# ---- uart_tx_core ----
### The metal 1 layer, uart_tx_core

Bar = 50 um. Supply wires on this layer in gray.
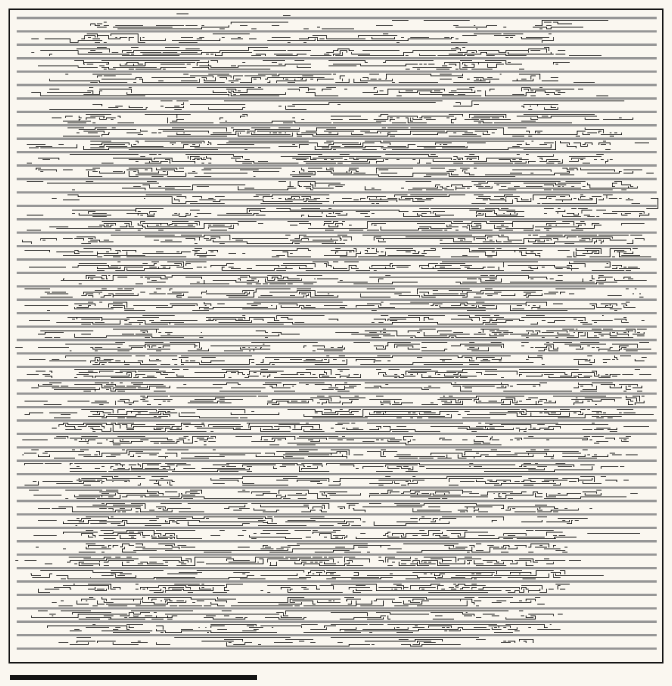
### Signal wires on met2, uart_tx_core

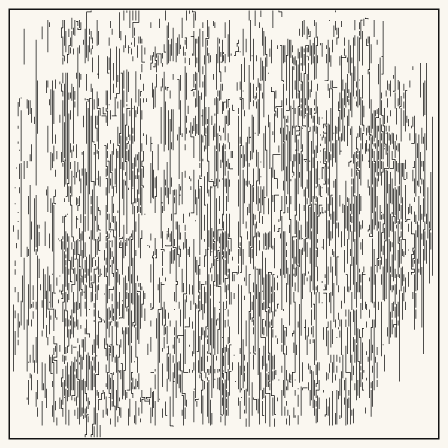
### M3 wires, uart_tx_core

Bar = 50 um. Cells faint in the background.
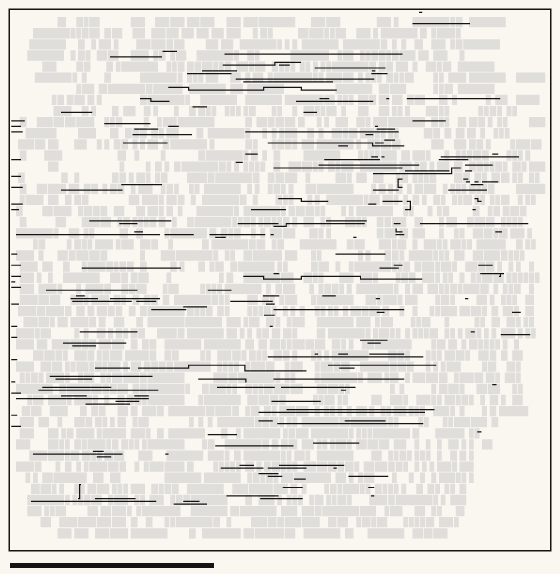
**src/rtl/uart_tx_core.sv**
```systemverilog
// UART transmitter: serialises one byte per frame (start, data, optional parity, stop)
// using a per-frame snapshot of the tuner settings.
module uart_tx_core #(
    parameter int DATA_W = 8,
    parameter int PW_W   = 24
) (
    input  logic              clk,
    input  logic              rst,
    input  logic [PW_W-1:0]   pulse_width,
    input  logic [1:0]        sbl,
    input  logic              parity_on,
    input  logic              parity_set,
    input  logic              seniority_h,
    input  logic [DATA_W-1:0] data,
    input  logic              valid,
    output logic              ready,
    output logic              tx,
    output logic              done
);

    localparam int BW = (DATA_W > 1) ? $clog2(DATA_W) : 1;

    typedef enum logic [2:0] {
        IDLE   = 3'd0,
        START  = 3'd1,
        DATA   = 3'd2,
        PARITY = 3'd3,
        STOP   = 3'd4
    } state_t;

    // Even parity is the plain XOR; odd parity is its inverse.
    function automatic logic parity_of(input logic [DATA_W-1:0] d, input logic even);
        parity_of = (^d) ^ ~even;
    endfunction

    state_t              state_r, state_n;
    logic [PW_W:0]       timer_r, timer_n;
    logic [BW-1:0]       bit_r, bit_n;
    logic [DATA_W-1:0]   shift_r, shift_n;
    logic [PW_W-1:0]     p_r;
    logic [PW_W:0]       stop_len_r;
    logic                par_on_r, msb_first_r, par_bit_r;

    logic [PW_W-1:0]     p_in_s;
    logic [PW_W:0]       stop_in_s;
    logic [PW_W:0]       len_s;
    logic                accept_s, last_s;
    logic                tx_n, done_n, ready_n;

    // Clamp bit period and derive stop length from the live settings (used only at accept).
    always_comb begin
        p_in_s = (pulse_width < PW_W'(2)) ? PW_W'(2) : pulse_width;
        case (sbl)
            2'd1:    stop_in_s = {1'b0, p_in_s} + {2'b00, p_in_s[PW_W-1:1]};
            2'd2:    stop_in_s = {p_in_s, 1'b0};
            default: stop_in_s = {1'b0, p_in_s};
        endcase
    end

    assign accept_s = valid && ready;
    assign len_s    = (state_r == STOP) ? stop_len_r : {1'b0, p_r};
    assign last_s   = (timer_r == (len_s - (PW_W+1)'(1)));

    // Next-state, bit counter and shift register.
    always_comb begin
        state_n = state_r;
        timer_n = timer_r;
        bit_n   = bit_r;
        shift_n = shift_r;
        case (state_r)
            IDLE: begin
                if (accept_s) begin
                    state_n = START;
                    timer_n = '0;
                    bit_n   = '0;
                    shift_n = data;
                end else begin
                    state_n = IDLE;
                end
            end
            START, DATA, PARITY, STOP: begin
                if (!last_s) begin
                    timer_n = timer_r + (PW_W+1)'(1);
                end else begin
                    timer_n = '0;
                    case (state_r)
                        START:  state_n = DATA;
                        DATA: begin
                            if (bit_r == BW'(DATA_W-1)) begin
                                state_n = par_on_r ? PARITY : STOP;
                                bit_n   = '0;
                            end else begin
                                bit_n   = bit_r + BW'(1);
                                shift_n = msb_first_r ? {shift_r[DATA_W-2:0], 1'b0}
                                                      : {1'b0, shift_r[DATA_W-1:1]};
                            end
                        end
                        PARITY: state_n = STOP;
                        default: state_n = IDLE;
                    endcase
                end
            end
            default: begin
                state_n = IDLE;
                timer_n = '0;
                bit_n   = '0;
            end
        endcase
    end

    // Outputs are computed for the upcoming cycle so tx falls on the accepting edge.
    always_comb begin
        case (state_n)
            START:   tx_n = 1'b0;
            DATA:    tx_n = msb_first_r ? shift_n[DATA_W-1] : shift_n[0];
            PARITY:  tx_n = par_bit_r;
            default: tx_n = 1'b1;
        endcase
        done_n  = (state_n == STOP) && (timer_n == (stop_len_r - (PW_W+1)'(1)));
        ready_n = (state_n == IDLE);
    end

    // FSM state, counters and registered outputs.
    always_ff @(posedge clk or posedge rst) begin
        if (rst) begin
            state_r <= IDLE;
            timer_r <= '0;
            bit_r   <= '0;
            shift_r <= '0;
            tx      <= 1'b1;
            ready   <= 1'b1;
            done    <= 1'b0;
        end else begin
            state_r <= state_n;
            timer_r <= timer_n;
            bit_r   <= bit_n;
            shift_r <= shift_n;
            tx      <= tx_n;
            ready   <= ready_n;
            done    <= done_n;
        end
    end

    // Frame snapshot of the settings, captured only on accept.
    always_ff @(posedge clk or posedge rst) begin
        if (rst) begin
            p_r         <= PW_W'(2);
            stop_len_r  <= (PW_W+1)'(2);
            par_on_r    <= 1'b0;
            msb_first_r <= 1'b0;
            par_bit_r   <= 1'b0;
        end else if (accept_s) begin
            p_r         <= p_in_s;
            stop_len_r  <= stop_in_s;
            par_on_r    <= parity_on;
            msb_first_r <= seniority_h;
            par_bit_r   <= parity_of(data, parity_set);
        end else begin
            p_r         <= p_r;
            stop_len_r  <= stop_len_r;
            par_on_r    <= par_on_r;
            msb_first_r <= msb_first_r;
            par_bit_r   <= par_bit_r;
        end
    end

endmodule

```
**config.mk**
```make
export PLATFORM = sky130hd
export DESIGN_NAME = uart_tx_core
export DESIGN_NICKNAME = d
export VERILOG_FILES = /design/src/rtl/uart_tx_core.sv
export SDC_FILE = /design/constraint.sdc
export NUM_CORES = 1
export LEC_CHECK = 0
export ABC_AREA = 1
export CORE_UTILIZATION = 55
export CTS_CLUSTER_SIZE = 28
export DETAILED_ROUTE_END_ITERATION = 7
export GPL_TIMING_DRIVEN = 1
export PLACE_DENSITY = 0.74
export SLEW_MARGIN = 20
export SYNTH_ARGS = -nofsm -noshare
export SYNTH_HDL_FRONTEND = slang
export SYNTH_SLANG_ARGS = --single-unit
```
**constraint.sdc**
```tcl
create_clock -name clk -period 3.6 [get_ports clk]
set_input_delay 0.72 -clock clk [delete_from_list [all_inputs] [get_ports clk]]
set_output_delay 0.72 -clock clk [all_outputs]
set_load 0.05 [all_outputs]
```
==> Changelog: implementation <==
### Implementation results

* Outcome: finished, violations left
* Failing checks: setup timing
* Net load switching power at 680 uW
* VDD IR max at 0.200 mV
* Ys async rst share at 100%
* Clock period minus worst slack at 3.63 ns
* Syn nets at 1563
* Vias in the first global route at 9106
* Final Setup Violations at 1
* Clk network pwr share at 39.6%
* Crit-path slowest cell: dfrtp_1
* Post-CTS Setup Bufs at 8
* R2r setup slk at -0.03 ns
* Drt first-iter violations at 744
* DIE WIDTH at 132 um
* Area leader share at 24.2%
* PnR worst setup slack at -0.0271 ns
* Placed Cells incl. Taps at 1793
* Seq pwr share at 43.1%
* FMAX at 276 MHz
* TritonCTS buffer count at 9
* GPL Wtd Cong at 0.933
* Number of diodes at 0
* Flop share of the area at 20.4%
About 'The metal 1 layer' of uart_tx_core:
wire length on this layer = 12800 um
main direction = horizontal
share of all routed wire = 45%
nets with wire on the layer = 1580
longest straight run = 45.1 um
vias: 10100
grt met1 use: 45.9%
drt total wl: 28400 um

About 'Signal wires on met2' of uart_tx_core:
main direction = vertical
longest straight run = 49.0 um
wire length on this layer = 12800 um
GRT met2 Usage: 49.5%

About 'M3 wires' of uart_tx_core:
nets with wire on the layer = 155
wire length on this layer = 1830 um
longest straight run = 43.2 um
grt met3 use: 3.69%


# ---- tbird_signal_ctrl ----
File: config.mk
export PLATFORM = sky130hd
export DESIGN_NAME = tbird_signal_ctrl
export DESIGN_NICKNAME = d
export VERILOG_FILES = /design/src/rtl/tbird_pkg.sv /design/src/rtl/tbird_step_tick.sv /design/src/rtl/tbird_signal_ctrl.sv
export SDC_FILE = /design/constraint.sdc
export NUM_CORES = 1
export LEC_CHECK = 0
export ABC_AREA = 1
export ABC_CLOCK_PERIOD_IN_PS = 4820
export CAP_MARGIN = 20
export CORE_MARGIN = 2
export CORE_UTILIZATION = 45
export CTS_CLUSTER_DIAMETER = 150
export DETAILED_ROUTE_END_ITERATION = 6
export PLACE_DENSITY = 0.68
export RECOVER_POWER = 100
export SLEW_MARGIN = 0
export SYNTH_ARGS = -nofsm -noshare
export SYNTH_HDL_FRONTEND = slang
export SYNTH_HIERARCHICAL = 1
export SYNTH_SLANG_ARGS = --single-unit
File: constraint.sdc
create_clock -name clk -period 4.82 [get_ports clk]
set_input_delay 1.446 -clock clk [delete_from_list [all_inputs] [get_ports clk]]
set_output_delay 1.446 -clock clk [all_outputs]
set_load 0.005 [all_outputs]
File: src/rtl/tbird_pkg.sv
// Shared types and lamp patterns for the Thunderbird tail-light sequencer.
package tbird_pkg;

  typedef enum logic [3:0] {
    IDLE,
    L1,
    L2,
    L3,
    GAP_L,
    R1,
    R2,
    R3,
    GAP_R,
    HAZ,
    GAP_H
  } state_t;

  // Side vectors are {c, b, a}: outer lamp in bit 2, inner lamp in bit 0.
  localparam logic [2:0] PAT_1   = 3'b001;
  localparam logic [2:0] PAT_2   = 3'b011;
  localparam logic [2:0] PAT_3   = 3'b111;
  localparam logic [2:0] PAT_OFF = 3'b000;
  localparam logic [2:0] PAT_ON  = 3'b111;

  // Request arbitration shared by IDLE and every GAP state.
  function automatic state_t arbitrate(input logic haz_req, input logic left_req,
                                       input logic right_req);
    if (haz_req)        return HAZ;
    else if (left_req)  return L1;
    else if (right_req) return R1;
    else                return IDLE;
  endfunction

endpackage

File: src/rtl/tbird_step_tick.sv
// Animation-step prescaler: pulses step_tick once every TICK_DIV running cycles.
module tbird_step_tick #(
  parameter int TICK_DIV = 4
) (
  input  logic clk,
  input  logic reset,
  input  logic clear,
  input  logic run,
  output logic step_tick
);

  localparam logic [7:0] LAST = 8'(TICK_DIV - 1);

  logic [7:0] count_q, count_d;

  assign step_tick = run && (count_q == LAST);

  // Next count: held at zero while cleared, wraps on the tick, else counts up.
  always_comb begin
    // NOTE: assign a default before any branch so no path leaves count_d unassigned (latch).
    count_d = count_q;
    if (clear || step_tick) begin
      count_d = '0;
    end else if (run) begin
      count_d = count_q + 8'd1;
    end
  end

  // Counter register with synchronous reset.
  always_ff @(posedge clk) begin
    // NOTE: state registers use non-blocking assignment so all flops update from pre-edge values.
    if (reset) begin
      count_q <= '0;
    end else begin
      count_q <= count_d;
    end
  end

endmodule

File: src/rtl/tbird_signal_ctrl.sv
// Turn/hazard/brake sequencer: arbitrates requests, steps the animation at the
// prescaled rate and overlays brake lighting on the side not being animated.
module tbird_signal_ctrl
  import tbird_pkg::*;
#(
  parameter int TICK_DIV = 4
) (
  input  logic clk,
  input  logic reset,
  input  logic left,
  input  logic right,
  input  logic hazard,
  input  logic brake,
  output logic lc,
  output logic lb,
  output logic la,
  output logic ra,
  output logic rb,
  output logic rc,
  output logic busy
);

  state_t     state_q, state_d;
  logic       brake_q;
  logic       step_tick;
  logic       haz_req;
  logic       in_idle;
  logic [2:0] left_v, right_v;

  assign haz_req = hazard | (left & right);
  assign in_idle = (state_q == IDLE);

  // The counter sits at zero in IDLE, so the first step after leaving IDLE is full length.
  tbird_step_tick #(.TICK_DIV(TICK_DIV)) u_step_tick (
    .clk      (clk),
    .reset    (reset),
    .clear    (in_idle),
    .run      (!in_idle),
    .step_tick(step_tick)
  );

  // State and brake registers.
  always_ff @(posedge clk) begin
    if (reset) begin
      state_q <= IDLE;
      brake_q <= 1'b0;
    end else begin
      state_q <= state_d;
      brake_q <= brake;
    end
  end

  // Next state: IDLE arbitrates every cycle, everything else moves only on a step tick.
  always_comb begin
    state_d = state_q;
    if (in_idle) begin
      state_d = arbitrate(haz_req, left, right);
    end else if (step_tick) begin
      case (state_q)
        L1:                   state_d = haz_req ? HAZ : L2;
        L2:                   state_d = haz_req ? HAZ : L3;
        L3:                   state_d = haz_req ? HAZ : GAP_L;
        R1:                   state_d = haz_req ? HAZ : R2;
        R2:                   state_d = haz_req ? HAZ : R3;
        R3:                   state_d = haz_req ? HAZ : GAP_R;
        HAZ:                  state_d = GAP_H;
        GAP_L, GAP_R, GAP_H:  state_d = arbitrate(haz_req, left, right);
        default:              state_d = IDLE;
      endcase
    end
  end

  // Lamp decode from registered state and brake only; brake lights the side not animated.
  always_comb begin
    left_v  = PAT_OFF;
    right_v = PAT_OFF;
    case (state_q)
      L1:      left_v  = PAT_1;
      L2:      left_v  = PAT_2;
      L3:      left_v  = PAT_3;
      R1:      right_v = PAT_1;
      R2:      right_v = PAT_2;
      R3:      right_v = PAT_3;
      HAZ: begin
        left_v  = PAT_ON;
        right_v = PAT_ON;
      end
      default: ;
    endcase
    if (brake_q) begin
      case (state_q)
        L1, L2, L3, GAP_L: right_v = PAT_ON;
        R1, R2, R3, GAP_R: left_v  = PAT_ON;
        default: begin
          left_v  = PAT_ON;
          right_v = PAT_ON;
        end
      endcase
    end
  end

  assign {lc, lb, la} = left_v;
  assign {rc, rb, ra} = right_v;
  assign busy         = !in_idle;

endmodule

==> Changelog: implementation <==
### Implementation results

* Outcome: complete, no violations
* Final core occ at 56.6%
* PD cells at 454 mW/mm2
* CTS Sinks at 13
* Drc violations at 0
* R2r setup slk at 2.92 ns
* Vias in the first global route at 879
* Mux cell area share at 1.05%
* CTS tree: yes
* Ys async rst share at 0%
* Worst-margin pin slew at 0.355 ns
* CTS root buf: clkbuf_4
* Routed wl met3 at 118 um
* DRT met1 WL at 1040 um
* Placed Cells incl. Taps at 200
* FMAX at 291 MHz
* Largest cells by area: dfxtp_1 (27%), nand2_1 (22%), inv_1 (9.1%)
* Clock Power at 67.3 uW
* Overall Global Routing Usage at 18.6%
* Reg2reg end: state_q[1]
* Critical path launch point: state_q[3]
* Dominant comb cell: simple AND/OR/NAND/NOR gates
* Net Sw Frac at 45.1%
* DIE WIDTH at 49.9 um
* Row count at 16
* Ao+oa area frac at 12.5%
* Setup TNS at 0 ns
* Count leader, synth: nand2_1
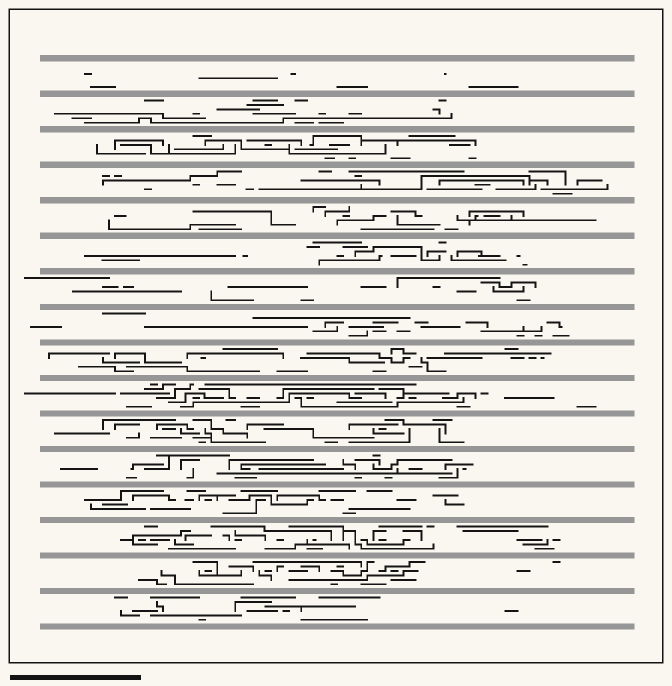
*The metal 1 layer, tbird_signal_ctrl*
Bar = 10 um. Supply wires on this layer in gray.
share of all routed wire = 51%
longest straight run = 17.9 um
wire length on this layer = 1040 um
vias: 993
drt total wl: 2040 um
grt met1 use: 25.0%


# ---- control_sched ----
## src/rtl/common_pkg.sv

```systemverilog
// Shared scheduler types: instruction word, decoded fetch/commit controls and drain timing.
package common_pkg;

    localparam int T_D = 3;

    localparam logic [3:0] OP_DRAIN = 4'hF;

    typedef struct packed {
        logic [3:0]  opcode;
        logic [11:0] operand;
    } instruction_t;

    typedef struct packed {
        logic        valid;
        logic        drain;
        logic [11:0] addr;
    } fetch_t;

    typedef struct packed {
        logic        valid;
        logic [3:0]  opcode;
        logic [11:0] operand;
    } commit_t;

    typedef struct packed {
        fetch_t  fetch;
        commit_t commit;
    } ctrl_signals_t;

endpackage

```

## src/rtl/decoder.sv

```systemverilog
// Combinational instruction decoder producing fetch and commit controls for one instruction.
module decoder
    import common_pkg::*;
(
    input  instruction_t inst_i,
    output fetch_t       fetch_o,
    output commit_t      commit_o
);

    // Decode opcode/operand into fetch and commit fields.
    always_comb begin
        fetch_o          = '0;
        commit_o         = '0;
        fetch_o.valid    = 1'b1;
        fetch_o.drain    = (inst_i.opcode == OP_DRAIN);
        fetch_o.addr     = inst_i.operand;
        commit_o.valid   = 1'b1;
        commit_o.opcode  = inst_i.opcode;
        commit_o.operand = inst_i.operand;
    end

endmodule

```

## src/rtl/inst_fifo.sv

```systemverilog
// Instruction buffer: circular FIFO with synchronous flush and a registered occupancy count.
module inst_fifo #(
    parameter int WIDTH = 16,
    parameter int DEPTH = 4
) (
    input  logic                   clk_i,
    input  logic                   rst_i,
    input  logic                   push_i,
    input  logic                   pop_i,
    input  logic                   flush_i,
    input  logic [WIDTH-1:0]       data_i,
    output logic [WIDTH-1:0]       data_o,
    output logic                   full_o,
    output logic                   empty_o,
    output logic [$clog2(DEPTH):0] count_o
);

    localparam int AW = $clog2(DEPTH);
    localparam logic [AW:0] FULL_CNT = (AW+1)'(DEPTH);

    logic [WIDTH-1:0] r_mem [DEPTH];
    logic [AW-1:0]    r_wr_ptr;
    logic [AW-1:0]    r_rd_ptr;
    logic [AW:0]      r_count;
    logic             w_push;
    logic             w_pop;

    assign full_o  = (r_count == FULL_CNT);
    assign empty_o = (r_count == '0);
    assign count_o = r_count;
    assign data_o  = r_mem[r_rd_ptr];
    assign w_push  = push_i && !full_o && !flush_i;
    assign w_pop   = pop_i && !empty_o && !flush_i;

    // Storage array; contents are only observed through the count, so no reset.
    always_ff @(posedge clk_i) begin
        if (w_push) begin
            r_mem[r_wr_ptr] <= data_i;
        end
    end

    // Pointers wrap naturally because DEPTH is a power of two.
    always_ff @(posedge clk_i or posedge rst_i) begin
        if (rst_i) begin
            r_wr_ptr <= '0;
            r_rd_ptr <= '0;
            r_count  <= '0;
        end else if (flush_i) begin
            r_wr_ptr <= '0;
            r_rd_ptr <= '0;
            r_count  <= '0;
        end else begin
            if (w_push) begin
                r_wr_ptr <= r_wr_ptr + AW'(1);
            end
            if (w_pop) begin
                r_rd_ptr <= r_rd_ptr + AW'(1);
            end
            case ({w_push, w_pop})
                2'b10:   r_count <= r_count + (AW+1)'(1);
                2'b01:   r_count <= r_count - (AW+1)'(1);
                default: r_count <= r_count;
            endcase
        end
    end

endmodule

```

## src/rtl/control_sched.sv

```systemverilog
// Buffers instructions, issues one per cycle through the decoder, stalls after drains,
// and delays the decoded fetch/commit controls through independent flop chains.
module control_sched
    import common_pkg::*;
#(
    parameter int FIFO_DEPTH   = 4,
    parameter int DRAIN_CYCLES = T_D,
    parameter int FETCH_LAT    = 1,
    parameter int COMMIT_LAT   = T_D + 1
) (
    input  logic                        clk_i,
    input  logic                        rst_i,
    input  instruction_t                inst_i,
    input  logic                        inst_valid_i,
    output logic                        inst_ready_o,
    input  logic                        flush_i,
    output ctrl_signals_t               ctrl_signals,
    output logic [$clog2(FIFO_DEPTH):0] fifo_count_o,
    output logic                        busy_o
);

    localparam int CNT_W = $clog2(DRAIN_CYCLES + 1);

    typedef enum logic [0:0] {
        ST_ISSUE = 1'b0,
        ST_DRAIN = 1'b1
    } sched_state_t;

    sched_state_t r_state;
    sched_state_t w_state_nxt;
    logic [CNT_W-1:0] r_drain_cnt;
    logic [CNT_W-1:0] w_cnt_nxt;

    instruction_t w_head;
    logic         w_full;
    logic         w_empty;
    logic         w_issue;
    logic         w_pipe_busy;
    fetch_t       w_dec_fetch;
    commit_t      w_dec_commit;
    fetch_t       w_fetch_in;
    commit_t      w_commit_in;

    fetch_t  r_fetch_pipe  [FETCH_LAT];
    commit_t r_commit_pipe [COMMIT_LAT];

    inst_fifo #(
        .WIDTH ($bits(instruction_t)),
        .DEPTH (FIFO_DEPTH)
    ) u_fifo (
        .clk_i   (clk_i),
        .rst_i   (rst_i),
        .push_i  (inst_valid_i),
        .pop_i   (w_issue),
        .flush_i (flush_i),
        .data_i  (inst_i),
        .data_o  (w_head),
        .full_o  (w_full),
        .empty_o (w_empty),
        .count_o (fifo_count_o)
    );

    decoder u_decoder (
        .inst_i   (w_head),
        .fetch_o  (w_dec_fetch),
        .commit_o (w_dec_commit)
    );

    assign inst_ready_o = !w_full;
    assign w_issue      = !w_empty && (r_state == ST_ISSUE) && !flush_i;
    assign w_fetch_in   = w_issue ? w_dec_fetch : '0;
    assign w_commit_in  = w_issue ? w_dec_commit : '0;

    // Next state: counter holds remaining stall cycles; leave DRAIN after the cycle it reads 1.
    always_comb begin
        w_state_nxt = r_state;
        w_cnt_nxt   = r_drain_cnt;
        if (flush_i) begin
            w_state_nxt = ST_ISSUE;
            w_cnt_nxt   = '0;
        end else begin
            case (r_state)
                ST_ISSUE: begin
                    if (w_issue && w_dec_fetch.drain) begin
                        w_state_nxt = ST_DRAIN;
                        w_cnt_nxt   = CNT_W'(DRAIN_CYCLES);
                    end else begin
                        w_state_nxt = ST_ISSUE;
                    end
                end
                ST_DRAIN: begin
                    w_cnt_nxt = r_drain_cnt - CNT_W'(1);
                    if (r_drain_cnt <= CNT_W'(1)) begin
                        w_state_nxt = ST_ISSUE;
                    end else begin
                        w_state_nxt = ST_DRAIN;
                    end
                end
                default: begin
                    w_state_nxt = ST_ISSUE;
                    w_cnt_nxt   = '0;
                end
            endcase
        end
    end

    // State and drain counter registers.
    always_ff @(posedge clk_i or posedge rst_i) begin
        if (rst_i) begin
            r_state     <= ST_ISSUE;
            r_drain_cnt <= '0;
        end else begin
            r_state     <= w_state_nxt;
            r_drain_cnt <= w_cnt_nxt;
        end
    end

    // Fetch and commit delay chains; flush clears every stage, payload included.
    always_ff @(posedge clk_i or posedge rst_i) begin
        if (rst_i) begin
            for (int i = 0; i < FETCH_LAT; i++) r_fetch_pipe[i] <= '0;
            for (int i = 0; i < COMMIT_LAT; i++) r_commit_pipe[i] <= '0;
        end else if (flush_i) begin
            for (int i = 0; i < FETCH_LAT; i++) r_fetch_pipe[i] <= '0;
            for (int i = 0; i < COMMIT_LAT; i++) r_commit_pipe[i] <= '0;
        end else begin
            r_fetch_pipe[0]  <= w_fetch_in;
            r_commit_pipe[0] <= w_commit_in;
            for (int i = 1; i < FETCH_LAT; i++) r_fetch_pipe[i] <= r_fetch_pipe[i-1];
            for (int i = 1; i < COMMIT_LAT; i++) r_commit_pipe[i] <= r_commit_pipe[i-1];
        end
    end

    // Any valid stage in either chain keeps the block busy.
    always_comb begin
        w_pipe_busy = 1'b0;
        for (int i = 0; i < FETCH_LAT; i++) w_pipe_busy = w_pipe_busy | r_fetch_pipe[i].valid;
        for (int i = 0; i < COMMIT_LAT; i++) w_pipe_busy = w_pipe_busy | r_commit_pipe[i].valid;
    end

    assign ctrl_signals.fetch  = r_fetch_pipe[FETCH_LAT-1];
    assign ctrl_signals.commit = r_commit_pipe[COMMIT_LAT-1];
    assign busy_o = (fifo_count_o != '0) || (r_state == ST_DRAIN) || w_pipe_busy;

endmodule
```

## config.mk

```make
export PLATFORM = sky130hd
export DESIGN_NAME = control_sched
export DESIGN_NICKNAME = d
export VERILOG_FILES = /design/src/rtl/common_pkg.sv /design/src/rtl/decoder.sv /design/src/rtl/inst_fifo.sv /design/src/rtl/control_sched.sv
export SDC_FILE = /design/constraint.sdc
export NUM_CORES = 1
export LEC_CHECK = 0
export CORE_ASPECT_RATIO = 1.25
export CORE_MARGIN = 1
export CORE_UTILIZATION = 60
export CTS_CLUSTER_SIZE = 16
export DETAILED_ROUTE_END_ITERATION = 12
export GPL_TIMING_DRIVEN = 0
export HOLD_SLACK_MARGIN = 0.15
export PLACE_DENSITY = 0.84
export SLEW_MARGIN = 20
export SYNTH_ARGS = -nofsm -noshare
export SYNTH_HDL_FRONTEND = slang
export SYNTH_SLANG_ARGS = --single-unit
```

## constraint.sdc

```tcl
create_clock -name clk_i -period 6.7 [get_ports clk_i]
set_input_delay 0.67 -clock clk_i [delete_from_list [all_inputs] [get_ports clk_i]]
set_output_delay 0.67 -clock clk_i [all_outputs]
set_load 0.01 [all_outputs]
```

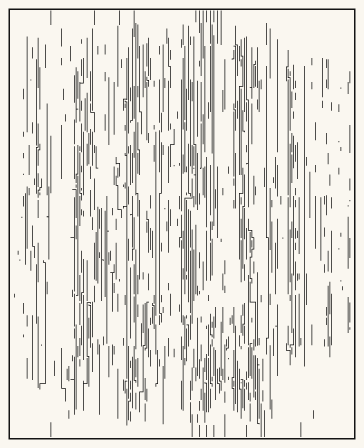
*Signal wires on met2, control_sched*
share of all routed wire = 56%
longest straight run = 76.2 um
main direction = vertical
wire length on this layer = 4860 um
vias: 2766
GRT met2 Usage: 37.5%
drt total wl: 8620 um

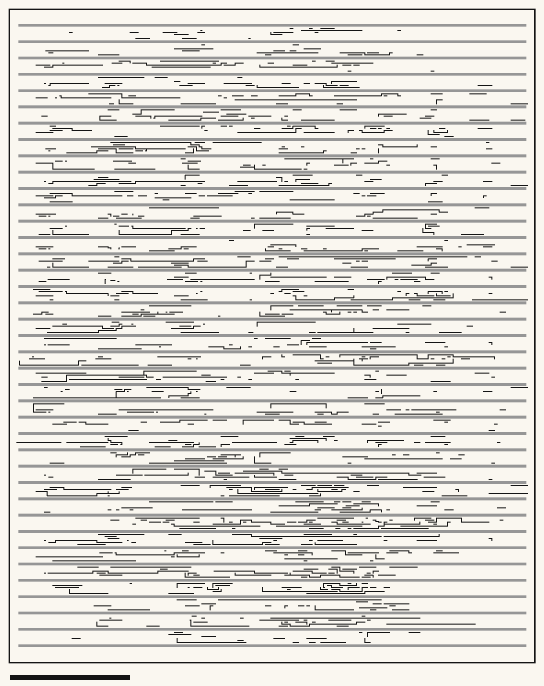
*The metal 1 layer, control_sched*
Bar = 20 um. Supply wires on this layer in gray.
main direction = horizontal
wire length on this layer = 3250 um
nets with wire on the layer = 384
grt met1 use: 22.2%

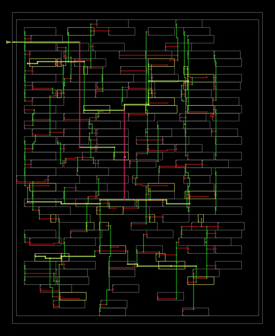
*Clock routing, control_sched*
TritonCTS buffer count: 17
Worst-Skew Late Latency: 0.52 ns
# clk buffers: 19
CTS Sinks: 143

==> Changelog: implementation <==
### Implementation results

* Outcome: complete, no violations
* Max reg flops at 64
* Commonest Layout Cell: dfrtp_1
* Post-Synthesis Cell Area at 0.00546 mm2
* Total core area at 0.00875 mm2
* Global-route wire length before repair at 13900 um
* CTS resizes at 0
* GR peak layer: met2
* Clk tree area frac at 7.75%
* Seq. pwr at 1.07 mW
* Dominant cell type by area after synthesis: dfrtp_1
* Vias in the first global route at 2893
* Simple Share, Synth at 11.3%
* CP arrival at 3.37 ns
* Net load switching power at 608 uW
* Largest register by flop count: u_fifo.r_mem
* Clk buf depth at 2
* GPL Wtd Cong at 0.716

# ---- mem_stage_bus_if_flat ----
### The metal 1 layer, mem_stage_bus_if_flat

Bar = 50 um. Supply wires on this layer in gray.
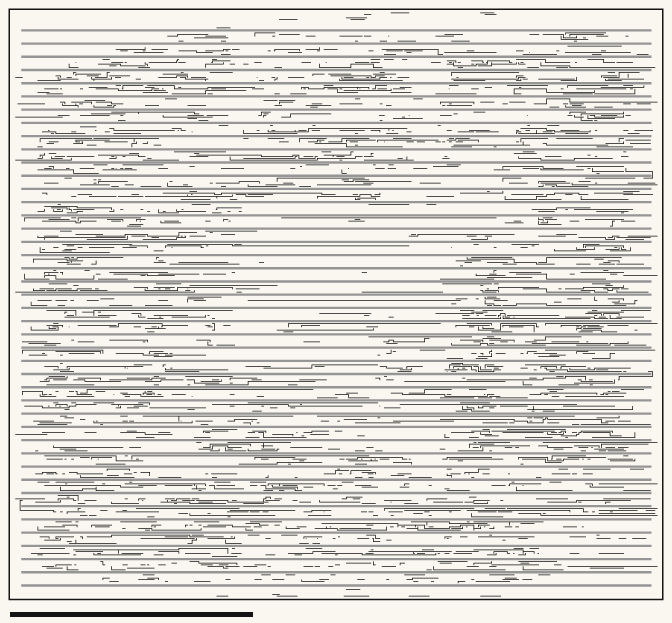
### Signal wires on met2, mem_stage_bus_if_flat

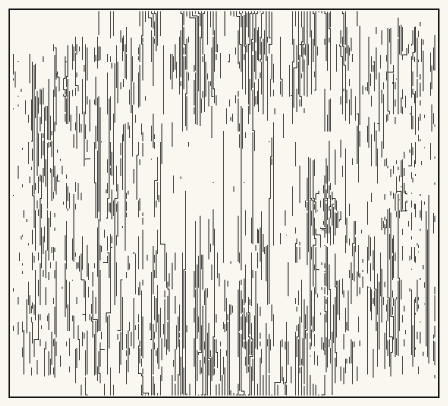
$ cat src/rtl/mips_mem_pkg.sv
// Shared control-bit indices and FSM encoding for the MEM-stage bus interface.
package mips_mem_pkg;

    localparam int unsigned CTL_MEMREAD  = 0;
    localparam int unsigned CTL_MEMWRITE = 1;
    localparam int unsigned CTL_MEMTOREG = 2;
    localparam int unsigned CTL_REGWRITE = 3;
    localparam int unsigned CTL_SPARE    = 4;

    typedef enum logic [1:0] {
        IDLE   = 2'd0,
        ACCESS = 2'd1,
        GRANT  = 2'd2
    } mem_state_e;

endpackage

$ cat src/rtl/mem_stage_bus_if_if.sv
// Data-memory bus shared between the MEM stage (master) and memory/DMA side (slave).
interface mem_stage_bus_if_if #(
    parameter int unsigned ADDR_W = 16,
    parameter int unsigned DATA_W = 32
) ();

    logic [ADDR_W-1:0] mem_addr;
    logic [DATA_W-1:0] mem_wdata;
    logic              mem_rd;
    logic              mem_wr;
    logic              mem_oe;
    logic [DATA_W-1:0] mem_rdata;
    logic              mem_ready;
    logic              hold_req;
    logic              hlda;
    logic              bus_err;

    modport master (
        output mem_addr, mem_wdata, mem_rd, mem_wr, mem_oe, hlda, bus_err,
        input  mem_rdata, mem_ready, hold_req
    );

    modport slave (
        input  mem_addr, mem_wdata, mem_rd, mem_wr, mem_oe, hlda, bus_err,
        output mem_rdata, mem_ready, hold_req
    );

endinterface

$ cat src/rtl/mem_wait_timer.sv
// Wait-state counter with terminal-count flag; only exists when MEM_TIMEOUT_EN is defined.
`ifdef MEM_TIMEOUT_EN
module mem_wait_timer #(
    parameter int unsigned MAX_WAIT = 15
) (
    input  logic clk,
    input  logic rst,
    input  logic clear_i,
    input  logic count_en_i,
    output logic tc_o
);

    localparam int unsigned CntW = $clog2(MAX_WAIT + 1);

    logic [CntW-1:0] cnt_q, cnt_d;

    always_comb begin
        cnt_d = cnt_q;
        if (clear_i) begin
            cnt_d = '0;
        end else if (count_en_i) begin
            cnt_d = cnt_q + 1'b1;
        end
    end

    // Flags the wait cycle that brings the count up to MAX_WAIT.
    assign tc_o = count_en_i && (cnt_q == CntW'(MAX_WAIT - 1));

    always_ff @(posedge clk) begin
        if (rst) begin
            cnt_q <= '0;
        end else begin
            cnt_q <= cnt_d;
        end
    end

endmodule
`endif

$ cat src/rtl/mem_stage_bus_if.sv
// MEM stage: turns the EX/MEM bundle into data-bus cycles, arbitrates with DMA via HRQ/HLDA,
// and registers MEM/WB. Define MEM_TIMEOUT_EN to abort accesses after MAX_WAIT wait states.
module mem_stage_bus_if
    import mips_mem_pkg::*;
#(
    parameter int unsigned DATA_W   = 32,
    parameter int unsigned ADDR_W   = 16,
    parameter int unsigned PC_W     = 15,
    parameter int unsigned MAX_WAIT = 15
) (
    input  logic              clk,
    input  logic              rst,
    input  logic [4:0]        control_in,
    input  logic [DATA_W-1:0] alu_output_in,
    input  logic [DATA_W-1:0] mem_Write_Data_in,
    input  logic [4:0]        rd_in,
    input  logic [PC_W-1:0]   pc_in,
    output logic              stall,
    mem_stage_bus_if_if.master bus,
    output logic [1:0]        wb_control_out,
    output logic [DATA_W-1:0] wb_read_data_out,
    output logic [DATA_W-1:0] wb_alu_out,
    output logic [4:0]        wb_rd_out,
    output logic [PC_W-1:0]   wb_pc_out,
    output logic              wb_valid_out
);

    mem_state_e        state_q, state_d;
    logic [ADDR_W-1:0] addr_q, addr_d;
    logic [DATA_W-1:0] wdata_q, wdata_d;
    logic              rd_q, rd_d;
    logic              wr_q, wr_d;
    logic              hlda_q, hlda_d;
    logic              oe_q, oe_d;
    logic [1:0]        wb_ctl_q, wb_ctl_d;
    logic [DATA_W-1:0] wb_rdata_q, wb_rdata_d;
    logic [DATA_W-1:0] wb_alu_q, wb_alu_d;
    logic [4:0]        wb_rd_q, wb_rd_d;
    logic [PC_W-1:0]   wb_pc_q, wb_pc_d;
    logic              wb_valid_q, wb_valid_d;

    logic              mem_op;
    logic              is_write;
    logic              access_start;
    logic              wait_cycle;
    logic              wait_abort;
    logic              wb_load;
    logic [DATA_W-1:0] wb_rdata_new;

    // Write wins when both MemRead and MemWrite are set.
    assign mem_op     = control_in[CTL_MEMREAD] | control_in[CTL_MEMWRITE];
    assign is_write   = control_in[CTL_MEMWRITE];
    assign wait_cycle = (state_q == ACCESS) && !bus.mem_ready;

`ifdef MEM_TIMEOUT_EN
    logic bus_err_q, bus_err_d;

    mem_wait_timer #(
        .MAX_WAIT (MAX_WAIT)
    ) u_wait_timer (
        .clk        (clk),
        .rst        (rst),
        .clear_i    (access_start),
        .count_en_i (wait_cycle),
        .tc_o       (wait_abort)
    );

    assign bus_err_d   = wait_abort;
    assign bus.bus_err = bus_err_q;

    always_ff @(posedge clk) begin
        if (rst) begin
            bus_err_q <= 1'b0;
        end else begin
            bus_err_q <= bus_err_d;
        end
    end
`else
    logic unused_max_wait;
    logic unused_wait_cycle;

    assign wait_abort        = 1'b0;
    assign bus.bus_err       = 1'b0;
    assign unused_max_wait   = (MAX_WAIT != 0);
    assign unused_wait_cycle = wait_cycle;
`endif

    logic unused_spare;
    assign unused_spare = control_in[CTL_SPARE];

    always_comb begin
        state_d      = state_q;
        addr_d       = addr_q;
        wdata_d      = wdata_q;
        rd_d         = rd_q;
        wr_d         = wr_q;
        hlda_d       = hlda_q;
        oe_d         = oe_q;
        stall        = 1'b0;
        wb_load      = 1'b0;
        access_start = 1'b0;
        wb_rdata_new = '0;

        unique case (state_q)
            IDLE: begin
                if (bus.hold_req) begin
                    state_d = GRANT;
                    hlda_d  = 1'b1;
                    oe_d    = 1'b0;
                    stall   = mem_op;
                    wb_load = !mem_op;
                end else if (mem_op) begin
                    state_d      = ACCESS;
                    addr_d       = alu_output_in[ADDR_W-1:0];
                    wdata_d      = mem_Write_Data_in;
                    rd_d         = !is_write;
                    wr_d         = is_write;
                    stall        = 1'b1;
                    access_start = 1'b1;
                end else begin
                    wb_load = 1'b1;
                end
            end
            ACCESS: begin
                if (bus.mem_ready) begin
                    state_d      = IDLE;
                    rd_d         = 1'b0;
                    wr_d         = 1'b0;
                    wb_load      = 1'b1;
                    wb_rdata_new = is_write ? '0 : bus.mem_rdata;
                end else if (wait_abort) begin
                    // Aborted access retires as a bubble so the pipeline can move on.
                    state_d = IDLE;
                    rd_d    = 1'b0;
                    wr_d    = 1'b0;
                end else begin
                    stall = 1'b1;
                end
            end
            GRANT: begin
                stall   = mem_op;
                wb_load = !mem_op;
                if (!bus.hold_req) begin
                    state_d = IDLE;
                    hlda_d  = 1'b0;
                    oe_d    = 1'b1;
                end
            end
            default: begin
                state_d = IDLE;
            end
        endcase
    end

    always_comb begin
        wb_valid_d = 1'b0;
        wb_ctl_d   = 2'b00;
        wb_rdata_d = wb_rdata_q;
        wb_alu_d   = wb_alu_q;
        wb_rd_d    = wb_rd_q;
        wb_pc_d    = wb_pc_q;
        if (wb_load) begin
            wb_valid_d = 1'b1;
            wb_ctl_d   = {control_in[CTL_REGWRITE], control_in[CTL_MEMTOREG]};
            wb_rdata_d = wb_rdata_new;
            wb_alu_d   = alu_output_in;
            wb_rd_d    = rd_in;
            wb_pc_d    = pc_in;
        end
    end

    always_ff @(posedge clk) begin
        if (rst) begin
            state_q    <= IDLE;
            addr_q     <= '0;
            wdata_q    <= '0;
            rd_q       <= 1'b0;
            wr_q       <= 1'b0;
            hlda_q     <= 1'b0;
            oe_q       <= 1'b1;
            wb_ctl_q   <= 2'b00;
            wb_rdata_q <= '0;
            wb_alu_q   <= '0;
            wb_rd_q    <= '0;
            wb_pc_q    <= '0;
            wb_valid_q <= 1'b0;
        end else begin
            state_q    <= state_d;
            addr_q     <= addr_d;
            wdata_q    <= wdata_d;
            rd_q       <= rd_d;
            wr_q       <= wr_d;
            hlda_q     <= hlda_d;
            oe_q       <= oe_d;
            wb_ctl_q   <= wb_ctl_d;
            wb_rdata_q <= wb_rdata_d;
            wb_alu_q   <= wb_alu_d;
            wb_rd_q    <= wb_rd_d;
            wb_pc_q    <= wb_pc_d;
            wb_valid_q <= wb_valid_d;
        end
    end

    assign bus.mem_addr     = addr_q;
    assign bus.mem_wdata    = wdata_q;
    assign bus.mem_rd       = rd_q;
    assign bus.mem_wr       = wr_q;
    assign bus.mem_oe       = oe_q;
    assign bus.hlda         = hlda_q;
    assign wb_control_out   = wb_ctl_q;
    assign wb_read_data_out = wb_rdata_q;
    assign wb_alu_out       = wb_alu_q;
    assign wb_rd_out        = wb_rd_q;
    assign wb_pc_out        = wb_pc_q;
    assign wb_valid_out     = wb_valid_q;

endmodule

$ cat src/flat_wrapper.sv
// flat-port wrapper written by rule: the top's interface ports become plain ports
module mem_stage_bus_if_flat import mips_mem_pkg::*;
#(
    parameter int unsigned DATA_W   = 32,
    parameter int unsigned ADDR_W   = 16,
    parameter int unsigned PC_W     = 15,
    parameter int unsigned MAX_WAIT = 15
)
  (clk, rst, control_in, alu_output_in, mem_Write_Data_in, rd_in, pc_in, stall, wb_control_out, wb_read_data_out, wb_alu_out, wb_rd_out, wb_pc_out, wb_valid_out, bus_mem_addr, bus_mem_wdata, bus_mem_rd, bus_mem_wr, bus_mem_oe, bus_hlda, bus_bus_err, bus_mem_rdata, bus_mem_ready, bus_hold_req);
  mem_stage_bus_if_if #(.ADDR_W(ADDR_W), .DATA_W(DATA_W)) bus_i ();
  input  logic clk;
  input  logic rst;
  input  logic [4:0] control_in;
  input  logic [DATA_W-1:0] alu_output_in;
  input  logic [DATA_W-1:0] mem_Write_Data_in;
  input  logic [4:0] rd_in;
  input  logic [PC_W-1:0] pc_in;
  output logic stall;
  output logic [1:0] wb_control_out;
  output logic [DATA_W-1:0] wb_read_data_out;
  output logic [DATA_W-1:0] wb_alu_out;
  output logic [4:0] wb_rd_out;
  output logic [PC_W-1:0] wb_pc_out;
  output logic wb_valid_out;
  output wire logic [$bits(bus_i.mem_addr)-1:0] bus_mem_addr;
  output wire logic [$bits(bus_i.mem_wdata)-1:0] bus_mem_wdata;
  output wire logic [$bits(bus_i.mem_rd)-1:0] bus_mem_rd;
  output wire logic [$bits(bus_i.mem_wr)-1:0] bus_mem_wr;
  output wire logic [$bits(bus_i.mem_oe)-1:0] bus_mem_oe;
  output wire logic [$bits(bus_i.hlda)-1:0] bus_hlda;
  output wire logic [$bits(bus_i.bus_err)-1:0] bus_bus_err;
  input wire logic [$bits(bus_i.mem_rdata)-1:0] bus_mem_rdata;
  input wire logic [$bits(bus_i.mem_ready)-1:0] bus_mem_ready;
  input wire logic [$bits(bus_i.hold_req)-1:0] bus_hold_req;
  assign bus_mem_addr = bus_i.mem_addr;
  assign bus_mem_wdata = bus_i.mem_wdata;
  assign bus_mem_rd = bus_i.mem_rd;
  assign bus_mem_wr = bus_i.mem_wr;
  assign bus_mem_oe = bus_i.mem_oe;
  assign bus_hlda = bus_i.hlda;
  assign bus_bus_err = bus_i.bus_err;
  assign bus_i.mem_rdata = bus_mem_rdata;
  assign bus_i.mem_ready = bus_mem_ready;
  assign bus_i.hold_req = bus_hold_req;
  mem_stage_bus_if #(.DATA_W(DATA_W), .ADDR_W(ADDR_W), .PC_W(PC_W), .MAX_WAIT(MAX_WAIT)) u_core (.clk(clk), .rst(rst), .control_in(control_in), .alu_output_in(alu_output_in), .mem_Write_Data_in(mem_Write_Data_in), .rd_in(rd_in), .pc_in(pc_in), .stall(stall), .bus(bus_i), .wb_control_out(wb_control_out), .wb_read_data_out(wb_read_data_out), .wb_alu_out(wb_alu_out), .wb_rd_out(wb_rd_out), .wb_pc_out(wb_pc_out), .wb_valid_out(wb_valid_out));
endmodule
$ cat config.mk
export PLATFORM = sky130hd
export DESIGN_NAME = mem_stage_bus_if_flat
export DESIGN_NICKNAME = d
export VERILOG_FILES = /design/src/rtl/mips_mem_pkg.sv /design/src/rtl/mem_stage_bus_if_if.sv /design/src/rtl/mem_wait_timer.sv /design/src/rtl/mem_stage_bus_if.sv /design/src/flat_wrapper.sv
export SDC_FILE = /design/constraint.sdc
export NUM_CORES = 1
export LEC_CHECK = 0
export CORE_ASPECT_RATIO = 0.9
export CORE_MARGIN = 2
export CORE_UTILIZATION = 38
export DETAILED_ROUTE_END_ITERATION = 12
export GPL_TIMING_DRIVEN = 0
export PLACE_DENSITY_LB_ADDON = 0.3
export RECOVER_POWER = 25
export SYNTH_ARGS = -nofsm -noshare
export SYNTH_HDL_FRONTEND = slang
export SYNTH_SLANG_ARGS = --single-unit
$ cat constraint.sdc
create_clock -name clk -period 1.3 [get_ports clk]
set_input_delay 0.13 -clock clk [delete_from_list [all_inputs] [get_ports clk]]
set_output_delay 0.13 -clock clk [all_outputs]
set_load 0.1 [all_outputs]
==> Changelog: implementation <==
### Implementation results

* Top pwr grp: the clock network
* Worst path most repeated cell: buf_12
* Failing checks: setup timing
* Worst-case hold path end point: u_core.wb_alu_out[28]
* Commonest Layout Cell: nand2b_1
* Outcome: finished, violations left
* Total core area at 0.0148 mm2
* Final hold slack at 0.271 ns
* Share of layout cells above drive strength 1 at 27.5%
* Number of diodes at 0
* PnR worst setup slack at -0.133 ns
* Post-route cell area at 0.00946 mm2
* Setup TNS at -11.29 ns
* Sequential fraction of the synthesis area at 48.7%
* Mux cell area share at 17.3%
* Post-CTS Setup Bufs at 10
* Final Setup Violations at 133
Notes on 'The metal 1 layer' of mem_stage_bus_if_flat above:
nets with wire on the layer = 844
main direction = horizontal
vias: 4967
grt met1 use: 24.3%
drt total wl: 18200 um

Notes on 'Signal wires on met2' of mem_stage_bus_if_flat above:
wire length on this layer = 8940 um
longest straight run = 52.7 um
share of all routed wire = 49%
nets with wire on the layer = 868
GRT met2 Usage: 35.7%


# ---- bcd_bin_sequencer ----
`src/rtl/bcd_bin_sequencer.sv`:
```
// Serial BCD-to-binary converter, one digit per clock, most significant digit first; BCD_INVALID_CHECK_EN enables invalid-digit error.
// Latency: done visible NDIGITS edges after the accepting edge; start is ignored while busy (nothing queued).
module bcd_bin_sequencer #(
   parameter int NDIGITS = 4,
   parameter int OUT_W   = 14
) (
   input  logic                   clock,
   input  logic                   reset,
   input  logic                   start,
   input  logic [4*NDIGITS-1:0]   bcd_in,
   output logic                   busy,
   output logic                   done,
   output logic [OUT_W-1:0]       bin_out,
   output logic                   error
);

   localparam int SW = 4 * NDIGITS;
   localparam int CW = (NDIGITS > 1) ? $clog2(NDIGITS) : 1;

   typedef enum logic {IDLE, CONV} state_t;

   state_t            state, state_nx;
   logic              busy_nx, done_nx;
   logic              accept, last;
   logic [SW-1:0]     sr;
   logic [OUT_W-1:0]  acc;
   logic [CW-1:0]     cnt;
   logic [3:0]        digit;
   logic [OUT_W-1:0]  step;
   logic              err_step;

   assign digit  = sr[SW-1 -: 4];
   assign step   = acc * OUT_W'(10) + OUT_W'(digit);
   assign accept = (state == IDLE) && start;
   assign last   = (state == CONV) && (cnt == CW'(NDIGITS - 1));

   always_ff @(posedge clock) begin
      if (reset) state <= IDLE;
      else       state <= state_nx;
   end

   always_comb begin
      state_nx = state;
      busy_nx  = busy;
      done_nx  = 1'b0;
      case (state)
         IDLE: begin
            if (start) begin
               state_nx = CONV;
               busy_nx  = 1'b1;
            end
         end
         CONV: begin
            if (last) begin
               state_nx = IDLE;
               busy_nx  = 1'b0;
               done_nx  = 1'b1;
            end
         end
         default: begin
            state_nx = IDLE;
            busy_nx  = 1'b0;
         end
      endcase
   end

   always_ff @(posedge clock) begin
      if (reset) begin
         busy    <= 1'b0;
         done    <= 1'b0;
         sr      <= '0;
         acc     <= '0;
         cnt     <= '0;
         bin_out <= '0;
      end else begin
         busy <= busy_nx;
         done <= done_nx;
         if (accept) begin
            sr  <= bcd_in;
            acc <= '0;
            cnt <= '0;
         end else if (state == CONV) begin
            sr  <= sr << 4;
            acc <= step;
            cnt <= cnt + CW'(1);
         end
         // an invalid conversion reports zero rather than a meaningless weighted sum
         if (last) bin_out <= err_step ? '0 : step;
      end
   end

`ifdef BCD_INVALID_CHECK_EN
   logic err_acc;

   assign err_step = err_acc | (digit > 4'd9);

   always_ff @(posedge clock) begin
      if (reset) begin
         err_acc <= 1'b0;
         error   <= 1'b0;
      end else begin
         if (accept)              err_acc <= 1'b0;
         else if (state == CONV)  err_acc <= err_step;
         if (last)                error   <= err_step;
      end
   end
`else
   assign err_step = 1'b0;
   assign error    = 1'b0;
`endif

endmodule
```
`config.mk`:
```
export PLATFORM = sky130hd
export DESIGN_NAME = bcd_bin_sequencer
export DESIGN_NICKNAME = d
export VERILOG_FILES = /design/src/rtl/bcd_bin_sequencer.sv
export SDC_FILE = /design/constraint.sdc
export NUM_CORES = 1
export LEC_CHECK = 0
export CAP_MARGIN = 0
export CORE_ASPECT_RATIO = 2
export CORE_MARGIN = 3
export CORE_UTILIZATION = 45
export DETAILED_ROUTE_END_ITERATION = 12
export GPL_TIMING_DRIVEN = 0
export PLACE_DENSITY = 0.68
export SLEW_MARGIN = 20
export SYNTH_ARGS = -nofsm -noshare
export SYNTH_HDL_FRONTEND = slang
export SYNTH_SLANG_ARGS = --single-unit
```
`constraint.sdc`:
```
create_clock -name clock -period 4.7 [get_ports clock]
set_input_delay 0.47 -clock clock [delete_from_list [all_inputs] [get_ports clock]]
set_output_delay 0.47 -clock clock [all_outputs]
set_load 0.02 [all_outputs]
```
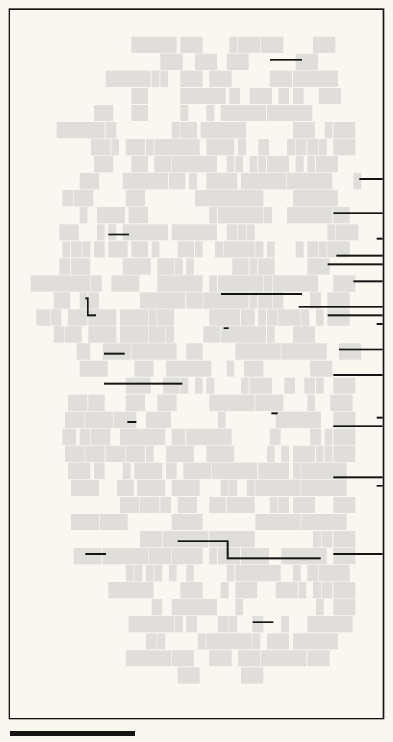
*M3 wires, bcd_bin_sequencer*
Bar = 20 um. Cells faint in the background.
share of all routed wire = 2.8%
longest straight run = 14.7 um
main direction = horizontal
wire length on this layer = 166 um
nets with wire on the layer = 22
grt met3 use: 2.85%
vias: 2072
drt total wl: 5900 um

==> Changelog: implementation <==
### Implementation results

* Top cell category: multi-input combinational cells
* Dpl ws at 1.55 ns
* Total power at 890 uW
* Dpl cell area at 0.00297 mm2
* Max reg flops at 16
* Layout Area Growth over Synthesis at 20.3%
* RR Startpoint: acc[1]
* Wire length per cell at 15.3 um
* Clk network pwr share at 36.6%
* Area reported by Yosys stat at 0.00258 mm2
* Critical Path Stages at 10
* Registers at 48
* Post-CTS Setup Bufs at 0
* Global-route wire length before repair at 9940 um
* Nets at 368
* Worst-path clk slew at 0.09 ns
* Largest register by flop count: sr
* DIE WIDTH at 59.5 um
* NonClk Buf Share at 12.6%
* Hold depth at 2
* Simple Share, Synth at 16.1%
* Outcome: complete, no violations
* Overall Global Routing Usage at 19.3%
* Seq. pwr at 434 uW
* Log Warnings at 26
* Post-synth EDFFs at 0
* CTS root buf: clkbuf_8
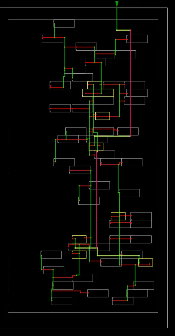
*Clock routing, bcd_bin_sequencer*
Worst-Skew Late Latency: 0.30 ns
CTS Sinks: 48
# clk buffers: 7


# ---- match_encoder ----
--- src/rtl/match_encoder.sv ---
// Two-stage priority encoder for a TCAM match-line vector: per-byte pre-encode,
// then lowest-group select, with valid/ready flow control and a saturating hit counter.
module match_encoder #(
  parameter int D  = 512,
  parameter int AW = $clog2(D)
) (
  input  logic          clk,
  input  logic          reset,
  input  logic [D-1:0]  match_in,
  input  logic          in_valid,
  output logic          in_ready,
  output logic          out_valid,
  input  logic          out_ready,
  output logic          out_hit,
  output logic [AW-1:0] out_addr,
  output logic          out_multi,
  output logic [31:0]   hit_count
);

  localparam int G  = D / 8;
  localparam int GW = AW - 3;

  function automatic logic [2:0] lowest8(input logic [7:0] b);
    logic [2:0] idx;
    idx = '0;
    for (int i = 7; i >= 0; i--) begin
      if (b[i]) idx = 3'(i);
    end
    return idx;
  endfunction

  function automatic logic multi8(input logic [7:0] b);
    return |(b & (b - 8'd1));
  endfunction

  logic                 w_advance;
  logic [G-1:0]         w_ghit_p0;
  logic [G-1:0]         w_gmulti_p0;
  logic [G-1:0][2:0]    w_gidx_p0;

  logic                 r_vld_p1;
  logic [G-1:0]         r_ghit_p1;
  logic [G-1:0]         r_gmulti_p1;
  logic [G-1:0][2:0]    r_gidx_p1;

  logic                 w_hit_p1;
  logic                 w_multi_p1;
  logic [GW-1:0]        w_gsel_p1;
  logic [2:0]           w_lidx_p1;

  logic                 r_vld_p2;
  logic                 r_hit_p2;
  logic [AW-1:0]        r_addr_p2;
  logic                 r_multi_p2;
  logic [31:0]          r_hit_count;

  assign w_advance = !r_vld_p2 || out_ready;
  assign in_ready  = w_advance;

  // Stage p0 -> p1: per-byte hit, lowest local index, and in-byte multi flag
  always_comb begin
    w_ghit_p0   = '0;
    w_gmulti_p0 = '0;
    w_gidx_p0   = '0;
    for (int g = 0; g < G; g++) begin
      w_ghit_p0[g]   = |match_in[g*8 +: 8];
      w_gidx_p0[g]   = lowest8(match_in[g*8 +: 8]);
      w_gmulti_p0[g] = multi8(match_in[g*8 +: 8]);
    end
  end

  always_ff @(posedge clk) begin
    if (w_advance) begin
      r_ghit_p1   <= w_ghit_p0;
      r_gidx_p1   <= w_gidx_p0;
      r_gmulti_p1 <= w_gmulti_p0;
    end
  end

  // Stage p1 -> p2: lowest hitting byte wins; two hitting bytes also imply multi
  always_comb begin
    w_gsel_p1 = '0;
    w_lidx_p1 = '0;
    for (int g = G - 1; g >= 0; g--) begin
      if (r_ghit_p1[g]) begin
        w_gsel_p1 = GW'(g);
        w_lidx_p1 = r_gidx_p1[g];
      end
    end
    w_hit_p1   = |r_ghit_p1;
    w_multi_p1 = (|r_gmulti_p1) || (|(r_ghit_p1 & (r_ghit_p1 - 1'b1)));
  end

  always_ff @(posedge clk or posedge reset) begin
    if (reset) begin
      r_vld_p1   <= 1'b0;
      r_vld_p2   <= 1'b0;
      r_hit_p2   <= 1'b0;
      r_addr_p2  <= '0;
      r_multi_p2 <= 1'b0;
    end else if (w_advance) begin
      r_vld_p1   <= in_valid;
      r_vld_p2   <= r_vld_p1;
      r_hit_p2   <= w_hit_p1;
      r_addr_p2  <= {w_gsel_p1, w_lidx_p1};
      r_multi_p2 <= w_multi_p1;
    end
  end

  // Output stage: counter advances only on delivered hits and sticks at all-ones
  always_ff @(posedge clk or posedge reset) begin
    if (reset) begin
      r_hit_count <= '0;
    end else if (r_vld_p2 && out_ready && r_hit_p2 && (r_hit_count != 32'hFFFF_FFFF)) begin
      r_hit_count <= r_hit_count + 32'd1;
    end
  end

  assign out_valid = r_vld_p2;
  assign out_hit   = r_hit_p2;
  assign out_addr  = r_addr_p2;
  assign out_multi = r_multi_p2;
  assign hit_count = r_hit_count;

endmodule

--- config.mk ---
export PLATFORM = sky130hd
export DESIGN_NAME = match_encoder
export DESIGN_NICKNAME = d
export VERILOG_FILES = /design/src/rtl/match_encoder.sv
export SDC_FILE = /design/constraint.sdc
export NUM_CORES = 1
export LEC_CHECK = 0
export CORE_MARGIN = 5
export CORE_UTILIZATION = 45
export DETAILED_ROUTE_END_ITERATION = 6
export MAX_ROUTING_LAYER = met4
export PLACE_DENSITY_LB_ADDON = 0.25
export SLEW_MARGIN = 25
export SYNTH_ARGS = -nofsm -noshare
export SYNTH_HDL_FRONTEND = slang
export SYNTH_SLANG_ARGS = --single-unit
--- constraint.sdc ---
create_clock -name clk -period 6.2 [get_ports clk]
set_input_delay 1.24 -clock clk [delete_from_list [all_inputs] [get_ports clk]]
set_output_delay 1.24 -clock clk [all_outputs]
set_load 0.01 [all_outputs]
==> Changelog: implementation <==
### Implementation results

* Setup crit end kind: output pin
* Seq pwr share at 45.3%
* GR peak layer: met2
* Simple Share, Synth at 30.6%
* Clk network pwr share at 38.0%
* GPL Wtd Cong at 0.958
* Final core occ at 60.5%
* Hold depth at 2
* Area leader share at 41.2%
* Area reported by Yosys stat at 0.0233 mm2
* RSZ-0062 raised after global routing: false
* Max-cap violations at 0
* Critical path launch point: out_ready
* Crit path largest cell delay at 0.68 ns
* Max-slew violation count at 0
* Placed Cells incl. Taps at 4016
* Outcome: complete, no violations
* Dpl ws at 1.73 ns
* Commonest Layout Cell: nor2_1
* Number of cells in Yosys stat at 2825
* Met2 wire length at 38700 um
* Crit path kind: input port to output pin
* Drc violations at 0
* DRT Pass-1 Iters at 5
* Biggest regs: r_gidx_p1 x192, r_ghit_p1 x64, r_gmulti_p1 x64
* VDD IR max at 0.167 mV
* Sequential fraction of the synthesis area at 46.1%
* PortBufs at 560
* Ports at 561
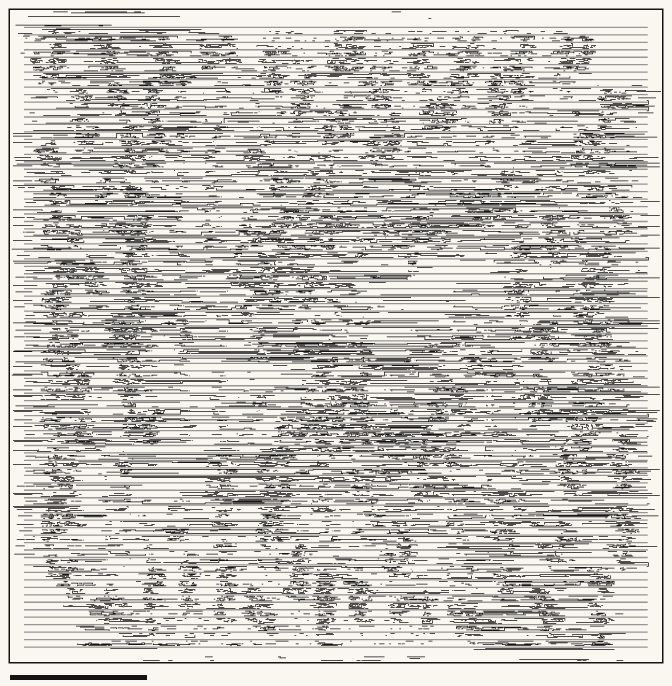
*The metal 1 layer, match_encoder*
Bar = 50 um. Supply wires on this layer in gray.
wire length on this layer = 34.2 mm
longest straight run = 65.3 um
nets with wire on the layer = 3639
main direction = horizontal
drt total wl: 82500 um
grt met1 use: 36.5%

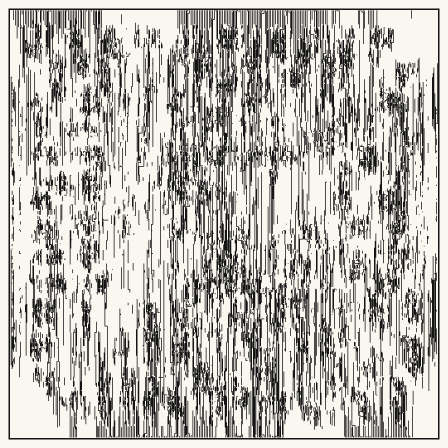
*Signal wires on met2, match_encoder*
wire length on this layer = 38.7 mm
main direction = vertical
nets with wire on the layer = 3320
share of all routed wire = 47%
longest straight run = 86.4 um
GRT met2 Usage: 45.9%
vias: 24100

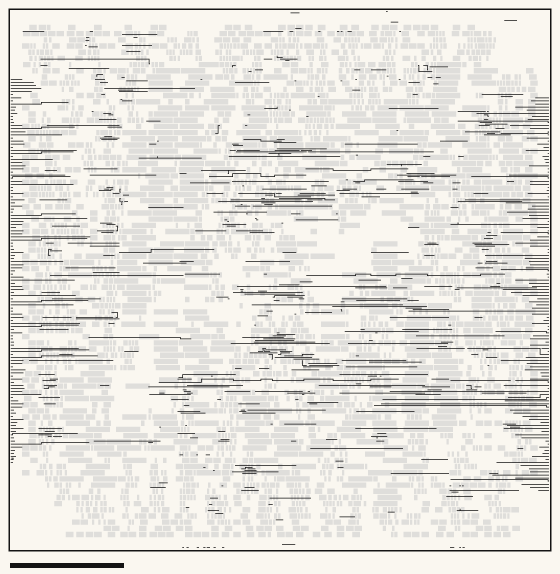
*M3 wires, match_encoder*
Bar = 50 um. Cells faint in the background.
share of all routed wire = 8.7%
longest straight run = 75.7 um
nets with wire on the layer = 617
grt met3 use: 5.71%


# ---- seg_rw_arb ----
### The metal 1 layer, seg_rw_arb

Bar = 20 um. Supply wires on this layer in gray.
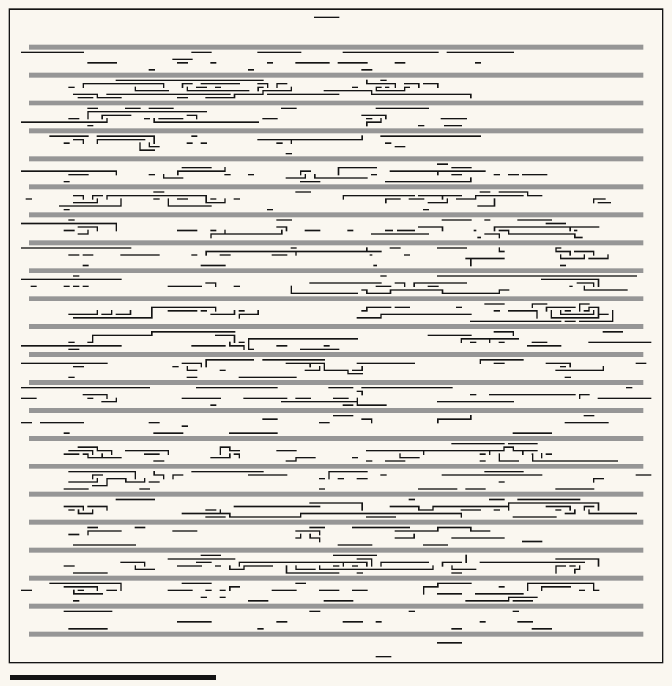
### Signal wires on met2, seg_rw_arb

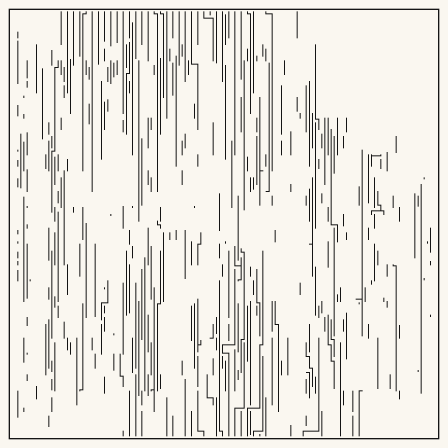
--- config.mk ---
export PLATFORM = sky130hd
export DESIGN_NAME = seg_rw_arb
export DESIGN_NICKNAME = d
export VERILOG_FILES = /design/src/rtl/seg_rw_arb.sv
export SDC_FILE = /design/constraint.sdc
export NUM_CORES = 1
export LEC_CHECK = 0
export ABC_AREA = 1
export CAP_MARGIN = 40
export CORE_MARGIN = 1.5
export CORE_UTILIZATION = 34
export CTS_BUF_LIST = sky130_fd_sc_hd__clkbuf_4
export CTS_CLUSTER_DIAMETER = 120
export DETAILED_ROUTE_END_ITERATION = 10
export PLACE_DENSITY_LB_ADDON = 0.3
export SLEW_MARGIN = 30
export SYNTH_ARGS = -nofsm -noshare
export SYNTH_HDL_FRONTEND = slang
export SYNTH_SLANG_ARGS = --single-unit
--- constraint.sdc ---
create_clock -name clock -period 4 [get_ports clock]
set_input_delay 0.8 -clock clock [delete_from_list [all_inputs] [get_ports clock]]
set_output_delay 0.8 -clock clock [all_outputs]
set_load 0.02 [all_outputs]
--- src/rtl/seg_rw_arb.sv ---
// Two-requester read/write arbiter in front of a single-port segment memory.
// Define SEG_RW_ARB_RR_EN for round-robin arbitration; the default is fixed priority (requester 0 wins).
module seg_rw_arb #(
  parameter int AWIDTH = 7,
  parameter int DWIDTH = 16
) (
  input  logic              clock,
  input  logic              reset,
  input  logic [1:0]        req_valid,
  output logic [1:0]        req_ready,
  input  logic [AWIDTH-1:0] req_addr0,
  input  logic [AWIDTH-1:0] req_addr1,
  input  logic [DWIDTH-1:0] req_wdata0,
  input  logic [DWIDTH-1:0] req_wdata1,
  input  logic [1:0]        req_write,
  output logic [1:0]        rsp_valid,
  input  logic [1:0]        rsp_ready,
  output logic [DWIDTH-1:0] rsp_data,
  output logic              mem_en,
  output logic              mem_we,
  output logic [AWIDTH-1:0] mem_addr,
  output logic [DWIDTH-1:0] mem_wdata,
  input  logic [DWIDTH-1:0] mem_rdata,
  output logic              busy
);

  typedef enum logic [1:0] {IDLE, RDWAIT, RESP} state_t;

  state_t            r_state;
  state_t            w_next;
  logic              r_grant;
  logic              r_last_grant;
  logic [1:0]        r_rsp_valid;
  logic [DWIDTH-1:0] r_rsp_data;
  logic              w_gnt;
  logic              w_accept;

  // With nothing valid the index parks on the last winner; it is unused then.
  always_comb begin
`ifdef SEG_RW_ARB_RR_EN
    if (req_valid == 2'b11)  w_gnt = ~r_last_grant;
    else if (req_valid[0])   w_gnt = 1'b0;
    else if (req_valid[1])   w_gnt = 1'b1;
    else                     w_gnt = r_last_grant;
`else
    if (req_valid[0])        w_gnt = 1'b0;
    else if (req_valid[1])   w_gnt = 1'b1;
    else                     w_gnt = r_last_grant;
`endif
  end

  // Reset also gates the combinational accept so nothing is granted while held.
  assign w_accept = reset && (r_state == IDLE) && (req_valid != 2'b00);

  always_ff @(posedge clock or negedge reset) begin
    if (!reset) r_state <= IDLE;
    else        r_state <= w_next;
  end

  always_comb begin
    w_next = r_state;
    case (r_state)
      IDLE:    if (w_accept && !req_write[w_gnt]) w_next = RDWAIT;
      RDWAIT:  w_next = RESP;
      RESP:    if (rsp_ready[r_grant]) w_next = IDLE;
      default: w_next = IDLE;
    endcase
  end

  always_comb begin
    req_ready = 2'b00;
    mem_en    = 1'b0;
    mem_we    = 1'b0;
    mem_addr  = '0;
    mem_wdata = '0;
    if (w_accept) begin
      req_ready[w_gnt] = 1'b1;
      mem_en           = 1'b1;
      mem_we           = req_write[w_gnt];
      mem_addr         = w_gnt ? req_addr1  : req_addr0;
      mem_wdata        = w_gnt ? req_wdata1 : req_wdata0;
    end
  end

  always_ff @(posedge clock or negedge reset) begin
    if (!reset) begin
      r_rsp_valid  <= 2'b00;
      r_rsp_data   <= '0;
      r_last_grant <= 1'b1;
      r_grant      <= 1'b0;
    end else begin
      if (w_accept) begin
        r_last_grant <= w_gnt;
        if (!req_write[w_gnt]) r_grant <= w_gnt;
      end
      case (r_state)
        RDWAIT: begin
          r_rsp_data  <= mem_rdata;
          r_rsp_valid <= r_grant ? 2'b10 : 2'b01;
        end
        RESP:    if (rsp_ready[r_grant]) r_rsp_valid <= 2'b00;
        default: ;
      endcase
    end
  end

  assign rsp_valid = r_rsp_valid;
  assign rsp_data  = r_rsp_data;
  assign busy      = (r_state != IDLE);

endmodule

==> Changelog: implementation <==
### Implementation results

* Setup TNS at 0 ns
* Post-synth EDFFs at 0
* Routed wl met3 at 277 um
* Post-Synthesis Cell Area at 0.00124 mm2
* Clk buf depth at 2
* Outcome: complete, no violations
* Adder share at 0%
* Int Power at 741 uW
* Log Warnings at 26
* Commonest Layout Cell: nand2_1
* Antenna violations before repair at 0
* Met2 wire length at 2010 um
* Yosys reg bits at 22
* Sequential fraction of the synthesis area at 44.4%
* Vias in the first global route at 1582
* Drc violations at 0
* Area leader share at 42.3%
* Area reported by Yosys stat at 0.00124 mm2
* Drt via density at 4.38
* Chip area at 0.00403 mm2
* FMAX at 275 MHz
* Ys async rst share at 100%
* Largest net degree at the start of global routing at 26
* Dominant cell type by area after synthesis: dfrtp_1
* Crit-path slowest cell: clkdlybuf4s50_1
* Net load switching power at 520 uW
* Number of diodes at 0
About 'The metal 1 layer' of seg_rw_arb:
wire length on this layer = 1440 um
main direction = horizontal
share of all routed wire = 38%
longest straight run = 19.3 um
vias: 1517
drt total wl: 3830 um

About 'Signal wires on met2' of seg_rw_arb:
share of all routed wire = 52%
main direction = vertical
GRT met2 Usage: 38.6%


# ---- imem_loader ----
### The metal 1 layer, imem_loader

Bar = 20 um. Supply wires on this layer in gray.
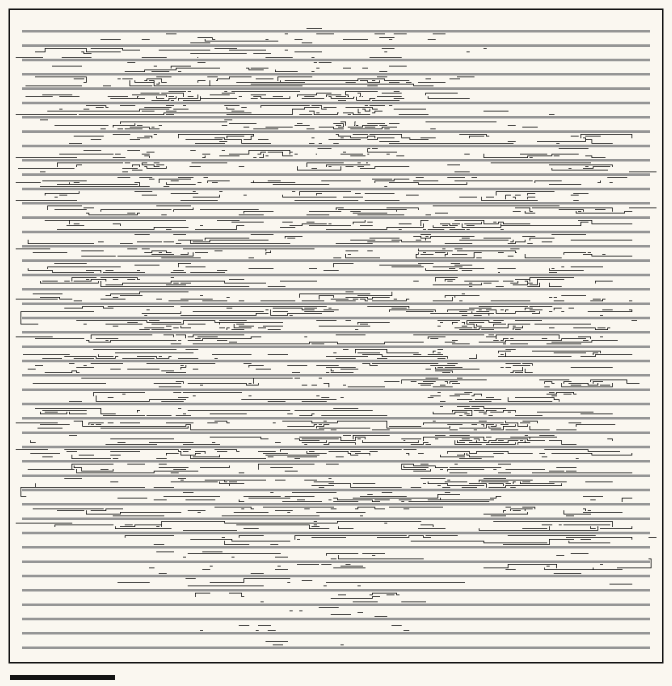
### Signal wires on met2, imem_loader

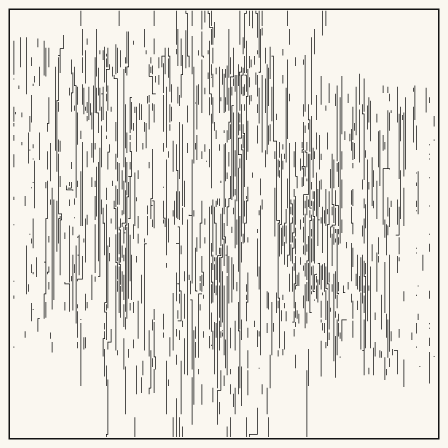
### M3 wires, imem_loader

Bar = 20 um. Cells faint in the background.
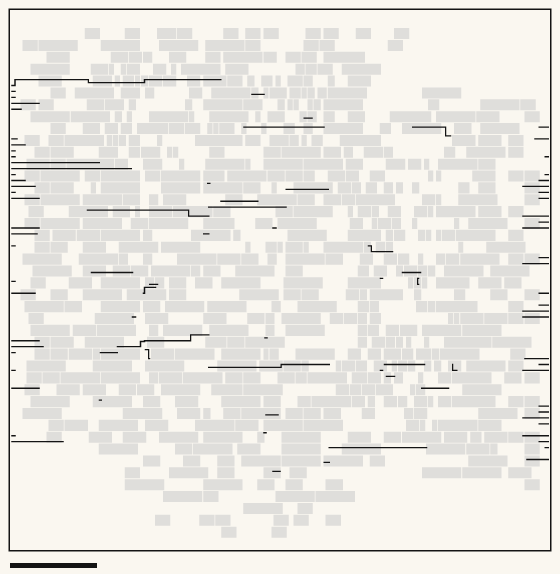
--- src/rtl/imem_loader.sv ---
// imem_loader: boot loader that assembles little-endian words from a UART byte stream,
// writes them to instruction memory from address 0 and returns an 8-bit checksum.
module imem_loader #(
    parameter int ADDR_W = 14
) (
    input  logic              clk,
    input  logic              rst_n,
    input  logic              restart_i,
    input  logic [7:0]        rx_data_i,
    input  logic              rx_valid_i,
    output logic              rx_ready_o,
    output logic [7:0]        tx_data_o,
    output logic              tx_valid_o,
    input  logic              tx_ready_i,
    output logic              imem_we_o,
    output logic [ADDR_W-1:0] imem_addr_o,
    output logic [31:0]       imem_wdata_o,
    output logic              busy_o,
    output logic              done_o,
    output logic              err_o,
    output logic [ADDR_W:0]   word_count_o
);
    typedef enum logic [2:0] {HDR, DATA, ACK, DONE, ERR} state_t;

    state_t            state_q, state_d;
    logic [1:0]        byte_idx_q, byte_idx_d;
    logic [31:0]       shreg_q, shreg_d;
    logic [31:0]       n_q, n_d;
    logic [ADDR_W:0]   wc_q, wc_d;
    logic [7:0]        csum_q, csum_d;
    logic              we_q, we_d;
    logic [ADDR_W-1:0] addr_q, addr_d;
    logic [31:0]       wdata_q, wdata_d;
    logic              busy_q, busy_d;
    logic              last, acc;
    logic [31:0]       word;

    // the write cycle of the final word closes the byte stream
    assign last = we_q && (32'(wc_q) + 32'd1 == n_q);
    assign rx_ready_o = (state_q == HDR) || (state_q == DATA && !last);
    assign acc = rx_valid_i && rx_ready_o;
    assign word = {rx_data_i, shreg_q[31:8]};

    always_comb begin
        state_d    = state_q;
        byte_idx_d = acc ? byte_idx_q + 2'd1 : byte_idx_q;
        shreg_d    = acc ? word : shreg_q;
        n_d        = n_q;
        wc_d       = wc_q + {{ADDR_W{1'b0}}, we_q};
        csum_d     = csum_q;
        we_d       = 1'b0;
        addr_d     = addr_q;
        wdata_d    = wdata_q;
        case (state_q)
            HDR: if (acc && byte_idx_q == 2'd3) begin
                n_d     = word;
                state_d = (33'(word) > (33'd1 << ADDR_W)) ? ERR : (word == 32'd0 ? ACK : DATA);
            end
            DATA: begin
                if (acc) begin
                    csum_d = csum_q + rx_data_i;
                    if (byte_idx_q == 2'd3) begin
                        we_d    = 1'b1;
                        addr_d  = wc_q[ADDR_W-1:0];
                        wdata_d = word;
                    end
                end
                if (last) state_d = ACK;
            end
            ACK: if (tx_ready_i) state_d = DONE;
            default: if (restart_i) begin
                state_d    = HDR;
                wc_d       = '0;
                csum_d     = '0;
                byte_idx_d = '0;
            end
        endcase
        busy_d = (state_d == HDR) || (state_d == DATA) || (state_d == ACK);
    end

    always_ff @(posedge clk or negedge rst_n) begin
        if (!rst_n) begin
            state_q    <= HDR;
            byte_idx_q <= '0;
            shreg_q    <= '0;
            n_q        <= '0;
            wc_q       <= '0;
            csum_q     <= '0;
            we_q       <= 1'b0;
            addr_q     <= '0;
            wdata_q    <= '0;
            busy_q     <= 1'b1;
        end else begin
            state_q    <= state_d;
            byte_idx_q <= byte_idx_d;
            shreg_q    <= shreg_d;
            n_q        <= n_d;
            wc_q       <= wc_d;
            csum_q     <= csum_d;
            we_q       <= we_d;
            addr_q     <= addr_d;
            wdata_q    <= wdata_d;
            busy_q     <= busy_d;
        end
    end

    assign tx_valid_o   = state_q == ACK;
    assign tx_data_o    = csum_q;
    assign done_o       = state_q == DONE;
    assign err_o        = state_q == ERR;
    assign busy_o       = busy_q;
    assign imem_we_o    = we_q;
    assign imem_addr_o  = addr_q;
    assign imem_wdata_o = wdata_q;
    assign word_count_o = wc_q;
endmodule

--- config.mk ---
export PLATFORM = sky130hd
export DESIGN_NAME = imem_loader
export DESIGN_NICKNAME = d
export VERILOG_FILES = /design/src/rtl/imem_loader.sv
export SDC_FILE = /design/constraint.sdc
export NUM_CORES = 1
export LEC_CHECK = 0
export CORE_MARGIN = 2
export CORE_UTILIZATION = 45
export DETAILED_ROUTE_END_ITERATION = 7
export GPL_TIMING_DRIVEN = 0
export PLACE_DENSITY = 0.68
export SLEW_MARGIN = 20
export SYNTH_ARGS = -nofsm -noshare
export SYNTH_HDL_FRONTEND = slang
export SYNTH_SLANG_ARGS = --single-unit
--- constraint.sdc ---
create_clock -name clk -period 3.3 [get_ports clk]
set_input_delay 0.495 -clock clk [delete_from_list [all_inputs] [get_ports clk]]
set_output_delay 0.495 -clock clk [all_outputs]
set_load 0.01 [all_outputs]
==> Changelog: implementation <==
### Implementation results

* Outcome: complete, no violations
* CTS Sinks at 132
* PortBufs at 87
* Largest cells by area: dfrtp_1 (51%), mux2_4 (11%), mux2_2 (10%)
* Mux cell area share at 22.2%
* Crit start category: register
* Share of layout cells above drive strength 1 at 29.2%
* Combinational Power Share at 38.5%
* Hold Path Class: register to register
* RSZ-0062 raised after global routing: false
* Final Cycle Share at 96.3%
* DRT Pass-1 Iters at 4
* Highest Signal Layer: met4
* Ao+oa area frac at 4.99%
* CTS root buf: clkbuf_16
* Dominant comb cell: multiplexers
* H-Tree Depth at 4
## Picture notes: 'The metal 1 layer' of imem_loader
main direction = horizontal
wire length on this layer = 6430 um
share of all routed wire = 46%
longest straight run = 40.0 um
drt total wl: 13900 um
grt met1 use: 26.0%

## Picture notes: 'Signal wires on met2' of imem_loader
longest straight run = 46.6 um
wire length on this layer = 6770 um
nets with wire on the layer = 578
main direction = vertical
vias: 4257
GRT met2 Usage: 30.7%

## Picture notes: 'M3 wires' of imem_loader
longest straight run = 27.4 um
share of all routed wire = 3.7%
main direction = horizontal
grt met3 use: 5.22%


# ---- multicycle_control_unit ----
### Signal wires on met2, multicycle_control_unit

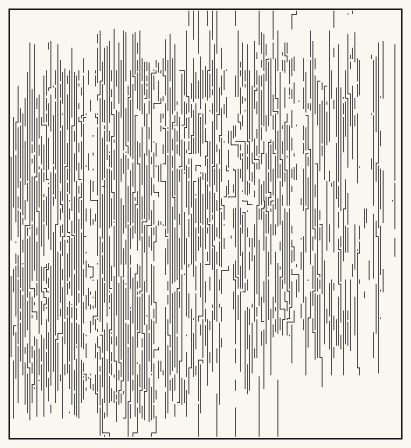
### Clock routing, multicycle_control_unit

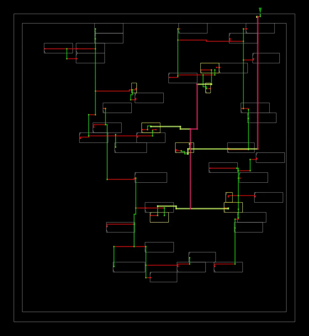
**src/rtl/multicycle_control_unit.sv**
```systemverilog
// rtl/multicycle_control_unit.sv - multicycle MIPS datapath controller FSM
// Sequences fetch/decode/execute/memory/writeback and counts retired instructions.
module multicycle_control_unit (
    input  logic        clk,
    input  logic        rst_n,
    input  logic [5:0]  opcode,
    input  logic [5:0]  function_code,
    input  logic        zero,
    input  logic        mem_ready,
    output logic        pc_write,
    output logic        ir_write,
    output logic        mem_read,
    output logic        mem_write,
    output logic        reg_write,
    output logic [1:0]  reg_dst,
    output logic [1:0]  mem_to_reg,
    output logic        alu_src_a,
    output logic [1:0]  alu_src_b,
    output logic        ext_zero,
    output logic [1:0]  pc_src,
    output logic [2:0]  alu_ctrl,
    output logic [2:0]  state,
    output logic        halted,
    output logic [31:0] instr_count
);

    typedef enum logic [2:0] {
        S_FETCH     = 3'd0,
        S_DECODE    = 3'd1,
        S_EXECUTE   = 3'd2,
        S_MEMORY    = 3'd3,
        S_WRITEBACK = 3'd4,
        S_HALT      = 3'd5
    } state_t;

    localparam logic [5:0] OP_RTYPE = 6'h00;
    localparam logic [5:0] OP_ADDI  = 6'h08;
    localparam logic [5:0] OP_ORI   = 6'h0D;
    localparam logic [5:0] OP_LW    = 6'h23;
    localparam logic [5:0] OP_SW    = 6'h2B;
    localparam logic [5:0] OP_BEQ   = 6'h04;
    localparam logic [5:0] OP_BNE   = 6'h05;
    localparam logic [5:0] OP_J     = 6'h02;
    localparam logic [5:0] OP_JAL   = 6'h03;
    localparam logic [5:0] OP_HALT  = 6'h3F;

    localparam logic [2:0] ALU_ADD = 3'b000;
    localparam logic [2:0] ALU_SUB = 3'b001;
    localparam logic [2:0] ALU_AND = 3'b010;
    localparam logic [2:0] ALU_OR  = 3'b011;
    localparam logic [2:0] ALU_SLT = 3'b100;

    state_t      state_q, state_d;
    logic [31:0] instr_count_q, instr_count_d;

    logic        funct_valid;
    logic [2:0]  funct_alu;

    always_comb begin
        funct_valid = 1'b1;
        funct_alu   = ALU_ADD;
        case (function_code)
            6'h20:   funct_alu = ALU_ADD;
            6'h22:   funct_alu = ALU_SUB;
            6'h24:   funct_alu = ALU_AND;
            6'h25:   funct_alu = ALU_OR;
            6'h2A:   funct_alu = ALU_SLT;
            default: funct_valid = 1'b0;
        endcase
    end

    always_comb begin
        state_d    = state_q;
        pc_write   = 1'b0;
        ir_write   = 1'b0;
        mem_read   = 1'b0;
        mem_write  = 1'b0;
        reg_write  = 1'b0;
        reg_dst    = 2'b00;
        mem_to_reg = 2'b00;
        alu_src_a  = 1'b0;
        alu_src_b  = 2'b00;
        ext_zero   = 1'b0;
        pc_src     = 2'b00;
        alu_ctrl   = ALU_ADD;
        halted     = 1'b0;

        case (state_q)
            S_FETCH: begin
                mem_read  = 1'b1;
                alu_src_b = 2'b01;
                if (mem_ready) begin
                    ir_write = 1'b1;
                    pc_write = 1'b1;
                    state_d  = S_DECODE;
                end
            end

            S_DECODE: begin
                // Branch target precomputed into ALUOut while the opcode is examined.
                alu_src_b = 2'b11;
                case (opcode)
                    OP_HALT: state_d = S_HALT;
                    OP_J: begin
                        pc_write = 1'b1;
                        pc_src   = 2'b10;
                        state_d  = S_FETCH;
                    end
                    OP_JAL: begin
                        pc_write   = 1'b1;
                        pc_src     = 2'b10;
                        reg_write  = 1'b1;
                        reg_dst    = 2'b10;
                        mem_to_reg = 2'b10;
                        state_d    = S_FETCH;
                    end
                    OP_RTYPE: state_d = funct_valid ? S_EXECUTE : S_FETCH;
                    OP_ADDI, OP_ORI, OP_LW, OP_SW, OP_BEQ, OP_BNE:
                        state_d = S_EXECUTE;
                    default: state_d = S_FETCH;
                endcase
            end

            S_EXECUTE: begin
                alu_src_a = 1'b1;
                case (opcode)
                    OP_RTYPE: begin
                        alu_ctrl = funct_alu;
                        state_d  = S_WRITEBACK;
                    end
                    OP_ADDI: begin
                        alu_src_b = 2'b10;
                        state_d   = S_WRITEBACK;
                    end
                    OP_ORI: begin
                        alu_src_b = 2'b10;
                        ext_zero  = 1'b1;
                        alu_ctrl  = ALU_OR;
                        state_d   = S_WRITEBACK;
                    end
                    OP_LW, OP_SW: begin
                        alu_src_b = 2'b10;
                        state_d   = S_MEMORY;
                    end
                    OP_BEQ, OP_BNE: begin
                        alu_ctrl = ALU_SUB;
                        pc_src   = 2'b01;
                        pc_write = (opcode == OP_BEQ) ? zero : ~zero;
                        state_d  = S_FETCH;
                    end
                    default: state_d = S_FETCH;
                endcase
            end

            S_MEMORY: begin
                case (opcode)
                    OP_LW: begin
                        mem_read = 1'b1;
                        if (mem_ready) state_d = S_WRITEBACK;
                    end
                    OP_SW: begin
                        mem_write = 1'b1;
                        if (mem_ready) state_d = S_FETCH;
                    end
                    default: state_d = S_FETCH;
                endcase
            end

            S_WRITEBACK: begin
                reg_write = 1'b1;
                if (opcode == OP_RTYPE) reg_dst = 2'b01;
                if (opcode == OP_LW) mem_to_reg = 2'b01;
                state_d = S_FETCH;
            end

            S_HALT: halted = 1'b1;

            default: state_d = S_FETCH;
        endcase

        // Reset gates every side effect so an aborted instruction writes nothing.
        if (!rst_n) begin
            pc_write  = 1'b0;
            ir_write  = 1'b0;
            mem_read  = 1'b0;
            mem_write = 1'b0;
            reg_write = 1'b0;
            halted    = 1'b0;
        end
    end

    always_comb begin
        instr_count_d = instr_count_q;
        if (state_q != S_FETCH && state_d == S_FETCH)
            instr_count_d = instr_count_q + 32'd1;
    end

    always_ff @(posedge clk) begin
        if (!rst_n) begin
            state_q       <= S_FETCH;
            instr_count_q <= 32'd0;
        end else begin
            state_q       <= state_d;
            instr_count_q <= instr_count_d;
        end
    end

    assign state       = state_q;
    assign instr_count = instr_count_q;

endmodule

```
**config.mk**
```make
export PLATFORM = sky130hd
export DESIGN_NAME = multicycle_control_unit
export DESIGN_NICKNAME = d
export VERILOG_FILES = /design/src/rtl/multicycle_control_unit.sv
export SDC_FILE = /design/constraint.sdc
export NUM_CORES = 1
export LEC_CHECK = 0
export ABC_AREA = 1
export CORE_ASPECT_RATIO = 1.1
export CORE_MARGIN = 2
export CORE_UTILIZATION = 44
export CTS_CLUSTER_DIAMETER = 80
export DETAILED_ROUTE_END_ITERATION = 8
export PLACE_DENSITY = 0.86
export SETUP_SLACK_MARGIN = 0.1
export SYNTH_ARGS = -nofsm -noshare
export SYNTH_HDL_FRONTEND = slang
export SYNTH_SLANG_ARGS = --single-unit
```
**constraint.sdc**
```tcl
create_clock -name clk -period 1.95 [get_ports clk]
set_clock_uncertainty 0.2 [all_clocks]
set_input_delay 0.39 -clock clk [delete_from_list [all_inputs] [get_ports clk]]
set_output_delay 0.39 -clock clk [all_outputs]
set_load 0.005 [all_outputs]
```
==> Changelog: implementation <==
### Implementation results

* Outcome: finished, violations left
* PnR worst setup slack at -0.344 ns
* Signal buffers at 161
* Hold Path Class: register to register
* Mux cell area share at 0%
* Vias in the first global route at 3541
* Crit path kind: register to output pin
* GR peak layer: met2
* Drt first-iter violations at 452
* Failing checks: setup timing
* Dpl ws at -0.769 ns
* Drt via density at 6.11
* CP required at 1.36 ns
* Max reg flops at 32
* Share of layout cells above drive strength 1 at 43.3%
* Reg2reg path depth at 12
* Crit path largest cell delay at 0.37 ns
* Overall Global Routing Usage at 30.1%
* Highest Signal Layer: met4
* Worst Min Path Start: instr_count[17]
* Final Cycle Share at 118%
* Final Setup Violations at 49
* Post-route cell area at 0.00471 mm2
* PD cells at 342 mW/mm2
* Seq. pwr at 719 uW
* TritonCTS buffer count at 5
* Worst path bufs/invs at 4
* Worst-case hold path end point: instr_count[17]
* Post-Syn Instances at 435
* Log Warnings at 29
Notes on 'Signal wires on met2' of multicycle_control_unit above:
share of all routed wire = 49%
main direction = vertical
wire length on this layer = 6570 um
nets with wire on the layer = 576
longest straight run = 46.2 um
vias: 4079
GRT met2 Usage: 56.4%

Notes on 'Clock routing' of multicycle_control_unit above:
# clk buffers: 7
registers: 35


# ---- burst_rw_sched ----
### The metal 1 layer, burst_rw_sched

Bar = 50 um. Supply wires on this layer in gray.
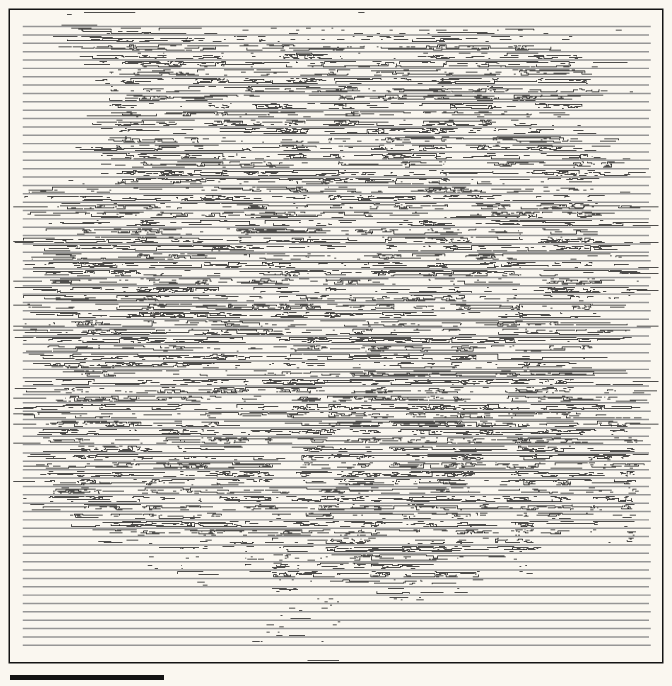
### Signal wires on met2, burst_rw_sched

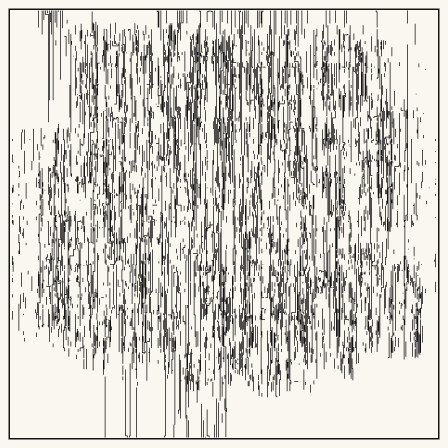
--- src/rtl/burst_rw_sched_pkg.sv ---
// burst_rw_sched_pkg
//   Command-type encodings shared by the CAS stage, the scheduler and the
//   burst data stage. 2'b00 is reserved to mean "no burst" on rw_type, and
//   2'b11 is illegal on rw_request.
package burst_rw_sched_pkg;
   localparam logic [1:0] READ  = 2'b01;
   localparam logic [1:0] WRITE = 2'b10;
endpackage

--- src/rtl/burst_rw_sched.sv ---
// burst_rw_sched
//   Latency scheduler between the CAS command stage and the burst data stage.
//   Each accepted CAS is parked in a small in-flight table with a countdown
//   and an age stamp. A one-cycle burst-start command (rw_cmd/rw_type/rw_data)
//   is emitted exactly RD_DELAY or WR_DELAY clocks after the accepting edge.
//
// Ports
//   clock_t      rising-edge DDR clock
//   reset_n      asynchronous active-low reset
//   cas_cmd      CAS issued this cycle (taken only while cas_ready=1)
//   rw_request   READ / WRITE from burst_rw_sched_pkg
//   data_in      write data sampled with cas_cmd
//   rd_delay     read latency in clocks (quasi-static)
//   wr_delay     write latency in clocks (quasi-static)
//   cas_ready    a table entry is free
//   rw_cmd       one-cycle burst-start pulse
//   rw_type      type of the issued burst, 2'b00 when idle
//   rw_data      write data of the issued burst, 0 for reads and idle
//   burst_busy   data bus occupied, BURST_CLKS cycles from rw_cmd
//   ovf_err      sticky: CAS dropped (table full or illegal request)
//   overlap_err  sticky: burst start collided with another due entry or
//                with a burst still on the bus
//
// Handshake: a CAS transfers on a rising edge where cas_cmd=1 and
// cas_ready=1; cas_ready depends on registered state only. rw_cmd has no
// back-pressure: the burst data stage must take it in the cycle it is high.
module burst_rw_sched
   import burst_rw_sched_pkg::*;
#(
   parameter int DEPTH      = 4,
   parameter int DATA_W     = 64,
   parameter int DLY_W      = 6,
   parameter int BURST_CLKS = 4
) (
   input  logic              clock_t,
   input  logic              reset_n,
   input  logic              cas_cmd,
   input  logic [1:0]        rw_request,
   input  logic [DATA_W-1:0] data_in,
   input  logic [DLY_W-1:0]  rd_delay,
   input  logic [DLY_W-1:0]  wr_delay,
   output logic              cas_ready,
   output logic              rw_cmd,
   output logic [1:0]        rw_type,
   output logic [DATA_W-1:0] rw_data,
   output logic              burst_busy,
   output logic              ovf_err,
   output logic              overlap_err
);

   localparam int IW  = (DEPTH > 1) ? $clog2(DEPTH) : 1;
   localparam int AW  = DLY_W + 1;
   localparam int BCW = $clog2(BURST_CLKS + 1);

   // in-flight table
   logic [DEPTH-1:0]  valid;
   logic [1:0]        ent_type [DEPTH];
   logic [DATA_W-1:0] ent_data [DEPTH];
   logic [DLY_W-1:0]  ent_cnt  [DEPTH];
   logic [AW-1:0]     ent_age  [DEPTH];
   logic [AW-1:0]     age_ctr;
   logic [BCW-1:0]    burst_cnt;

   // selection / allocation
   logic [AW-1:0]     rel_age [DEPTH];
   logic [DEPTH-1:0]  due;
   logic [DEPTH-1:0]  issue_vec;
   logic              sel_found;
   logic [IW-1:0]     sel_idx;
   logic [AW-1:0]     sel_rel;
   logic              multi_due;
   logic              free_found;
   logic [IW-1:0]     free_idx;
   logic              legal_req;
   logic              accept;
   logic [DLY_W-1:0]  d_sel;
   logic [DLY_W-1:0]  d_start;
   logic              collide;

   assign cas_ready  = ~&valid;
   assign burst_busy = (burst_cnt != '0);

   assign legal_req = (rw_request == READ) || (rw_request == WRITE);
   assign accept    = cas_cmd && cas_ready && legal_req;
   assign d_sel     = (rw_request == WRITE) ? wr_delay : rd_delay;
   // Clamp to 2 so a new entry is never due in the cycle it is accepted.
   assign d_start   = (d_sel < DLY_W'(2)) ? DLY_W'(2) : d_sel;

   // Oldest-first pick among due entries. age_ctr is the next stamp to hand
   // out, so age_ctr - stamp is larger for older entries; with at most DEPTH
   // live entries this modular distance never wraps.
   always_comb begin
      due       = '0;
      issue_vec = '0;
      sel_found = 1'b0;
      sel_idx   = '0;
      sel_rel   = '0;
      multi_due = 1'b0;
      for (int i = 0; i < DEPTH; i++) begin
         rel_age[i] = age_ctr - ent_age[i];
         due[i]     = valid[i] && (ent_cnt[i] == DLY_W'(1));
         if (due[i]) begin
            if (sel_found) multi_due = 1'b1;
            if (!sel_found || (rel_age[i] > sel_rel)) begin
               sel_found = 1'b1;
               sel_idx   = i[IW-1:0];
               sel_rel   = rel_age[i];
            end
         end
      end
      for (int i = 0; i < DEPTH; i++) begin
         issue_vec[i] = sel_found && (sel_idx == i[IW-1:0]);
      end
   end

   // lowest-index free entry
   always_comb begin
      free_found = 1'b0;
      free_idx   = '0;
      for (int i = 0; i < DEPTH; i++) begin
         if (!valid[i] && !free_found) begin
            free_found = 1'b1;
            free_idx   = i[IW-1:0];
         end
      end
   end

   // A new burst collides if another entry was also due, or if the previous
   // burst still occupies the bus in the cycle the new rw_cmd is high
   // (counter above 1 here means it will still be non-zero next cycle).
   assign collide = sel_found && (multi_due || (burst_cnt > BCW'(1)));

   always_ff @(posedge clock_t or negedge reset_n) begin
      if (!reset_n) begin
         valid       <= '0;
         age_ctr     <= '0;
         burst_cnt   <= '0;
         rw_cmd      <= 1'b0;
         rw_type     <= 2'b00;
         rw_data     <= '0;
         ovf_err     <= 1'b0;
         overlap_err <= 1'b0;
         for (int i = 0; i < DEPTH; i++) begin
            ent_type[i] <= 2'b00;
            ent_data[i] <= '0;
            ent_cnt[i]  <= '0;
            ent_age[i]  <= '0;
         end
      end else begin
         // Countdown; a due entry that lost arbitration parks at 1.
         for (int i = 0; i < DEPTH; i++) begin
            if (issue_vec[i]) begin
               valid[i] <= 1'b0;
            end else if (valid[i] && (ent_cnt[i] != DLY_W'(1))) begin
               ent_cnt[i] <= ent_cnt[i] - DLY_W'(1);
            end
         end

         if (sel_found) begin
            rw_cmd  <= 1'b1;
            rw_type <= ent_type[sel_idx];
            rw_data <= ent_data[sel_idx];
         end else begin
            rw_cmd  <= 1'b0;
            rw_type <= 2'b00;
            rw_data <= '0;
         end

         // The free slot is never the issuing slot, so both can happen.
         if (accept) begin
            valid[free_idx]    <= 1'b1;
            ent_type[free_idx] <= rw_request;
            ent_data[free_idx] <= (rw_request == WRITE) ? data_in : '0;
            ent_cnt[free_idx]  <= d_start;
            ent_age[free_idx]  <= age_ctr;
            age_ctr            <= age_ctr + AW'(1);
         end

         if (sel_found) begin
            burst_cnt <= BCW'(BURST_CLKS);
         end else if (burst_cnt != '0) begin
            burst_cnt <= burst_cnt - BCW'(1);
         end

         if (cas_cmd && !accept) ovf_err <= 1'b1;
         if (collide) overlap_err <= 1'b1;
      end
   end

endmodule

--- config.mk ---
export PLATFORM = sky130hd
export DESIGN_NAME = burst_rw_sched
export DESIGN_NICKNAME = d
export VERILOG_FILES = /design/src/rtl/burst_rw_sched_pkg.sv /design/src/rtl/burst_rw_sched.sv
export SDC_FILE = /design/constraint.sdc
export NUM_CORES = 1
export LEC_CHECK = 0
export ABC_AREA = 1
export CAP_MARGIN = 10
export CORE_MARGIN = 4
export CORE_UTILIZATION = 45
export CTS_BUF_LIST = sky130_fd_sc_hd__clkbuf_4
export CTS_CLUSTER_DIAMETER = 80
export DETAILED_ROUTE_END_ITERATION = 6
export PLACE_DENSITY_LB_ADDON = 0.25
export SYNTH_ARGS = -nofsm -noshare
export SYNTH_HDL_FRONTEND = slang
export SYNTH_SLANG_ARGS = --single-unit
--- constraint.sdc ---
create_clock -name clock_t -period 9.3 [get_ports clock_t]
set_input_delay 2.79 -clock clock_t [delete_from_list [all_inputs] [get_ports clock_t]]
set_output_delay 2.79 -clock clock_t [all_outputs]
set_load 0.03 [all_outputs]
==> Changelog: implementation <==
### Implementation results

* Ys Warns at 0
* Worst Min Path Start: overlap_err
* Final clock skew at 0.0429 ns
* Crit start category: register
* Yosys cell types at 41
* Yosys reg bits at 399
* Area leader share at 53.3%
* Clk buf depth at 3
* Outcome: complete, no violations
* Slew HR at 29.3%
* Post-synth EDFFs at 0
* Dominant comb cell: simple AND/OR/NAND/NOR gates
* Clock Power at 1.48 mW
* Inverters at 180
* Dpl cell area at 0.0204 mm2
* R2r setup slk at 1.99 ns
* Global-route wire length before repair at 77800 um
* Met2 wire length at 22200 um
* DRT met1 WL at 21500 um
* Core Density at Floorplan at 45.7%
* CP required at 10.01 ns
* GR peak layer: met2
* Net load switching power at 2.27 mW
* Worst Path Max Fanout at 38
* Worst-margin pin slew at 1.06 ns
* Final hold vios at 0
* Int Power at 3.72 mW
* DP Wirelength at 28700 um
* Drc violations at 0
## Picture notes: 'The metal 1 layer' of burst_rw_sched
longest straight run = 73.4 um
share of all routed wire = 46%
nets with wire on the layer = 2291
main direction = horizontal
wire length on this layer = 21.5 mm
grt met1 use: 29.3%
vias: 15000
drt total wl: 47200 um

## Picture notes: 'Signal wires on met2' of burst_rw_sched
share of all routed wire = 47%
nets with wire on the layer = 1907
longest straight run = 84.6 um
wire length on this layer = 22.2 mm
main direction = vertical
GRT met2 Usage: 34.9%


# ---- vga_timing_gen ----
### The metal 1 layer, vga_timing_gen

Bar = 20 um. Supply wires on this layer in gray.
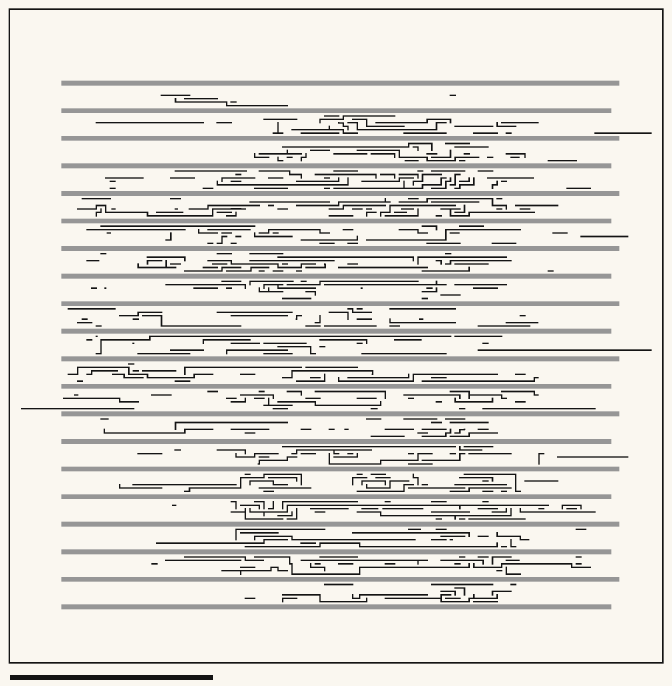
### Signal wires on met2, vga_timing_gen

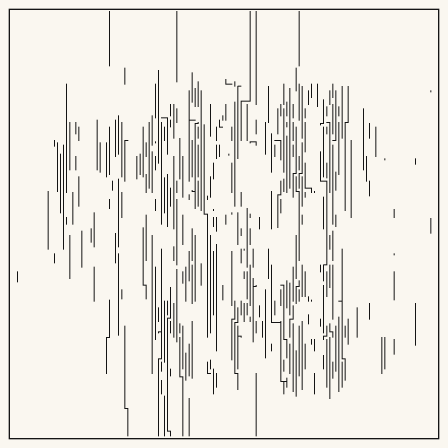
### M3 wires, vga_timing_gen

Bar = 20 um. Cells faint in the background.
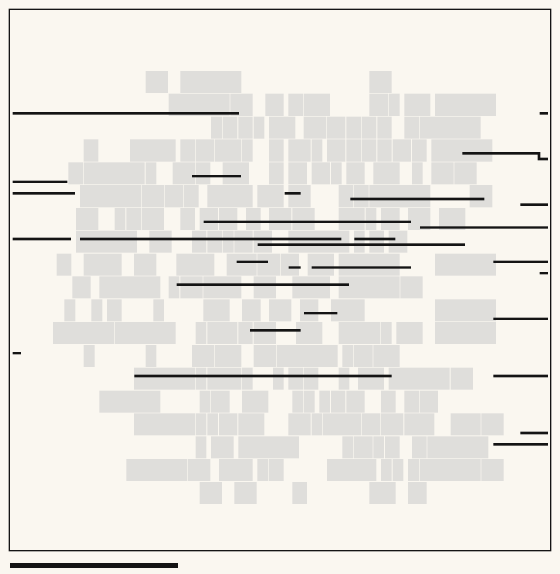
===== config.mk =====
export PLATFORM = sky130hd
export DESIGN_NAME = vga_timing_gen
export DESIGN_NICKNAME = d
export VERILOG_FILES = /design/src/rtl/vga_timing_gen.sv
export SDC_FILE = /design/constraint.sdc
export NUM_CORES = 1
export LEC_CHECK = 0
export CAP_MARGIN = 15
export CORE_MARGIN = 5
export CORE_UTILIZATION = 50
export CTS_BUF_LIST = sky130_fd_sc_hd__clkbuf_4 sky130_fd_sc_hd__clkbuf_8
export DETAILED_ROUTE_END_ITERATION = 8
export DONT_BUFFER_PORTS = 1
export PLACE_DENSITY = 0.67
export SLEW_MARGIN = 20
export SYNTH_ARGS = -nofsm -noshare
export SYNTH_HDL_FRONTEND = slang
export SYNTH_SLANG_ARGS = --single-unit

===== constraint.sdc =====
create_clock -name clk -period 2.3 [get_ports clk]
set_input_delay 0.345 -clock clk [delete_from_list [all_inputs] [get_ports clk]]
set_output_delay 0.345 -clock clk [all_outputs]
set_load 0.02 [all_outputs]

===== src/rtl/vga_timing_gen.sv =====
// 640x480@60 Hz VGA scan timing generator: pixel-rate divider, h/v counters and registered sync decode.
// Optional VGA_SYNC_DELAY_EN delays hsync/vsync by one pixel to line up with a registered RGB stage.
module vga_timing_gen #(
  parameter int unsigned CLK_DIV  = 4,
  parameter int unsigned H_ACTIVE = 640,
  parameter int unsigned H_FP     = 16,
  parameter int unsigned H_SYNC   = 96,
  parameter int unsigned H_BP     = 48,
  parameter int unsigned V_ACTIVE = 480,
  parameter int unsigned V_FP     = 10,
  parameter int unsigned V_SYNC   = 2,
  parameter int unsigned V_BP     = 33
) (
  input  logic       clk,
  input  logic       rst,
  output logic [9:0] h_cnt,
  output logic [9:0] v_cnt,
  output logic       valid,
  output logic       hsync,
  output logic       vsync,
  output logic       pix_tick,
  output logic       frame_start
);

  localparam int unsigned CNT_W    = 10;
  localparam int unsigned CMP_W    = CNT_W + 1;
  localparam int unsigned DIV_W    = (CLK_DIV > 1) ? $clog2(CLK_DIV) : 1;
  localparam int unsigned H_TOTAL  = H_ACTIVE + H_FP + H_SYNC + H_BP;
  localparam int unsigned V_TOTAL  = V_ACTIVE + V_FP + V_SYNC + V_BP;
  localparam int unsigned HS_START = H_ACTIVE + H_FP;
  localparam int unsigned HS_END   = HS_START + H_SYNC;
  localparam int unsigned VS_START = V_ACTIVE + V_FP;
  localparam int unsigned VS_END   = VS_START + V_SYNC;

  logic [DIV_W-1:0] div;
  logic [DIV_W-1:0] div_nxt;
  logic [CNT_W-1:0] h_nxt;
  logic [CNT_W-1:0] v_nxt;
  logic [CMP_W-1:0] h_nxt_w;
  logic [CMP_W-1:0] v_nxt_w;
  logic             adv_c;
  logic             valid_nxt;
  logic             hsync_nxt;
  logic             vsync_nxt;
  logic             frame_nxt;
  logic             hsync_al;
  logic             vsync_al;

  // Next-state: divider and raster counters, advancing once per pixel
  always_comb begin
    div_nxt = div;
    h_nxt   = h_cnt;
    v_nxt   = v_cnt;
    adv_c   = (div == DIV_W'(CLK_DIV - 1));
    if (adv_c) begin
      div_nxt = '0;
      if (h_cnt == CNT_W'(H_TOTAL - 1)) begin
        h_nxt = '0;
        if (v_cnt == CNT_W'(V_TOTAL - 1)) begin
          v_nxt = '0;
        end else begin
          v_nxt = v_cnt + CNT_W'(1);
        end
      end else begin
        h_nxt = h_cnt + CNT_W'(1);
      end
    end else begin
      div_nxt = div + DIV_W'(1);
    end
  end

  // Decode from the next counter values so registered flags have zero skew to h_cnt/v_cnt.
  // One extra bit keeps a 1024 total from truncating the compare limits.
  always_comb begin
    h_nxt_w   = {1'b0, h_nxt};
    v_nxt_w   = {1'b0, v_nxt};
    valid_nxt = (h_nxt_w < CMP_W'(H_ACTIVE)) && (v_nxt_w < CMP_W'(V_ACTIVE));
    hsync_nxt = !((h_nxt_w >= CMP_W'(HS_START)) && (h_nxt_w < CMP_W'(HS_END)));
    vsync_nxt = !((v_nxt_w >= CMP_W'(VS_START)) && (v_nxt_w < CMP_W'(VS_END)));
    frame_nxt = adv_c && (h_nxt == '0) && (v_nxt == '0);
  end

  always_ff @(posedge clk) begin
    if (rst) begin
      div         <= '0;
      h_cnt       <= CNT_W'(H_TOTAL - 1);
      v_cnt       <= CNT_W'(V_TOTAL - 1);
      valid       <= 1'b0;
      hsync_al    <= 1'b1;
      vsync_al    <= 1'b1;
      pix_tick    <= 1'b0;
      frame_start <= 1'b0;
    end else begin
      div         <= div_nxt;
      h_cnt       <= h_nxt;
      v_cnt       <= v_nxt;
      valid       <= valid_nxt;
      hsync_al    <= hsync_nxt;
      vsync_al    <= vsync_nxt;
      pix_tick    <= adv_c;
      frame_start <= frame_nxt;
    end
  end

`ifdef VGA_SYNC_DELAY_EN
  // Syncs trail the counters by one pixel
  always_ff @(posedge clk) begin
    if (rst) begin
      hsync <= 1'b1;
      vsync <= 1'b1;
    end else if (adv_c) begin
      hsync <= hsync_al;
      vsync <= vsync_al;
    end
  end
`else
  assign hsync = hsync_al;
  assign vsync = vsync_al;
`endif

endmodule

==> Changelog: implementation <==
### Implementation results

* Outcome: complete, no violations
* Drt via density at 5.98
* Critical path launch point: div[0]
* Share of layout cells above drive strength 1 at 21.3%
* Log Warnings at 27
* CP arrival at 2.43 ns
* Combinational Power Share at 24.8%
* Critical Path Stages at 8
* Top Layout Cells: buf_4 (28), dfxtp_1 (27), nor2_1 (16), nand2_1 (16), a21oi_1 (11)
* Setup crit end: frame_start
* Placed Cells incl. Taps at 229
* Top cell category: multi-input combinational cells
* Area reported by Yosys stat at 0.00148 mm2
* VDD IR max at 0.297 mV
* Logic area at 871 um2
* Slew HR at 72.0%
* Combinational share of cell area at 50.7%
* Worst path most repeated cell: nand3_1
* Hold Buf Count CTS at 0
* Int Power at 666 uW
* Post-Syn Instances at 180
* Reg2reg path depth at 8
## Picture notes: 'The metal 1 layer' of vga_timing_gen
wire length on this layer = 1630 um
share of all routed wire = 46%
main direction = horizontal
grt met1 use: 25.2%
drt total wl: 3550 um
vias: 1394

## Picture notes: 'Signal wires on met2' of vga_timing_gen
nets with wire on the layer = 180
longest straight run = 20.7 um
main direction = vertical
GRT met2 Usage: 28.0%

## Picture notes: 'M3 wires' of vga_timing_gen
share of all routed wire = 8.1%
longest straight run = 30.8 um
grt met3 use: 3.33%


# ---- prog_loader_flat ----
[config.mk]
export PLATFORM = sky130hd
export DESIGN_NAME = prog_loader_flat
export DESIGN_NICKNAME = d
export VERILOG_FILES = /design/src/rtl/prog_loader_pkg.sv /design/src/rtl/prog_loader_if.sv /design/src/rtl/prog_loader.sv /design/src/flat_wrapper.sv
export SDC_FILE = /design/constraint.sdc
export NUM_CORES = 1
export LEC_CHECK = 0
export ABC_AREA = 1
export CAP_MARGIN = 25
export CORE_ASPECT_RATIO = 1.25
export CORE_MARGIN = 2
export CORE_UTILIZATION = 35
export DETAILED_ROUTE_END_ITERATION = 8
export MAX_ROUTING_LAYER = met4
export SLEW_MARGIN = 25
export SYNTH_ARGS = -nofsm -noshare
export SYNTH_HDL_FRONTEND = slang
export SYNTH_SLANG_ARGS = --single-unit
[constraint.sdc]
create_clock -name clk -period 3.3 [get_ports clk]
set_clock_uncertainty 0.05 [all_clocks]
set_input_delay 0.825 -clock clk [delete_from_list [all_inputs] [get_ports clk]]
set_output_delay 0.825 -clock clk [all_outputs]
set_load 0.05 [all_outputs]
[src/rtl/prog_loader_pkg.sv]
// prog_loader_pkg: values shared by the program loader and the core's
// instruction-memory models.
//   - MEMORY_DEPTH_DEF / ADDR_WIDTH_DEF : instruction memory geometry (bytes)
//   - SYNC_BYTE_DEF                     : frame start marker
//   - ST_*                              : loader FSM state encodings
package prog_loader_pkg;

  localparam int unsigned MEMORY_DEPTH_DEF = 32;
  localparam int unsigned ADDR_WIDTH_DEF   = 5;
  localparam logic [7:0]  SYNC_BYTE_DEF    = 8'hA5;

  localparam logic [2:0] ST_IDLE = 3'd0;
  localparam logic [2:0] ST_LEN  = 3'd1;
  localparam logic [2:0] ST_DATA = 3'd2;
  localparam logic [2:0] ST_CHK  = 3'd3;
  localparam logic [2:0] ST_DONE = 3'd4;
  localparam logic [2:0] ST_ERR  = 3'd5;

endpackage

[src/rtl/prog_loader_if.sv]
// prog_loader_if: byte-stream input and instruction-memory write bus of the
// program loader.
//   rx_valid, rx_data  : byte source -> loader
//   rx_ready           : loader -> byte source
//   mem_we, mem_addr, mem_wdata : loader -> instruction memory
// Modports: master = loader side, slave = source/memory side.
interface prog_loader_if
  import prog_loader_pkg::*;
#(
  parameter int unsigned ADDR_WIDTH = ADDR_WIDTH_DEF
) ();

  logic                  rx_valid;
  logic [7:0]            rx_data;
  logic                  rx_ready;
  logic                  mem_we;
  logic [ADDR_WIDTH-1:0] mem_addr;
  logic [7:0]            mem_wdata;

  modport master (
    input  rx_valid, rx_data,
    output rx_ready, mem_we, mem_addr, mem_wdata
  );

  modport slave (
    output rx_valid, rx_data,
    input  rx_ready, mem_we, mem_addr, mem_wdata
  );

endinterface

[src/rtl/prog_loader.sv]
// prog_loader: parses a framed byte stream (SYNC, N, N payload bytes,
// optional checksum) and writes the payload into byte-wide instruction
// memory from address 0, holding the core in reset until a valid image is in.
//
// Ports:
//   clk      : system clock, rising edge
//   rst      : asynchronous active-high reset
//   bus      : prog_loader_if.master (rx byte handshake + memory write port)
//   core_rst : reset to the core, high unless a valid image is loaded
//   done     : valid image loaded, core running
//   error    : last frame rejected
//
// Build option: define PROG_LOADER_CHECKSUM_EN to add the trailing checksum
// byte (8-bit wrapping sum of the payload) and its CHK state.
//
// state | meaning
// ------+-------------------------------------------------------------
// IDLE  | hunting for SYNC_BYTE, other bytes dropped
// LEN   | next byte is payload length N (1..MEMORY_DEPTH)
// DATA  | writing payload bytes, down-counting remaining bytes
// CHK   | next byte is the payload checksum (checksum build only)
// DONE  | image valid, core released; SYNC_BYTE restarts a load
// ERR   | frame rejected, core held; SYNC_BYTE restarts a load
module prog_loader
  import prog_loader_pkg::*;
#(
  parameter int unsigned MEMORY_DEPTH = MEMORY_DEPTH_DEF,
  parameter int unsigned ADDR_WIDTH   = ADDR_WIDTH_DEF,
  parameter logic [7:0]  SYNC_BYTE    = SYNC_BYTE_DEF
) (
  input  logic              clk,
  input  logic              rst,
  prog_loader_if.master     bus,
  output logic              core_rst,
  output logic              done,
  output logic              error
);

  logic [2:0]            state_q, state_d;
  logic                  rx_ready_q;
  logic [7:0]            rem_q, rem_d;
  logic [ADDR_WIDTH-1:0] addr_q, addr_d;
  logic                  mem_we_q, mem_we_d;
  logic [ADDR_WIDTH-1:0] mem_addr_q, mem_addr_d;
  logic [7:0]            mem_wdata_q, mem_wdata_d;
  logic                  core_rst_q, done_q, error_q;
  logic                  xfer;
  logic                  is_sync;
  logic                  len_bad;
`ifdef PROG_LOADER_CHECKSUM_EN
  logic [7:0]            csum_q, csum_d;
`endif

  assign xfer    = bus.rx_valid && rx_ready_q;
  assign is_sync = (bus.rx_data == SYNC_BYTE);
  assign len_bad = (bus.rx_data == 8'd0) || (32'(bus.rx_data) > MEMORY_DEPTH);

  always_comb begin
    state_d     = state_q;
    rem_d       = rem_q;
    addr_d      = addr_q;
    mem_we_d    = 1'b0;
    mem_addr_d  = mem_addr_q;
    mem_wdata_d = mem_wdata_q;
`ifdef PROG_LOADER_CHECKSUM_EN
    csum_d      = csum_q;
`endif
    case (state_q)
      ST_IDLE: begin
        if (xfer && is_sync) state_d = ST_LEN;
      end
      ST_LEN: begin
        if (xfer) begin
          if (len_bad) begin
            state_d = ST_ERR;
          end else begin
            rem_d   = bus.rx_data;
            addr_d  = '0;
`ifdef PROG_LOADER_CHECKSUM_EN
            csum_d  = 8'd0;
`endif
            state_d = ST_DATA;
          end
        end
      end
      ST_DATA: begin
        if (xfer) begin
          mem_we_d    = 1'b1;
          mem_addr_d  = addr_q;
          mem_wdata_d = bus.rx_data;
          addr_d      = addr_q + ADDR_WIDTH'(1);
          rem_d       = rem_q - 8'd1;
`ifdef PROG_LOADER_CHECKSUM_EN
          csum_d      = csum_q + bus.rx_data;
          if (rem_q == 8'd1) state_d = ST_CHK;
`else
          if (rem_q == 8'd1) state_d = ST_DONE;
`endif
        end
      end
`ifdef PROG_LOADER_CHECKSUM_EN
      ST_CHK: begin
        if (xfer) state_d = (bus.rx_data == csum_q) ? ST_DONE : ST_ERR;
      end
`endif
      ST_DONE, ST_ERR: begin
        if (xfer && is_sync) state_d = ST_LEN;
      end
      default: state_d = ST_IDLE;
    endcase
  end

  always_ff @(posedge clk or posedge rst) begin
    if (rst) begin
      state_q     <= ST_IDLE;
      rx_ready_q  <= 1'b0;
      rem_q       <= 8'd0;
      addr_q      <= '0;
      mem_we_q    <= 1'b0;
      mem_addr_q  <= '0;
      mem_wdata_q <= 8'd0;
      core_rst_q  <= 1'b1;
      done_q      <= 1'b0;
      error_q     <= 1'b0;
`ifdef PROG_LOADER_CHECKSUM_EN
      csum_q      <= 8'd0;
`endif
    end else begin
      state_q     <= state_d;
      rx_ready_q  <= 1'b1;
      rem_q       <= rem_d;
      addr_q      <= addr_d;
      mem_we_q    <= mem_we_d;
      mem_addr_q  <= mem_addr_d;
      mem_wdata_q <= mem_wdata_d;
      // Decoded from the next state so the core leaves reset on the same
      // edge that captures the final write.
      core_rst_q  <= (state_d != ST_DONE);
      done_q      <= (state_d == ST_DONE);
      error_q     <= (state_d == ST_ERR);
`ifdef PROG_LOADER_CHECKSUM_EN
      csum_q      <= csum_d;
`endif
    end
  end

  assign bus.rx_ready  = rx_ready_q;
  assign bus.mem_we    = mem_we_q;
  assign bus.mem_addr  = mem_addr_q;
  assign bus.mem_wdata = mem_wdata_q;
  assign core_rst      = core_rst_q;
  assign done          = done_q;
  assign error         = error_q;

endmodule

[src/flat_wrapper.sv]
// flat-port wrapper written by rule: the top's interface ports become plain ports
module prog_loader_flat import prog_loader_pkg::*;
#(
  parameter int unsigned MEMORY_DEPTH = MEMORY_DEPTH_DEF,
  parameter int unsigned ADDR_WIDTH   = ADDR_WIDTH_DEF,
  parameter logic [7:0]  SYNC_BYTE    = SYNC_BYTE_DEF
)
  (clk, rst, core_rst, done, error, bus_rx_valid, bus_rx_data, bus_rx_ready, bus_mem_we, bus_mem_addr, bus_mem_wdata);
  prog_loader_if #(.ADDR_WIDTH(ADDR_WIDTH)) bus_i ();
  input  logic clk;
  input  logic rst;
  output logic core_rst;
  output logic done;
  output logic error;
  input wire logic [$bits(bus_i.rx_valid)-1:0] bus_rx_valid;
  input wire logic [$bits(bus_i.rx_data)-1:0] bus_rx_data;
  output wire logic [$bits(bus_i.rx_ready)-1:0] bus_rx_ready;
  output wire logic [$bits(bus_i.mem_we)-1:0] bus_mem_we;
  output wire logic [$bits(bus_i.mem_addr)-1:0] bus_mem_addr;
  output wire logic [$bits(bus_i.mem_wdata)-1:0] bus_mem_wdata;
  assign bus_i.rx_valid = bus_rx_valid;
  assign bus_i.rx_data = bus_rx_data;
  assign bus_rx_ready = bus_i.rx_ready;
  assign bus_mem_we = bus_i.mem_we;
  assign bus_mem_addr = bus_i.mem_addr;
  assign bus_mem_wdata = bus_i.mem_wdata;
  prog_loader #(.MEMORY_DEPTH(MEMORY_DEPTH), .ADDR_WIDTH(ADDR_WIDTH), .SYNC_BYTE(SYNC_BYTE)) u_core (.clk(clk), .rst(rst), .bus(bus_i), .core_rst(core_rst), .done(done), .error(error));
endmodule
==> Changelog: implementation <==
### Implementation results

* Outcome: complete, no violations
* Worst path bufs/invs at 1
* Ys Warns at 0
* Registers at 34
* Post-CTS Setup Bufs at 0
* Inverters at 32
* Sequential cell area at 852 um2
* Critical Path Stages at 1
* Top Layout Cells: nand2_1 (64), dfrtp_1 (33), inv_1 (30), clkdlybuf4s50_1 (28), nor2_1 (22)
* DRT met1 WL at 1720 um
* Mean Syn Cell Area at 8.06 um2
* GRT overflow at 0
* Flop share of the area at 38.4%
* Setup crit end: core_rst
* Slew HR at 66.1%
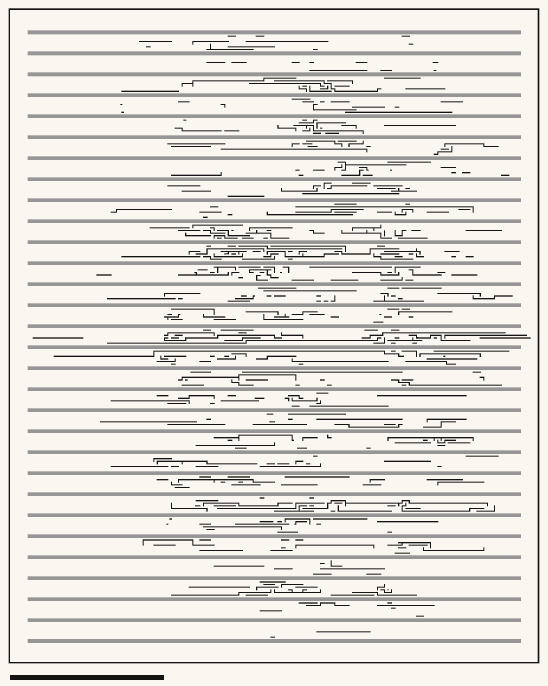
*The metal 1 layer, prog_loader_flat*
Bar = 20 um. Supply wires on this layer in gray.
nets with wire on the layer = 235
main direction = horizontal
wire length on this layer = 1720 um
longest straight run = 29.9 um
grt met1 use: 19.0%
drt total wl: 3640 um
vias: 1487


# ---- serial_queue_bridge ----
### The metal 1 layer, serial_queue_bridge

Bar = 20 um. Supply wires on this layer in gray.
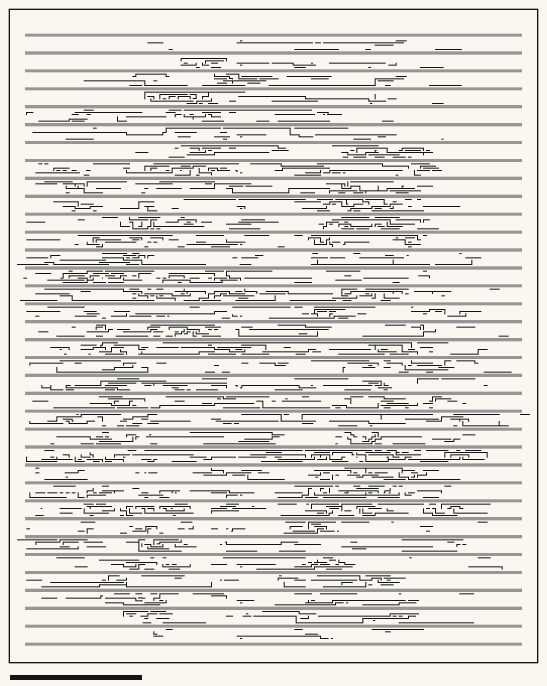
[src/rtl/serial_queue_bridge.sv]
// Serial-to-parallel ingest: tick-gated deserializer feeding a DEPTH-entry word FIFO.
// Latency: word enters HOLD 1 cycle after its last bit, is enqueued on the next q_tick and is poppable on the one after.
// Backpressure: a full FIFO keeps the word in HOLD; bits offered while holding are dropped and flagged as overrun.
module serial_queue_bridge #(
  parameter int WIDTH     = 8,
  parameter int DEPTH     = 8,
  parameter int BIT_DIV   = 10,
  parameter int Q_DIV     = 100,
  parameter int MSB_FIRST = 1,
  localparam int LW       = $clog2(DEPTH + 1)
) (
  input  logic             clock1M,
  input  logic             reset,
  input  logic             data_in,
  input  logic             write_in,
  input  logic             dequeue_in,
  output logic [WIDTH-1:0] data_out,
  output logic             data_valid,
  output logic             status_out,
  output logic [LW-1:0]    len_out,
  output logic             full_out,
  output logic             empty_out,
  output logic             overrun_out
);

  localparam int PW = $clog2(DEPTH);
  localparam int BW = (BIT_DIV > 1) ? $clog2(BIT_DIV) : 1;
  localparam int QW = (Q_DIV > 1) ? $clog2(Q_DIV) : 1;
  localparam int CW = $clog2(WIDTH + 1);

  typedef enum logic {COLLECT, HOLD} state_t;

  logic [BW-1:0]    bit_cnt;
  logic [QW-1:0]    q_cnt;
  logic             bit_tick;
  logic             q_tick;
  state_t           state;
  logic [WIDTH-1:0] shreg;
  logic [WIDTH-1:0] shift_nxt;
  logic [CW-1:0]    bitcnt;
  logic [WIDTH-1:0] mem [DEPTH];
  logic [PW-1:0]    head;
  logic [PW-1:0]    tail;
  logic             accept_bit;
  logic             pop_ok;
  logic             push_ok;
  logic [LW-1:0]    len_nxt;

  assign bit_tick   = (bit_cnt == BW'(BIT_DIV - 1));
  assign q_tick     = (q_cnt == QW'(Q_DIV - 1));
  assign accept_bit = (state == COLLECT) && bit_tick && write_in;
  assign pop_ok     = q_tick && dequeue_in && !empty_out;
  // A full FIFO still accepts the held word when a pop frees a slot on the same tick.
  assign push_ok    = (state == HOLD) && q_tick && (!full_out || pop_ok);

  // Free-running bit-rate enable counter.
  always_ff @(posedge clock1M or negedge reset) begin
    if (!reset)        bit_cnt <= '0;
    else if (bit_tick) bit_cnt <= '0;
    else               bit_cnt <= bit_cnt + BW'(1);
  end

  // Free-running queue-rate enable counter.
  always_ff @(posedge clock1M or negedge reset) begin
    if (!reset)      q_cnt <= '0;
    else if (q_tick) q_cnt <= '0;
    else             q_cnt <= q_cnt + QW'(1);
  end

  // Shift direction: MSB-first fills from the bottom so the first bit ends up on top.
  always_comb begin
    shift_nxt = shreg;
    if (MSB_FIRST != 0) shift_nxt = {shreg[WIDTH-2:0], data_in};
    else                shift_nxt = {data_in, shreg[WIDTH-1:1]};
  end

  // Occupancy after this cycle's push/pop.
  always_comb begin
    len_nxt = len_out;
    if (push_ok && !pop_ok)      len_nxt = len_out + LW'(1);
    else if (pop_ok && !push_ok) len_nxt = len_out - LW'(1);
  end

  // Deserializer FSM with registered status and sticky overrun.
  always_ff @(posedge clock1M or negedge reset) begin
    if (!reset) begin
      state       <= COLLECT;
      shreg       <= '0;
      bitcnt      <= '0;
      status_out  <= 1'b0;
      overrun_out <= 1'b0;
    end else begin
      case (state)
        COLLECT: begin
          if (accept_bit) begin
            shreg  <= shift_nxt;
            bitcnt <= bitcnt + CW'(1);
            if (bitcnt == CW'(WIDTH - 1)) begin
              state      <= HOLD;
              status_out <= 1'b1;
            end
          end
        end
        HOLD: begin
          if (bit_tick && write_in) overrun_out <= 1'b1;
          if (push_ok) begin
            bitcnt     <= '0;
            state      <= COLLECT;
            status_out <= 1'b0;
          end
        end
        default: state <= COLLECT;
      endcase
    end
  end

  // Word storage; stale contents are unreachable once the pointers reset.
  always_ff @(posedge clock1M) begin
    if (push_ok) mem[tail] <= shreg;
  end

  // Pointers, registered flags and pop output.
  always_ff @(posedge clock1M or negedge reset) begin
    if (!reset) begin
      head       <= '0;
      tail       <= '0;
      len_out    <= '0;
      full_out   <= 1'b0;
      empty_out  <= 1'b1;
      data_out   <= '0;
      data_valid <= 1'b0;
    end else begin
      data_valid <= pop_ok;
      if (pop_ok) begin
        data_out <= mem[head];
        head     <= (head == PW'(DEPTH - 1)) ? '0 : head + PW'(1);
      end
      if (push_ok) tail <= (tail == PW'(DEPTH - 1)) ? '0 : tail + PW'(1);
      len_out   <= len_nxt;
      full_out  <= (len_nxt == LW'(DEPTH));
      empty_out <= (len_nxt == '0);
    end
  end

endmodule

[config.mk]
export PLATFORM = sky130hd
export DESIGN_NAME = serial_queue_bridge
export DESIGN_NICKNAME = d
export VERILOG_FILES = /design/src/rtl/serial_queue_bridge.sv
export SDC_FILE = /design/constraint.sdc
export NUM_CORES = 1
export LEC_CHECK = 0
export ABC_AREA = 1
export CAP_MARGIN = 20
export CORE_ASPECT_RATIO = 1.25
export CORE_MARGIN = 2
export CORE_UTILIZATION = 64
export CTS_CLUSTER_SIZE = 16
export DETAILED_ROUTE_END_ITERATION = 7
export PLACE_DENSITY = 0.94
export SYNTH_ARGS = -nofsm -noshare
export SYNTH_HDL_FRONTEND = slang
export SYNTH_SLANG_ARGS = --single-unit
[constraint.sdc]
create_clock -name clock1M -period 4.1 [get_ports clock1M]
set_clock_uncertainty 0.1 [all_clocks]
set_input_delay 0.82 -clock clock1M [delete_from_list [all_inputs] [get_ports clock1M]]
set_output_delay 0.82 -clock clock1M [all_outputs]
set_load 0.01 [all_outputs]
==> Changelog: implementation <==
### Implementation results

* R2r setup slk at 1.79 ns
* Max reg flops at 64
* Top Layout Cells: nand2_1 (78), edfxtp_1 (64), nor2_1 (50), dfrtp_1 (46), o21ai_0 (40)
* VDD IR max at 0.247 mV
* Drc violations at 0
* Outcome: complete, no violations
* Reg2reg path depth at 7
* DP Wirelength at 6860 um
* Worst path most repeated cell: nand2_2
* Log Warnings at 27
* Critical Path Stages at 7
* DIE WIDTH at 80.0 um
* Wire length per cell at 17.8 um
* Chip area at 0.00792 mm2
* Combinational share of cell area at 26.2%
* Global-route wire length before repair at 15300 um
* Final core occ at 73.7%
* GRT met2 Usage at 44.7%
* Sequential fraction of the synthesis area at 67.1%
* Worst Path Max Fanout at 8
* RSZ-0062 raised after global routing: false
* Crit path largest cell delay at 0.47 ns
* Mean Syn Cell Area at 11.2 um2
* Nets at 455
* CTS Sinks at 111
## Picture notes: 'The metal 1 layer' of serial_queue_bridge
longest straight run = 37.7 um
nets with wire on the layer = 416
vias: 3216
grt met1 use: 31.0%
drt total wl: 9580 um


# ---- round_sequencer_flat ----
### The metal 1 layer, round_sequencer_flat

Bar = 20 um. Supply wires on this layer in gray.
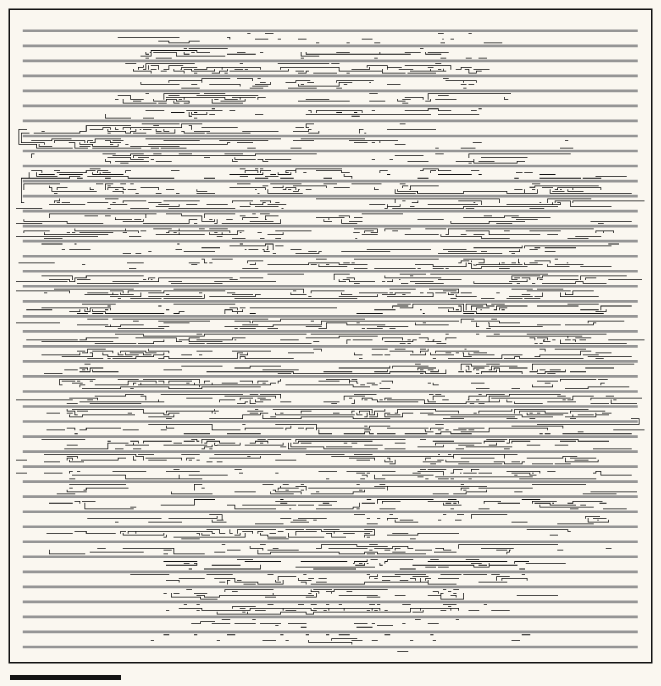
--- src/rtl/round_sequencer_pkg.sv ---
// round_pkg: opcode, challenge-word field and FSM state constants shared by the round sequencer
package round_pkg;
    localparam logic [1:0] OP_BOTAO       = 2'b00;
    localparam logic [1:0] OP_BOTAO_SERVO = 2'b01;
    localparam logic [1:0] OP_SERVO       = 2'b10;
    localparam logic [1:0] OP_SENSOR      = 2'b11;
    localparam int OP_MSB   = 59;
    localparam int OP_LSB   = 58;
    localparam int LEDS_MSB = 57;
    localparam int LEDS_LSB = 54;
    localparam int POS_MSB  = 53;
    localparam int POS_LSB  = 52;
    localparam int INF_MSB  = 51;
    localparam int INF_LSB  = 40;
    localparam int SUP_MSB  = 39;
    localparam int SUP_LSB  = 28;
    localparam int EXP_MSB  = 27;
    localparam int EXP_LSB  = 0;
    localparam logic [2:0] S_IDLE    = 3'd0;
    localparam logic [2:0] S_LOAD    = 3'd1;
    localparam logic [2:0] S_PRESENT = 3'd2;
    localparam logic [2:0] S_WAIT    = 3'd3;
    localparam logic [2:0] S_CHECK   = 3'd4;
    localparam logic [2:0] S_NEXT    = 3'd5;
    localparam logic [2:0] S_DONE    = 3'd6;
endpackage

--- src/rtl/round_sequencer_if.sv ---
// round_sequencer_if: ROM, answer front-end and display/servo signals of the round sequencer
interface round_sequencer_if;
    logic        iniciar;
    logic [59:0] rom_data;
    logic [27:0] codigo;
    logic        codigo_valid;
    logic [11:0] medida;
    logic        medida_valid;
    logic [2:0]  address;
    logic [3:0]  leds;
    logic [1:0]  pos_servo;
    logic        servo_en;
    logic [3:0]  acertos;
    logic        rodada_ok;
    logic        rodada_erro;
    logic        pronto;
    logic [2:0]  estado;
    modport master (
        output iniciar, rom_data, codigo, codigo_valid, medida, medida_valid,
        input  address, leds, pos_servo, servo_en, acertos, rodada_ok, rodada_erro, pronto, estado
    );
    modport slave (
        input  iniciar, rom_data, codigo, codigo_valid, medida, medida_valid,
        output address, leds, pos_servo, servo_en, acertos, rodada_ok, rodada_erro, pronto, estado
    );
endinterface

--- src/rtl/round_timer.sv ---
// round_timer: clearable enabled counter pulsing tc on the CYCLES-th enabled cycle
module round_timer #(
    parameter int CYCLES = 1000
) (
    input  logic clock,
    input  logic reset,
    input  logic clr,
    input  logic en,
    output logic tc
);
    localparam int W = CYCLES > 1 ? $clog2(CYCLES) : 1;
    logic [W-1:0] cnt;
    assign tc = en && cnt == W'(CYCLES - 1);
    // count enabled cycles, restarting on clear or terminal count
    always_ff @(posedge clock or posedge reset)
        if (reset) cnt <= '0;
        else if (clr || tc) cnt <= '0;
        else if (en) cnt <= cnt + W'(1);
endmodule

--- src/rtl/round_sequencer.sv ---
// round_sequencer: walks the challenge ROM one round at a time and scores answers (ROUND_TIMEOUT_EN adds an answer timeout)
module round_sequencer
    import round_pkg::*;
#(
    parameter int NUM_ROUNDS     = 8,
    parameter int TIMEOUT_CYCLES = 50_000_000,
    parameter int PRESENT_CYCLES = 1000
) (
    input logic clock,
    input logic reset,
    round_sequencer_if.slave bus
);
    logic [2:0]  state;
    logic [59:0] word;
    logic [27:0] ans;
    logic        timed_out;
    logic [2:0]  address;
    logic [3:0]  acertos;
    logic        present_tc;
    logic        wait_tc;
    logic [1:0]  op;
    logic        sensor;
    logic        accept;
    logic        hit;
    logic        showing;

    assign op      = word[OP_MSB:OP_LSB];
    assign sensor  = op == OP_SENSOR;
    assign accept  = sensor ? bus.medida_valid : bus.codigo_valid;
    assign hit     = !timed_out && (sensor ? (ans[11:0] >= word[INF_MSB:INF_LSB] && ans[11:0] <= word[SUP_MSB:SUP_LSB])
                                           : ans == word[EXP_MSB:EXP_LSB]);
    assign showing = state >= S_PRESENT && state <= S_CHECK;

    round_timer #(.CYCLES(PRESENT_CYCLES)) u_present (
        .clock(clock), .reset(reset), .clr(state != S_PRESENT), .en(state == S_PRESENT), .tc(present_tc)
    );
`ifdef ROUND_TIMEOUT_EN
    round_timer #(.CYCLES(TIMEOUT_CYCLES)) u_timeout (
        .clock(clock), .reset(reset), .clr(state != S_WAIT), .en(state == S_WAIT), .tc(wait_tc)
    );
`else
    assign wait_tc = 1'b0;
`endif

    // round FSM: latch word, present, capture answer, score, advance
    always_ff @(posedge clock or posedge reset)
        if (reset) begin
            state     <= S_IDLE;
            word      <= '0;
            ans       <= '0;
            timed_out <= 1'b0;
            address   <= '0;
            acertos   <= '0;
        end else
            case (state)
                S_IDLE, S_DONE:
                    if (bus.iniciar) begin
                        acertos <= '0;
                        address <= '0;
                        state   <= S_LOAD;
                    end
                S_LOAD: begin
                    word  <= bus.rom_data;
                    state <= S_PRESENT;
                end
                S_PRESENT: if (present_tc) state <= S_WAIT;
                S_WAIT:
                    if (accept) begin
                        ans   <= sensor ? {16'b0, bus.medida} : bus.codigo;
                        state <= S_CHECK;
                    end else if (wait_tc) begin
                        timed_out <= 1'b1;
                        state     <= S_CHECK;
                    end
                S_CHECK: begin
                    if (hit && acertos != 4'hF) acertos <= acertos + 4'd1;
                    timed_out <= 1'b0;
                    state     <= S_NEXT;
                end
                S_NEXT:
                    if (address == 3'(NUM_ROUNDS - 1)) state <= S_DONE;
                    else begin
                        address <= address + 3'd1;
                        state   <= S_LOAD;
                    end
                default: state <= S_IDLE;
            endcase

    assign bus.address     = address;
    assign bus.acertos     = acertos;
    assign bus.estado      = state;
    assign bus.leds        = showing ? word[LEDS_MSB:LEDS_LSB] : 4'd0;
    assign bus.pos_servo   = showing ? word[POS_MSB:POS_LSB] : 2'd0;
    assign bus.servo_en    = showing && (op == OP_BOTAO_SERVO || op == OP_SERVO);
    assign bus.rodada_ok   = state == S_CHECK && hit;
    assign bus.rodada_erro = state == S_CHECK && !hit;
    assign bus.pronto      = state == S_DONE;
endmodule

--- src/flat_wrapper.sv ---
// flat-port wrapper written by rule: the top's interface ports become plain ports
module round_sequencer_flat import round_pkg::*;
#(
    parameter int NUM_ROUNDS     = 8,
    parameter int TIMEOUT_CYCLES = 50_000_000,
    parameter int PRESENT_CYCLES = 1000
)
  (clock, reset, bus_iniciar, bus_rom_data, bus_codigo, bus_codigo_valid, bus_medida, bus_medida_valid, bus_address, bus_leds, bus_pos_servo, bus_servo_en, bus_acertos, bus_rodada_ok, bus_rodada_erro, bus_pronto, bus_estado);
  round_sequencer_if bus_i ();
  input logic clock;
  input logic reset;
  input wire logic [$bits(bus_i.iniciar)-1:0] bus_iniciar;
  input wire logic [$bits(bus_i.rom_data)-1:0] bus_rom_data;
  input wire logic [$bits(bus_i.codigo)-1:0] bus_codigo;
  input wire logic [$bits(bus_i.codigo_valid)-1:0] bus_codigo_valid;
  input wire logic [$bits(bus_i.medida)-1:0] bus_medida;
  input wire logic [$bits(bus_i.medida_valid)-1:0] bus_medida_valid;
  output wire logic [$bits(bus_i.address)-1:0] bus_address;
  output wire logic [$bits(bus_i.leds)-1:0] bus_leds;
  output wire logic [$bits(bus_i.pos_servo)-1:0] bus_pos_servo;
  output wire logic [$bits(bus_i.servo_en)-1:0] bus_servo_en;
  output wire logic [$bits(bus_i.acertos)-1:0] bus_acertos;
  output wire logic [$bits(bus_i.rodada_ok)-1:0] bus_rodada_ok;
  output wire logic [$bits(bus_i.rodada_erro)-1:0] bus_rodada_erro;
  output wire logic [$bits(bus_i.pronto)-1:0] bus_pronto;
  output wire logic [$bits(bus_i.estado)-1:0] bus_estado;
  assign bus_i.iniciar = bus_iniciar;
  assign bus_i.rom_data = bus_rom_data;
  assign bus_i.codigo = bus_codigo;
  assign bus_i.codigo_valid = bus_codigo_valid;
  assign bus_i.medida = bus_medida;
  assign bus_i.medida_valid = bus_medida_valid;
  assign bus_address = bus_i.address;
  assign bus_leds = bus_i.leds;
  assign bus_pos_servo = bus_i.pos_servo;
  assign bus_servo_en = bus_i.servo_en;
  assign bus_acertos = bus_i.acertos;
  assign bus_rodada_ok = bus_i.rodada_ok;
  assign bus_rodada_erro = bus_i.rodada_erro;
  assign bus_pronto = bus_i.pronto;
  assign bus_estado = bus_i.estado;
  round_sequencer #(.NUM_ROUNDS(NUM_ROUNDS), .TIMEOUT_CYCLES(TIMEOUT_CYCLES), .PRESENT_CYCLES(PRESENT_CYCLES)) u_core (.clock(clock), .reset(reset), .bus(bus_i));
endmodule
--- config.mk ---
export PLATFORM = sky130hd
export DESIGN_NAME = round_sequencer_flat
export DESIGN_NICKNAME = d
export VERILOG_FILES = /design/src/rtl/round_sequencer_pkg.sv /design/src/rtl/round_sequencer_if.sv /design/src/rtl/round_timer.sv /design/src/rtl/round_sequencer.sv /design/src/flat_wrapper.sv
export SDC_FILE = /design/constraint.sdc
export NUM_CORES = 1
export LEC_CHECK = 0
export ABC_AREA = 1
export CORE_AREA = 2 2 114 116
export DETAILED_ROUTE_END_ITERATION = 12
export DIE_AREA = 0 0 116 118
export MAX_ROUTING_LAYER = met4
export PLACE_DENSITY = 0.74
export SYNTH_ARGS = -nofsm -noshare
export SYNTH_HDL_FRONTEND = slang
export SYNTH_SLANG_ARGS = --single-unit
--- constraint.sdc ---
create_clock -name clock -period 3.35 [get_ports clock]
set_input_delay 0.5025 -clock clock [delete_from_list [all_inputs] [get_ports clock]]
set_output_delay 0.5025 -clock clock [all_outputs]
set_load 0.01 [all_outputs]
==> Changelog: implementation <==
### Implementation results

* Dpl cell area at 0.00703 mm2
* Total core area at 0.0124 mm2
* GRT overflow at 0
* Nets at 968
* Adder share at 6.44%
* Worst-Skew Late Latency at 0.35 ns
* Cell Count, Final, Fillers Out at 1011
* GR peak layer: met2
* Biggest regs: u_core.word x60, u_core.ans x28, u_core.u_present.cnt x10
* Outcome: complete, no violations
* Cell leakage power at 3.56 nW
* Hold Buf Count CTS at 0
* Simple Share, Synth at 25.6%
* Tapcells at 172
* Net load switching power at 2.59 mW
* Worst-path clk slew at 0.07 ns
* Drc violations at 0
* Ao+oa area frac at 8.42%
* Setup crit end kind: output pin
* Inverters at 103
* Final Setup Violations at 0
* Worst-case hold path end point: u_core.u_present.cnt[0]
## Picture notes: 'The metal 1 layer' of round_sequencer_flat
main direction = horizontal
longest straight run = 33.1 um
nets with wire on the layer = 874
vias: 4847
drt total wl: 14000 um
grt met1 use: 31.4%


# ---- mc_ctrl ----
### The metal 1 layer, mc_ctrl

Bar = 10 um. Supply wires on this layer in gray.
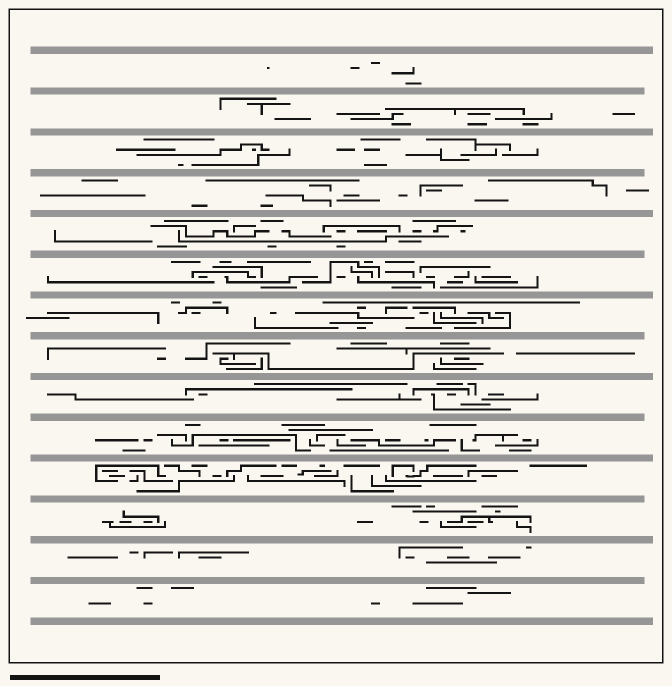
### Signal wires on met2, mc_ctrl

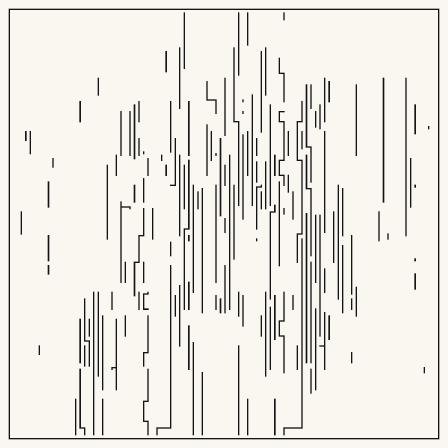
<file path="config.mk">
export PLATFORM = sky130hd
export DESIGN_NAME = mc_ctrl
export DESIGN_NICKNAME = d
export VERILOG_FILES = /design/src/rtl/mc_ctrl_pkg.sv /design/src/rtl/mc_ctrl_decode.sv /design/src/rtl/mc_ctrl.sv
export SDC_FILE = /design/constraint.sdc
export NUM_CORES = 1
export LEC_CHECK = 0
export ABC_AREA = 1
export CAP_MARGIN = 20
export CORE_UTILIZATION = 29
export DETAILED_ROUTE_END_ITERATION = 10
export PLACE_DENSITY_LB_ADDON = 0.05
export SYNTH_ARGS = -nofsm -noshare
export SYNTH_HDL_FRONTEND = slang
export SYNTH_SLANG_ARGS = --single-unit
export TNS_END_PERCENT = 1
</file>
<file path="constraint.sdc">
create_clock -name clk -period 2.7 [get_ports clk]
set_input_delay 0.405 -clock clk [delete_from_list [all_inputs] [get_ports clk]]
set_output_delay 0.405 -clock clk [all_outputs]
set_load 0.1 [all_outputs]
</file>
<file path="src/rtl/mc_ctrl_pkg.sv">
// Shared encodings for the multi-cycle controller: state codes, opcodes/functs,
// and the select encodings understood by EXT, ALU, NPC and the GRF write muxes.
package mc_ctrl_pkg;

    typedef enum logic [2:0] {
        S_FETCH  = 3'd0,
        S_DECODE = 3'd1,
        S_EXEC   = 3'd2,
        S_MEM    = 3'd3,
        S_WB     = 3'd4
    } state_e;

    localparam logic [5:0] OP_RTYPE = 6'h00;
    localparam logic [5:0] OP_ORI   = 6'h0D;
    localparam logic [5:0] OP_LW    = 6'h23;
    localparam logic [5:0] OP_SW    = 6'h2B;
    localparam logic [5:0] OP_BEQ   = 6'h04;
    localparam logic [5:0] OP_LUI   = 6'h0F;
    localparam logic [5:0] OP_JAL   = 6'h03;

    localparam logic [5:0] FN_ADDU  = 6'h21;
    localparam logic [5:0] FN_SUBU  = 6'h23;
    localparam logic [5:0] FN_JR    = 6'h08;

    localparam logic [1:0] NPC_PC4  = 2'b00;
    localparam logic [1:0] NPC_BR   = 2'b01;
    localparam logic [1:0] NPC_JAL  = 2'b10;
    localparam logic [1:0] NPC_JR   = 2'b11;

    localparam logic [1:0] EXT_ZERO = 2'b00;
    localparam logic [1:0] EXT_SIGN = 2'b01;
    localparam logic [1:0] EXT_LUI  = 2'b10;

    localparam logic [2:0] ALU_ADD  = 3'b000;
    localparam logic [2:0] ALU_SUB  = 3'b001;
    localparam logic [2:0] ALU_OR   = 3'b010;

    localparam logic [1:0] DST_RT   = 2'b00;
    localparam logic [1:0] DST_RD   = 2'b01;
    localparam logic [1:0] DST_RA   = 2'b10;

    localparam logic [1:0] WD_ALU   = 2'b00;
    localparam logic [1:0] WD_DM    = 2'b01;
    localparam logic [1:0] WD_PC    = 2'b10;

    // One-hot instruction class; exactly one field is set for any Instr.
    typedef struct packed {
        logic rcal;
        logic ori;
        logic lui;
        logic lw;
        logic sw;
        logic beq;
        logic jal;
        logic jr;
        logic unk;
    } instr_class_t;

    typedef struct packed {
        logic [1:0] extOp;
        logic [2:0] aluOp;
        logic       aluSrc;
        logic [1:0] npcOp;
        logic [1:0] regDst;
        logic [1:0] wdSel;
    } sel_t;

endpackage

</file>
<file path="src/rtl/mc_ctrl_decode.sv">
// Combinational instruction decoder: classifies the held instruction and
// derives the datapath selects, which depend on Instr alone.
module mc_decode
    import mc_ctrl_pkg::*;
(
    input  logic [31:0]  i_instr,
    output instr_class_t o_cls,
    output sel_t         o_sel
);

    logic [5:0] w_op;
    logic [5:0] w_fn;
    logic       w_unused;

    assign w_op     = i_instr[31:26];
    assign w_fn     = i_instr[5:0];
    assign w_unused = ^i_instr[25:6];

    always_comb begin
        o_cls = '0;
        case (w_op)
            OP_RTYPE: begin
                case (w_fn)
                    FN_ADDU, FN_SUBU: o_cls.rcal = 1'b1;
                    FN_JR:            o_cls.jr   = 1'b1;
                    default:          o_cls.unk  = 1'b1;
                endcase
            end
            OP_ORI:  o_cls.ori = 1'b1;
            OP_LUI:  o_cls.lui = 1'b1;
            OP_LW:   o_cls.lw  = 1'b1;
            OP_SW:   o_cls.sw  = 1'b1;
            OP_BEQ:  o_cls.beq = 1'b1;
            OP_JAL:  o_cls.jal = 1'b1;
            default: o_cls.unk = 1'b1;
        endcase
    end

    // All-zero encodings are the defaults, so only the non-zero cases are listed.
    always_comb begin
        o_sel        = '0;
        o_sel.aluSrc = o_cls.ori | o_cls.lui | o_cls.lw | o_cls.sw;

        if (o_cls.lw || o_cls.sw || o_cls.beq)
            o_sel.extOp = EXT_SIGN;
        else if (o_cls.lui)
            o_sel.extOp = EXT_LUI;

        if ((o_cls.rcal && (w_fn == FN_SUBU)) || o_cls.beq)
            o_sel.aluOp = ALU_SUB;
        else if (o_cls.ori || o_cls.lui)
            o_sel.aluOp = ALU_OR;

        if (o_cls.jal)
            o_sel.npcOp = NPC_JAL;
        else if (o_cls.jr)
            o_sel.npcOp = NPC_JR;
        else if (o_cls.beq)
            o_sel.npcOp = NPC_BR;

        if (o_cls.rcal)
            o_sel.regDst = DST_RD;
        else if (o_cls.jal)
            o_sel.regDst = DST_RA;

        if (o_cls.lw)
            o_sel.wdSel = WD_DM;
        else if (o_cls.jal)
            o_sel.wdSel = WD_PC;
    end

endmodule

</file>
<file path="src/rtl/mc_ctrl.sv">
// Multi-cycle main controller: FETCH/DECODE/EXEC/MEM/WB state machine with
// combinational write strobes; selects come straight from the decoder.
module mc_ctrl
    import mc_ctrl_pkg::*;
(
    input  logic        clk,
    input  logic        reset,
    input  logic [31:0] Instr,
    input  logic        Zero,
    output logic        PCWr,
    output logic        IRWr,
    output logic [1:0]  NPCOp,
    output logic [1:0]  EXTOp,
    output logic [2:0]  ALUOp,
    output logic        ALUSrc,
    output logic        RegWr,
    output logic [1:0]  RegDst,
    output logic [1:0]  WDSel,
    output logic        MemWr,
    output logic        Done,
    output logic [2:0]  State
);

    state_e       r_state;
    state_e       w_next;
    instr_class_t w_cls;
    sel_t         w_sel;

    mc_decode u_decode (
        .i_instr (Instr),
        .o_cls   (w_cls),
        .o_sel   (w_sel)
    );

    always_ff @(posedge clk) begin
        if (reset)
            r_state <= S_FETCH;
        else
            r_state <= w_next;
    end

    assign State = r_state;

    always_comb begin
        w_next = S_FETCH;
        PCWr   = 1'b0;
        IRWr   = 1'b0;
        RegWr  = 1'b0;
        MemWr  = 1'b0;
        Done   = 1'b0;
        EXTOp  = w_sel.extOp;
        ALUOp  = w_sel.aluOp;
        ALUSrc = w_sel.aluSrc;
        RegDst = w_sel.regDst;
        WDSel  = w_sel.wdSel;
        NPCOp  = (r_state == S_FETCH) ? NPC_PC4 : w_sel.npcOp;

        case (r_state)
            S_FETCH: begin
                IRWr   = 1'b1;
                PCWr   = 1'b1;
                w_next = S_DECODE;
            end
            S_DECODE: begin
                if (w_cls.jal) begin
                    PCWr  = 1'b1;
                    RegWr = 1'b1;
                    Done  = 1'b1;
                end else if (w_cls.jr) begin
                    PCWr = 1'b1;
                    Done = 1'b1;
                end else if (w_cls.unk) begin
                    Done = 1'b1;
                end else begin
                    w_next = S_EXEC;
                end
            end
            S_EXEC: begin
                if (w_cls.beq) begin
                    PCWr = Zero;
                    Done = 1'b1;
                end else if (w_cls.lw || w_cls.sw) begin
                    w_next = S_MEM;
                end else if (w_cls.rcal || w_cls.ori || w_cls.lui) begin
                    w_next = S_WB;
                end else begin
                    Done = 1'b1;
                end
            end
            S_MEM: begin
                if (w_cls.sw) begin
                    MemWr = 1'b1;
                    Done  = 1'b1;
                end else if (w_cls.lw) begin
                    w_next = S_WB;
                end else begin
                    Done = 1'b1;
                end
            end
            S_WB: begin
                RegWr = w_cls.rcal | w_cls.ori | w_cls.lui | w_cls.lw;
                Done  = 1'b1;
            end
            default: begin
                w_next = S_FETCH;
            end
        endcase

        // A reset cycle must never leave a partial write behind.
        if (reset) begin
            PCWr   = 1'b0;
            IRWr   = 1'b0;
            RegWr  = 1'b0;
            MemWr  = 1'b0;
            Done   = 1'b0;
            NPCOp  = '0;
            EXTOp  = '0;
            ALUOp  = '0;
            ALUSrc = 1'b0;
            RegDst = '0;
            WDSel  = '0;
            w_next = S_FETCH;
        end
    end

endmodule

</file>
==> Changelog: implementation <==
### Implementation results

* Outcome: finished, violations left
* Failing checks: DRC
* Combinational share of cell area at 37.0%
* Top Layout Cells: nor2_1 (23), nand2_1 (22), inv_1 (16), buf_12 (16), clkdlybuf4s50_1 (14)
* GR peak layer: met2
* MI comb cells at 80
* Log Warnings at 47
* Row count at 14
* PD cells at 251 mW/mm2
* Adder share at 0%
* Simple Share, Synth at 58.9%
* # clk buffers at 4
* XOR Share, Synth at 0%
* Post-Syn Instances at 101
* Nets at 173
* Drc violations at 6
* DIE WIDTH at 43.5 um
* Yosys reg bits at 3
* Worst Min Path Start: State[2]
* Crit path cell chain: clkdlybuf4s50_1 > nand2_1 > inv_1 > nand3_1 > nand3_1 > nor3_2 > nor2_1 > nor2_1 > buf_12
* Ys async rst share at 0%
* GPL Wtd Cong at 0.794
* Hold Buf Count CTS at 0
* Total core area at 0.00156 mm2
* Setup TNS at 0 ns
* Final hold slack at 0.615 ns
* Worst-case hold path end point: State[2]
About 'The metal 1 layer' of mc_ctrl:
share of all routed wire = 43%
longest straight run = 17.0 um
grt met1 use: 22.7%
drt total wl: 1640 um
vias: 734

About 'Signal wires on met2' of mc_ctrl:
main direction = vertical
nets with wire on the layer = 123
share of all routed wire = 49%
longest straight run = 19.2 um
GRT met2 Usage: 33.6%


# ---- varint_encoder ----
### The metal 1 layer, varint_encoder

Bar = 20 um. Supply wires on this layer in gray.
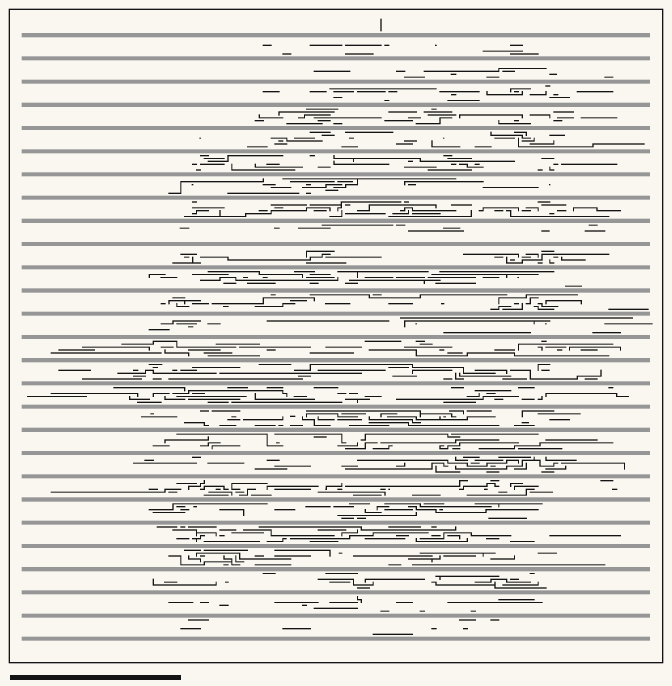
### Signal wires on met2, varint_encoder

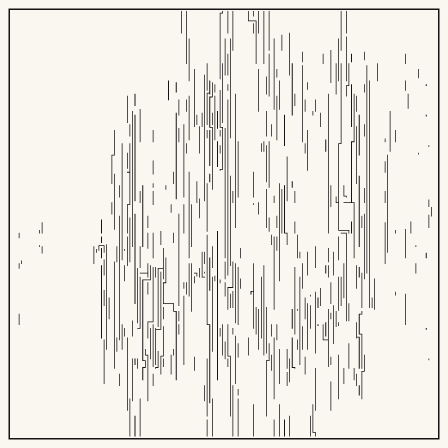
[src/rtl/varint_pkg.sv]
// Shared types and helpers for the varint (LEB128) encoder.
package varint_pkg;

  typedef enum logic [0:0] {
    IDLE = 1'b0,
    EMIT = 1'b1
  } varint_state_e;

  // Number of 7-bit groups needed to hold a w-bit value.
  function automatic int varint_max_bytes(int w);
    return (w + 6) / 7;
  endfunction

  // Encoded length in bytes of the low 'width' bits of value.
  function automatic int varint_len(logic [63:0] value, int width);
    logic [63:0] v;
    int n;
    v = (width >= 64) ? value : (value & ((64'd1 << width) - 64'd1));
    n = 1;
    for (int i = 7; i < 64; i += 7) begin
      if ((v >> i) != 64'd0) n = i / 7 + 1;
    end
    return n;
  endfunction

endpackage

[src/rtl/varint_zigzag.sv]
// Protobuf sint (zigzag) mapping: small-magnitude signed values become small unsigned values.
module varint_zigzag #(
  parameter int DATA_W = 32
) (
  input  logic [DATA_W-1:0] data_i,
  input  logic              zigzag_i,
  output logic [DATA_W-1:0] data_o
);

  always_comb begin
    data_o = data_i;
    if (zigzag_i) data_o = (data_i << 1) ^ {DATA_W{data_i[DATA_W-1]}};
  end

endmodule

[src/rtl/varint_encoder.sv]
// Width-generic LEB128 varint encoder, one byte per cycle with back-to-back values.
// Optional zigzag pre-transform is enabled by defining VARINT_ZIGZAG_EN.
module varint_encoder
  import varint_pkg::*;
#(
  parameter int DATA_W = 32,
  parameter int LEN_W  = $clog2(varint_max_bytes(DATA_W) + 1)
) (
  input  logic              clk,
  input  logic              reset,
  input  logic              in_valid_i,
  output logic              in_ready_o,
  input  logic [DATA_W-1:0] in_data_i,
  input  logic              in_zigzag_i,
  output logic              out_valid_o,
  input  logic              out_ready_i,
  output logic [7:0]        out_data_o,
  output logic              out_last_o,
  output logic [LEN_W-1:0]  out_len_o,
  output logic              dbg_state_o,
  output logic [LEN_W-1:0]  dbg_cnt_o
);

  // Handshakes: a transfer happens on a rising edge where valid and ready are
  // both high; valid never waits on ready, and the output byte is held while
  // out_valid_o is high and out_ready_i is low.

  varint_state_e     state_q;
  logic [DATA_W-1:0] shreg_q, shreg_d, load_val;
  logic [LEN_W-1:0]  cnt_q, cnt_d;
  logic              out_valid_q, out_last_q;
  logic [7:0]        out_data_q;
  logic [LEN_W-1:0]  out_len_q;
  logic              accept, out_hs;

`ifdef VARINT_ZIGZAG_EN
  varint_zigzag #(.DATA_W(DATA_W)) u_zigzag (
    .data_i   (in_data_i),
    .zigzag_i (in_zigzag_i),
    .data_o   (load_val)
  );
`else
  logic unused_zigzag;
  assign unused_zigzag = in_zigzag_i;
  assign load_val      = in_data_i;
`endif

  function automatic logic more_groups(logic [DATA_W-1:0] v);
    return |(v >> 7);
  endfunction

  function automatic logic [7:0] byte_of(logic [DATA_W-1:0] v);
    return {more_groups(v), v[6:0]};
  endfunction

  // A new value may enter while the last byte of the previous one leaves.
  assign in_ready_o = ~reset & ((state_q == IDLE) |
                                ((state_q == EMIT) & out_last_q & out_ready_i));
  assign accept     = in_valid_i & in_ready_o;
  assign out_hs     = out_valid_q & out_ready_i;
  assign shreg_d    = shreg_q >> 7;
  assign cnt_d      = cnt_q + LEN_W'(1);

  always_ff @(posedge clk) begin
    if (reset) begin
      state_q     <= IDLE;
      shreg_q     <= '0;
      cnt_q       <= '0;
      out_valid_q <= 1'b0;
      out_data_q  <= 8'h00;
      out_last_q  <= 1'b0;
      out_len_q   <= '0;
    end else begin
      case (state_q)
        IDLE: begin
          if (accept) begin
            state_q     <= EMIT;
            shreg_q     <= load_val;
            cnt_q       <= LEN_W'(1);
            out_valid_q <= 1'b1;
            out_data_q  <= byte_of(load_val);
            out_last_q  <= ~more_groups(load_val);
            out_len_q   <= more_groups(load_val) ? '0 : LEN_W'(1);
          end
        end
        EMIT: begin
          if (accept) begin
            shreg_q     <= load_val;
            cnt_q       <= LEN_W'(1);
            out_valid_q <= 1'b1;
            out_data_q  <= byte_of(load_val);
            out_last_q  <= ~more_groups(load_val);
            out_len_q   <= more_groups(load_val) ? '0 : LEN_W'(1);
          end else if (out_hs) begin
            if (!out_last_q) begin
              shreg_q    <= shreg_d;
              cnt_q      <= cnt_d;
              out_data_q <= byte_of(shreg_d);
              out_last_q <= ~more_groups(shreg_d);
              out_len_q  <= more_groups(shreg_d) ? '0 : cnt_d;
            end else begin
              state_q     <= IDLE;
              out_valid_q <= 1'b0;
              out_data_q  <= 8'h00;
              out_last_q  <= 1'b0;
              out_len_q   <= '0;
            end
          end
        end
        default: begin
          state_q     <= IDLE;
          out_valid_q <= 1'b0;
          out_data_q  <= 8'h00;
          out_last_q  <= 1'b0;
          out_len_q   <= '0;
        end
      endcase
    end
  end

  assign out_valid_o = out_valid_q;
  assign out_data_o  = out_data_q;
  assign out_last_o  = out_last_q;
  assign out_len_o   = out_len_q;
  assign dbg_state_o = state_q;
  assign dbg_cnt_o   = cnt_q;

endmodule

[config.mk]
export PLATFORM = sky130hd
export DESIGN_NAME = varint_encoder
export DESIGN_NICKNAME = d
export VERILOG_FILES = /design/src/rtl/varint_pkg.sv /design/src/rtl/varint_zigzag.sv /design/src/rtl/varint_encoder.sv
export SDC_FILE = /design/constraint.sdc
export NUM_CORES = 1
export LEC_CHECK = 0
export CORE_MARGIN = 1
export CORE_UTILIZATION = 36
export CTS_CLUSTER_DIAMETER = 80
export DETAILED_ROUTE_END_ITERATION = 12
export PLACE_DENSITY = 0.7
export SYNTH_ARGS = -nofsm -noshare
export SYNTH_HDL_FRONTEND = slang
export SYNTH_SLANG_ARGS = --single-unit
[constraint.sdc]
create_clock -name clk -period 5 [get_ports clk]
set_input_delay 0.75 -clock clk [delete_from_list [all_inputs] [get_ports clk]]
set_output_delay 0.75 -clock clk [all_outputs]
set_load 0.05 [all_outputs]
==> Changelog: implementation <==
### Implementation results

* Clock Power at 225 uW
* Combinational share of cell area at 40.5%
* Dpl cell area at 0.00255 mm2
* Outcome: complete, no violations
* GPL Wtd Cong at 0.737
* Slew HR at 55.3%
* # clk buffers at 7
* Final hold vios at 0
* GR peak layer: met2
* CTS Sinks at 42
* Met2 wire length at 2200 um
* Hold Path Class: register to register
* Mux cell area share at 9.05%
* Total core area at 0.00520 mm2
* H-Tree Depth at 2
Notes on 'The metal 1 layer' of varint_encoder above:
nets with wire on the layer = 268
main direction = horizontal
longest straight run = 27.1 um
grt met1 use: 23.2%
drt total wl: 4800 um
vias: 1802

Notes on 'Signal wires on met2' of varint_encoder above:
wire length on this layer = 2200 um
longest straight run = 40.5 um
GRT met2 Usage: 25.4%


# ---- output_stream_ctrl ----
### The metal 1 layer, output_stream_ctrl

Bar = 20 um. Supply wires on this layer in gray.
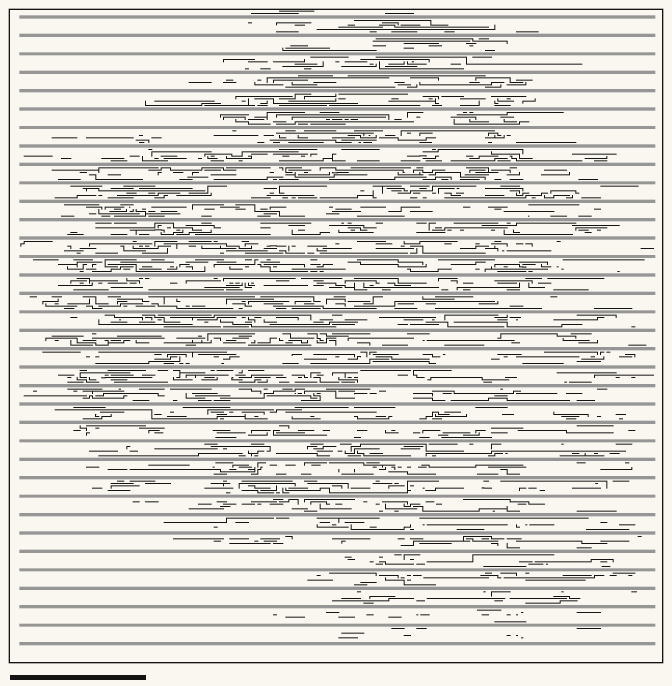
### Signal wires on met2, output_stream_ctrl

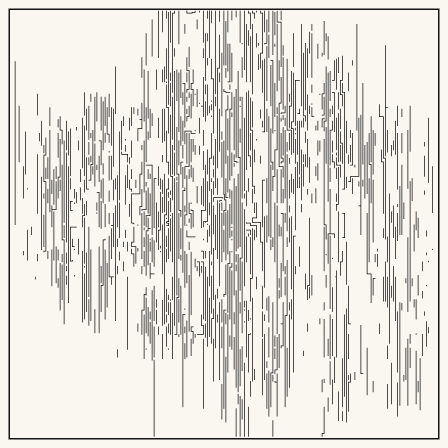
`src/rtl/output_stream_ctrl.sv`:
```
// rtl/output_stream_ctrl.sv - frame streamer from shared RAM to a pixel FIFO with cpu/stream arbitration
module output_stream_ctrl #(
    parameter int ADDR_W    = 18,
    parameter int BASE_ADDR = 160000,
    parameter int LEN0      = 40000,
    parameter int LEN1      = 88804,
    parameter int FIFO_D    = 4
) (
    input  logic              i_clk,
    input  logic              i_rst,
    input  logic              i_start,
    input  logic              i_sel,
    input  logic              i_abort,
    input  logic              i_cpu_req,
    input  logic [ADDR_W-1:0] i_cpu_addr,
    input  logic              i_cpu_we,
    output logic              o_cpu_gnt,
    output logic [ADDR_W-1:0] o_mem_addr,
    output logic              o_mem_we,
    input  logic [7:0]        i_mem_rdata,
    output logic [7:0]        o_pix_data,
    output logic              o_pix_valid,
    input  logic              i_pix_ready,
    output logic              o_busy,
    output logic              o_done
);

    localparam int LEN_MAX = (LEN0 > LEN1) ? LEN0 : LEN1;
    localparam int CNT_W   = $clog2(LEN_MAX + 1);
    localparam int PTR_W   = (FIFO_D > 1) ? $clog2(FIFO_D) : 1;
    localparam int FCNT_W  = $clog2(FIFO_D + 1);

    typedef enum logic [1:0] {S_IDLE, S_STREAM, S_DRAIN, S_DONE} state_t;

    state_t              r_state;
    logic [ADDR_W-1:0]   r_rd_addr;
    logic [CNT_W-1:0]    r_remaining;
    logic                r_inflight;
    logic                r_rr_cpu;
    logic                r_busy;
    logic                r_done;
    logic [7:0]          r_fifo [FIFO_D];
    logic [PTR_W-1:0]    r_wr_ptr;
    logic [PTR_W-1:0]    r_rd_ptr;
    logic [FCNT_W-1:0]   r_count;

    logic                w_credit;
    logic                w_stream_req;
    logic                w_contested;
    logic                w_cpu_gnt;
    logic                w_stream_gnt;
    logic                w_flush;
    logic                w_push;
    logic                w_pop;

    // Credit check, round-robin arbitration and shared memory port muxing
    always_comb begin
        w_credit     = (int'(r_count) + int'(r_inflight)) < FIFO_D;
        // A read is never issued in the abort cycle so nothing returns after the flush
        w_stream_req = (r_state == S_STREAM) && (r_remaining != '0) && w_credit && !i_abort;
        w_contested  = w_stream_req && i_cpu_req;
        w_cpu_gnt    = !i_rst && i_cpu_req && (!w_stream_req || r_rr_cpu);
        w_stream_gnt = !i_rst && w_stream_req && (!i_cpu_req || !r_rr_cpu);
        w_flush      = i_abort && ((r_state == S_STREAM) || (r_state == S_DRAIN));
        w_push       = r_inflight;
        w_pop        = (r_count != '0) && i_pix_ready;
        o_cpu_gnt    = w_cpu_gnt;
        o_mem_addr   = '0;
        o_mem_we     = 1'b0;
        if (w_cpu_gnt) begin
            o_mem_addr = i_cpu_addr;
            o_mem_we   = i_cpu_we;
        end else if (w_stream_gnt) begin
            o_mem_addr = r_rd_addr;
        end
    end

    // Frame control FSM: address/length bookkeeping, in-flight flag, arbiter pointer
    always_ff @(posedge i_clk or posedge i_rst) begin
        if (i_rst) begin
            r_state     <= S_IDLE;
            r_rd_addr   <= '0;
            r_remaining <= '0;
            r_inflight  <= 1'b0;
            r_rr_cpu    <= 1'b1;
            r_busy      <= 1'b0;
            r_done      <= 1'b0;
        end else begin
            r_done     <= 1'b0;
            r_inflight <= w_stream_gnt;
            if (w_contested) begin
                r_rr_cpu <= !r_rr_cpu;
            end
            case (r_state)
                S_IDLE: begin
                    if (i_start) begin
                        r_rd_addr   <= ADDR_W'(BASE_ADDR);
                        r_remaining <= i_sel ? CNT_W'(LEN1) : CNT_W'(LEN0);
                        r_busy      <= 1'b1;
                        r_state     <= S_STREAM;
                    end
                end
                S_STREAM: begin
                    if (i_abort) begin
                        r_inflight <= 1'b0;
                        r_busy     <= 1'b0;
                        r_state    <= S_IDLE;
                    end else if (w_stream_gnt) begin
                        r_remaining <= r_remaining - 1'b1;
                        // Hold the address on the last read so it never passes the frame end
                        if (r_remaining == CNT_W'(1)) begin
                            r_state <= S_DRAIN;
                        end else begin
                            r_rd_addr <= r_rd_addr + 1'b1;
                        end
                    end
                end
                S_DRAIN: begin
                    if (i_abort) begin
                        r_inflight <= 1'b0;
                        r_busy     <= 1'b0;
                        r_state    <= S_IDLE;
                    end else if (!r_inflight && (r_count == '0)) begin
                        r_busy  <= 1'b0;
                        r_done  <= 1'b1;
                        r_state <= S_DONE;
                    end
                end
                default: begin
                    r_state <= S_IDLE;
                end
            endcase
        end
    end

    // Pixel FIFO pointers and occupancy; abort empties it in one cycle
    always_ff @(posedge i_clk or posedge i_rst) begin
        if (i_rst) begin
            r_wr_ptr <= '0;
            r_rd_ptr <= '0;
            r_count  <= '0;
        end else if (w_flush) begin
            r_wr_ptr <= '0;
            r_rd_ptr <= '0;
            r_count  <= '0;
        end else begin
            if (w_push) begin
                r_wr_ptr <= (r_wr_ptr == PTR_W'(FIFO_D - 1)) ? '0 : r_wr_ptr + 1'b1;
            end
            if (w_pop) begin
                r_rd_ptr <= (r_rd_ptr == PTR_W'(FIFO_D - 1)) ? '0 : r_rd_ptr + 1'b1;
            end
            case ({w_push, w_pop})
                2'b10:   r_count <= r_count + 1'b1;
                2'b01:   r_count <= r_count - 1'b1;
                default: r_count <= r_count;
            endcase
        end
    end

    // FIFO storage captures read data the cycle after each stream read
    always_ff @(posedge i_clk) begin
        if (w_push) begin
            r_fifo[r_wr_ptr] <= i_mem_rdata;
        end
    end

    assign o_pix_valid = (r_count != '0);
    assign o_pix_data  = o_pix_valid ? r_fifo[r_rd_ptr] : 8'h00;
    assign o_busy      = r_busy;
    assign o_done      = r_done;

endmodule

```
`config.mk`:
```
export PLATFORM = sky130hd
export DESIGN_NAME = output_stream_ctrl
export DESIGN_NICKNAME = d
export VERILOG_FILES = /design/src/rtl/output_stream_ctrl.sv
export SDC_FILE = /design/constraint.sdc
export NUM_CORES = 1
export LEC_CHECK = 0
export CAP_MARGIN = 20
export CORE_UTILIZATION = 49
export CTS_CLUSTER_SIZE = 8
export DETAILED_ROUTE_END_ITERATION = 10
export PLACE_DENSITY = 0.87
export SYNTH_ARGS = -nofsm -noshare
export SYNTH_HDL_FRONTEND = slang
export SYNTH_SLANG_ARGS = --single-unit
export TNS_END_PERCENT = 10
```
`constraint.sdc`:
```
create_clock -name i_clk -period 3.9 [get_ports i_clk]
set_input_delay 1.17 -clock i_clk [delete_from_list [all_inputs] [get_ports i_clk]]
set_output_delay 1.17 -clock i_clk [all_outputs]
set_load 0.1 [all_outputs]
```
==> Changelog: implementation <==
### Implementation results

* Drt first-iter violations at 408
* Hold depth at 2
* Outcome: complete, no violations
* Dominant comb cell: simple AND/OR/NAND/NOR gates
* DRT Pass-1 Iters at 6
* Final hold slack at 0.560 ns
* Ao+oa area frac at 16.4%
* Share of layout cells above drive strength 1 at 25.1%
* Setup TNS at 0 ns
* Drc violations at 0
* Worst path bufs/invs at 4
* Flop share of the area at 36.6%
* Number of cells in Yosys stat at 402
* H-Tree Depth at 3
* Row count at 34
* CTS resizes at 12
* Reg2reg path depth at 7
* CTS Sinks at 80
* GRT overflow at 0
* Main synth FF type: dfrtp_1
* Dpl cell area at 0.00544 mm2
* Mean Syn Cell Area at 10.8 um2
* Final Cycle Share at 99.6%
* Post-synth EDFFs at 32
* Overall Global Routing Usage at 26.1%
* Antenna violations before repair at 0
About 'The metal 1 layer' of output_stream_ctrl:
share of all routed wire = 38%
nets with wire on the layer = 468
longest straight run = 26.2 um
main direction = horizontal
grt met1 use: 31.5%
vias: 3811
drt total wl: 12000 um

About 'Signal wires on met2' of output_stream_ctrl:
share of all routed wire = 50%
longest straight run = 36.7 um
nets with wire on the layer = 488
wire length on this layer = 5980 um
main direction = vertical
GRT met2 Usage: 45.0%


# ---- input_conditioner_flat ----
### The metal 1 layer, input_conditioner_flat

Bar = 20 um. Supply wires on this layer in gray.
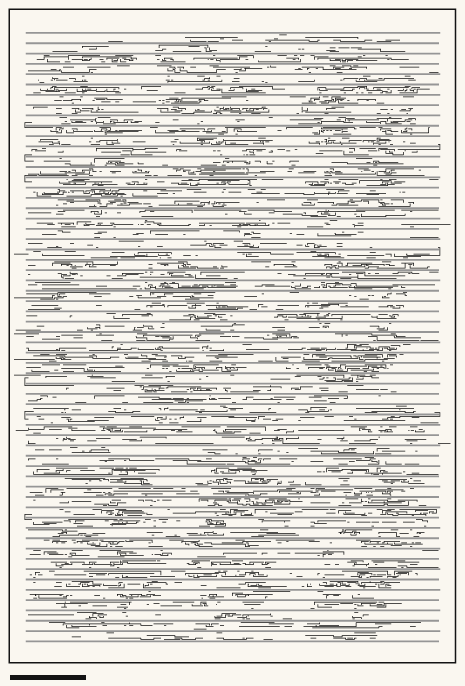
### Signal wires on met2, input_conditioner_flat

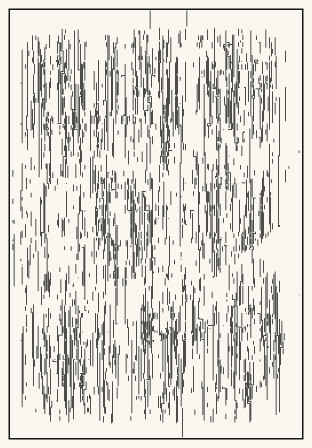
**src/rtl/input_conditioner_if.sv**
```systemverilog
// input_conditioner_if: raw board inputs in, debounced levels and press pulses out.
interface input_conditioner_if;
  logic [3:0] Button_raw;
  logic [3:0] Switch_raw;
  logic [3:0] Button_pulse;
  logic [3:0] Switch_out;
  logic [3:0] Button_level;
  modport master (
    output Button_raw, Switch_raw,
    input  Button_pulse, Switch_out, Button_level
  );
  modport slave (
    input  Button_raw, Switch_raw,
    output Button_pulse, Switch_out, Button_level
  );
endinterface

```
**src/rtl/input_conditioner.sv**
```systemverilog
// input_conditioner: synchronizes and debounces switches and buttons, emits one-hot single-cycle press pulses.
module input_conditioner #(
  parameter int DEBOUNCE_CYCLES = 250000,
  parameter int CNT_W           = 18
) (
  input logic                 CLK_In,
  input logic                 RST_In,
  input_conditioner_if.slave  io
);
  localparam logic [CNT_W-1:0] LAST = CNT_W'(DEBOUNCE_CYCLES - 1);
  logic [7:0]       s1_q, s1_d, s2_q, s2_d, lvl_q, lvl_d;
  logic [CNT_W-1:0] cnt_q [8];
  logic [CNT_W-1:0] cnt_d [8];
  logic [3:0]       btn_dly_q, btn_dly_d, pulse_q, pulse_d, rise;
  // bits [3:0] are buttons, [7:4] are switches
  always_comb begin
    s1_d      = {io.Switch_raw, io.Button_raw};
    s2_d      = s1_q;
    lvl_d     = lvl_q;
    for (int i = 0; i < 8; i++) begin
      cnt_d[i] = (s2_q[i] == lvl_q[i] || cnt_q[i] == LAST) ? '0 : cnt_q[i] + 1'b1;
      lvl_d[i] = (s2_q[i] != lvl_q[i] && cnt_q[i] == LAST) ? s2_q[i] : lvl_q[i];
    end
    btn_dly_d = lvl_q[3:0];
    rise      = lvl_q[3:0] & ~btn_dly_q;
    // abort (bit3) beats confirm (bit0); losers are dropped
    pulse_d   = rise[3] ? 4'b1000 :
                rise[0] ? 4'b0001 :
                rise[1] ? 4'b0010 :
                rise[2] ? 4'b0100 : 4'b0000;
  end
  always_ff @(posedge CLK_In or posedge RST_In) begin
    if (RST_In) begin
      s1_q      <= '0;
      s2_q      <= '0;
      lvl_q     <= '0;
      cnt_q     <= '{default: '0};
      btn_dly_q <= '0;
      pulse_q   <= '0;
    end else begin
      s1_q      <= s1_d;
      s2_q      <= s2_d;
      lvl_q     <= lvl_d;
      cnt_q     <= cnt_d;
      btn_dly_q <= btn_dly_d;
      pulse_q   <= pulse_d;
    end
  end
  assign io.Button_pulse = pulse_q;
  assign io.Switch_out   = lvl_q[7:4];
  assign io.Button_level = lvl_q[3:0];
endmodule

```
**src/flat_wrapper.sv**
```systemverilog
// flat-port wrapper written by rule: the top's interface ports become plain ports
module input_conditioner_flat 
#(
  parameter int DEBOUNCE_CYCLES = 250000,
  parameter int CNT_W           = 18
)
  (CLK_In, RST_In, io_Button_raw, io_Switch_raw, io_Button_pulse, io_Switch_out, io_Button_level);
  input_conditioner_if io_i ();
  input logic CLK_In;
  input logic RST_In;
  input wire logic [$bits(io_i.Button_raw)-1:0] io_Button_raw;
  input wire logic [$bits(io_i.Switch_raw)-1:0] io_Switch_raw;
  output wire logic [$bits(io_i.Button_pulse)-1:0] io_Button_pulse;
  output wire logic [$bits(io_i.Switch_out)-1:0] io_Switch_out;
  output wire logic [$bits(io_i.Button_level)-1:0] io_Button_level;
  assign io_i.Button_raw = io_Button_raw;
  assign io_i.Switch_raw = io_Switch_raw;
  assign io_Button_pulse = io_i.Button_pulse;
  assign io_Switch_out = io_i.Switch_out;
  assign io_Button_level = io_i.Button_level;
  input_conditioner #(.DEBOUNCE_CYCLES(DEBOUNCE_CYCLES), .CNT_W(CNT_W)) u_core (.CLK_In(CLK_In), .RST_In(RST_In), .io(io_i));
endmodule
```
**config.mk**
```make
export PLATFORM = sky130hd
export DESIGN_NAME = input_conditioner_flat
export DESIGN_NICKNAME = d
export VERILOG_FILES = /design/src/rtl/input_conditioner_if.sv /design/src/rtl/input_conditioner.sv /design/src/flat_wrapper.sv
export SDC_FILE = /design/constraint.sdc
export NUM_CORES = 1
export LEC_CHECK = 0
export ABC_AREA = 1
export CELL_PAD_IN_SITES_DETAIL_PLACEMENT = 0
export CELL_PAD_IN_SITES_GLOBAL_PLACEMENT = 1
export CORE_ASPECT_RATIO = 1.5
export CORE_MARGIN = 4
export CORE_UTILIZATION = 52
export CTS_BUF_LIST = sky130_fd_sc_hd__clkbuf_8
export CTS_CLUSTER_DIAMETER = 100
export DETAILED_ROUTE_END_ITERATION = 10
export GPL_TIMING_DRIVEN = 0
export PLACE_DENSITY_LB_ADDON = 0.1
export SYNTH_ARGS = -nofsm -noshare
export SYNTH_HDL_FRONTEND = slang
export SYNTH_SLANG_ARGS = --single-unit
```
**constraint.sdc**
```tcl
create_clock -name CLK_In -period 11.34 [get_ports CLK_In]
set_input_delay 2.268 -clock CLK_In [delete_from_list [all_inputs] [get_ports CLK_In]]
set_output_delay 2.268 -clock CLK_In [all_outputs]
set_load 0.01 [all_outputs]
```
==> Changelog: implementation <==
### Implementation results

* Sequential cell area at 0.00440 mm2
* Clk tree area frac at 4.41%
* Critical path launch point: u_core.lvl_q[1]
* Registers at 176
* Outcome: complete, no violations
* Wire length per cell at 12.4 um
* Setup crit end kind: output pin
* Worst-margin pin slew at 0.533 ns
* Ys async rst share at 100%
* Post-Syn Instances at 1190
* Number of diodes at 0
* Final Setup Violations at 0
* Placed Cells incl. Taps at 1425
* Mean Syn Cell Area at 7.83 um2
* Largest net degree at the start of global routing at 103
* Net load switching power at 258 uW
* TritonCTS buffer count at 17
* Dpl ws at 7.63 ns
* CTS tree: yes
* CP required at 9.07 ns
* # clk buffers at 19
* Dominant cell type by area after synthesis: dfrtp_1
* Dominant comb cell: simple AND/OR/NAND/NOR gates
* Share of layout cells above drive strength 1 at 6.76%
* Post-CTS Setup Bufs at 0
## Picture notes: 'The metal 1 layer' of input_conditioner_flat
wire length on this layer = 7990 um
nets with wire on the layer = 1180
main direction = horizontal
longest straight run = 24.8 um
grt met1 use: 23.2%
vias: 7220
drt total wl: 18000 um

## Picture notes: 'Signal wires on met2' of input_conditioner_flat
longest straight run = 46.6 um
wire length on this layer = 9340 um
GRT met2 Usage: 35.1%


# ---- postfix_eval_p_flat ----
### The metal 1 layer, postfix_eval_p_flat

Bar = 50 um. Supply wires on this layer in gray.
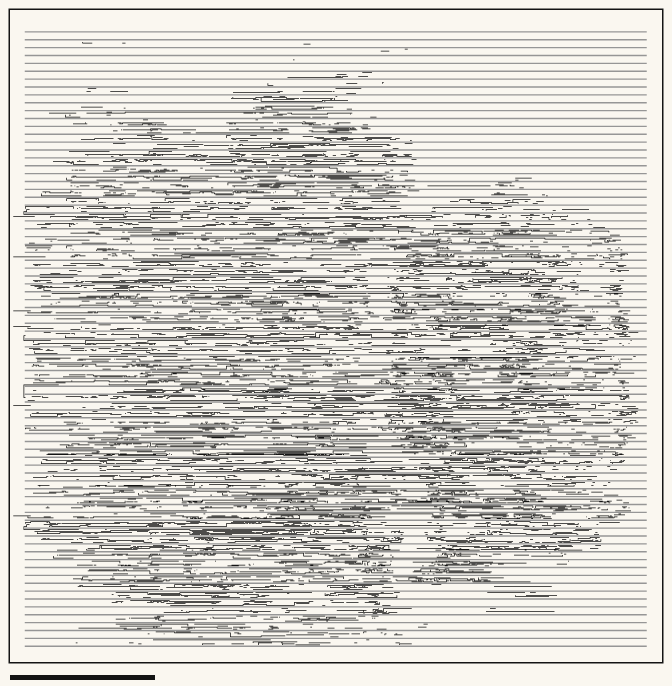
### Signal wires on met2, postfix_eval_p_flat

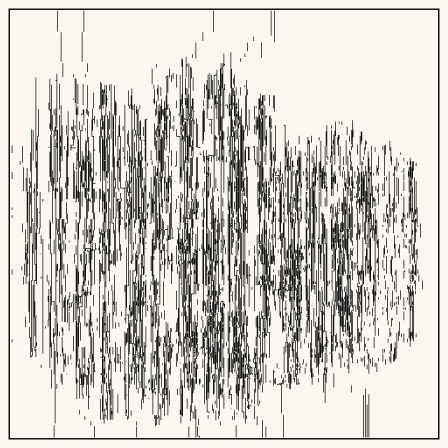
### M3 wires, postfix_eval_p_flat

Bar = 50 um. Cells faint in the background.
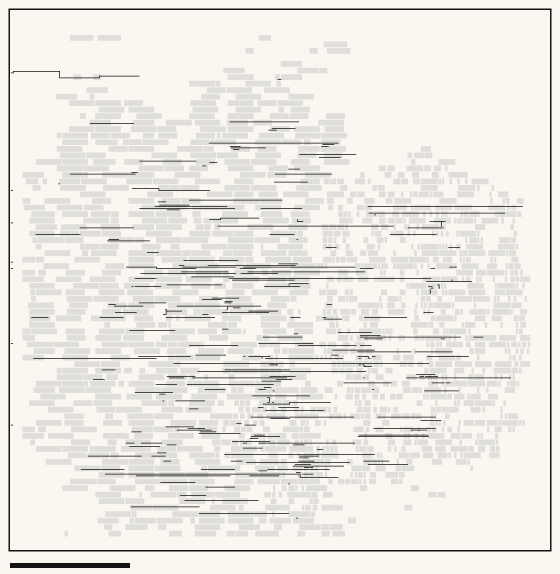
===== src/rtl/postfix_eval_p_pkg.sv =====
// Shared definitions for the postfix evaluator: opcode encodings, FSM states
// and the opcode legality check.
package postfix_pkg;

    localparam logic [3:0] OP_ADD = 4'b0001;
    localparam logic [3:0] OP_SUB = 4'b0010;
    localparam logic [3:0] OP_MUL = 4'b0100;
    localparam logic [3:0] OP_AND = 4'b1000;
    localparam logic [3:0] OP_XOR = 4'b0011;

    typedef enum logic [1:0] {
        S_IDLE,
        S_RUN,
        S_ERR
    } state_t;

    function automatic logic is_legal_op(input logic [3:0] op);
        return (op == OP_ADD) || (op == OP_SUB) || (op == OP_MUL) ||
               (op == OP_AND) || (op == OP_XOR);
    endfunction

endpackage


===== src/rtl/postfix_eval_p_if.sv =====
// Token/result bus between a token source (master) and the evaluator (slave).
interface postfix_eval_p_if #(
    parameter int DATA_W = 16,
    parameter int IN_W   = 4
);
    logic              IN_VALID;
    logic              OP_MODE;
    logic [IN_W-1:0]   IN;
    logic              OUT_VALID;
    logic [DATA_W-1:0] OUT;
    logic              OUT_ERR;

    modport master (output IN_VALID, OP_MODE, IN, input OUT_VALID, OUT, OUT_ERR);
    modport slave  (input IN_VALID, OP_MODE, IN, output OUT_VALID, OUT, OUT_ERR);
endinterface


===== src/rtl/postfix_eval_p_alu.sv =====
// Combinational operator unit: result = b <op> a, truncated to DATA_W bits.
module postfix_alu
    import postfix_pkg::*;
#(
    parameter int DATA_W = 16
) (
    input  logic [DATA_W-1:0] a,
    input  logic [DATA_W-1:0] b,
    input  logic [3:0]        op,
    output logic [DATA_W-1:0] result,
    output logic              illegal
);

    always_comb begin
        result  = '0;
        illegal = !is_legal_op(op);
        case (op)
            OP_ADD:  result = b + a;
            OP_SUB:  result = b - a;
            OP_MUL:  result = b * a;
            OP_AND:  result = b & a;
            OP_XOR:  result = b ^ a;
            default: result = '0;
        endcase
    end

endmodule


===== src/rtl/postfix_eval_p.sv =====
// Postfix (RPN) evaluator: token stream in, one registered result/error pulse
// per expression out. Expressions are delimited by runs of IN_VALID.
//
// state  | meaning
// S_IDLE | no expression in progress, stack empty
// S_RUN  | expression in progress, no fault so far
// S_ERR  | fault seen, tokens ignored until IN_VALID drops
module postfix_eval_p
    import postfix_pkg::*;
#(
    parameter int DATA_W = 16,
    parameter int IN_W   = 4,
    parameter int DEPTH  = 16
) (
    input logic              CLK,
    input logic              RESET,
    postfix_eval_p_if.slave  bus
);

    localparam int CNT_W = $clog2(DEPTH + 1);
    localparam int IDX_W = $clog2(DEPTH);

    state_t            state, state_nxt;
    logic [CNT_W-1:0]  count, count_nxt;
    logic [DATA_W-1:0] stack [DEPTH];

    logic [DATA_W-1:0] tok_ext;
    logic [IDX_W-1:0]  idx_a, idx_b, idx_push, wr_idx;
    logic [DATA_W-1:0] alu_result, wr_data;
    logic              alu_illegal, tok_fault, wr_en, emit, emit_ok;

    logic              out_valid_q, out_err_q;
    logic [DATA_W-1:0] out_q;

    assign tok_ext  = DATA_W'(bus.IN);
    assign idx_a    = IDX_W'(count - CNT_W'(1));
    assign idx_b    = IDX_W'(count - CNT_W'(2));
    assign idx_push = IDX_W'(count);

    postfix_alu #(.DATA_W(DATA_W)) u_alu (
        .a       (stack[idx_a]),
        .b       (stack[idx_b]),
        .op      (bus.IN[3:0]),
        .result  (alu_result),
        .illegal (alu_illegal)
    );

    // Opcode bits above the low nibble must be zero for a legal operator.
    always_comb begin
        if (bus.OP_MODE)
            tok_fault = (count < CNT_W'(2)) || alu_illegal || ((tok_ext >> 4) != '0);
        else
            tok_fault = (count == CNT_W'(DEPTH));
    end

    always_comb begin
        state_nxt = state;
        count_nxt = count;
        wr_en     = 1'b0;
        wr_idx    = idx_push;
        wr_data   = tok_ext;
        emit      = 1'b0;
        emit_ok   = 1'b0;
        case (state)
            S_IDLE, S_RUN: begin
                if (bus.IN_VALID) begin
                    if (tok_fault) begin
                        state_nxt = S_ERR;
                    end else begin
                        state_nxt = S_RUN;
                        wr_en     = 1'b1;
                        if (bus.OP_MODE) begin
                            wr_idx    = idx_b;
                            wr_data   = alu_result;
                            count_nxt = count - CNT_W'(1);
                        end else begin
                            count_nxt = count + CNT_W'(1);
                        end
                    end
                end else if (state == S_RUN) begin
                    emit      = 1'b1;
                    emit_ok   = (count == CNT_W'(1));
                    count_nxt = '0;
                    state_nxt = S_IDLE;
                end
            end
            S_ERR: begin
                if (!bus.IN_VALID) begin
                    emit      = 1'b1;
                    count_nxt = '0;
                    state_nxt = S_IDLE;
                end
            end
            default: state_nxt = S_IDLE;
        endcase
    end

    always_ff @(posedge CLK or negedge RESET) begin
        if (!RESET) begin
            state       <= S_IDLE;
            count       <= '0;
            out_valid_q <= 1'b0;
            out_q       <= '0;
            out_err_q   <= 1'b0;
        end else begin
            state       <= state_nxt;
            count       <= count_nxt;
            out_valid_q <= emit;
            out_q       <= (emit && emit_ok) ? stack[0] : '0;
            out_err_q   <= emit && !emit_ok;
        end
    end

    // Stack contents need no reset; count alone defines what is live.
    always_ff @(posedge CLK) begin
        if (wr_en)
            stack[wr_idx] <= wr_data;
    end

    assign bus.OUT_VALID = out_valid_q;
    assign bus.OUT       = out_q;
    assign bus.OUT_ERR   = out_err_q;

endmodule


===== src/flat_wrapper.sv =====
// flat-port wrapper written by rule: the top's interface ports become plain ports
module postfix_eval_p_flat import postfix_pkg::*;
#(
    parameter int DATA_W = 16,
    parameter int IN_W   = 4,
    parameter int DEPTH  = 16
)
  (CLK, RESET, bus_IN_VALID, bus_OP_MODE, bus_IN, bus_OUT_VALID, bus_OUT, bus_OUT_ERR);
  postfix_eval_p_if #(.DATA_W(DATA_W), .IN_W(IN_W)) bus_i ();
  input logic CLK;
  input logic RESET;
  input wire logic [$bits(bus_i.IN_VALID)-1:0] bus_IN_VALID;
  input wire logic [$bits(bus_i.OP_MODE)-1:0] bus_OP_MODE;
  input wire logic [$bits(bus_i.IN)-1:0] bus_IN;
  output wire logic [$bits(bus_i.OUT_VALID)-1:0] bus_OUT_VALID;
  output wire logic [$bits(bus_i.OUT)-1:0] bus_OUT;
  output wire logic [$bits(bus_i.OUT_ERR)-1:0] bus_OUT_ERR;
  assign bus_i.IN_VALID = bus_IN_VALID;
  assign bus_i.OP_MODE = bus_OP_MODE;
  assign bus_i.IN = bus_IN;
  assign bus_OUT_VALID = bus_i.OUT_VALID;
  assign bus_OUT = bus_i.OUT;
  assign bus_OUT_ERR = bus_i.OUT_ERR;
  postfix_eval_p #(.DATA_W(DATA_W), .IN_W(IN_W), .DEPTH(DEPTH)) u_core (.CLK(CLK), .RESET(RESET), .bus(bus_i));
endmodule

===== config.mk =====
export PLATFORM = sky130hd
export DESIGN_NAME = postfix_eval_p_flat
export DESIGN_NICKNAME = d
export VERILOG_FILES = /design/src/rtl/postfix_eval_p_pkg.sv /design/src/rtl/postfix_eval_p_if.sv /design/src/rtl/postfix_eval_p_alu.sv /design/src/rtl/postfix_eval_p.sv /design/src/flat_wrapper.sv
export SDC_FILE = /design/constraint.sdc
export NUM_CORES = 1
export LEC_CHECK = 0
export CAP_MARGIN = 40
export CORE_MARGIN = 5
export CORE_UTILIZATION = 40
export CTS_CLUSTER_SIZE = 20
export DETAILED_ROUTE_END_ITERATION = 16
export MAX_ROUTING_LAYER = met4
export SYNTH_ARGS = -nofsm -noshare
export SYNTH_HDL_FRONTEND = slang
export SYNTH_SLANG_ARGS = --single-unit

===== constraint.sdc =====
create_clock -name CLK -period 8.3 [get_ports CLK]
set_input_delay 1.66 -clock CLK [delete_from_list [all_inputs] [get_ports CLK]]
set_output_delay 1.66 -clock CLK [all_outputs]
set_load 0.1 [all_outputs]

==> Changelog: implementation <==
### Implementation results

* Outcome: complete, no violations
* XOR Share, Synth at 3.96%
* Crit start category: register
* # clk buffers at 34
* MI comb cells at 818
* Combinational share of cell area at 43.7%
* Flop share of the area at 38.4%
* GPL Wtd Cong at 0.836
* Share of layout cells above drive strength 1 at 26.0%
* Chip area at 0.0507 mm2
* RR Startpoint: u_core.count[0]
* CTS resizes at 0
* Largest register by flop count: u_core.stack
* Worst path most repeated cell: xnor2_1
* Count leader, synth: edfxtp_1
* R2r setup slk at 0.40 ns
* Post-Syn Instances at 1309
* Max reg flops at 256
* Worst Min Path Start: u_core.stack[0][14]
* Top Layout Cells: edfxtp_1 (256), mux4_2 (139), inv_1 (134), nand2_1 (95), buf_4 (92)
* Ys Warns at 0
* Yosys reg bits at 281
* Reg2reg path depth at 27
* Commonest Layout Cell: edfxtp_1
About 'The metal 1 layer' of postfix_eval_p_flat:
wire length on this layer = 21.1 mm
share of all routed wire = 42%
nets with wire on the layer = 1524
drt total wl: 50200 um
vias: 11700

About 'Signal wires on met2' of postfix_eval_p_flat:
nets with wire on the layer = 1395
wire length on this layer = 24.6 mm
GRT met2 Usage: 32.5%

About 'M3 wires' of postfix_eval_p_flat:
nets with wire on the layer = 150
longest straight run = 106 um
share of all routed wire = 7.0%
main direction = horizontal
wire length on this layer = 3510 um
grt met3 use: 2.24%


# ---- ethernet_rx_controller ----
**config.mk**
```make
export PLATFORM = sky130hd
export DESIGN_NAME = ethernet_rx_controller
export DESIGN_NICKNAME = d
export VERILOG_FILES = /design/src/rtl/ethernet_rx_controller_pkg.sv /design/src/rtl/gigex_word_fifo.sv /design/src/rtl/ethernet_rx_controller.sv
export SDC_FILE = /design/constraint.sdc
export NUM_CORES = 1
export LEC_CHECK = 0
export ABC_AREA = 1
export CAP_MARGIN = 20
export CORE_MARGIN = 4
export CORE_UTILIZATION = 64
export DETAILED_ROUTE_END_ITERATION = 10
export HOLD_SLACK_MARGIN = 0.12
export PLACE_DENSITY_LB_ADDON = 0.15
export SYNTH_ARGS = -nofsm -noshare
export SYNTH_HDL_FRONTEND = slang
export SYNTH_SLANG_ARGS = --single-unit
```
**constraint.sdc**
```tcl
create_clock -name clk -period 13.5 [get_ports clk]
set_input_delay 2.7 -clock clk [delete_from_list [all_inputs] [get_ports clk]]
set_output_delay 2.7 -clock clk [all_outputs]
set_load 0.03 [all_outputs]
```
**src/rtl/ethernet_rx_controller_pkg.sv**
```systemverilog
// Constants shared by the Gigex receive and transmit controllers.
package ethernet_rx_controller_pkg;

   localparam int GIGEX_BYTES_PER_WORD = 16;
   localparam int GIGEX_WORD_W         = 128;
   localparam int GIGEX_CHAN_W         = 3;
   localparam int GIGEX_FLOW_LATENCY   = 2;
   localparam int GIGEX_IDX_W          = $clog2(GIGEX_BYTES_PER_WORD);

   typedef logic [GIGEX_WORD_W-1:0] gigex_word_t;

endpackage

```
**src/rtl/gigex_word_fifo.sv**
```systemverilog
// Falling-edge first-word-fall-through FIFO for assembled Gigex words.
// A push into a full FIFO is accepted only when a pop happens on the same edge.
module gigex_word_fifo
   import ethernet_rx_controller_pkg::*;
#(
   parameter int DEPTH = 4,
   parameter int AW    = $clog2(DEPTH),
   parameter int CW    = $clog2(DEPTH) + 1
) (
   input  logic              clk,
   input  logic              rst_n,
   input  logic              push_i,
   input  gigex_word_t       push_data_i,
   input  logic              pop_i,
   output gigex_word_t       data_o,
   output logic              empty_o,
   output logic              full_o,
   output logic [CW-1:0]     count_o
);

   gigex_word_t       mem_q [DEPTH];
   logic [AW-1:0]     wrPtr_q;
   logic [AW-1:0]     wrPtr_d;
   logic [AW-1:0]     rdPtr_q;
   logic [AW-1:0]     rdPtr_d;
   logic [CW-1:0]     count_q;
   logic [CW-1:0]     count_d;
   logic              doPush;
   logic              doPop;

   // Qualify push/pop against occupancy and compute the next pointers and count.
   always_comb begin
      doPop   = pop_i & (count_q != '0);
      doPush  = push_i & ((count_q != CW'(DEPTH)) | doPop);
      wrPtr_d = wrPtr_q;
      rdPtr_d = rdPtr_q;
      count_d = count_q + CW'(doPush) - CW'(doPop);
      if (doPush) begin
         wrPtr_d = wrPtr_q + 1'b1;
      end
      if (doPop) begin
         rdPtr_d = rdPtr_q + 1'b1;
      end
   end

   // Pointer and occupancy registers, cleared by reset so stored words are forgotten.
   always_ff @(negedge clk or negedge rst_n) begin
      if (!rst_n) begin
         wrPtr_q <= '0;
         rdPtr_q <= '0;
         count_q <= '0;
      end else begin
         wrPtr_q <= wrPtr_d;
         rdPtr_q <= rdPtr_d;
         count_q <= count_d;
      end
   end

   // Word storage; contents only become visible through the occupancy count.
   always_ff @(negedge clk) begin
      if (doPush) begin
         mem_q[wrPtr_q] <= push_data_i;
      end
   end

   assign empty_o = (count_q == '0);
   assign full_o  = (count_q == CW'(DEPTH));
   assign count_o = count_q;
   assign data_o  = empty_o ? '0 : mem_q[rdPtr_q];

endmodule

```
**src/rtl/ethernet_rx_controller.sv**
```systemverilog
// Gigex receive path: filters one channel, packs 16 bytes into a 128-bit word
// (first byte most significant), queues words for the backend and raises a
// busy flag early enough to absorb the Gigex flow-control latency.
module ethernet_rx_controller
   import ethernet_rx_controller_pkg::*;
#(
   parameter int CHANNEL    = 0,
   parameter int FIFO_DEPTH = 4,
   parameter int CNT_W      = 16
) (
   input  logic                    clk,
   input  logic                    rst_n,
   input  logic [7:0]              byte_in,
   input  logic                    byte_in_valid,
   input  logic [GIGEX_CHAN_W-1:0] channel_in,
   output logic                    rx_busy,
   output logic [GIGEX_WORD_W-1:0] data,
   output logic                    valid,
   input  logic                    ready,
   output logic                    overflow,
   output logic [CNT_W-1:0]        dropped_count,
   input  logic                    clear_status
);

   localparam int CW = $clog2(FIFO_DEPTH) + 1;
   localparam int HEADROOM_WORDS =
      (GIGEX_FLOW_LATENCY + GIGEX_BYTES_PER_WORD - 1) / GIGEX_BYTES_PER_WORD;
   localparam logic [CW-1:0] BUSY_LEVEL = CW'(FIFO_DEPTH - HEADROOM_WORDS);
   localparam logic [GIGEX_IDX_W-1:0] LAST_IDX = GIGEX_IDX_W'(GIGEX_BYTES_PER_WORD - 1);

   logic [GIGEX_IDX_W-1:0] idx_q;
   logic [GIGEX_IDX_W-1:0] idx_d;
   gigex_word_t            asm_q;
   gigex_word_t            asm_d;
   logic                   asmFull_q;
   logic                   asmFull_d;
   logic                   overflow_q;
   logic                   overflow_d;
   logic [CNT_W-1:0]       dropCnt_q;
   logic [CNT_W-1:0]       dropCnt_d;
   logic                   rxBusy_q;
   logic                   rxBusy_d;

   logic                   chanMatch;
   logic                   fifoPush;
   logic                   fifoPop;
   logic                   fifoRoom;
   logic                   fifoEmpty;
   logic                   fifoFull;
   logic [CW-1:0]          fifoCount;
   logic [CW-1:0]          fifoCountNext;
   gigex_word_t            fifoData;
   gigex_word_t            pushWord;
   gigex_word_t            completedWord;
   logic                   dropByte;
   logic                   lostByte;

   // Assembler: shift accepted bytes in, hand complete words to the FIFO or hold
   // them when it is full; anything arriving while a word is held is lost.
   always_comb begin
      chanMatch     = (channel_in == GIGEX_CHAN_W'(CHANNEL));
      fifoPop       = ~fifoEmpty & ready;
      fifoRoom      = ~fifoFull | fifoPop;
      completedWord = {asm_q[GIGEX_WORD_W-9:0], byte_in};
      idx_d         = idx_q;
      asm_d         = asm_q;
      asmFull_d     = asmFull_q;
      fifoPush      = 1'b0;
      pushWord      = asm_q;
      dropByte      = 1'b0;
      lostByte      = 1'b0;
      if (asmFull_q) begin
         if (fifoRoom) begin
            fifoPush  = 1'b1;
            asmFull_d = 1'b0;
         end
         if (byte_in_valid) begin
            dropByte = 1'b1;
            lostByte = chanMatch;
         end
      end else if (byte_in_valid) begin
         if (!chanMatch) begin
            dropByte = 1'b1;
         end else begin
            asm_d = completedWord;
            if (idx_q == LAST_IDX) begin
               idx_d = '0;
               if (fifoRoom) begin
                  fifoPush = 1'b1;
                  pushWord = completedWord;
               end else begin
                  asmFull_d = 1'b1;
               end
            end else begin
               idx_d = idx_q + 1'b1;
            end
         end
      end
   end

   // Status and flow control: sticky overflow, saturating drop counter (clear
   // has priority) and busy raised while only the headroom slot is left.
   always_comb begin
      overflow_d    = overflow_q | lostByte;
      dropCnt_d     = dropCnt_q;
      if (dropByte && (dropCnt_q != '1)) begin
         dropCnt_d = dropCnt_q + 1'b1;
      end
      if (clear_status) begin
         overflow_d = 1'b0;
         dropCnt_d  = '0;
      end
      fifoCountNext = fifoCount + CW'(fifoPush) - CW'(fifoPop);
      rxBusy_d      = (fifoCountNext >= BUSY_LEVEL) | asmFull_d;
   end

   // State registers on the Gigex falling edge; reset discards any partial word.
   always_ff @(negedge clk or negedge rst_n) begin
      if (!rst_n) begin
         idx_q      <= '0;
         asm_q      <= '0;
         asmFull_q  <= 1'b0;
         overflow_q <= 1'b0;
         dropCnt_q  <= '0;
         rxBusy_q   <= 1'b0;
      end else begin
         idx_q      <= idx_d;
         asm_q      <= asm_d;
         asmFull_q  <= asmFull_d;
         overflow_q <= overflow_d;
         dropCnt_q  <= dropCnt_d;
         rxBusy_q   <= rxBusy_d;
      end
   end

   gigex_word_fifo #(
      .DEPTH (FIFO_DEPTH)
   ) u_fifo (
      .clk         (clk),
      .rst_n       (rst_n),
      .push_i      (fifoPush),
      .push_data_i (pushWord),
      .pop_i       (fifoPop),
      .data_o      (fifoData),
      .empty_o     (fifoEmpty),
      .full_o      (fifoFull),
      .count_o     (fifoCount)
   );

   assign data          = fifoData;
   assign valid         = ~fifoEmpty;
   assign rx_busy       = rxBusy_q;
   assign overflow      = overflow_q;
   assign dropped_count = dropCnt_q;

endmodule

```
==> Changelog: implementation <==
### Implementation results

* Outcome: complete, no violations
* Cell leakage power at 14.1 nW
* Met2 wire length at 34700 um
* Crit start category: register
* Hold Path Class: register to register
* Core Density at Floorplan at 64.7%
* Critical path launch point: u_fifo.rdPtr_q[0]
* Largest register by flop count: u_fifo.mem_q
* Clk buf depth at 3
* R2r setup slk at 10.55 ns
* Top Layout Cells: inv_1 (670), nor2_1 (534), edfxtp_1 (512), o21ai_0 (385), nand2_1 (327)
* Highest Signal Layer: met4
* VDD IR max at 0.245 mV
* Worst Min Path Start: asm_q[123]
* Chip area at 0.0469 mm2
* NonClk Buf Share at 6.01%
* Drt first-iter violations at 2555
* Row count at 76
* Layout Area Growth over Synthesis at 22.4%
* Area leader share at 55.3%
* Antenna violations before repair at 0
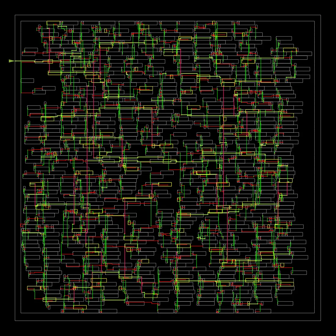
*Clock routing, ethernet_rx_controller*
Clock Power: 2.51 mW
final clock skew: 0.0776 ns
registers: 670

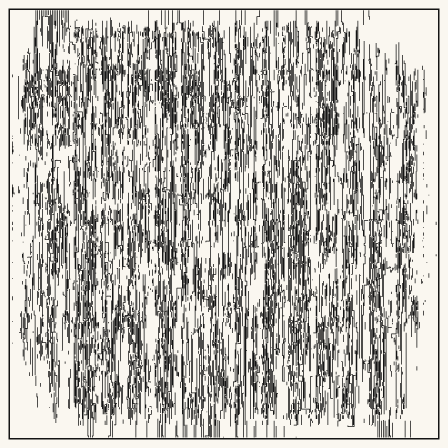
*Signal wires on met2, ethernet_rx_controller*
share of all routed wire = 50%
longest straight run = 59.2 um
vias: 21300
GRT met2 Usage: 49.1%
drt total wl: 69700 um

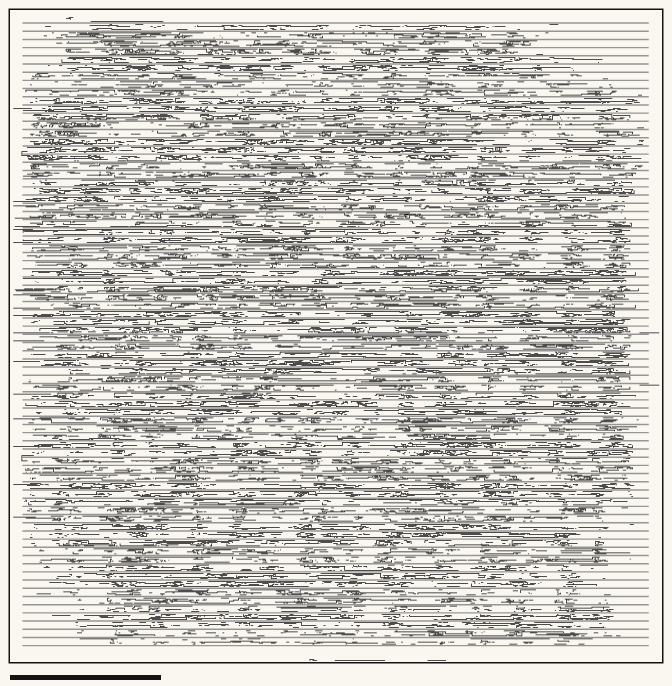
*The metal 1 layer, ethernet_rx_controller*
Bar = 50 um. Supply wires on this layer in gray.
nets with wire on the layer = 3069
share of all routed wire = 40%
longest straight run = 55.2 um
wire length on this layer = 27.7 mm
grt met1 use: 40.5%


# ---- integrator_dec ----
--- src/rtl/integrator_dec.sv ---
// ----------------------------------------------------------------------------
// integrator_dec
//   Decimating integrator stage of a CIC decimator. Every valid input sample is
//   added into a wrapping accumulator. Once per `decimation` valid samples, the
//   top DOUT_WIDTH bits of the updated sum are registered to dout. dout_valid
//   strobes for exactly one cycle alongside each new dout.
//
// Ports
//   clk         rising-edge clock
//   rst         asynchronous reset, active low
//   din         signed input sample (DIN_WIDTH bits)
//   din_valid   qualifies din; no backpressure, one sample per clock allowed
//   clear       synchronous clear of accumulator and sample counter; wins over
//               din_valid
//   decimation  samples per output; 0 behaves as 1; may change at any time
//   dout        signed decimated output (DOUT_WIDTH bits), held between strobes
//   dout_valid  one-cycle strobe, one clock after the completing sample
// ----------------------------------------------------------------------------
module integrator_dec #(
  parameter int DIN_WIDTH  = 9,
  parameter int ACC_WIDTH  = 24,
  parameter int DOUT_WIDTH = 16
) (
  input  logic                         clk,
  input  logic                         rst,
  input  logic signed [DIN_WIDTH-1:0]  din,
  input  logic                         din_valid,
  input  logic                         clear,
  input  logic        [31:0]           decimation,
  output logic signed [DOUT_WIDTH-1:0] dout,
  output logic                         dout_valid
);

  // Sign-extend a sample to accumulator width. The later addition wraps
  // modulo 2^ACC_WIDTH. This is intentional for CIC operation, so the sum
  // is never saturated.
  function automatic logic signed [ACC_WIDTH-1:0] sign_ext(
    input logic signed [DIN_WIDTH-1:0] x
  );
    return ACC_WIDTH'(x);
  endfunction

  // Truncate the accumulator to its top DOUT_WIDTH bits. The low bits are
  // discarded without rounding.
  function automatic logic signed [DOUT_WIDTH-1:0] top_bits(
    input logic signed [ACC_WIDTH-1:0] a
  );
    return a[ACC_WIDTH-1 -: DOUT_WIDTH];
  endfunction

  logic        [31:0]           dec_q, dec_d;
  logic signed [ACC_WIDTH-1:0]  acc_q, acc_d;
  logic        [31:0]           cnt_q, cnt_d;
  logic signed [DOUT_WIDTH-1:0] dout_q, dout_d;
  logic                         dout_valid_q, dout_valid_d;

  logic        [31:0]           dec_eff;
  logic signed [ACC_WIDTH-1:0]  acc_next;
  logic                         emit;

  always_comb begin
    dec_d        = decimation;
    dec_eff      = (dec_q == 32'd0) ? 32'd1 : dec_q;
    acc_next     = acc_q + sign_ext(din);
    acc_d        = acc_q;
    cnt_d        = cnt_q;
    emit         = 1'b0;

    if (clear) begin
      acc_d = '0;
      cnt_d = '0;
    end else if (din_valid) begin
      acc_d = acc_next;
      // The >= compare handles a ratio that shrinks below the current count.
      // In that case the next valid sample closes the block immediately, so
      // the counter never overruns.
      if (cnt_q >= dec_eff - 32'd1) begin
        cnt_d = '0;
        emit  = 1'b1;
      end else begin
        cnt_d = cnt_q + 32'd1;
      end
    end

    dout_d       = emit ? top_bits(acc_next) : dout_q;
    dout_valid_d = emit;
  end

  // ---- register stage: accumulator, counter and output ----
  always_ff @(posedge clk or negedge rst) begin
    if (!rst) begin
      dec_q        <= 32'd1;
      acc_q        <= '0;
      cnt_q        <= '0;
      dout_q       <= '0;
      dout_valid_q <= 1'b0;
    end else begin
      dec_q        <= dec_d;
      acc_q        <= acc_d;
      cnt_q        <= cnt_d;
      dout_q       <= dout_d;
      dout_valid_q <= dout_valid_d;
    end
  end

  assign dout       = dout_q;
  assign dout_valid = dout_valid_q;

endmodule

--- config.mk ---
export PLATFORM = sky130hd
export DESIGN_NAME = integrator_dec
export DESIGN_NICKNAME = d
export VERILOG_FILES = /design/src/rtl/integrator_dec.sv
export SDC_FILE = /design/constraint.sdc
export NUM_CORES = 1
export LEC_CHECK = 0
export CAP_MARGIN = 5
export CORE_ASPECT_RATIO = 0.7
export CORE_MARGIN = 2
export CORE_UTILIZATION = 50
export DETAILED_ROUTE_END_ITERATION = 7
export GPL_TIMING_DRIVEN = 0
export PLACE_DENSITY = 0.74
export SETUP_SLACK_MARGIN = 0.5
export SLEW_MARGIN = 0
export SYNTH_ARGS = -nofsm -noshare
export SYNTH_HDL_FRONTEND = slang
export SYNTH_SLANG_ARGS = --single-unit
export TNS_END_PERCENT = 30
--- constraint.sdc ---
create_clock -name clk -period 5.1 [get_ports clk]
set_input_delay 1.275 -clock clk [delete_from_list [all_inputs] [get_ports clk]]
set_output_delay 1.275 -clock clk [all_outputs]
set_load 0.005 [all_outputs]
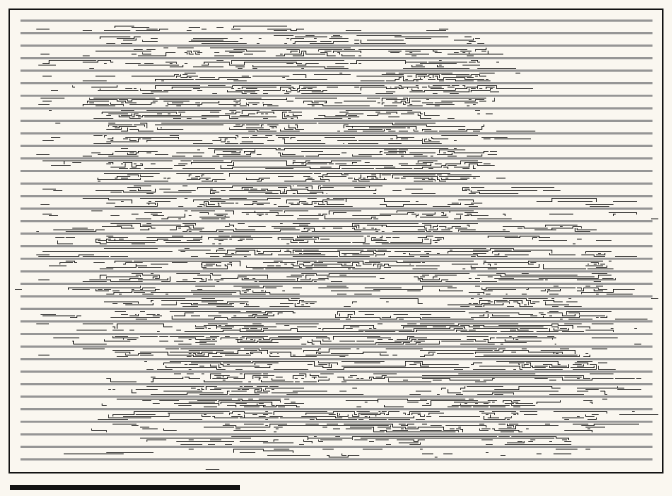
*The metal 1 layer, integrator_dec*
Bar = 50 um. Supply wires on this layer in gray.
wire length on this layer = 8480 um
longest straight run = 54.3 um
main direction = horizontal
nets with wire on the layer = 838
share of all routed wire = 48%
vias: 5990
drt total wl: 17800 um
grt met1 use: 38.7%

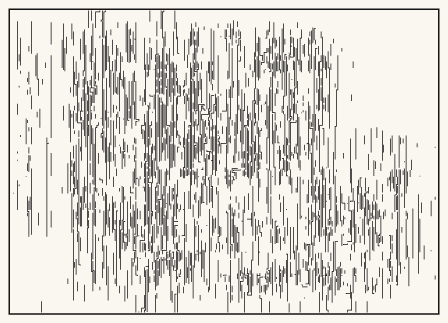
*Signal wires on met2, integrator_dec*
share of all routed wire = 44%
nets with wire on the layer = 774
main direction = vertical
longest straight run = 35.4 um
wire length on this layer = 7840 um
GRT met2 Usage: 37.9%

==> Changelog: implementation <==
### Implementation results

* Outcome: complete, no violations
* Worst Path Max Fanout at 5
* Final hold slack at 0.482 ns
* Top cell category: multi-input combinational cells
* Crit path cell chain: or4_4 > nor4_4 > or4b_4 > buf_8 > nor4_4 > nor2_2 > ha_4 > nand3_4 > nor2_4 > buf_4 > nand3b_1 > xor2_1 > ha_1 > nand4_1 > inv_1 > a221oi_2 > o211ai_1 > buf_4 > or4_1 > o21ai_1
* Met2 wire length at 7840 um
* Routed wl met3 at 1310 um
* Crit path kind: register to register
* Grt met3 use at 5.34%
* Signal buffers at 119
* DIE WIDTH at 141 um
* Core Density at Floorplan at 50.7%
* GR peak layer: met1
* Simple Share, Synth at 19.8%
* Combinational share of cell area at 48.9%

# ---- hb_task_dispatcher ----
===== src/rtl/hb_task_pkg.sv =====
// Shared task-word layout and dispatcher state encoding for the task dispatcher slice.
package hb_task_pkg;

    localparam int TASK_PIN_BIT = 31;
    localparam int TASK_TGT_HI  = 29;
    localparam int TASK_TGT_LO  = 28;

    typedef logic [31:0] hb_task_t;

    typedef enum logic [1:0] {
        ST_RUN,
        ST_HOL_STALL,
        ST_DRAIN,
        ST_QUIESCED
    } disp_state_e;

    function automatic logic task_pinned(input hb_task_t t);
        return t[TASK_PIN_BIT];
    endfunction

    function automatic logic [1:0] task_target(input hb_task_t t);
        return t[TASK_TGT_HI:TASK_TGT_LO];
    endfunction

endpackage


===== src/rtl/hb_rr_credit_pick.sv =====
// Combinational round-robin picker: first set mask bit searching upward from rr_ptr+1 with wrap.
module hb_rr_credit_pick #(
    parameter int NUM_WORKERS = 4,
    parameter int IW          = $clog2(NUM_WORKERS)
) (
    input  logic [IW-1:0]          rr_ptr,
    input  logic [NUM_WORKERS-1:0] mask,
    output logic [IW-1:0]          grant_idx,
    output logic                   grant_valid
);

    logic [IW:0]   sum;
    logic [IW-1:0] idx;

    // Walk offsets from farthest to nearest so the nearest eligible worker wins.
    always_comb begin
        grant_valid = 1'b0;
        grant_idx   = '0;
        sum         = '0;
        idx         = '0;
        for (int k = NUM_WORKERS; k >= 1; k--) begin
            sum = {1'b0, rr_ptr} + (IW+1)'(k);
            if (sum >= (IW+1)'(NUM_WORKERS)) begin
                sum = sum - (IW+1)'(NUM_WORKERS);
            end
            idx = sum[IW-1:0];
            if (mask[idx]) begin
                grant_valid = 1'b1;
                grant_idx   = idx;
            end
        end
    end

endmodule


===== src/rtl/hb_task_dispatcher.sv =====
// Pops tasks from the queue head and routes them to worker lanes under per-worker credits.
module hb_task_dispatcher
    import hb_task_pkg::*;
#(
    parameter int NUM_WORKERS = 4,
    parameter int CREDITS     = 2,
    parameter int STAT_W      = 16
) (
    input  logic                   clk,
    input  logic                   reset,
    input  logic                   q_valid,
    input  logic [31:0]            q_data,
    output logic                   q_pop,
    output logic [NUM_WORKERS-1:0] task_valid,
    output logic [31:0]            task_data,
    input  logic [NUM_WORKERS-1:0] credit_return,
    input  logic                   quiesce_req,
    output logic                   quiesced,
    output logic                   err_credit_ovf,
    output logic [STAT_W-1:0]      stat_dispatched,
    output logic [STAT_W-1:0]      stat_hol_stall
);

    localparam int IW = $clog2(NUM_WORKERS);
    localparam int CW = $clog2(CREDITS + 1);

    disp_state_e              state_reg;
    logic [IW-1:0]            rr_ptr_reg;
    logic [NUM_WORKERS-1:0]   task_valid_reg;
    hb_task_t                 task_data_reg;
    logic                     err_reg;
    logic [STAT_W-1:0]        stat_disp_reg;
    logic [STAT_W-1:0]        stat_hol_reg;

    logic [NUM_WORKERS-1:0]   elig;
    logic [NUM_WORKERS-1:0]   full_next;
    logic [NUM_WORKERS-1:0]   ovf_hit;
    logic [NUM_WORKERS-1:0]   tgt_hit;
    logic [NUM_WORKERS-1:0]   grant_oh;
    logic [1:0]               pin_tgt;
    logic                     pinned;
    logic [IW-1:0]            pin_idx;
    logic [IW-1:0]            pick_idx;
    logic                     pick_valid;
    logic [IW-1:0]            cand_idx;
    logic                     cand_valid;
    logic                     head_blocked;
    logic                     dispatch_ok;

    assign pin_tgt = task_target(q_data);
    assign pin_idx = IW'(pin_tgt);

    genvar gi;
    generate
        for (gi = 0; gi < NUM_WORKERS; gi++) begin : g_tgt
            assign tgt_hit[gi] = (pin_tgt == 2'(gi));
        end
    endgenerate

    // A target outside the worker range matches no lane, so the head falls back to round-robin.
    assign pinned = task_pinned(q_data) && (|tgt_hit);

    hb_rr_credit_pick #(
        .NUM_WORKERS (NUM_WORKERS),
        .IW          (IW)
    ) u_pick (
        .rr_ptr      (rr_ptr_reg),
        .mask        (elig),
        .grant_idx   (pick_idx),
        .grant_valid (pick_valid)
    );

    assign cand_valid   = pinned ? (|(tgt_hit & elig)) : pick_valid;
    assign cand_idx     = pinned ? pin_idx : pick_idx;
    assign head_blocked = q_valid && pinned && !cand_valid;
    assign dispatch_ok  = ((state_reg == ST_RUN) || (state_reg == ST_HOL_STALL)) && !quiesce_req;
    assign q_pop        = q_valid && cand_valid && dispatch_ok;

    generate
        for (gi = 0; gi < NUM_WORKERS; gi++) begin : g_cred
            logic [CW-1:0] cred_reg;
            logic [CW-1:0] cred_next;
            logic          ovf_now;

            assign grant_oh[gi] = q_pop && (cand_idx == IW'(gi));

            always_comb begin
                cred_next = cred_reg;
                ovf_now   = 1'b0;
                if (grant_oh[gi] && !credit_return[gi]) begin
                    cred_next = cred_reg - CW'(1);
                end else if (credit_return[gi] && !grant_oh[gi]) begin
                    if (cred_reg == CW'(CREDITS)) begin
                        ovf_now = 1'b1;
                    end else begin
                        cred_next = cred_reg + CW'(1);
                    end
                end
            end

            always_ff @(posedge clk or posedge reset) begin
                if (reset) begin
                    cred_reg <= CW'(CREDITS);
                end else begin
                    cred_reg <= cred_next;
                end
            end

            assign elig[gi]      = (cred_reg != '0);
            assign full_next[gi] = (cred_next == CW'(CREDITS));
            assign ovf_hit[gi]   = ovf_now;
        end
    endgenerate

    always_ff @(posedge clk or posedge reset) begin
        if (reset) begin
            state_reg      <= ST_RUN;
            rr_ptr_reg     <= IW'(NUM_WORKERS - 1);
            task_valid_reg <= '0;
            task_data_reg  <= '0;
            err_reg        <= 1'b0;
            stat_disp_reg  <= '0;
            stat_hol_reg   <= '0;
        end else begin
            task_valid_reg <= grant_oh;
            err_reg        <= err_reg | (|ovf_hit);
            if (q_pop) begin
                task_data_reg <= q_data;
                rr_ptr_reg    <= cand_idx;
                stat_disp_reg <= stat_disp_reg + STAT_W'(1);
            end

            case (state_reg)
                ST_RUN: begin
                    if (quiesce_req) begin
                        state_reg <= ST_DRAIN;
                    end else if (head_blocked) begin
                        state_reg <= ST_HOL_STALL;
                    end
                end
                ST_HOL_STALL: begin
                    // The releasing cycle dispatches, so only non-dispatching cycles are stalls.
                    if (!q_pop) begin
                        stat_hol_reg <= stat_hol_reg + STAT_W'(1);
                    end
                    if (quiesce_req) begin
                        state_reg <= ST_DRAIN;
                    end else if (!head_blocked) begin
                        state_reg <= ST_RUN;
                    end
                end
                ST_DRAIN: begin
                    // Look at next-cycle credits so quiesced rises right after the last return.
                    if (!quiesce_req) begin
                        state_reg <= ST_RUN;
                    end else if (&full_next) begin
                        state_reg <= ST_QUIESCED;
                    end
                end
                ST_QUIESCED: begin
                    if (!quiesce_req) begin
                        state_reg <= ST_RUN;
                    end
                end
                default: state_reg <= ST_RUN;
            endcase
        end
    end

    assign task_valid      = task_valid_reg;
    assign task_data       = task_data_reg;
    assign quiesced        = (state_reg == ST_QUIESCED);
    assign err_credit_ovf  = err_reg;
    assign stat_dispatched = stat_disp_reg;
    assign stat_hol_stall  = stat_hol_reg;

endmodule

===== config.mk =====
export PLATFORM = sky130hd
export DESIGN_NAME = hb_task_dispatcher
export DESIGN_NICKNAME = d
export VERILOG_FILES = /design/src/rtl/hb_task_pkg.sv /design/src/rtl/hb_rr_credit_pick.sv /design/src/rtl/hb_task_dispatcher.sv
export SDC_FILE = /design/constraint.sdc
export NUM_CORES = 1
export LEC_CHECK = 0
export CORE_UTILIZATION = 45
export DETAILED_ROUTE_END_ITERATION = 12
export PLACE_DENSITY = 0.75
export SLEW_MARGIN = 25
export SYNTH_ARGS = -nofsm -noshare
export SYNTH_HDL_FRONTEND = slang
export SYNTH_SLANG_ARGS = --single-unit

===== constraint.sdc =====
create_clock -name clk -period 5.8 [get_ports clk]
set_input_delay 0.87 -clock clk [delete_from_list [all_inputs] [get_ports clk]]
set_output_delay 0.87 -clock clk [all_outputs]
set_load 0.1 [all_outputs]

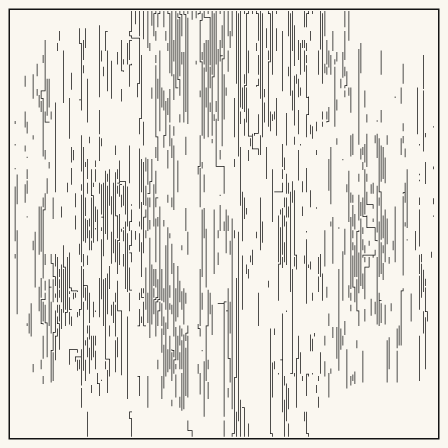
*Signal wires on met2, hb_task_dispatcher*
share of all routed wire = 49%
longest straight run = 43.5 um
GRT met2 Usage: 35.2%
drt total wl: 9580 um
vias: 3427

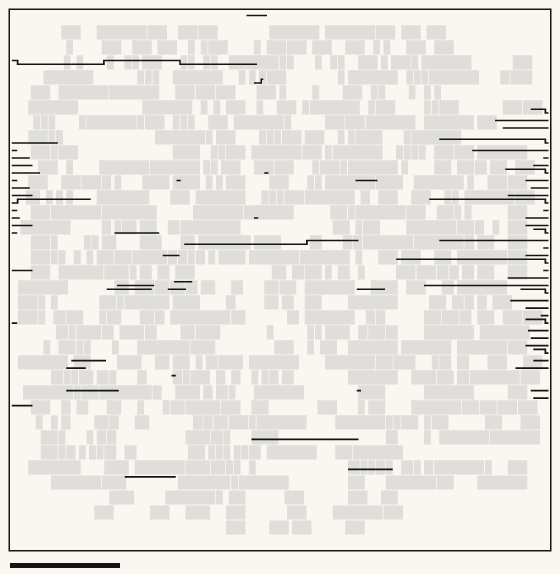
*M3 wires, hb_task_dispatcher*
Bar = 20 um. Cells faint in the background.
wire length on this layer = 478 um
share of all routed wire = 5.0%
grt met3 use: 3.51%

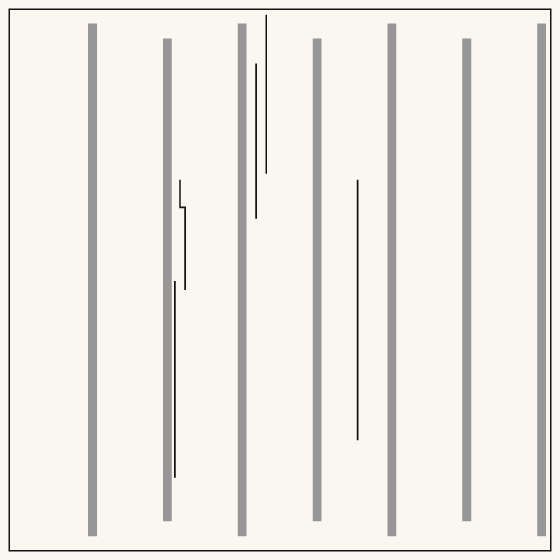
*Met4 routing, hb_task_dispatcher*
Supply wires on this layer in gray.
share of all routed wire = 1.7%
longest straight run = 46.9 um
main direction = vertical
nets with wire on the layer = 4
wire length on this layer = 159 um

==> Changelog: implementation <==
### Implementation results

* Post-DRT Antenna Nets at 0
* XOR Share, Synth at 6.77%
* Clk buf depth at 2
* Worst path bufs/invs at 3
* CP arrival at 3.19 ns
* Outcome: finished, violations left
* Net Sw Frac at 52.4%
* Worst-Skew Late Latency at 0.35 ns
* Wire length per cell at 14.7 um
* Drc violations at 9
* Fillers at 729
* MI comb cells at 313
* GR peak layer: met2
* PortBufs at 110
* Failing checks: DRC

# ---- reg_file_sequencer ----
### The metal 1 layer, reg_file_sequencer

Bar = 20 um. Supply wires on this layer in gray.
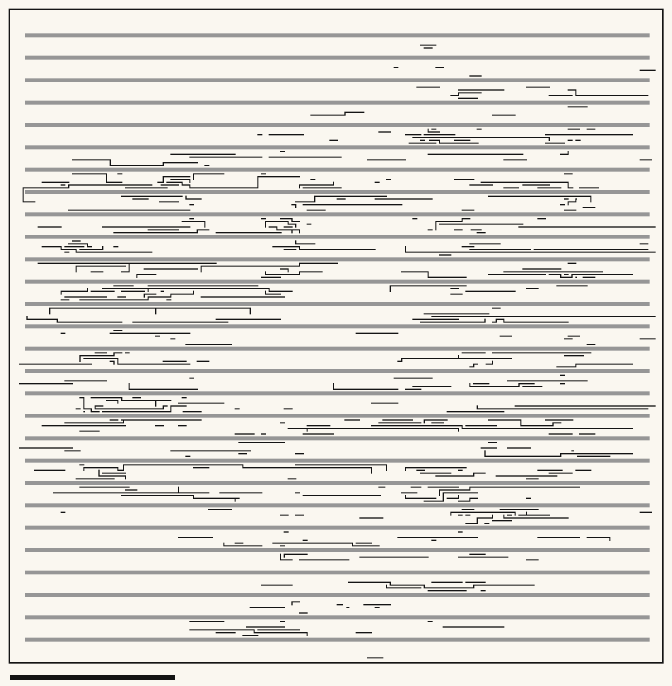
### Signal wires on met2, reg_file_sequencer

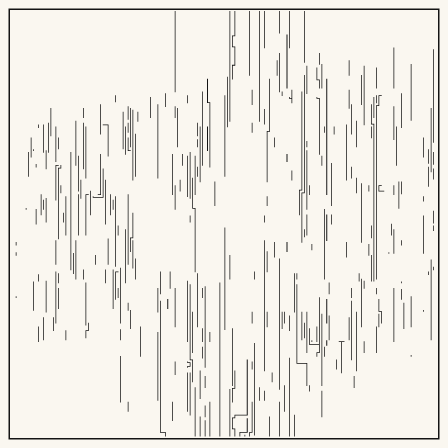
### config.mk
export PLATFORM = sky130hd
export DESIGN_NAME = reg_file_sequencer
export DESIGN_NICKNAME = d
export VERILOG_FILES = /design/src/rtl/reg_file_sequencer.sv
export SDC_FILE = /design/constraint.sdc
export NUM_CORES = 1
export LEC_CHECK = 0
export CELL_PAD_IN_SITES_DETAIL_PLACEMENT = 0
export CELL_PAD_IN_SITES_GLOBAL_PLACEMENT = 2
export CORE_MARGIN = 1.5
export CORE_UTILIZATION = 30
export CTS_BUF_LIST = sky130_fd_sc_hd__clkbuf_16
export CTS_CLUSTER_SIZE = 40
export DETAILED_ROUTE_END_ITERATION = 10
export PLACE_DENSITY = 0.91
export RECOVER_POWER = 50
export SLEW_MARGIN = 20
export SYNTH_ARGS = -nofsm -noshare
export SYNTH_HDL_FRONTEND = slang
export SYNTH_SLANG_ARGS = --single-unit
### constraint.sdc
create_clock -name CLK -period 2.5 [get_ports CLK]
set_input_delay 0.625 -clock CLK [delete_from_list [all_inputs] [get_ports CLK]]
set_output_delay 0.625 -clock CLK [all_outputs]
set_load 0.1 [all_outputs]
### src/rtl/reg_file_sequencer.sv
// ---------------------------------------------------------------------------
// reg_file_sequencer
//   Sequences one decoded instruction at a time through register read,
//   execute handshake and register writeback: IDLE -> READ -> EXEC -> WB.
//   Every output is decoded from the registered state and the latched
//   instruction fields, so no input reaches an output combinationally.
//
// Ports
//   CLK, RST          clock, asynchronous active-high reset
//   INSTR_VALID/READY instruction offer / accept (accepted only in IDLE)
//   RS1, RS2, RD      decoded register indices
//   USE_RS1/RS2/RD    operand-read and destination-write flags
//   LINK              writeback value is PC+4 rather than execute result
//   EXE_START         one-cycle pulse in READ: operands valid
//   EXE_DONE          execute result valid (sampled only in EXEC)
//   REG_READ_Ctrl_1/2 read-port enables, Reg_Addr_1/2 read-port indices
//   WRITE_EN, WRITE_Addr, REG_WRITE_Ctrl  register-file write strobe,
//                     index and data select (1 = PC+4)
//   BUSY              high whenever not IDLE
//   RETIRE_CNT        wrapping count of retired instructions
// ---------------------------------------------------------------------------
module reg_file_sequencer (
  input  logic        CLK,
  input  logic        RST,
  input  logic        INSTR_VALID,
  output logic        INSTR_READY,
  input  logic [4:0]  RS1,
  input  logic [4:0]  RS2,
  input  logic [4:0]  RD,
  input  logic        USE_RS1,
  input  logic        USE_RS2,
  input  logic        USE_RD,
  input  logic        LINK,
  output logic        EXE_START,
  input  logic        EXE_DONE,
  output logic        REG_READ_Ctrl_1,
  output logic        REG_READ_Ctrl_2,
  output logic [4:0]  Reg_Addr_1,
  output logic [4:0]  Reg_Addr_2,
  output logic        WRITE_EN,
  output logic [4:0]  WRITE_Addr,
  output logic        REG_WRITE_Ctrl,
  output logic        BUSY,
  output logic [15:0] RETIRE_CNT
);

  localparam logic [1:0] IDLE = 2'd0;
  localparam logic [1:0] READ = 2'd1;
  localparam logic [1:0] EXEC = 2'd2;
  localparam logic [1:0] WB   = 2'd3;

  logic [1:0]  state_q, state_d;
  logic [4:0]  rs1_q, rs1_d;
  logic [4:0]  rs2_q, rs2_d;
  logic [4:0]  rd_q, rd_d;
  logic        use_rs1_q, use_rs1_d;
  logic        use_rs2_q, use_rs2_d;
  logic        use_rd_q, use_rd_d;
  logic        link_q, link_d;
  logic [15:0] retire_cnt_q, retire_cnt_d;
  logic        accept_s;
  logic        retire_s;
  logic        need_wb_s;

  assign accept_s  = (state_q == IDLE) && INSTR_VALID;
  // x0 is hard-wired zero, so a destination of 0 never earns a WB cycle.
  assign need_wb_s = use_rd_q && (rd_q != 5'd0);

  // Next state, field capture and retire decision.
  always_comb begin
    state_d      = state_q;
    retire_s     = 1'b0;
    rs1_d        = rs1_q;
    rs2_d        = rs2_q;
    rd_d         = rd_q;
    use_rs1_d    = use_rs1_q;
    use_rs2_d    = use_rs2_q;
    use_rd_d     = use_rd_q;
    link_d       = link_q;
    case (state_q)
      IDLE: begin
        if (accept_s) begin
          state_d   = READ;
          rs1_d     = RS1;
          rs2_d     = RS2;
          rd_d      = RD;
          use_rs1_d = USE_RS1;
          use_rs2_d = USE_RS2;
          use_rd_d  = USE_RD;
          link_d    = LINK;
        end else begin
          state_d = IDLE;
        end
      end
      READ: state_d = EXEC;
      EXEC: begin
        if (EXE_DONE) begin
          if (need_wb_s) begin
            state_d = WB;
          end else begin
            state_d  = IDLE;
            retire_s = 1'b1;
          end
        end else begin
          state_d = EXEC;
        end
      end
      WB: begin
        state_d  = IDLE;
        retire_s = 1'b1;
      end
      default: state_d = IDLE;
    endcase
    if (retire_s) begin
      retire_cnt_d = retire_cnt_q + 16'd1;
    end else begin
      retire_cnt_d = retire_cnt_q;
    end
  end

  // State, latched instruction fields and retire counter.
  always_ff @(posedge CLK or posedge RST) begin
    if (RST) begin
      state_q      <= IDLE;
      rs1_q        <= 5'd0;
      rs2_q        <= 5'd0;
      rd_q         <= 5'd0;
      use_rs1_q    <= 1'b0;
      use_rs2_q    <= 1'b0;
      use_rd_q     <= 1'b0;
      link_q       <= 1'b0;
      retire_cnt_q <= 16'd0;
    end else begin
      state_q      <= state_d;
      rs1_q        <= rs1_d;
      rs2_q        <= rs2_d;
      rd_q         <= rd_d;
      use_rs1_q    <= use_rs1_d;
      use_rs2_q    <= use_rs2_d;
      use_rd_q     <= use_rd_d;
      link_q       <= link_d;
      retire_cnt_q <= retire_cnt_d;
    end
  end

  // Output decode from registered state and latched fields.
  always_comb begin
    INSTR_READY     = 1'b0;
    EXE_START       = 1'b0;
    BUSY            = 1'b1;
    REG_READ_Ctrl_1 = 1'b0;
    REG_READ_Ctrl_2 = 1'b0;
    Reg_Addr_1      = 5'd0;
    Reg_Addr_2      = 5'd0;
    WRITE_EN        = 1'b0;
    WRITE_Addr      = 5'd0;
    REG_WRITE_Ctrl  = 1'b0;
    case (state_q)
      IDLE: begin
        INSTR_READY = 1'b1;
        BUSY        = 1'b0;
      end
      READ, EXEC: begin
        EXE_START       = (state_q == READ);
        REG_READ_Ctrl_1 = use_rs1_q;
        REG_READ_Ctrl_2 = use_rs2_q;
        Reg_Addr_1      = use_rs1_q ? rs1_q : 5'd0;
        Reg_Addr_2      = use_rs2_q ? rs2_q : 5'd0;
      end
      WB: begin
        WRITE_EN       = 1'b1;
        WRITE_Addr     = rd_q;
        REG_WRITE_Ctrl = link_q;
      end
      default: begin
        BUSY = 1'b1;
      end
    endcase
  end

  assign RETIRE_CNT = retire_cnt_q;

endmodule

==> Changelog: implementation <==
### Implementation results

* Outcome: complete, no violations
* Crit start category: register
* Antenna violations before repair at 0
* Setup crit end: Reg_Addr_2[0]
* Slew HR at 38.6%
* Chip area at 0.00628 mm2
* Flop share of the area at 33.5%
* Worst-case hold path end point: RETIRE_CNT[15]
* Placed Cells incl. Taps at 272
* FMAX at 445 MHz
* Final hold vios at 0
* Post-Syn Instances at 141
* Worst Path Max Fanout at 12
* Final hold slack at 0.481 ns
* Ports at 61
* Count leader, synth: dfrtp_1
* Dpl cell area at 0.00259 mm2
* Logic area at 774 um2
* Vias in the first global route at 1310
* Signal buffers at 64
* XOR Share, Synth at 7.53%
* Ys async rst share at 100%
* Final Cycle Share at 89.8%
* Final core occ at 49.6%
* Number of cells in Yosys stat at 141
## Picture notes: 'The metal 1 layer' of reg_file_sequencer
wire length on this layer = 1770 um
share of all routed wire = 47%
main direction = horizontal
nets with wire on the layer = 188
longest straight run = 30.4 um
grt met1 use: 17.5%
vias: 1319
drt total wl: 3790 um

## Picture notes: 'Signal wires on met2' of reg_file_sequencer
nets with wire on the layer = 208
wire length on this layer = 1790 um
main direction = vertical
longest straight run = 32.1 um
GRT met2 Usage: 21.2%


# ---- ps2_keystroke_encoder ----
### The metal 1 layer, ps2_keystroke_encoder

Bar = 20 um. Supply wires on this layer in gray.
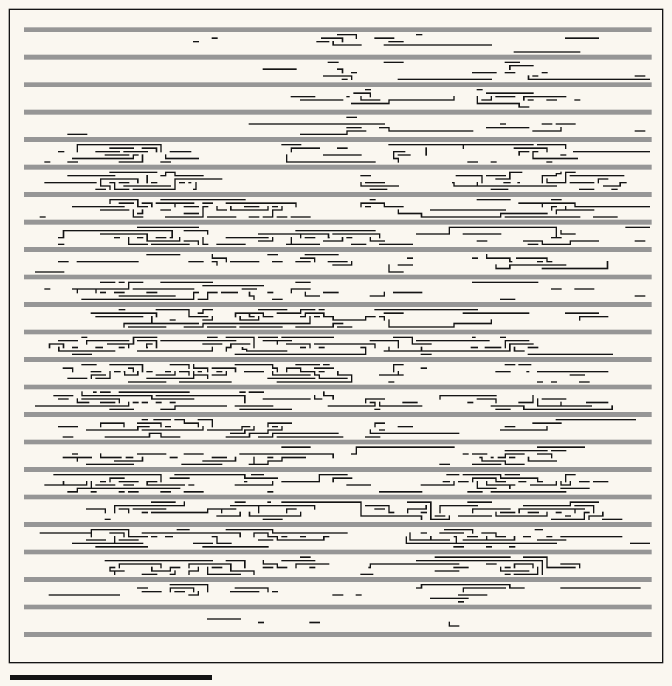
### Signal wires on met2, ps2_keystroke_encoder

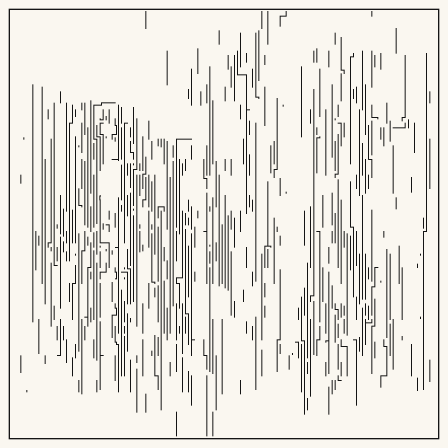
### M3 wires, ps2_keystroke_encoder

Bar = 20 um. Cells faint in the background.
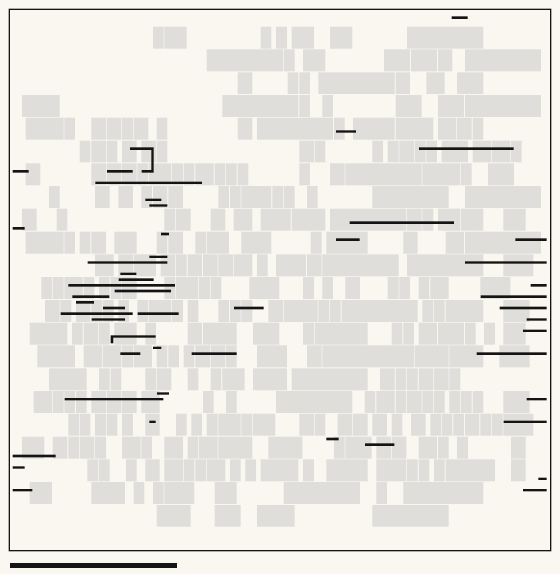
`config.mk`:
```
export PLATFORM = sky130hd
export DESIGN_NAME = ps2_keystroke_encoder
export DESIGN_NICKNAME = d
export VERILOG_FILES = /design/src/rtl/ps2_keystroke_encoder.sv
export SDC_FILE = /design/constraint.sdc
export NUM_CORES = 1
export LEC_CHECK = 0
export ABC_AREA = 1
export CAP_MARGIN = 20
export CORE_UTILIZATION = 50
export CTS_CLUSTER_SIZE = 8
export DETAILED_ROUTE_END_ITERATION = 10
export GPL_TIMING_DRIVEN = 0
export PLACE_DENSITY = 0.73
export SLEW_MARGIN = 20
export SYNTH_ARGS = -nofsm -noshare
export SYNTH_HDL_FRONTEND = slang
export SYNTH_SLANG_ARGS = --single-unit
```
`constraint.sdc`:
```
create_clock -name clk -period 2.18 [get_ports clk]
set_input_delay 0.436 -clock clk [delete_from_list [all_inputs] [get_ports clk]]
set_output_delay 0.436 -clock clk [all_outputs]
set_load 0.05 [all_outputs]
```
`src/rtl/ps2_keystroke_encoder.sv`:
```
// ASCII to PS/2 Set-2 make/break scan-code encoder with valid/ready byte streams.
// Optional macro CAPS_MODE_EN: letters are cased with Caps Lock toggles instead of a shift wrap.
module ps2_keystroke_encoder #(
  parameter int GAP_CYCLES = 0,
  parameter int GAP_W      = 8
) (
  input  logic       clk,
  input  logic       rst_n,
  input  logic [7:0] ascii_in,
  input  logic       ascii_valid,
  output logic       ascii_ready,
  output logic [7:0] code_out,
  output logic       code_valid,
  input  logic       code_ready,
  output logic       busy,
  output logic       err_unsup,
  output logic       caps_on
);

  // Handshakes: a byte moves on a clock edge where valid && ready are both high;
  // once code_valid is raised, it and code_out hold until that edge occurs.
  localparam logic [3:0] S_IDLE      = 4'd0;
  localparam logic [3:0] S_SHIFT_MK  = 4'd1;
  localparam logic [3:0] S_KEY_MK    = 4'd2;
  localparam logic [3:0] S_KEY_F0    = 4'd3;
  localparam logic [3:0] S_KEY_BRK   = 4'd4;
  localparam logic [3:0] S_SHIFT_F0  = 4'd5;
  localparam logic [3:0] S_SHIFT_BRK = 4'd6;
  localparam logic [3:0] S_GAP       = 4'd7;
`ifdef CAPS_MODE_EN
  localparam logic [3:0] S_CAPS_MK   = 4'd8;
  localparam logic [3:0] S_CAPS_F0   = 4'd9;
  localparam logic [3:0] S_CAPS_BRK  = 4'd10;
`endif

  localparam logic [GAP_W-1:0] GAP_LAST = GAP_W'((GAP_CYCLES > 0) ? GAP_CYCLES - 1 : 0);
  localparam logic [GAP_W-1:0] GAP_ONE  = GAP_W'(1);

  logic [3:0]       state;
  logic [3:0]       resume_state;
  logic [3:0]       succ;
  logic [7:0]       key;
  logic [7:0]       lut_key;
  logic             shift_wrap;
  logic             in_upper;
  logic [GAP_W-1:0] gap_cnt;

  // Letters fold to uppercase first; 8'h00 marks an unsupported character.
  function automatic logic [7:0] key_lookup(input logic [7:0] c);
    logic [7:0] u;
    u = (c >= 8'h61 && c <= 8'h7A) ? (c & 8'hDF) : c;
    case (u)
      8'h41: key_lookup = 8'h1C;  8'h42: key_lookup = 8'h32;  8'h43: key_lookup = 8'h21;
      8'h44: key_lookup = 8'h23;  8'h45: key_lookup = 8'h24;  8'h46: key_lookup = 8'h2B;
      8'h47: key_lookup = 8'h34;  8'h48: key_lookup = 8'h33;  8'h49: key_lookup = 8'h43;
      8'h4A: key_lookup = 8'h3B;  8'h4B: key_lookup = 8'h42;  8'h4C: key_lookup = 8'h4B;
      8'h4D: key_lookup = 8'h3A;  8'h4E: key_lookup = 8'h31;  8'h4F: key_lookup = 8'h44;
      8'h50: key_lookup = 8'h4D;  8'h51: key_lookup = 8'h15;  8'h52: key_lookup = 8'h2D;
      8'h53: key_lookup = 8'h1B;  8'h54: key_lookup = 8'h2C;  8'h55: key_lookup = 8'h3C;
      8'h56: key_lookup = 8'h2A;  8'h57: key_lookup = 8'h1D;  8'h58: key_lookup = 8'h22;
      8'h59: key_lookup = 8'h35;  8'h5A: key_lookup = 8'h1A;
      8'h30: key_lookup = 8'h45;  8'h31: key_lookup = 8'h16;  8'h32: key_lookup = 8'h1E;
      8'h33: key_lookup = 8'h26;  8'h34: key_lookup = 8'h25;  8'h35: key_lookup = 8'h2E;
      8'h36: key_lookup = 8'h36;  8'h37: key_lookup = 8'h3D;  8'h38: key_lookup = 8'h3E;
      8'h39: key_lookup = 8'h46;
      8'h20: key_lookup = 8'h29;
      8'h0D: key_lookup = 8'h5A;
      default: key_lookup = 8'h00;
    endcase
  endfunction

  assign lut_key     = key_lookup(ascii_in);
  assign in_upper    = (ascii_in >= 8'h41) && (ascii_in <= 8'h5A);
  assign ascii_ready = (state == S_IDLE);
  assign busy        = (state != S_IDLE);

`ifdef CAPS_MODE_EN
  logic caps_q;
  logic in_letter;
  assign in_letter = in_upper || ((ascii_in >= 8'h61) && (ascii_in <= 8'h7A));
  assign caps_on   = caps_q;
`else
  assign caps_on = 1'b0;
`endif

  always_comb begin
    code_out   = 8'h00;
    code_valid = 1'b1;
    succ       = S_IDLE;
    case (state)
      S_SHIFT_MK:  begin code_out = 8'h12; succ = S_KEY_MK;   end
      S_KEY_MK:    begin code_out = key;   succ = S_KEY_F0;   end
      S_KEY_F0:    begin code_out = 8'hF0; succ = S_KEY_BRK;  end
      S_KEY_BRK:   begin code_out = key;   succ = shift_wrap ? S_SHIFT_F0 : S_IDLE; end
      S_SHIFT_F0:  begin code_out = 8'hF0; succ = S_SHIFT_BRK; end
      S_SHIFT_BRK: begin code_out = 8'h12; succ = S_IDLE;     end
`ifdef CAPS_MODE_EN
      S_CAPS_MK:   begin code_out = 8'h58; succ = S_CAPS_F0;  end
      S_CAPS_F0:   begin code_out = 8'hF0; succ = S_CAPS_BRK; end
      S_CAPS_BRK:  begin code_out = 8'h58; succ = S_KEY_MK;   end
`endif
      default:     code_valid = 1'b0;
    endcase
  end

  always_ff @(posedge clk or negedge rst_n) begin
    if (!rst_n) begin
      state        <= S_IDLE;
      resume_state <= S_IDLE;
      key          <= 8'h00;
      shift_wrap   <= 1'b0;
      gap_cnt      <= '0;
      err_unsup    <= 1'b0;
`ifdef CAPS_MODE_EN
      caps_q       <= 1'b0;
`endif
    end else begin
      err_unsup <= 1'b0;
      case (state)
        S_IDLE: begin
          if (ascii_valid) begin
            key <= lut_key;
            if (lut_key == 8'h00) begin
              err_unsup <= 1'b1;
            end else begin
`ifdef CAPS_MODE_EN
              shift_wrap <= 1'b0;
              state      <= (in_letter && (in_upper != caps_q)) ? S_CAPS_MK : S_KEY_MK;
`else
              shift_wrap <= in_upper;
              state      <= in_upper ? S_SHIFT_MK : S_KEY_MK;
`endif
            end
          end
        end
        S_GAP: begin
          if (gap_cnt == GAP_LAST) state <= resume_state;
          else gap_cnt <= gap_cnt + GAP_ONE;
        end
        default: begin
          if (!code_valid) begin
            state <= S_IDLE;
          end else if (code_ready) begin
`ifdef CAPS_MODE_EN
            if (state == S_CAPS_BRK) caps_q <= ~caps_q;
`endif
            // The trailing gap also follows the last byte of a sequence.
            if (GAP_CYCLES > 0) begin
              state        <= S_GAP;
              resume_state <= succ;
              gap_cnt      <= '0;
            end else begin
              state <= succ;
            end
          end
        end
      endcase
    end
  end

endmodule
```
==> Changelog: implementation <==
### Implementation results

* Outcome: complete, no violations
* Slew HR at 40.2%
* Sequential fraction of the synthesis area at 25.6%
* Crit path kind: register to output pin
* Post-CTS Setup Bufs at 1
* Clk tree area frac at 3.05%
* Biggest regs: gap_cnt x8, key x7, state x3
* FMAX at 475 MHz
* Combinational share of cell area at 55.3%
* Die Y at 64.5 um
* Mean Syn Cell Area at 6.47 um2
* Worst Path Max Fanout at 8
* Worst Min Path Start: gap_cnt[7]
* Main synth FF type: dfrtp_1
* Ports at 25
* Reg2reg path depth at 8
* Comb power at 1.29 mW
* RR Startpoint: state[2]
* Final Cycle Share at 96.6%
## Picture notes: 'The metal 1 layer' of ps2_keystroke_encoder
longest straight run = 14.8 um
nets with wire on the layer = 313
share of all routed wire = 42%
drt total wl: 4640 um
grt met1 use: 28.0%
vias: 2017

## Picture notes: 'Signal wires on met2' of ps2_keystroke_encoder
nets with wire on the layer = 269
main direction = vertical
share of all routed wire = 50%
GRT met2 Usage: 43.8%

## Picture notes: 'M3 wires' of ps2_keystroke_encoder
wire length on this layer = 210 um
nets with wire on the layer = 42
main direction = horizontal
longest straight run = 12.4 um
grt met3 use: 2.82%


# ---- regbank_writeback ----
### The metal 1 layer, regbank_writeback

Bar = 50 um. Supply wires on this layer in gray.
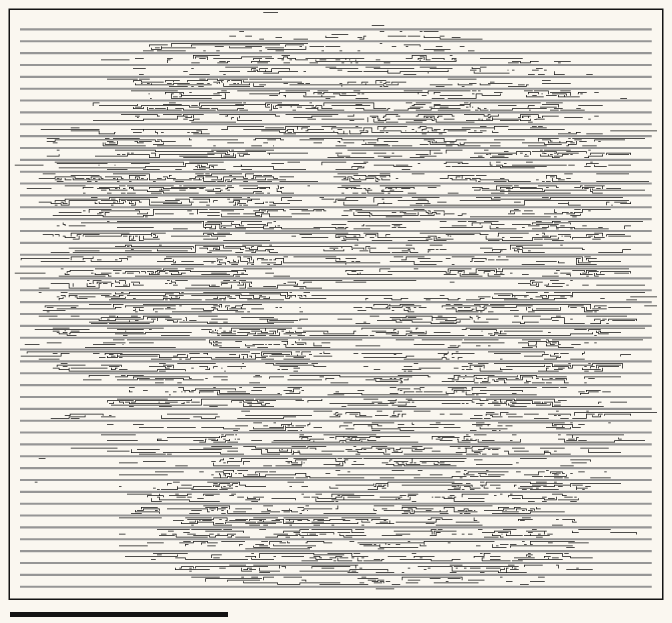
### Signal wires on met2, regbank_writeback

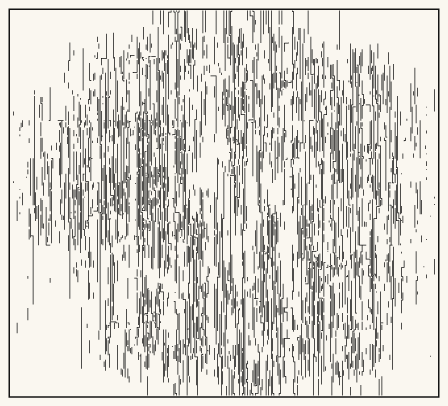
[src/rtl/regbank_writeback.sv]
// regbank_writeback: merges ALU and buffered multiplier results onto the register bank write port.
module regbank_writeback #(
  parameter int DEPTH      = 4,
  parameter bit DISCARD_R0 = 1'b1
) (
  input  logic        clk,
  input  logic        reset,
  input  logic        alu_valid,
  input  logic [4:0]  alu_addr,
  input  logic [31:0] alu_data,
  input  logic        mul_valid,
  output logic        mul_ready,
  input  logic [4:0]  mul_addr,
  input  logic [31:0] mul_data,
  input  logic [4:0]  query_addr,
  output logic        query_hit,
  output logic        wr_en,
  output logic [4:0]  wr_addr,
  output logic [31:0] wr_data
);
  localparam int AW = $clog2(DEPTH);
  localparam int CW = $clog2(DEPTH + 1);
  logic [4:0]       q_addr [DEPTH];
  logic [31:0]      q_data [DEPTH];
  logic [DEPTH-1:0] live;
  logic [AW-1:0]    head, tail;
  logic [CW-1:0]    count;
  logic             push, pop, alu_keep, mul_live;
  always_comb begin
    mul_ready = count != CW'(DEPTH);
    push      = mul_valid && mul_ready;
    pop       = !alu_valid && count != '0;
    alu_keep  = alu_valid && !(DISCARD_R0 && alu_addr == '0);
    mul_live  = !(DISCARD_R0 && mul_addr == '0);
    query_hit = 1'b0;
    for (int i = 0; i < DEPTH; i++) query_hit = query_hit | (live[i] && q_addr[i] == query_addr);
    query_hit = (DISCARD_R0 && query_addr == '0) ? 1'b0 : query_hit;
  end
  // live bits are cleared on pop, so live implies occupied; a later push overrides a same-cycle ALU kill
  always_ff @(posedge clk or posedge reset) begin
    if (reset) begin
      wr_en   <= 1'b0;
      wr_addr <= '0;
      wr_data <= '0;
      head    <= '0;
      tail    <= '0;
      count   <= '0;
      live    <= '0;
      for (int i = 0; i < DEPTH; i++) begin
        q_addr[i] <= '0;
        q_data[i] <= '0;
      end
    end else begin
      wr_en <= alu_valid ? alu_keep : pop && live[head];
      if (alu_valid || pop) begin
        wr_addr <= alu_valid ? alu_addr : q_addr[head];
        wr_data <= alu_valid ? alu_data : q_data[head];
      end
      for (int i = 0; i < DEPTH; i++)
        if (alu_valid && q_addr[i] == alu_addr) live[i] <= 1'b0;
      if (pop) begin
        live[head] <= 1'b0;
        head       <= head + AW'(1);
      end
      if (push) begin
        q_addr[tail] <= mul_addr;
        q_data[tail] <= mul_data;
        live[tail]   <= mul_live;
        tail         <= tail + AW'(1);
      end
      count <= count + CW'(push) - CW'(pop);
    end
  end
endmodule

[config.mk]
export PLATFORM = sky130hd
export DESIGN_NAME = regbank_writeback
export DESIGN_NICKNAME = d
export VERILOG_FILES = /design/src/rtl/regbank_writeback.sv
export SDC_FILE = /design/constraint.sdc
export NUM_CORES = 1
export LEC_CHECK = 0
export ABC_AREA = 1
export CAP_MARGIN = 30
export CORE_ASPECT_RATIO = 0.9
export CORE_MARGIN = 2
export CORE_UTILIZATION = 51
export DETAILED_ROUTE_END_ITERATION = 8
export PLACE_DENSITY = 0.8
export SYNTH_ARGS = -nofsm -noshare
export SYNTH_HDL_FRONTEND = slang
export SYNTH_SLANG_ARGS = --single-unit
[constraint.sdc]
create_clock -name clk -period 6.3 [get_ports clk]
set_clock_uncertainty 0.2 [all_clocks]
set_input_delay 0.945 -clock clk [delete_from_list [all_inputs] [get_ports clk]]
set_output_delay 0.945 -clock clk [all_outputs]
set_load 0.02 [all_outputs]
==> Changelog: implementation <==
### Implementation results

* Grt met3 use at 5.07%
* Core Density at Floorplan at 52.5%
* Ys Warns at 0
* Total power at 5.73 mW
* CTS root buf: clkbuf_16
* Dpl cell area at 0.0109 mm2
* Post-DRT Antenna Nets at 0
* Cell family with most CP delay: buffers and inverters
* Outcome: complete, no violations
* GR peak layer: met2
* Number of cells in Yosys stat at 1193
* Yosys reg bits at 197
* # clk buffers at 21
* Number of diodes at 0
* Antenna violations before repair at 1
* Combinational Power Share at 40.5%
* Worst Min Path Start: q_data[20]
* RSZ-0062 raised after global routing: false
Notes on 'The metal 1 layer' of regbank_writeback above:
share of all routed wire = 44%
wire length on this layer = 10900 um
main direction = horizontal
drt total wl: 24800 um
grt met1 use: 34.7%
vias: 8244

Notes on 'Signal wires on met2' of regbank_writeback above:
main direction = vertical
nets with wire on the layer = 1038
GRT met2 Usage: 41.6%


# ---- led_pwm_flat ----
[src/rtl/led_pwm_pkg.sv]
// Shared constants, types and helpers for the LED PWM block.
// Defaults describe the 32-bit Wishbone LED register: four 8-bit duty fields.
package led_pkg;

  localparam int LED_N_CH       = 4;
  localparam int LED_DUTY_W     = 8;
  localparam int LED_PRESC_W    = 16;
  localparam int LED_PERIOD_MAX = (1 << LED_DUTY_W) - 2;

  typedef logic [LED_DUTY_W-1:0] duty_t;

  typedef enum logic {
    ST_IDLE,
    ST_RUN
  } run_state_t;

  function automatic duty_t duty_field(input logic [LED_N_CH*LED_DUTY_W-1:0] word,
                                       input int k);
    return word[k*LED_DUTY_W +: LED_DUTY_W];
  endfunction

endpackage

[src/rtl/led_pwm_if.sv]
// Register-side controls and LED-side outputs of the PWM block.
// The register/driver side is the master; the PWM block is the slave.
interface led_pwm_if
  import led_pkg::*;
#(
  parameter int N_CH    = LED_N_CH,
  parameter int DUTY_W  = LED_DUTY_W,
  parameter int PRESC_W = LED_PRESC_W
);

  logic [N_CH*DUTY_W-1:0] i_duty;
  logic [PRESC_W-1:0]     i_prescale;
  logic                   i_en;
  logic [N_CH-1:0]        o_pwm;
  logic                   o_period;

  modport master (output i_duty, i_prescale, i_en, input o_pwm, o_period);
  modport slave  (input i_duty, i_prescale, i_en, output o_pwm, o_period);

endinterface

[src/rtl/led_prescaler.sv]
// Clock-enable generator: one tick every i_prescale+1 clocks while enabled.
// Shared with the blink/heartbeat logic.
module led_prescaler
  import led_pkg::*;
#(
  parameter int PRESC_W = LED_PRESC_W
) (
  input  logic               i_ck,
  input  logic               i_rst,
  input  logic               i_en,
  input  logic [PRESC_W-1:0] i_prescale,
  output logic               o_tick
);

  logic [PRESC_W-1:0] presc_cnt;

  // >= rather than == so that lowering i_prescale below the running count
  // ticks at once instead of waiting for a full counter wrap.
  assign o_tick = i_en && (presc_cnt >= i_prescale);

  // NOTE: state registers use non-blocking assignments so every flop samples
  // the pre-edge values, independent of block ordering.
  always_ff @(posedge i_ck) begin
    if (i_rst) begin
      presc_cnt <= '0;
    end else if (!i_en || o_tick) begin
      presc_cnt <= '0;
    end else begin
      presc_cnt <= presc_cnt + 1'b1;
    end
  end

endmodule

[src/rtl/led_pwm.sv]
// Per-channel LED PWM driven from the 32-bit LED register word.
// Duties are shadowed at period starts so bus writes never glitch a pulse.
module led_pwm
  import led_pkg::*;
#(
  parameter int N_CH    = LED_N_CH,
  parameter int DUTY_W  = LED_DUTY_W,
  parameter int PRESC_W = LED_PRESC_W
) (
  input  logic      i_ck,
  input  logic      i_rst,
  led_pwm_if.slave  bus
);

  localparam int PHASE_LAST = (1 << DUTY_W) - 2;

  if (N_CH * DUTY_W != 32) begin : g_cfg_err
    $error("led_pwm: N_CH*DUTY_W must equal 32");
  end

  run_state_t        state, state_next;
  logic              tick;
  logic              period_start;
  logic              start_q;
  logic [DUTY_W-1:0] phase;
  logic [N_CH-1:0]   cmp;

  led_prescaler #(.PRESC_W(PRESC_W)) u_presc (
    .i_ck       (i_ck),
    .i_rst      (i_rst),
    .i_en       (bus.i_en),
    .i_prescale (bus.i_prescale),
    .o_tick     (tick)
  );

  always_ff @(posedge i_ck) begin
    if (i_rst) state <= ST_IDLE;
    else       state <= state_next;
  end

  // The first tick after enable opens a period without advancing the phase,
  // so the first period has full length and starts with the current duty.
  always_comb begin
    // NOTE: every always_comb output gets a default first so no path
    // leaves it unassigned (which would infer a latch).
    state_next   = state;
    period_start = 1'b0;
    unique case (state)
      ST_IDLE: begin
        if (tick) begin
          period_start = 1'b1;
          state_next   = ST_RUN;
        end
      end
      ST_RUN: begin
        if (!bus.i_en) state_next = ST_IDLE;
        else if (tick && phase == DUTY_W'(PHASE_LAST)) period_start = 1'b1;
      end
      default: state_next = ST_IDLE;
    endcase
  end

  always_ff @(posedge i_ck) begin
    if (i_rst) begin
      phase   <= '0;
      start_q <= 1'b0;
    end else begin
      start_q <= period_start;
      if (!bus.i_en || period_start) phase <= '0;
      else if (tick)                 phase <= phase + 1'b1;
    end
  end

  for (genvar k = 0; k < N_CH; k++) begin : g_ch
    logic [DUTY_W-1:0] shadow;

    // NOTE: the shadow duties are a handful of flops and are cleared on reset
    // so a restart is indistinguishable from power-on.
    always_ff @(posedge i_ck) begin
      if (i_rst) begin
        shadow <= '0;
      end else if (!bus.i_en || period_start) begin
        shadow <= bus.i_duty[k*DUTY_W +: DUTY_W];
      end
    end

    assign cmp[k] = phase < shadow;
  end

  always_ff @(posedge i_ck) begin
    if (i_rst) begin
      bus.o_pwm    <= '0;
      bus.o_period <= 1'b0;
    end else begin
      bus.o_pwm    <= (bus.i_en && state == ST_RUN) ? cmp : '0;
      bus.o_period <= bus.i_en && start_q;
    end
  end

endmodule

[src/flat_wrapper.sv]
// flat-port wrapper written by rule: the top's interface ports become plain ports
module led_pwm_flat import led_pkg::*;
#(
  parameter int N_CH    = LED_N_CH,
  parameter int DUTY_W  = LED_DUTY_W,
  parameter int PRESC_W = LED_PRESC_W
)
  (i_ck, i_rst, bus_i_duty, bus_i_prescale, bus_i_en, bus_o_pwm, bus_o_period);
  led_pwm_if #(.N_CH(N_CH), .DUTY_W(DUTY_W), .PRESC_W(PRESC_W)) bus_i ();
  input  logic i_ck;
  input  logic i_rst;
  input wire logic [$bits(bus_i.i_duty)-1:0] bus_i_duty;
  input wire logic [$bits(bus_i.i_prescale)-1:0] bus_i_prescale;
  input wire logic [$bits(bus_i.i_en)-1:0] bus_i_en;
  output wire logic [$bits(bus_i.o_pwm)-1:0] bus_o_pwm;
  output wire logic [$bits(bus_i.o_period)-1:0] bus_o_period;
  assign bus_i.i_duty = bus_i_duty;
  assign bus_i.i_prescale = bus_i_prescale;
  assign bus_i.i_en = bus_i_en;
  assign bus_o_pwm = bus_i.o_pwm;
  assign bus_o_period = bus_i.o_period;
  led_pwm #(.N_CH(N_CH), .DUTY_W(DUTY_W), .PRESC_W(PRESC_W)) u_core (.i_ck(i_ck), .i_rst(i_rst), .bus(bus_i));
endmodule
[config.mk]
export PLATFORM = sky130hd
export DESIGN_NAME = led_pwm_flat
export DESIGN_NICKNAME = d
export VERILOG_FILES = /design/src/rtl/led_pwm_pkg.sv /design/src/rtl/led_pwm_if.sv /design/src/rtl/led_prescaler.sv /design/src/rtl/led_pwm.sv /design/src/flat_wrapper.sv
export SDC_FILE = /design/constraint.sdc
export NUM_CORES = 1
export LEC_CHECK = 0
export ABC_AREA = 1
export CELL_PAD_IN_SITES_DETAIL_PLACEMENT = 1
export CELL_PAD_IN_SITES_GLOBAL_PLACEMENT = 2
export CORE_ASPECT_RATIO = 0.5
export CORE_UTILIZATION = 34
export CTS_BUF_LIST = sky130_fd_sc_hd__clkbuf_4
export DETAILED_ROUTE_END_ITERATION = 10
export HOLD_SLACK_MARGIN = 0.1
export PLACE_DENSITY = 0.9
export SLEW_MARGIN = 20
export SYNTH_ARGS = -nofsm -noshare
export SYNTH_HDL_FRONTEND = slang
export SYNTH_SLANG_ARGS = --single-unit
export TNS_END_PERCENT = 30
[constraint.sdc]
create_clock -name i_ck -period 4.2 [get_ports i_ck]
set_input_delay 0.84 -clock i_ck [delete_from_list [all_inputs] [get_ports i_ck]]
set_output_delay 0.84 -clock i_ck [all_outputs]
set_load 0.05 [all_outputs]
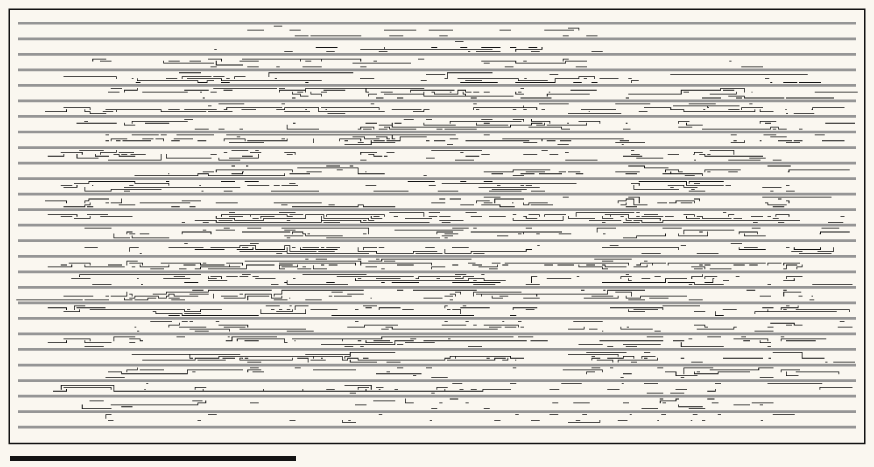
*The metal 1 layer, led_pwm_flat*
Bar = 50 um. Supply wires on this layer in gray.
longest straight run = 64.6 um
wire length on this layer = 4300 um
nets with wire on the layer = 607
main direction = horizontal
vias: 3297
drt total wl: 9060 um
grt met1 use: 20.9%

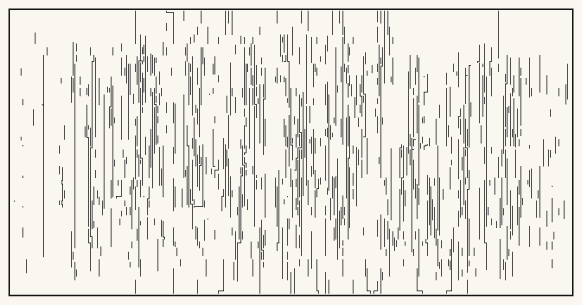
*Signal wires on met2, led_pwm_flat*
share of all routed wire = 48%
wire length on this layer = 4340 um
main direction = vertical
longest straight run = 53.7 um
GRT met2 Usage: 32.2%

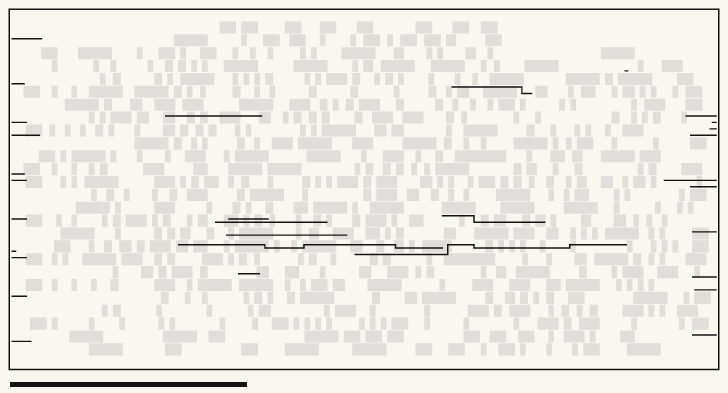
*M3 wires, led_pwm_flat*
Bar = 50 um. Cells faint in the background.
wire length on this layer = 327 um
share of all routed wire = 3.6%
main direction = horizontal
nets with wire on the layer = 26
longest straight run = 25.3 um
grt met3 use: 4.49%

==> Changelog: implementation <==
### Implementation results

* Outcome: complete, no violations
* DRT Pass-1 Iters at 4
* Largest register by flop count: u_core.g_ch.shadow
* Combinational Power Share at 13.2%
* Chip area at 0.0113 mm2
* Share of layout cells above drive strength 1 at 5.80%
* Row count at 26
* Setup TNS at 0 ns
* Routed wl met3 at 327 um
* Placed Cells incl. Taps at 693
* Largest net degree at the start of global routing at 36
* MI comb cells at 359
* Count leader, synth: nand2_1
* Global-route wire length before repair at 15300 um
* Overall Global Routing Usage at 17.7%
* Worst-path clk slew at 0.11 ns
* Mux cell area share at 0%
* NonClk Buf Share at 12.7%
* Final core occ at 43.4%
* Final hold vios at 0
* Signal buffers at 58
* Sequential fraction of the synthesis area at 34.1%
* Vias in the first global route at 3319
* Max reg flops at 32
* Worst-Skew Late Latency at 0.43 ns
* Met2 wire length at 4340 um
* H-Tree Depth at 3


## Gallery

Clock routing.
picture 1
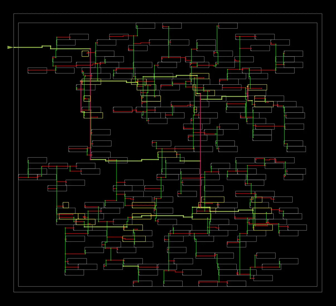
picture 2
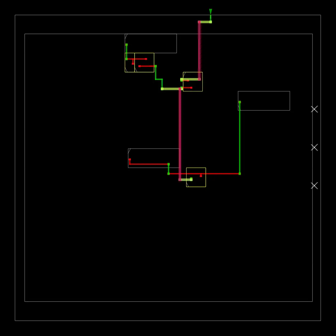
picture 3
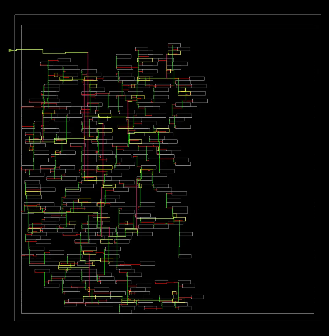
picture 4
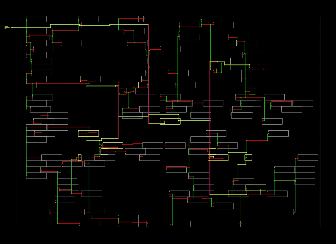
picture 5
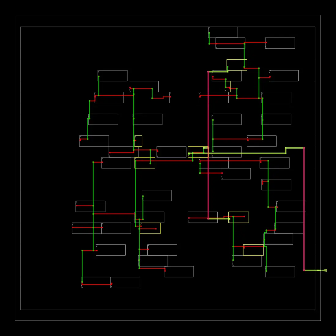
picture 6
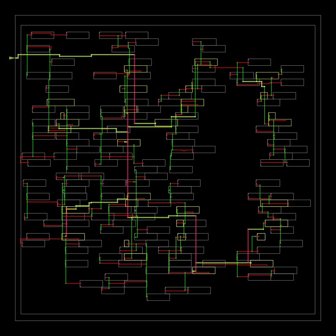
| picture | from |
|---|---|
| picture 4 | integrator_dec |
| picture 2 | mc_ctrl |
| picture 3 | postfix_eval_p_flat |
| picture 1 | regbank_writeback |
| picture 5 | varint_encoder |
| picture 6 | imem_loader |
The one with the fewest clock buffers is picture 2.
The one with the most sequential cells is picture 3.


==> layout pictures side by side <==
Clock routing.
(a)
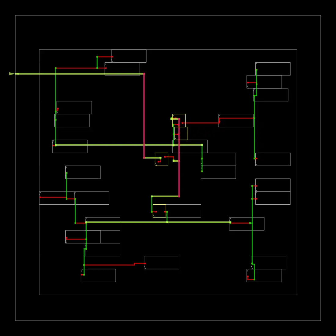
(b)
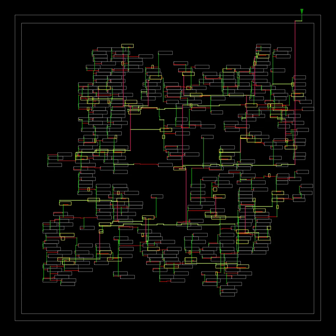
(c)
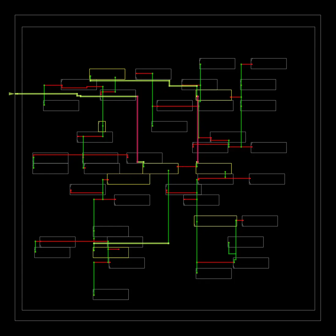
(d)
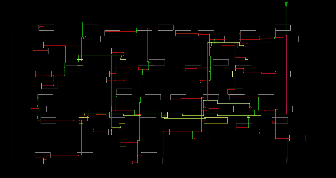
(e)
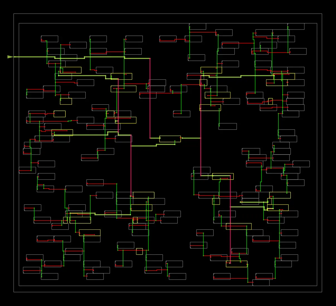
(f)
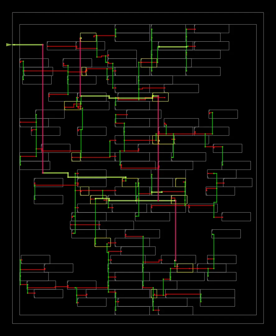
(b) -> match_encoder
(d) -> led_pwm_flat
(c) -> reg_file_sequencer
(e) -> mem_stage_bus_if_flat
(a) -> vga_timing_gen
(f) -> serial_queue_bridge

Power is estimated from default activity; no workload was simulated.
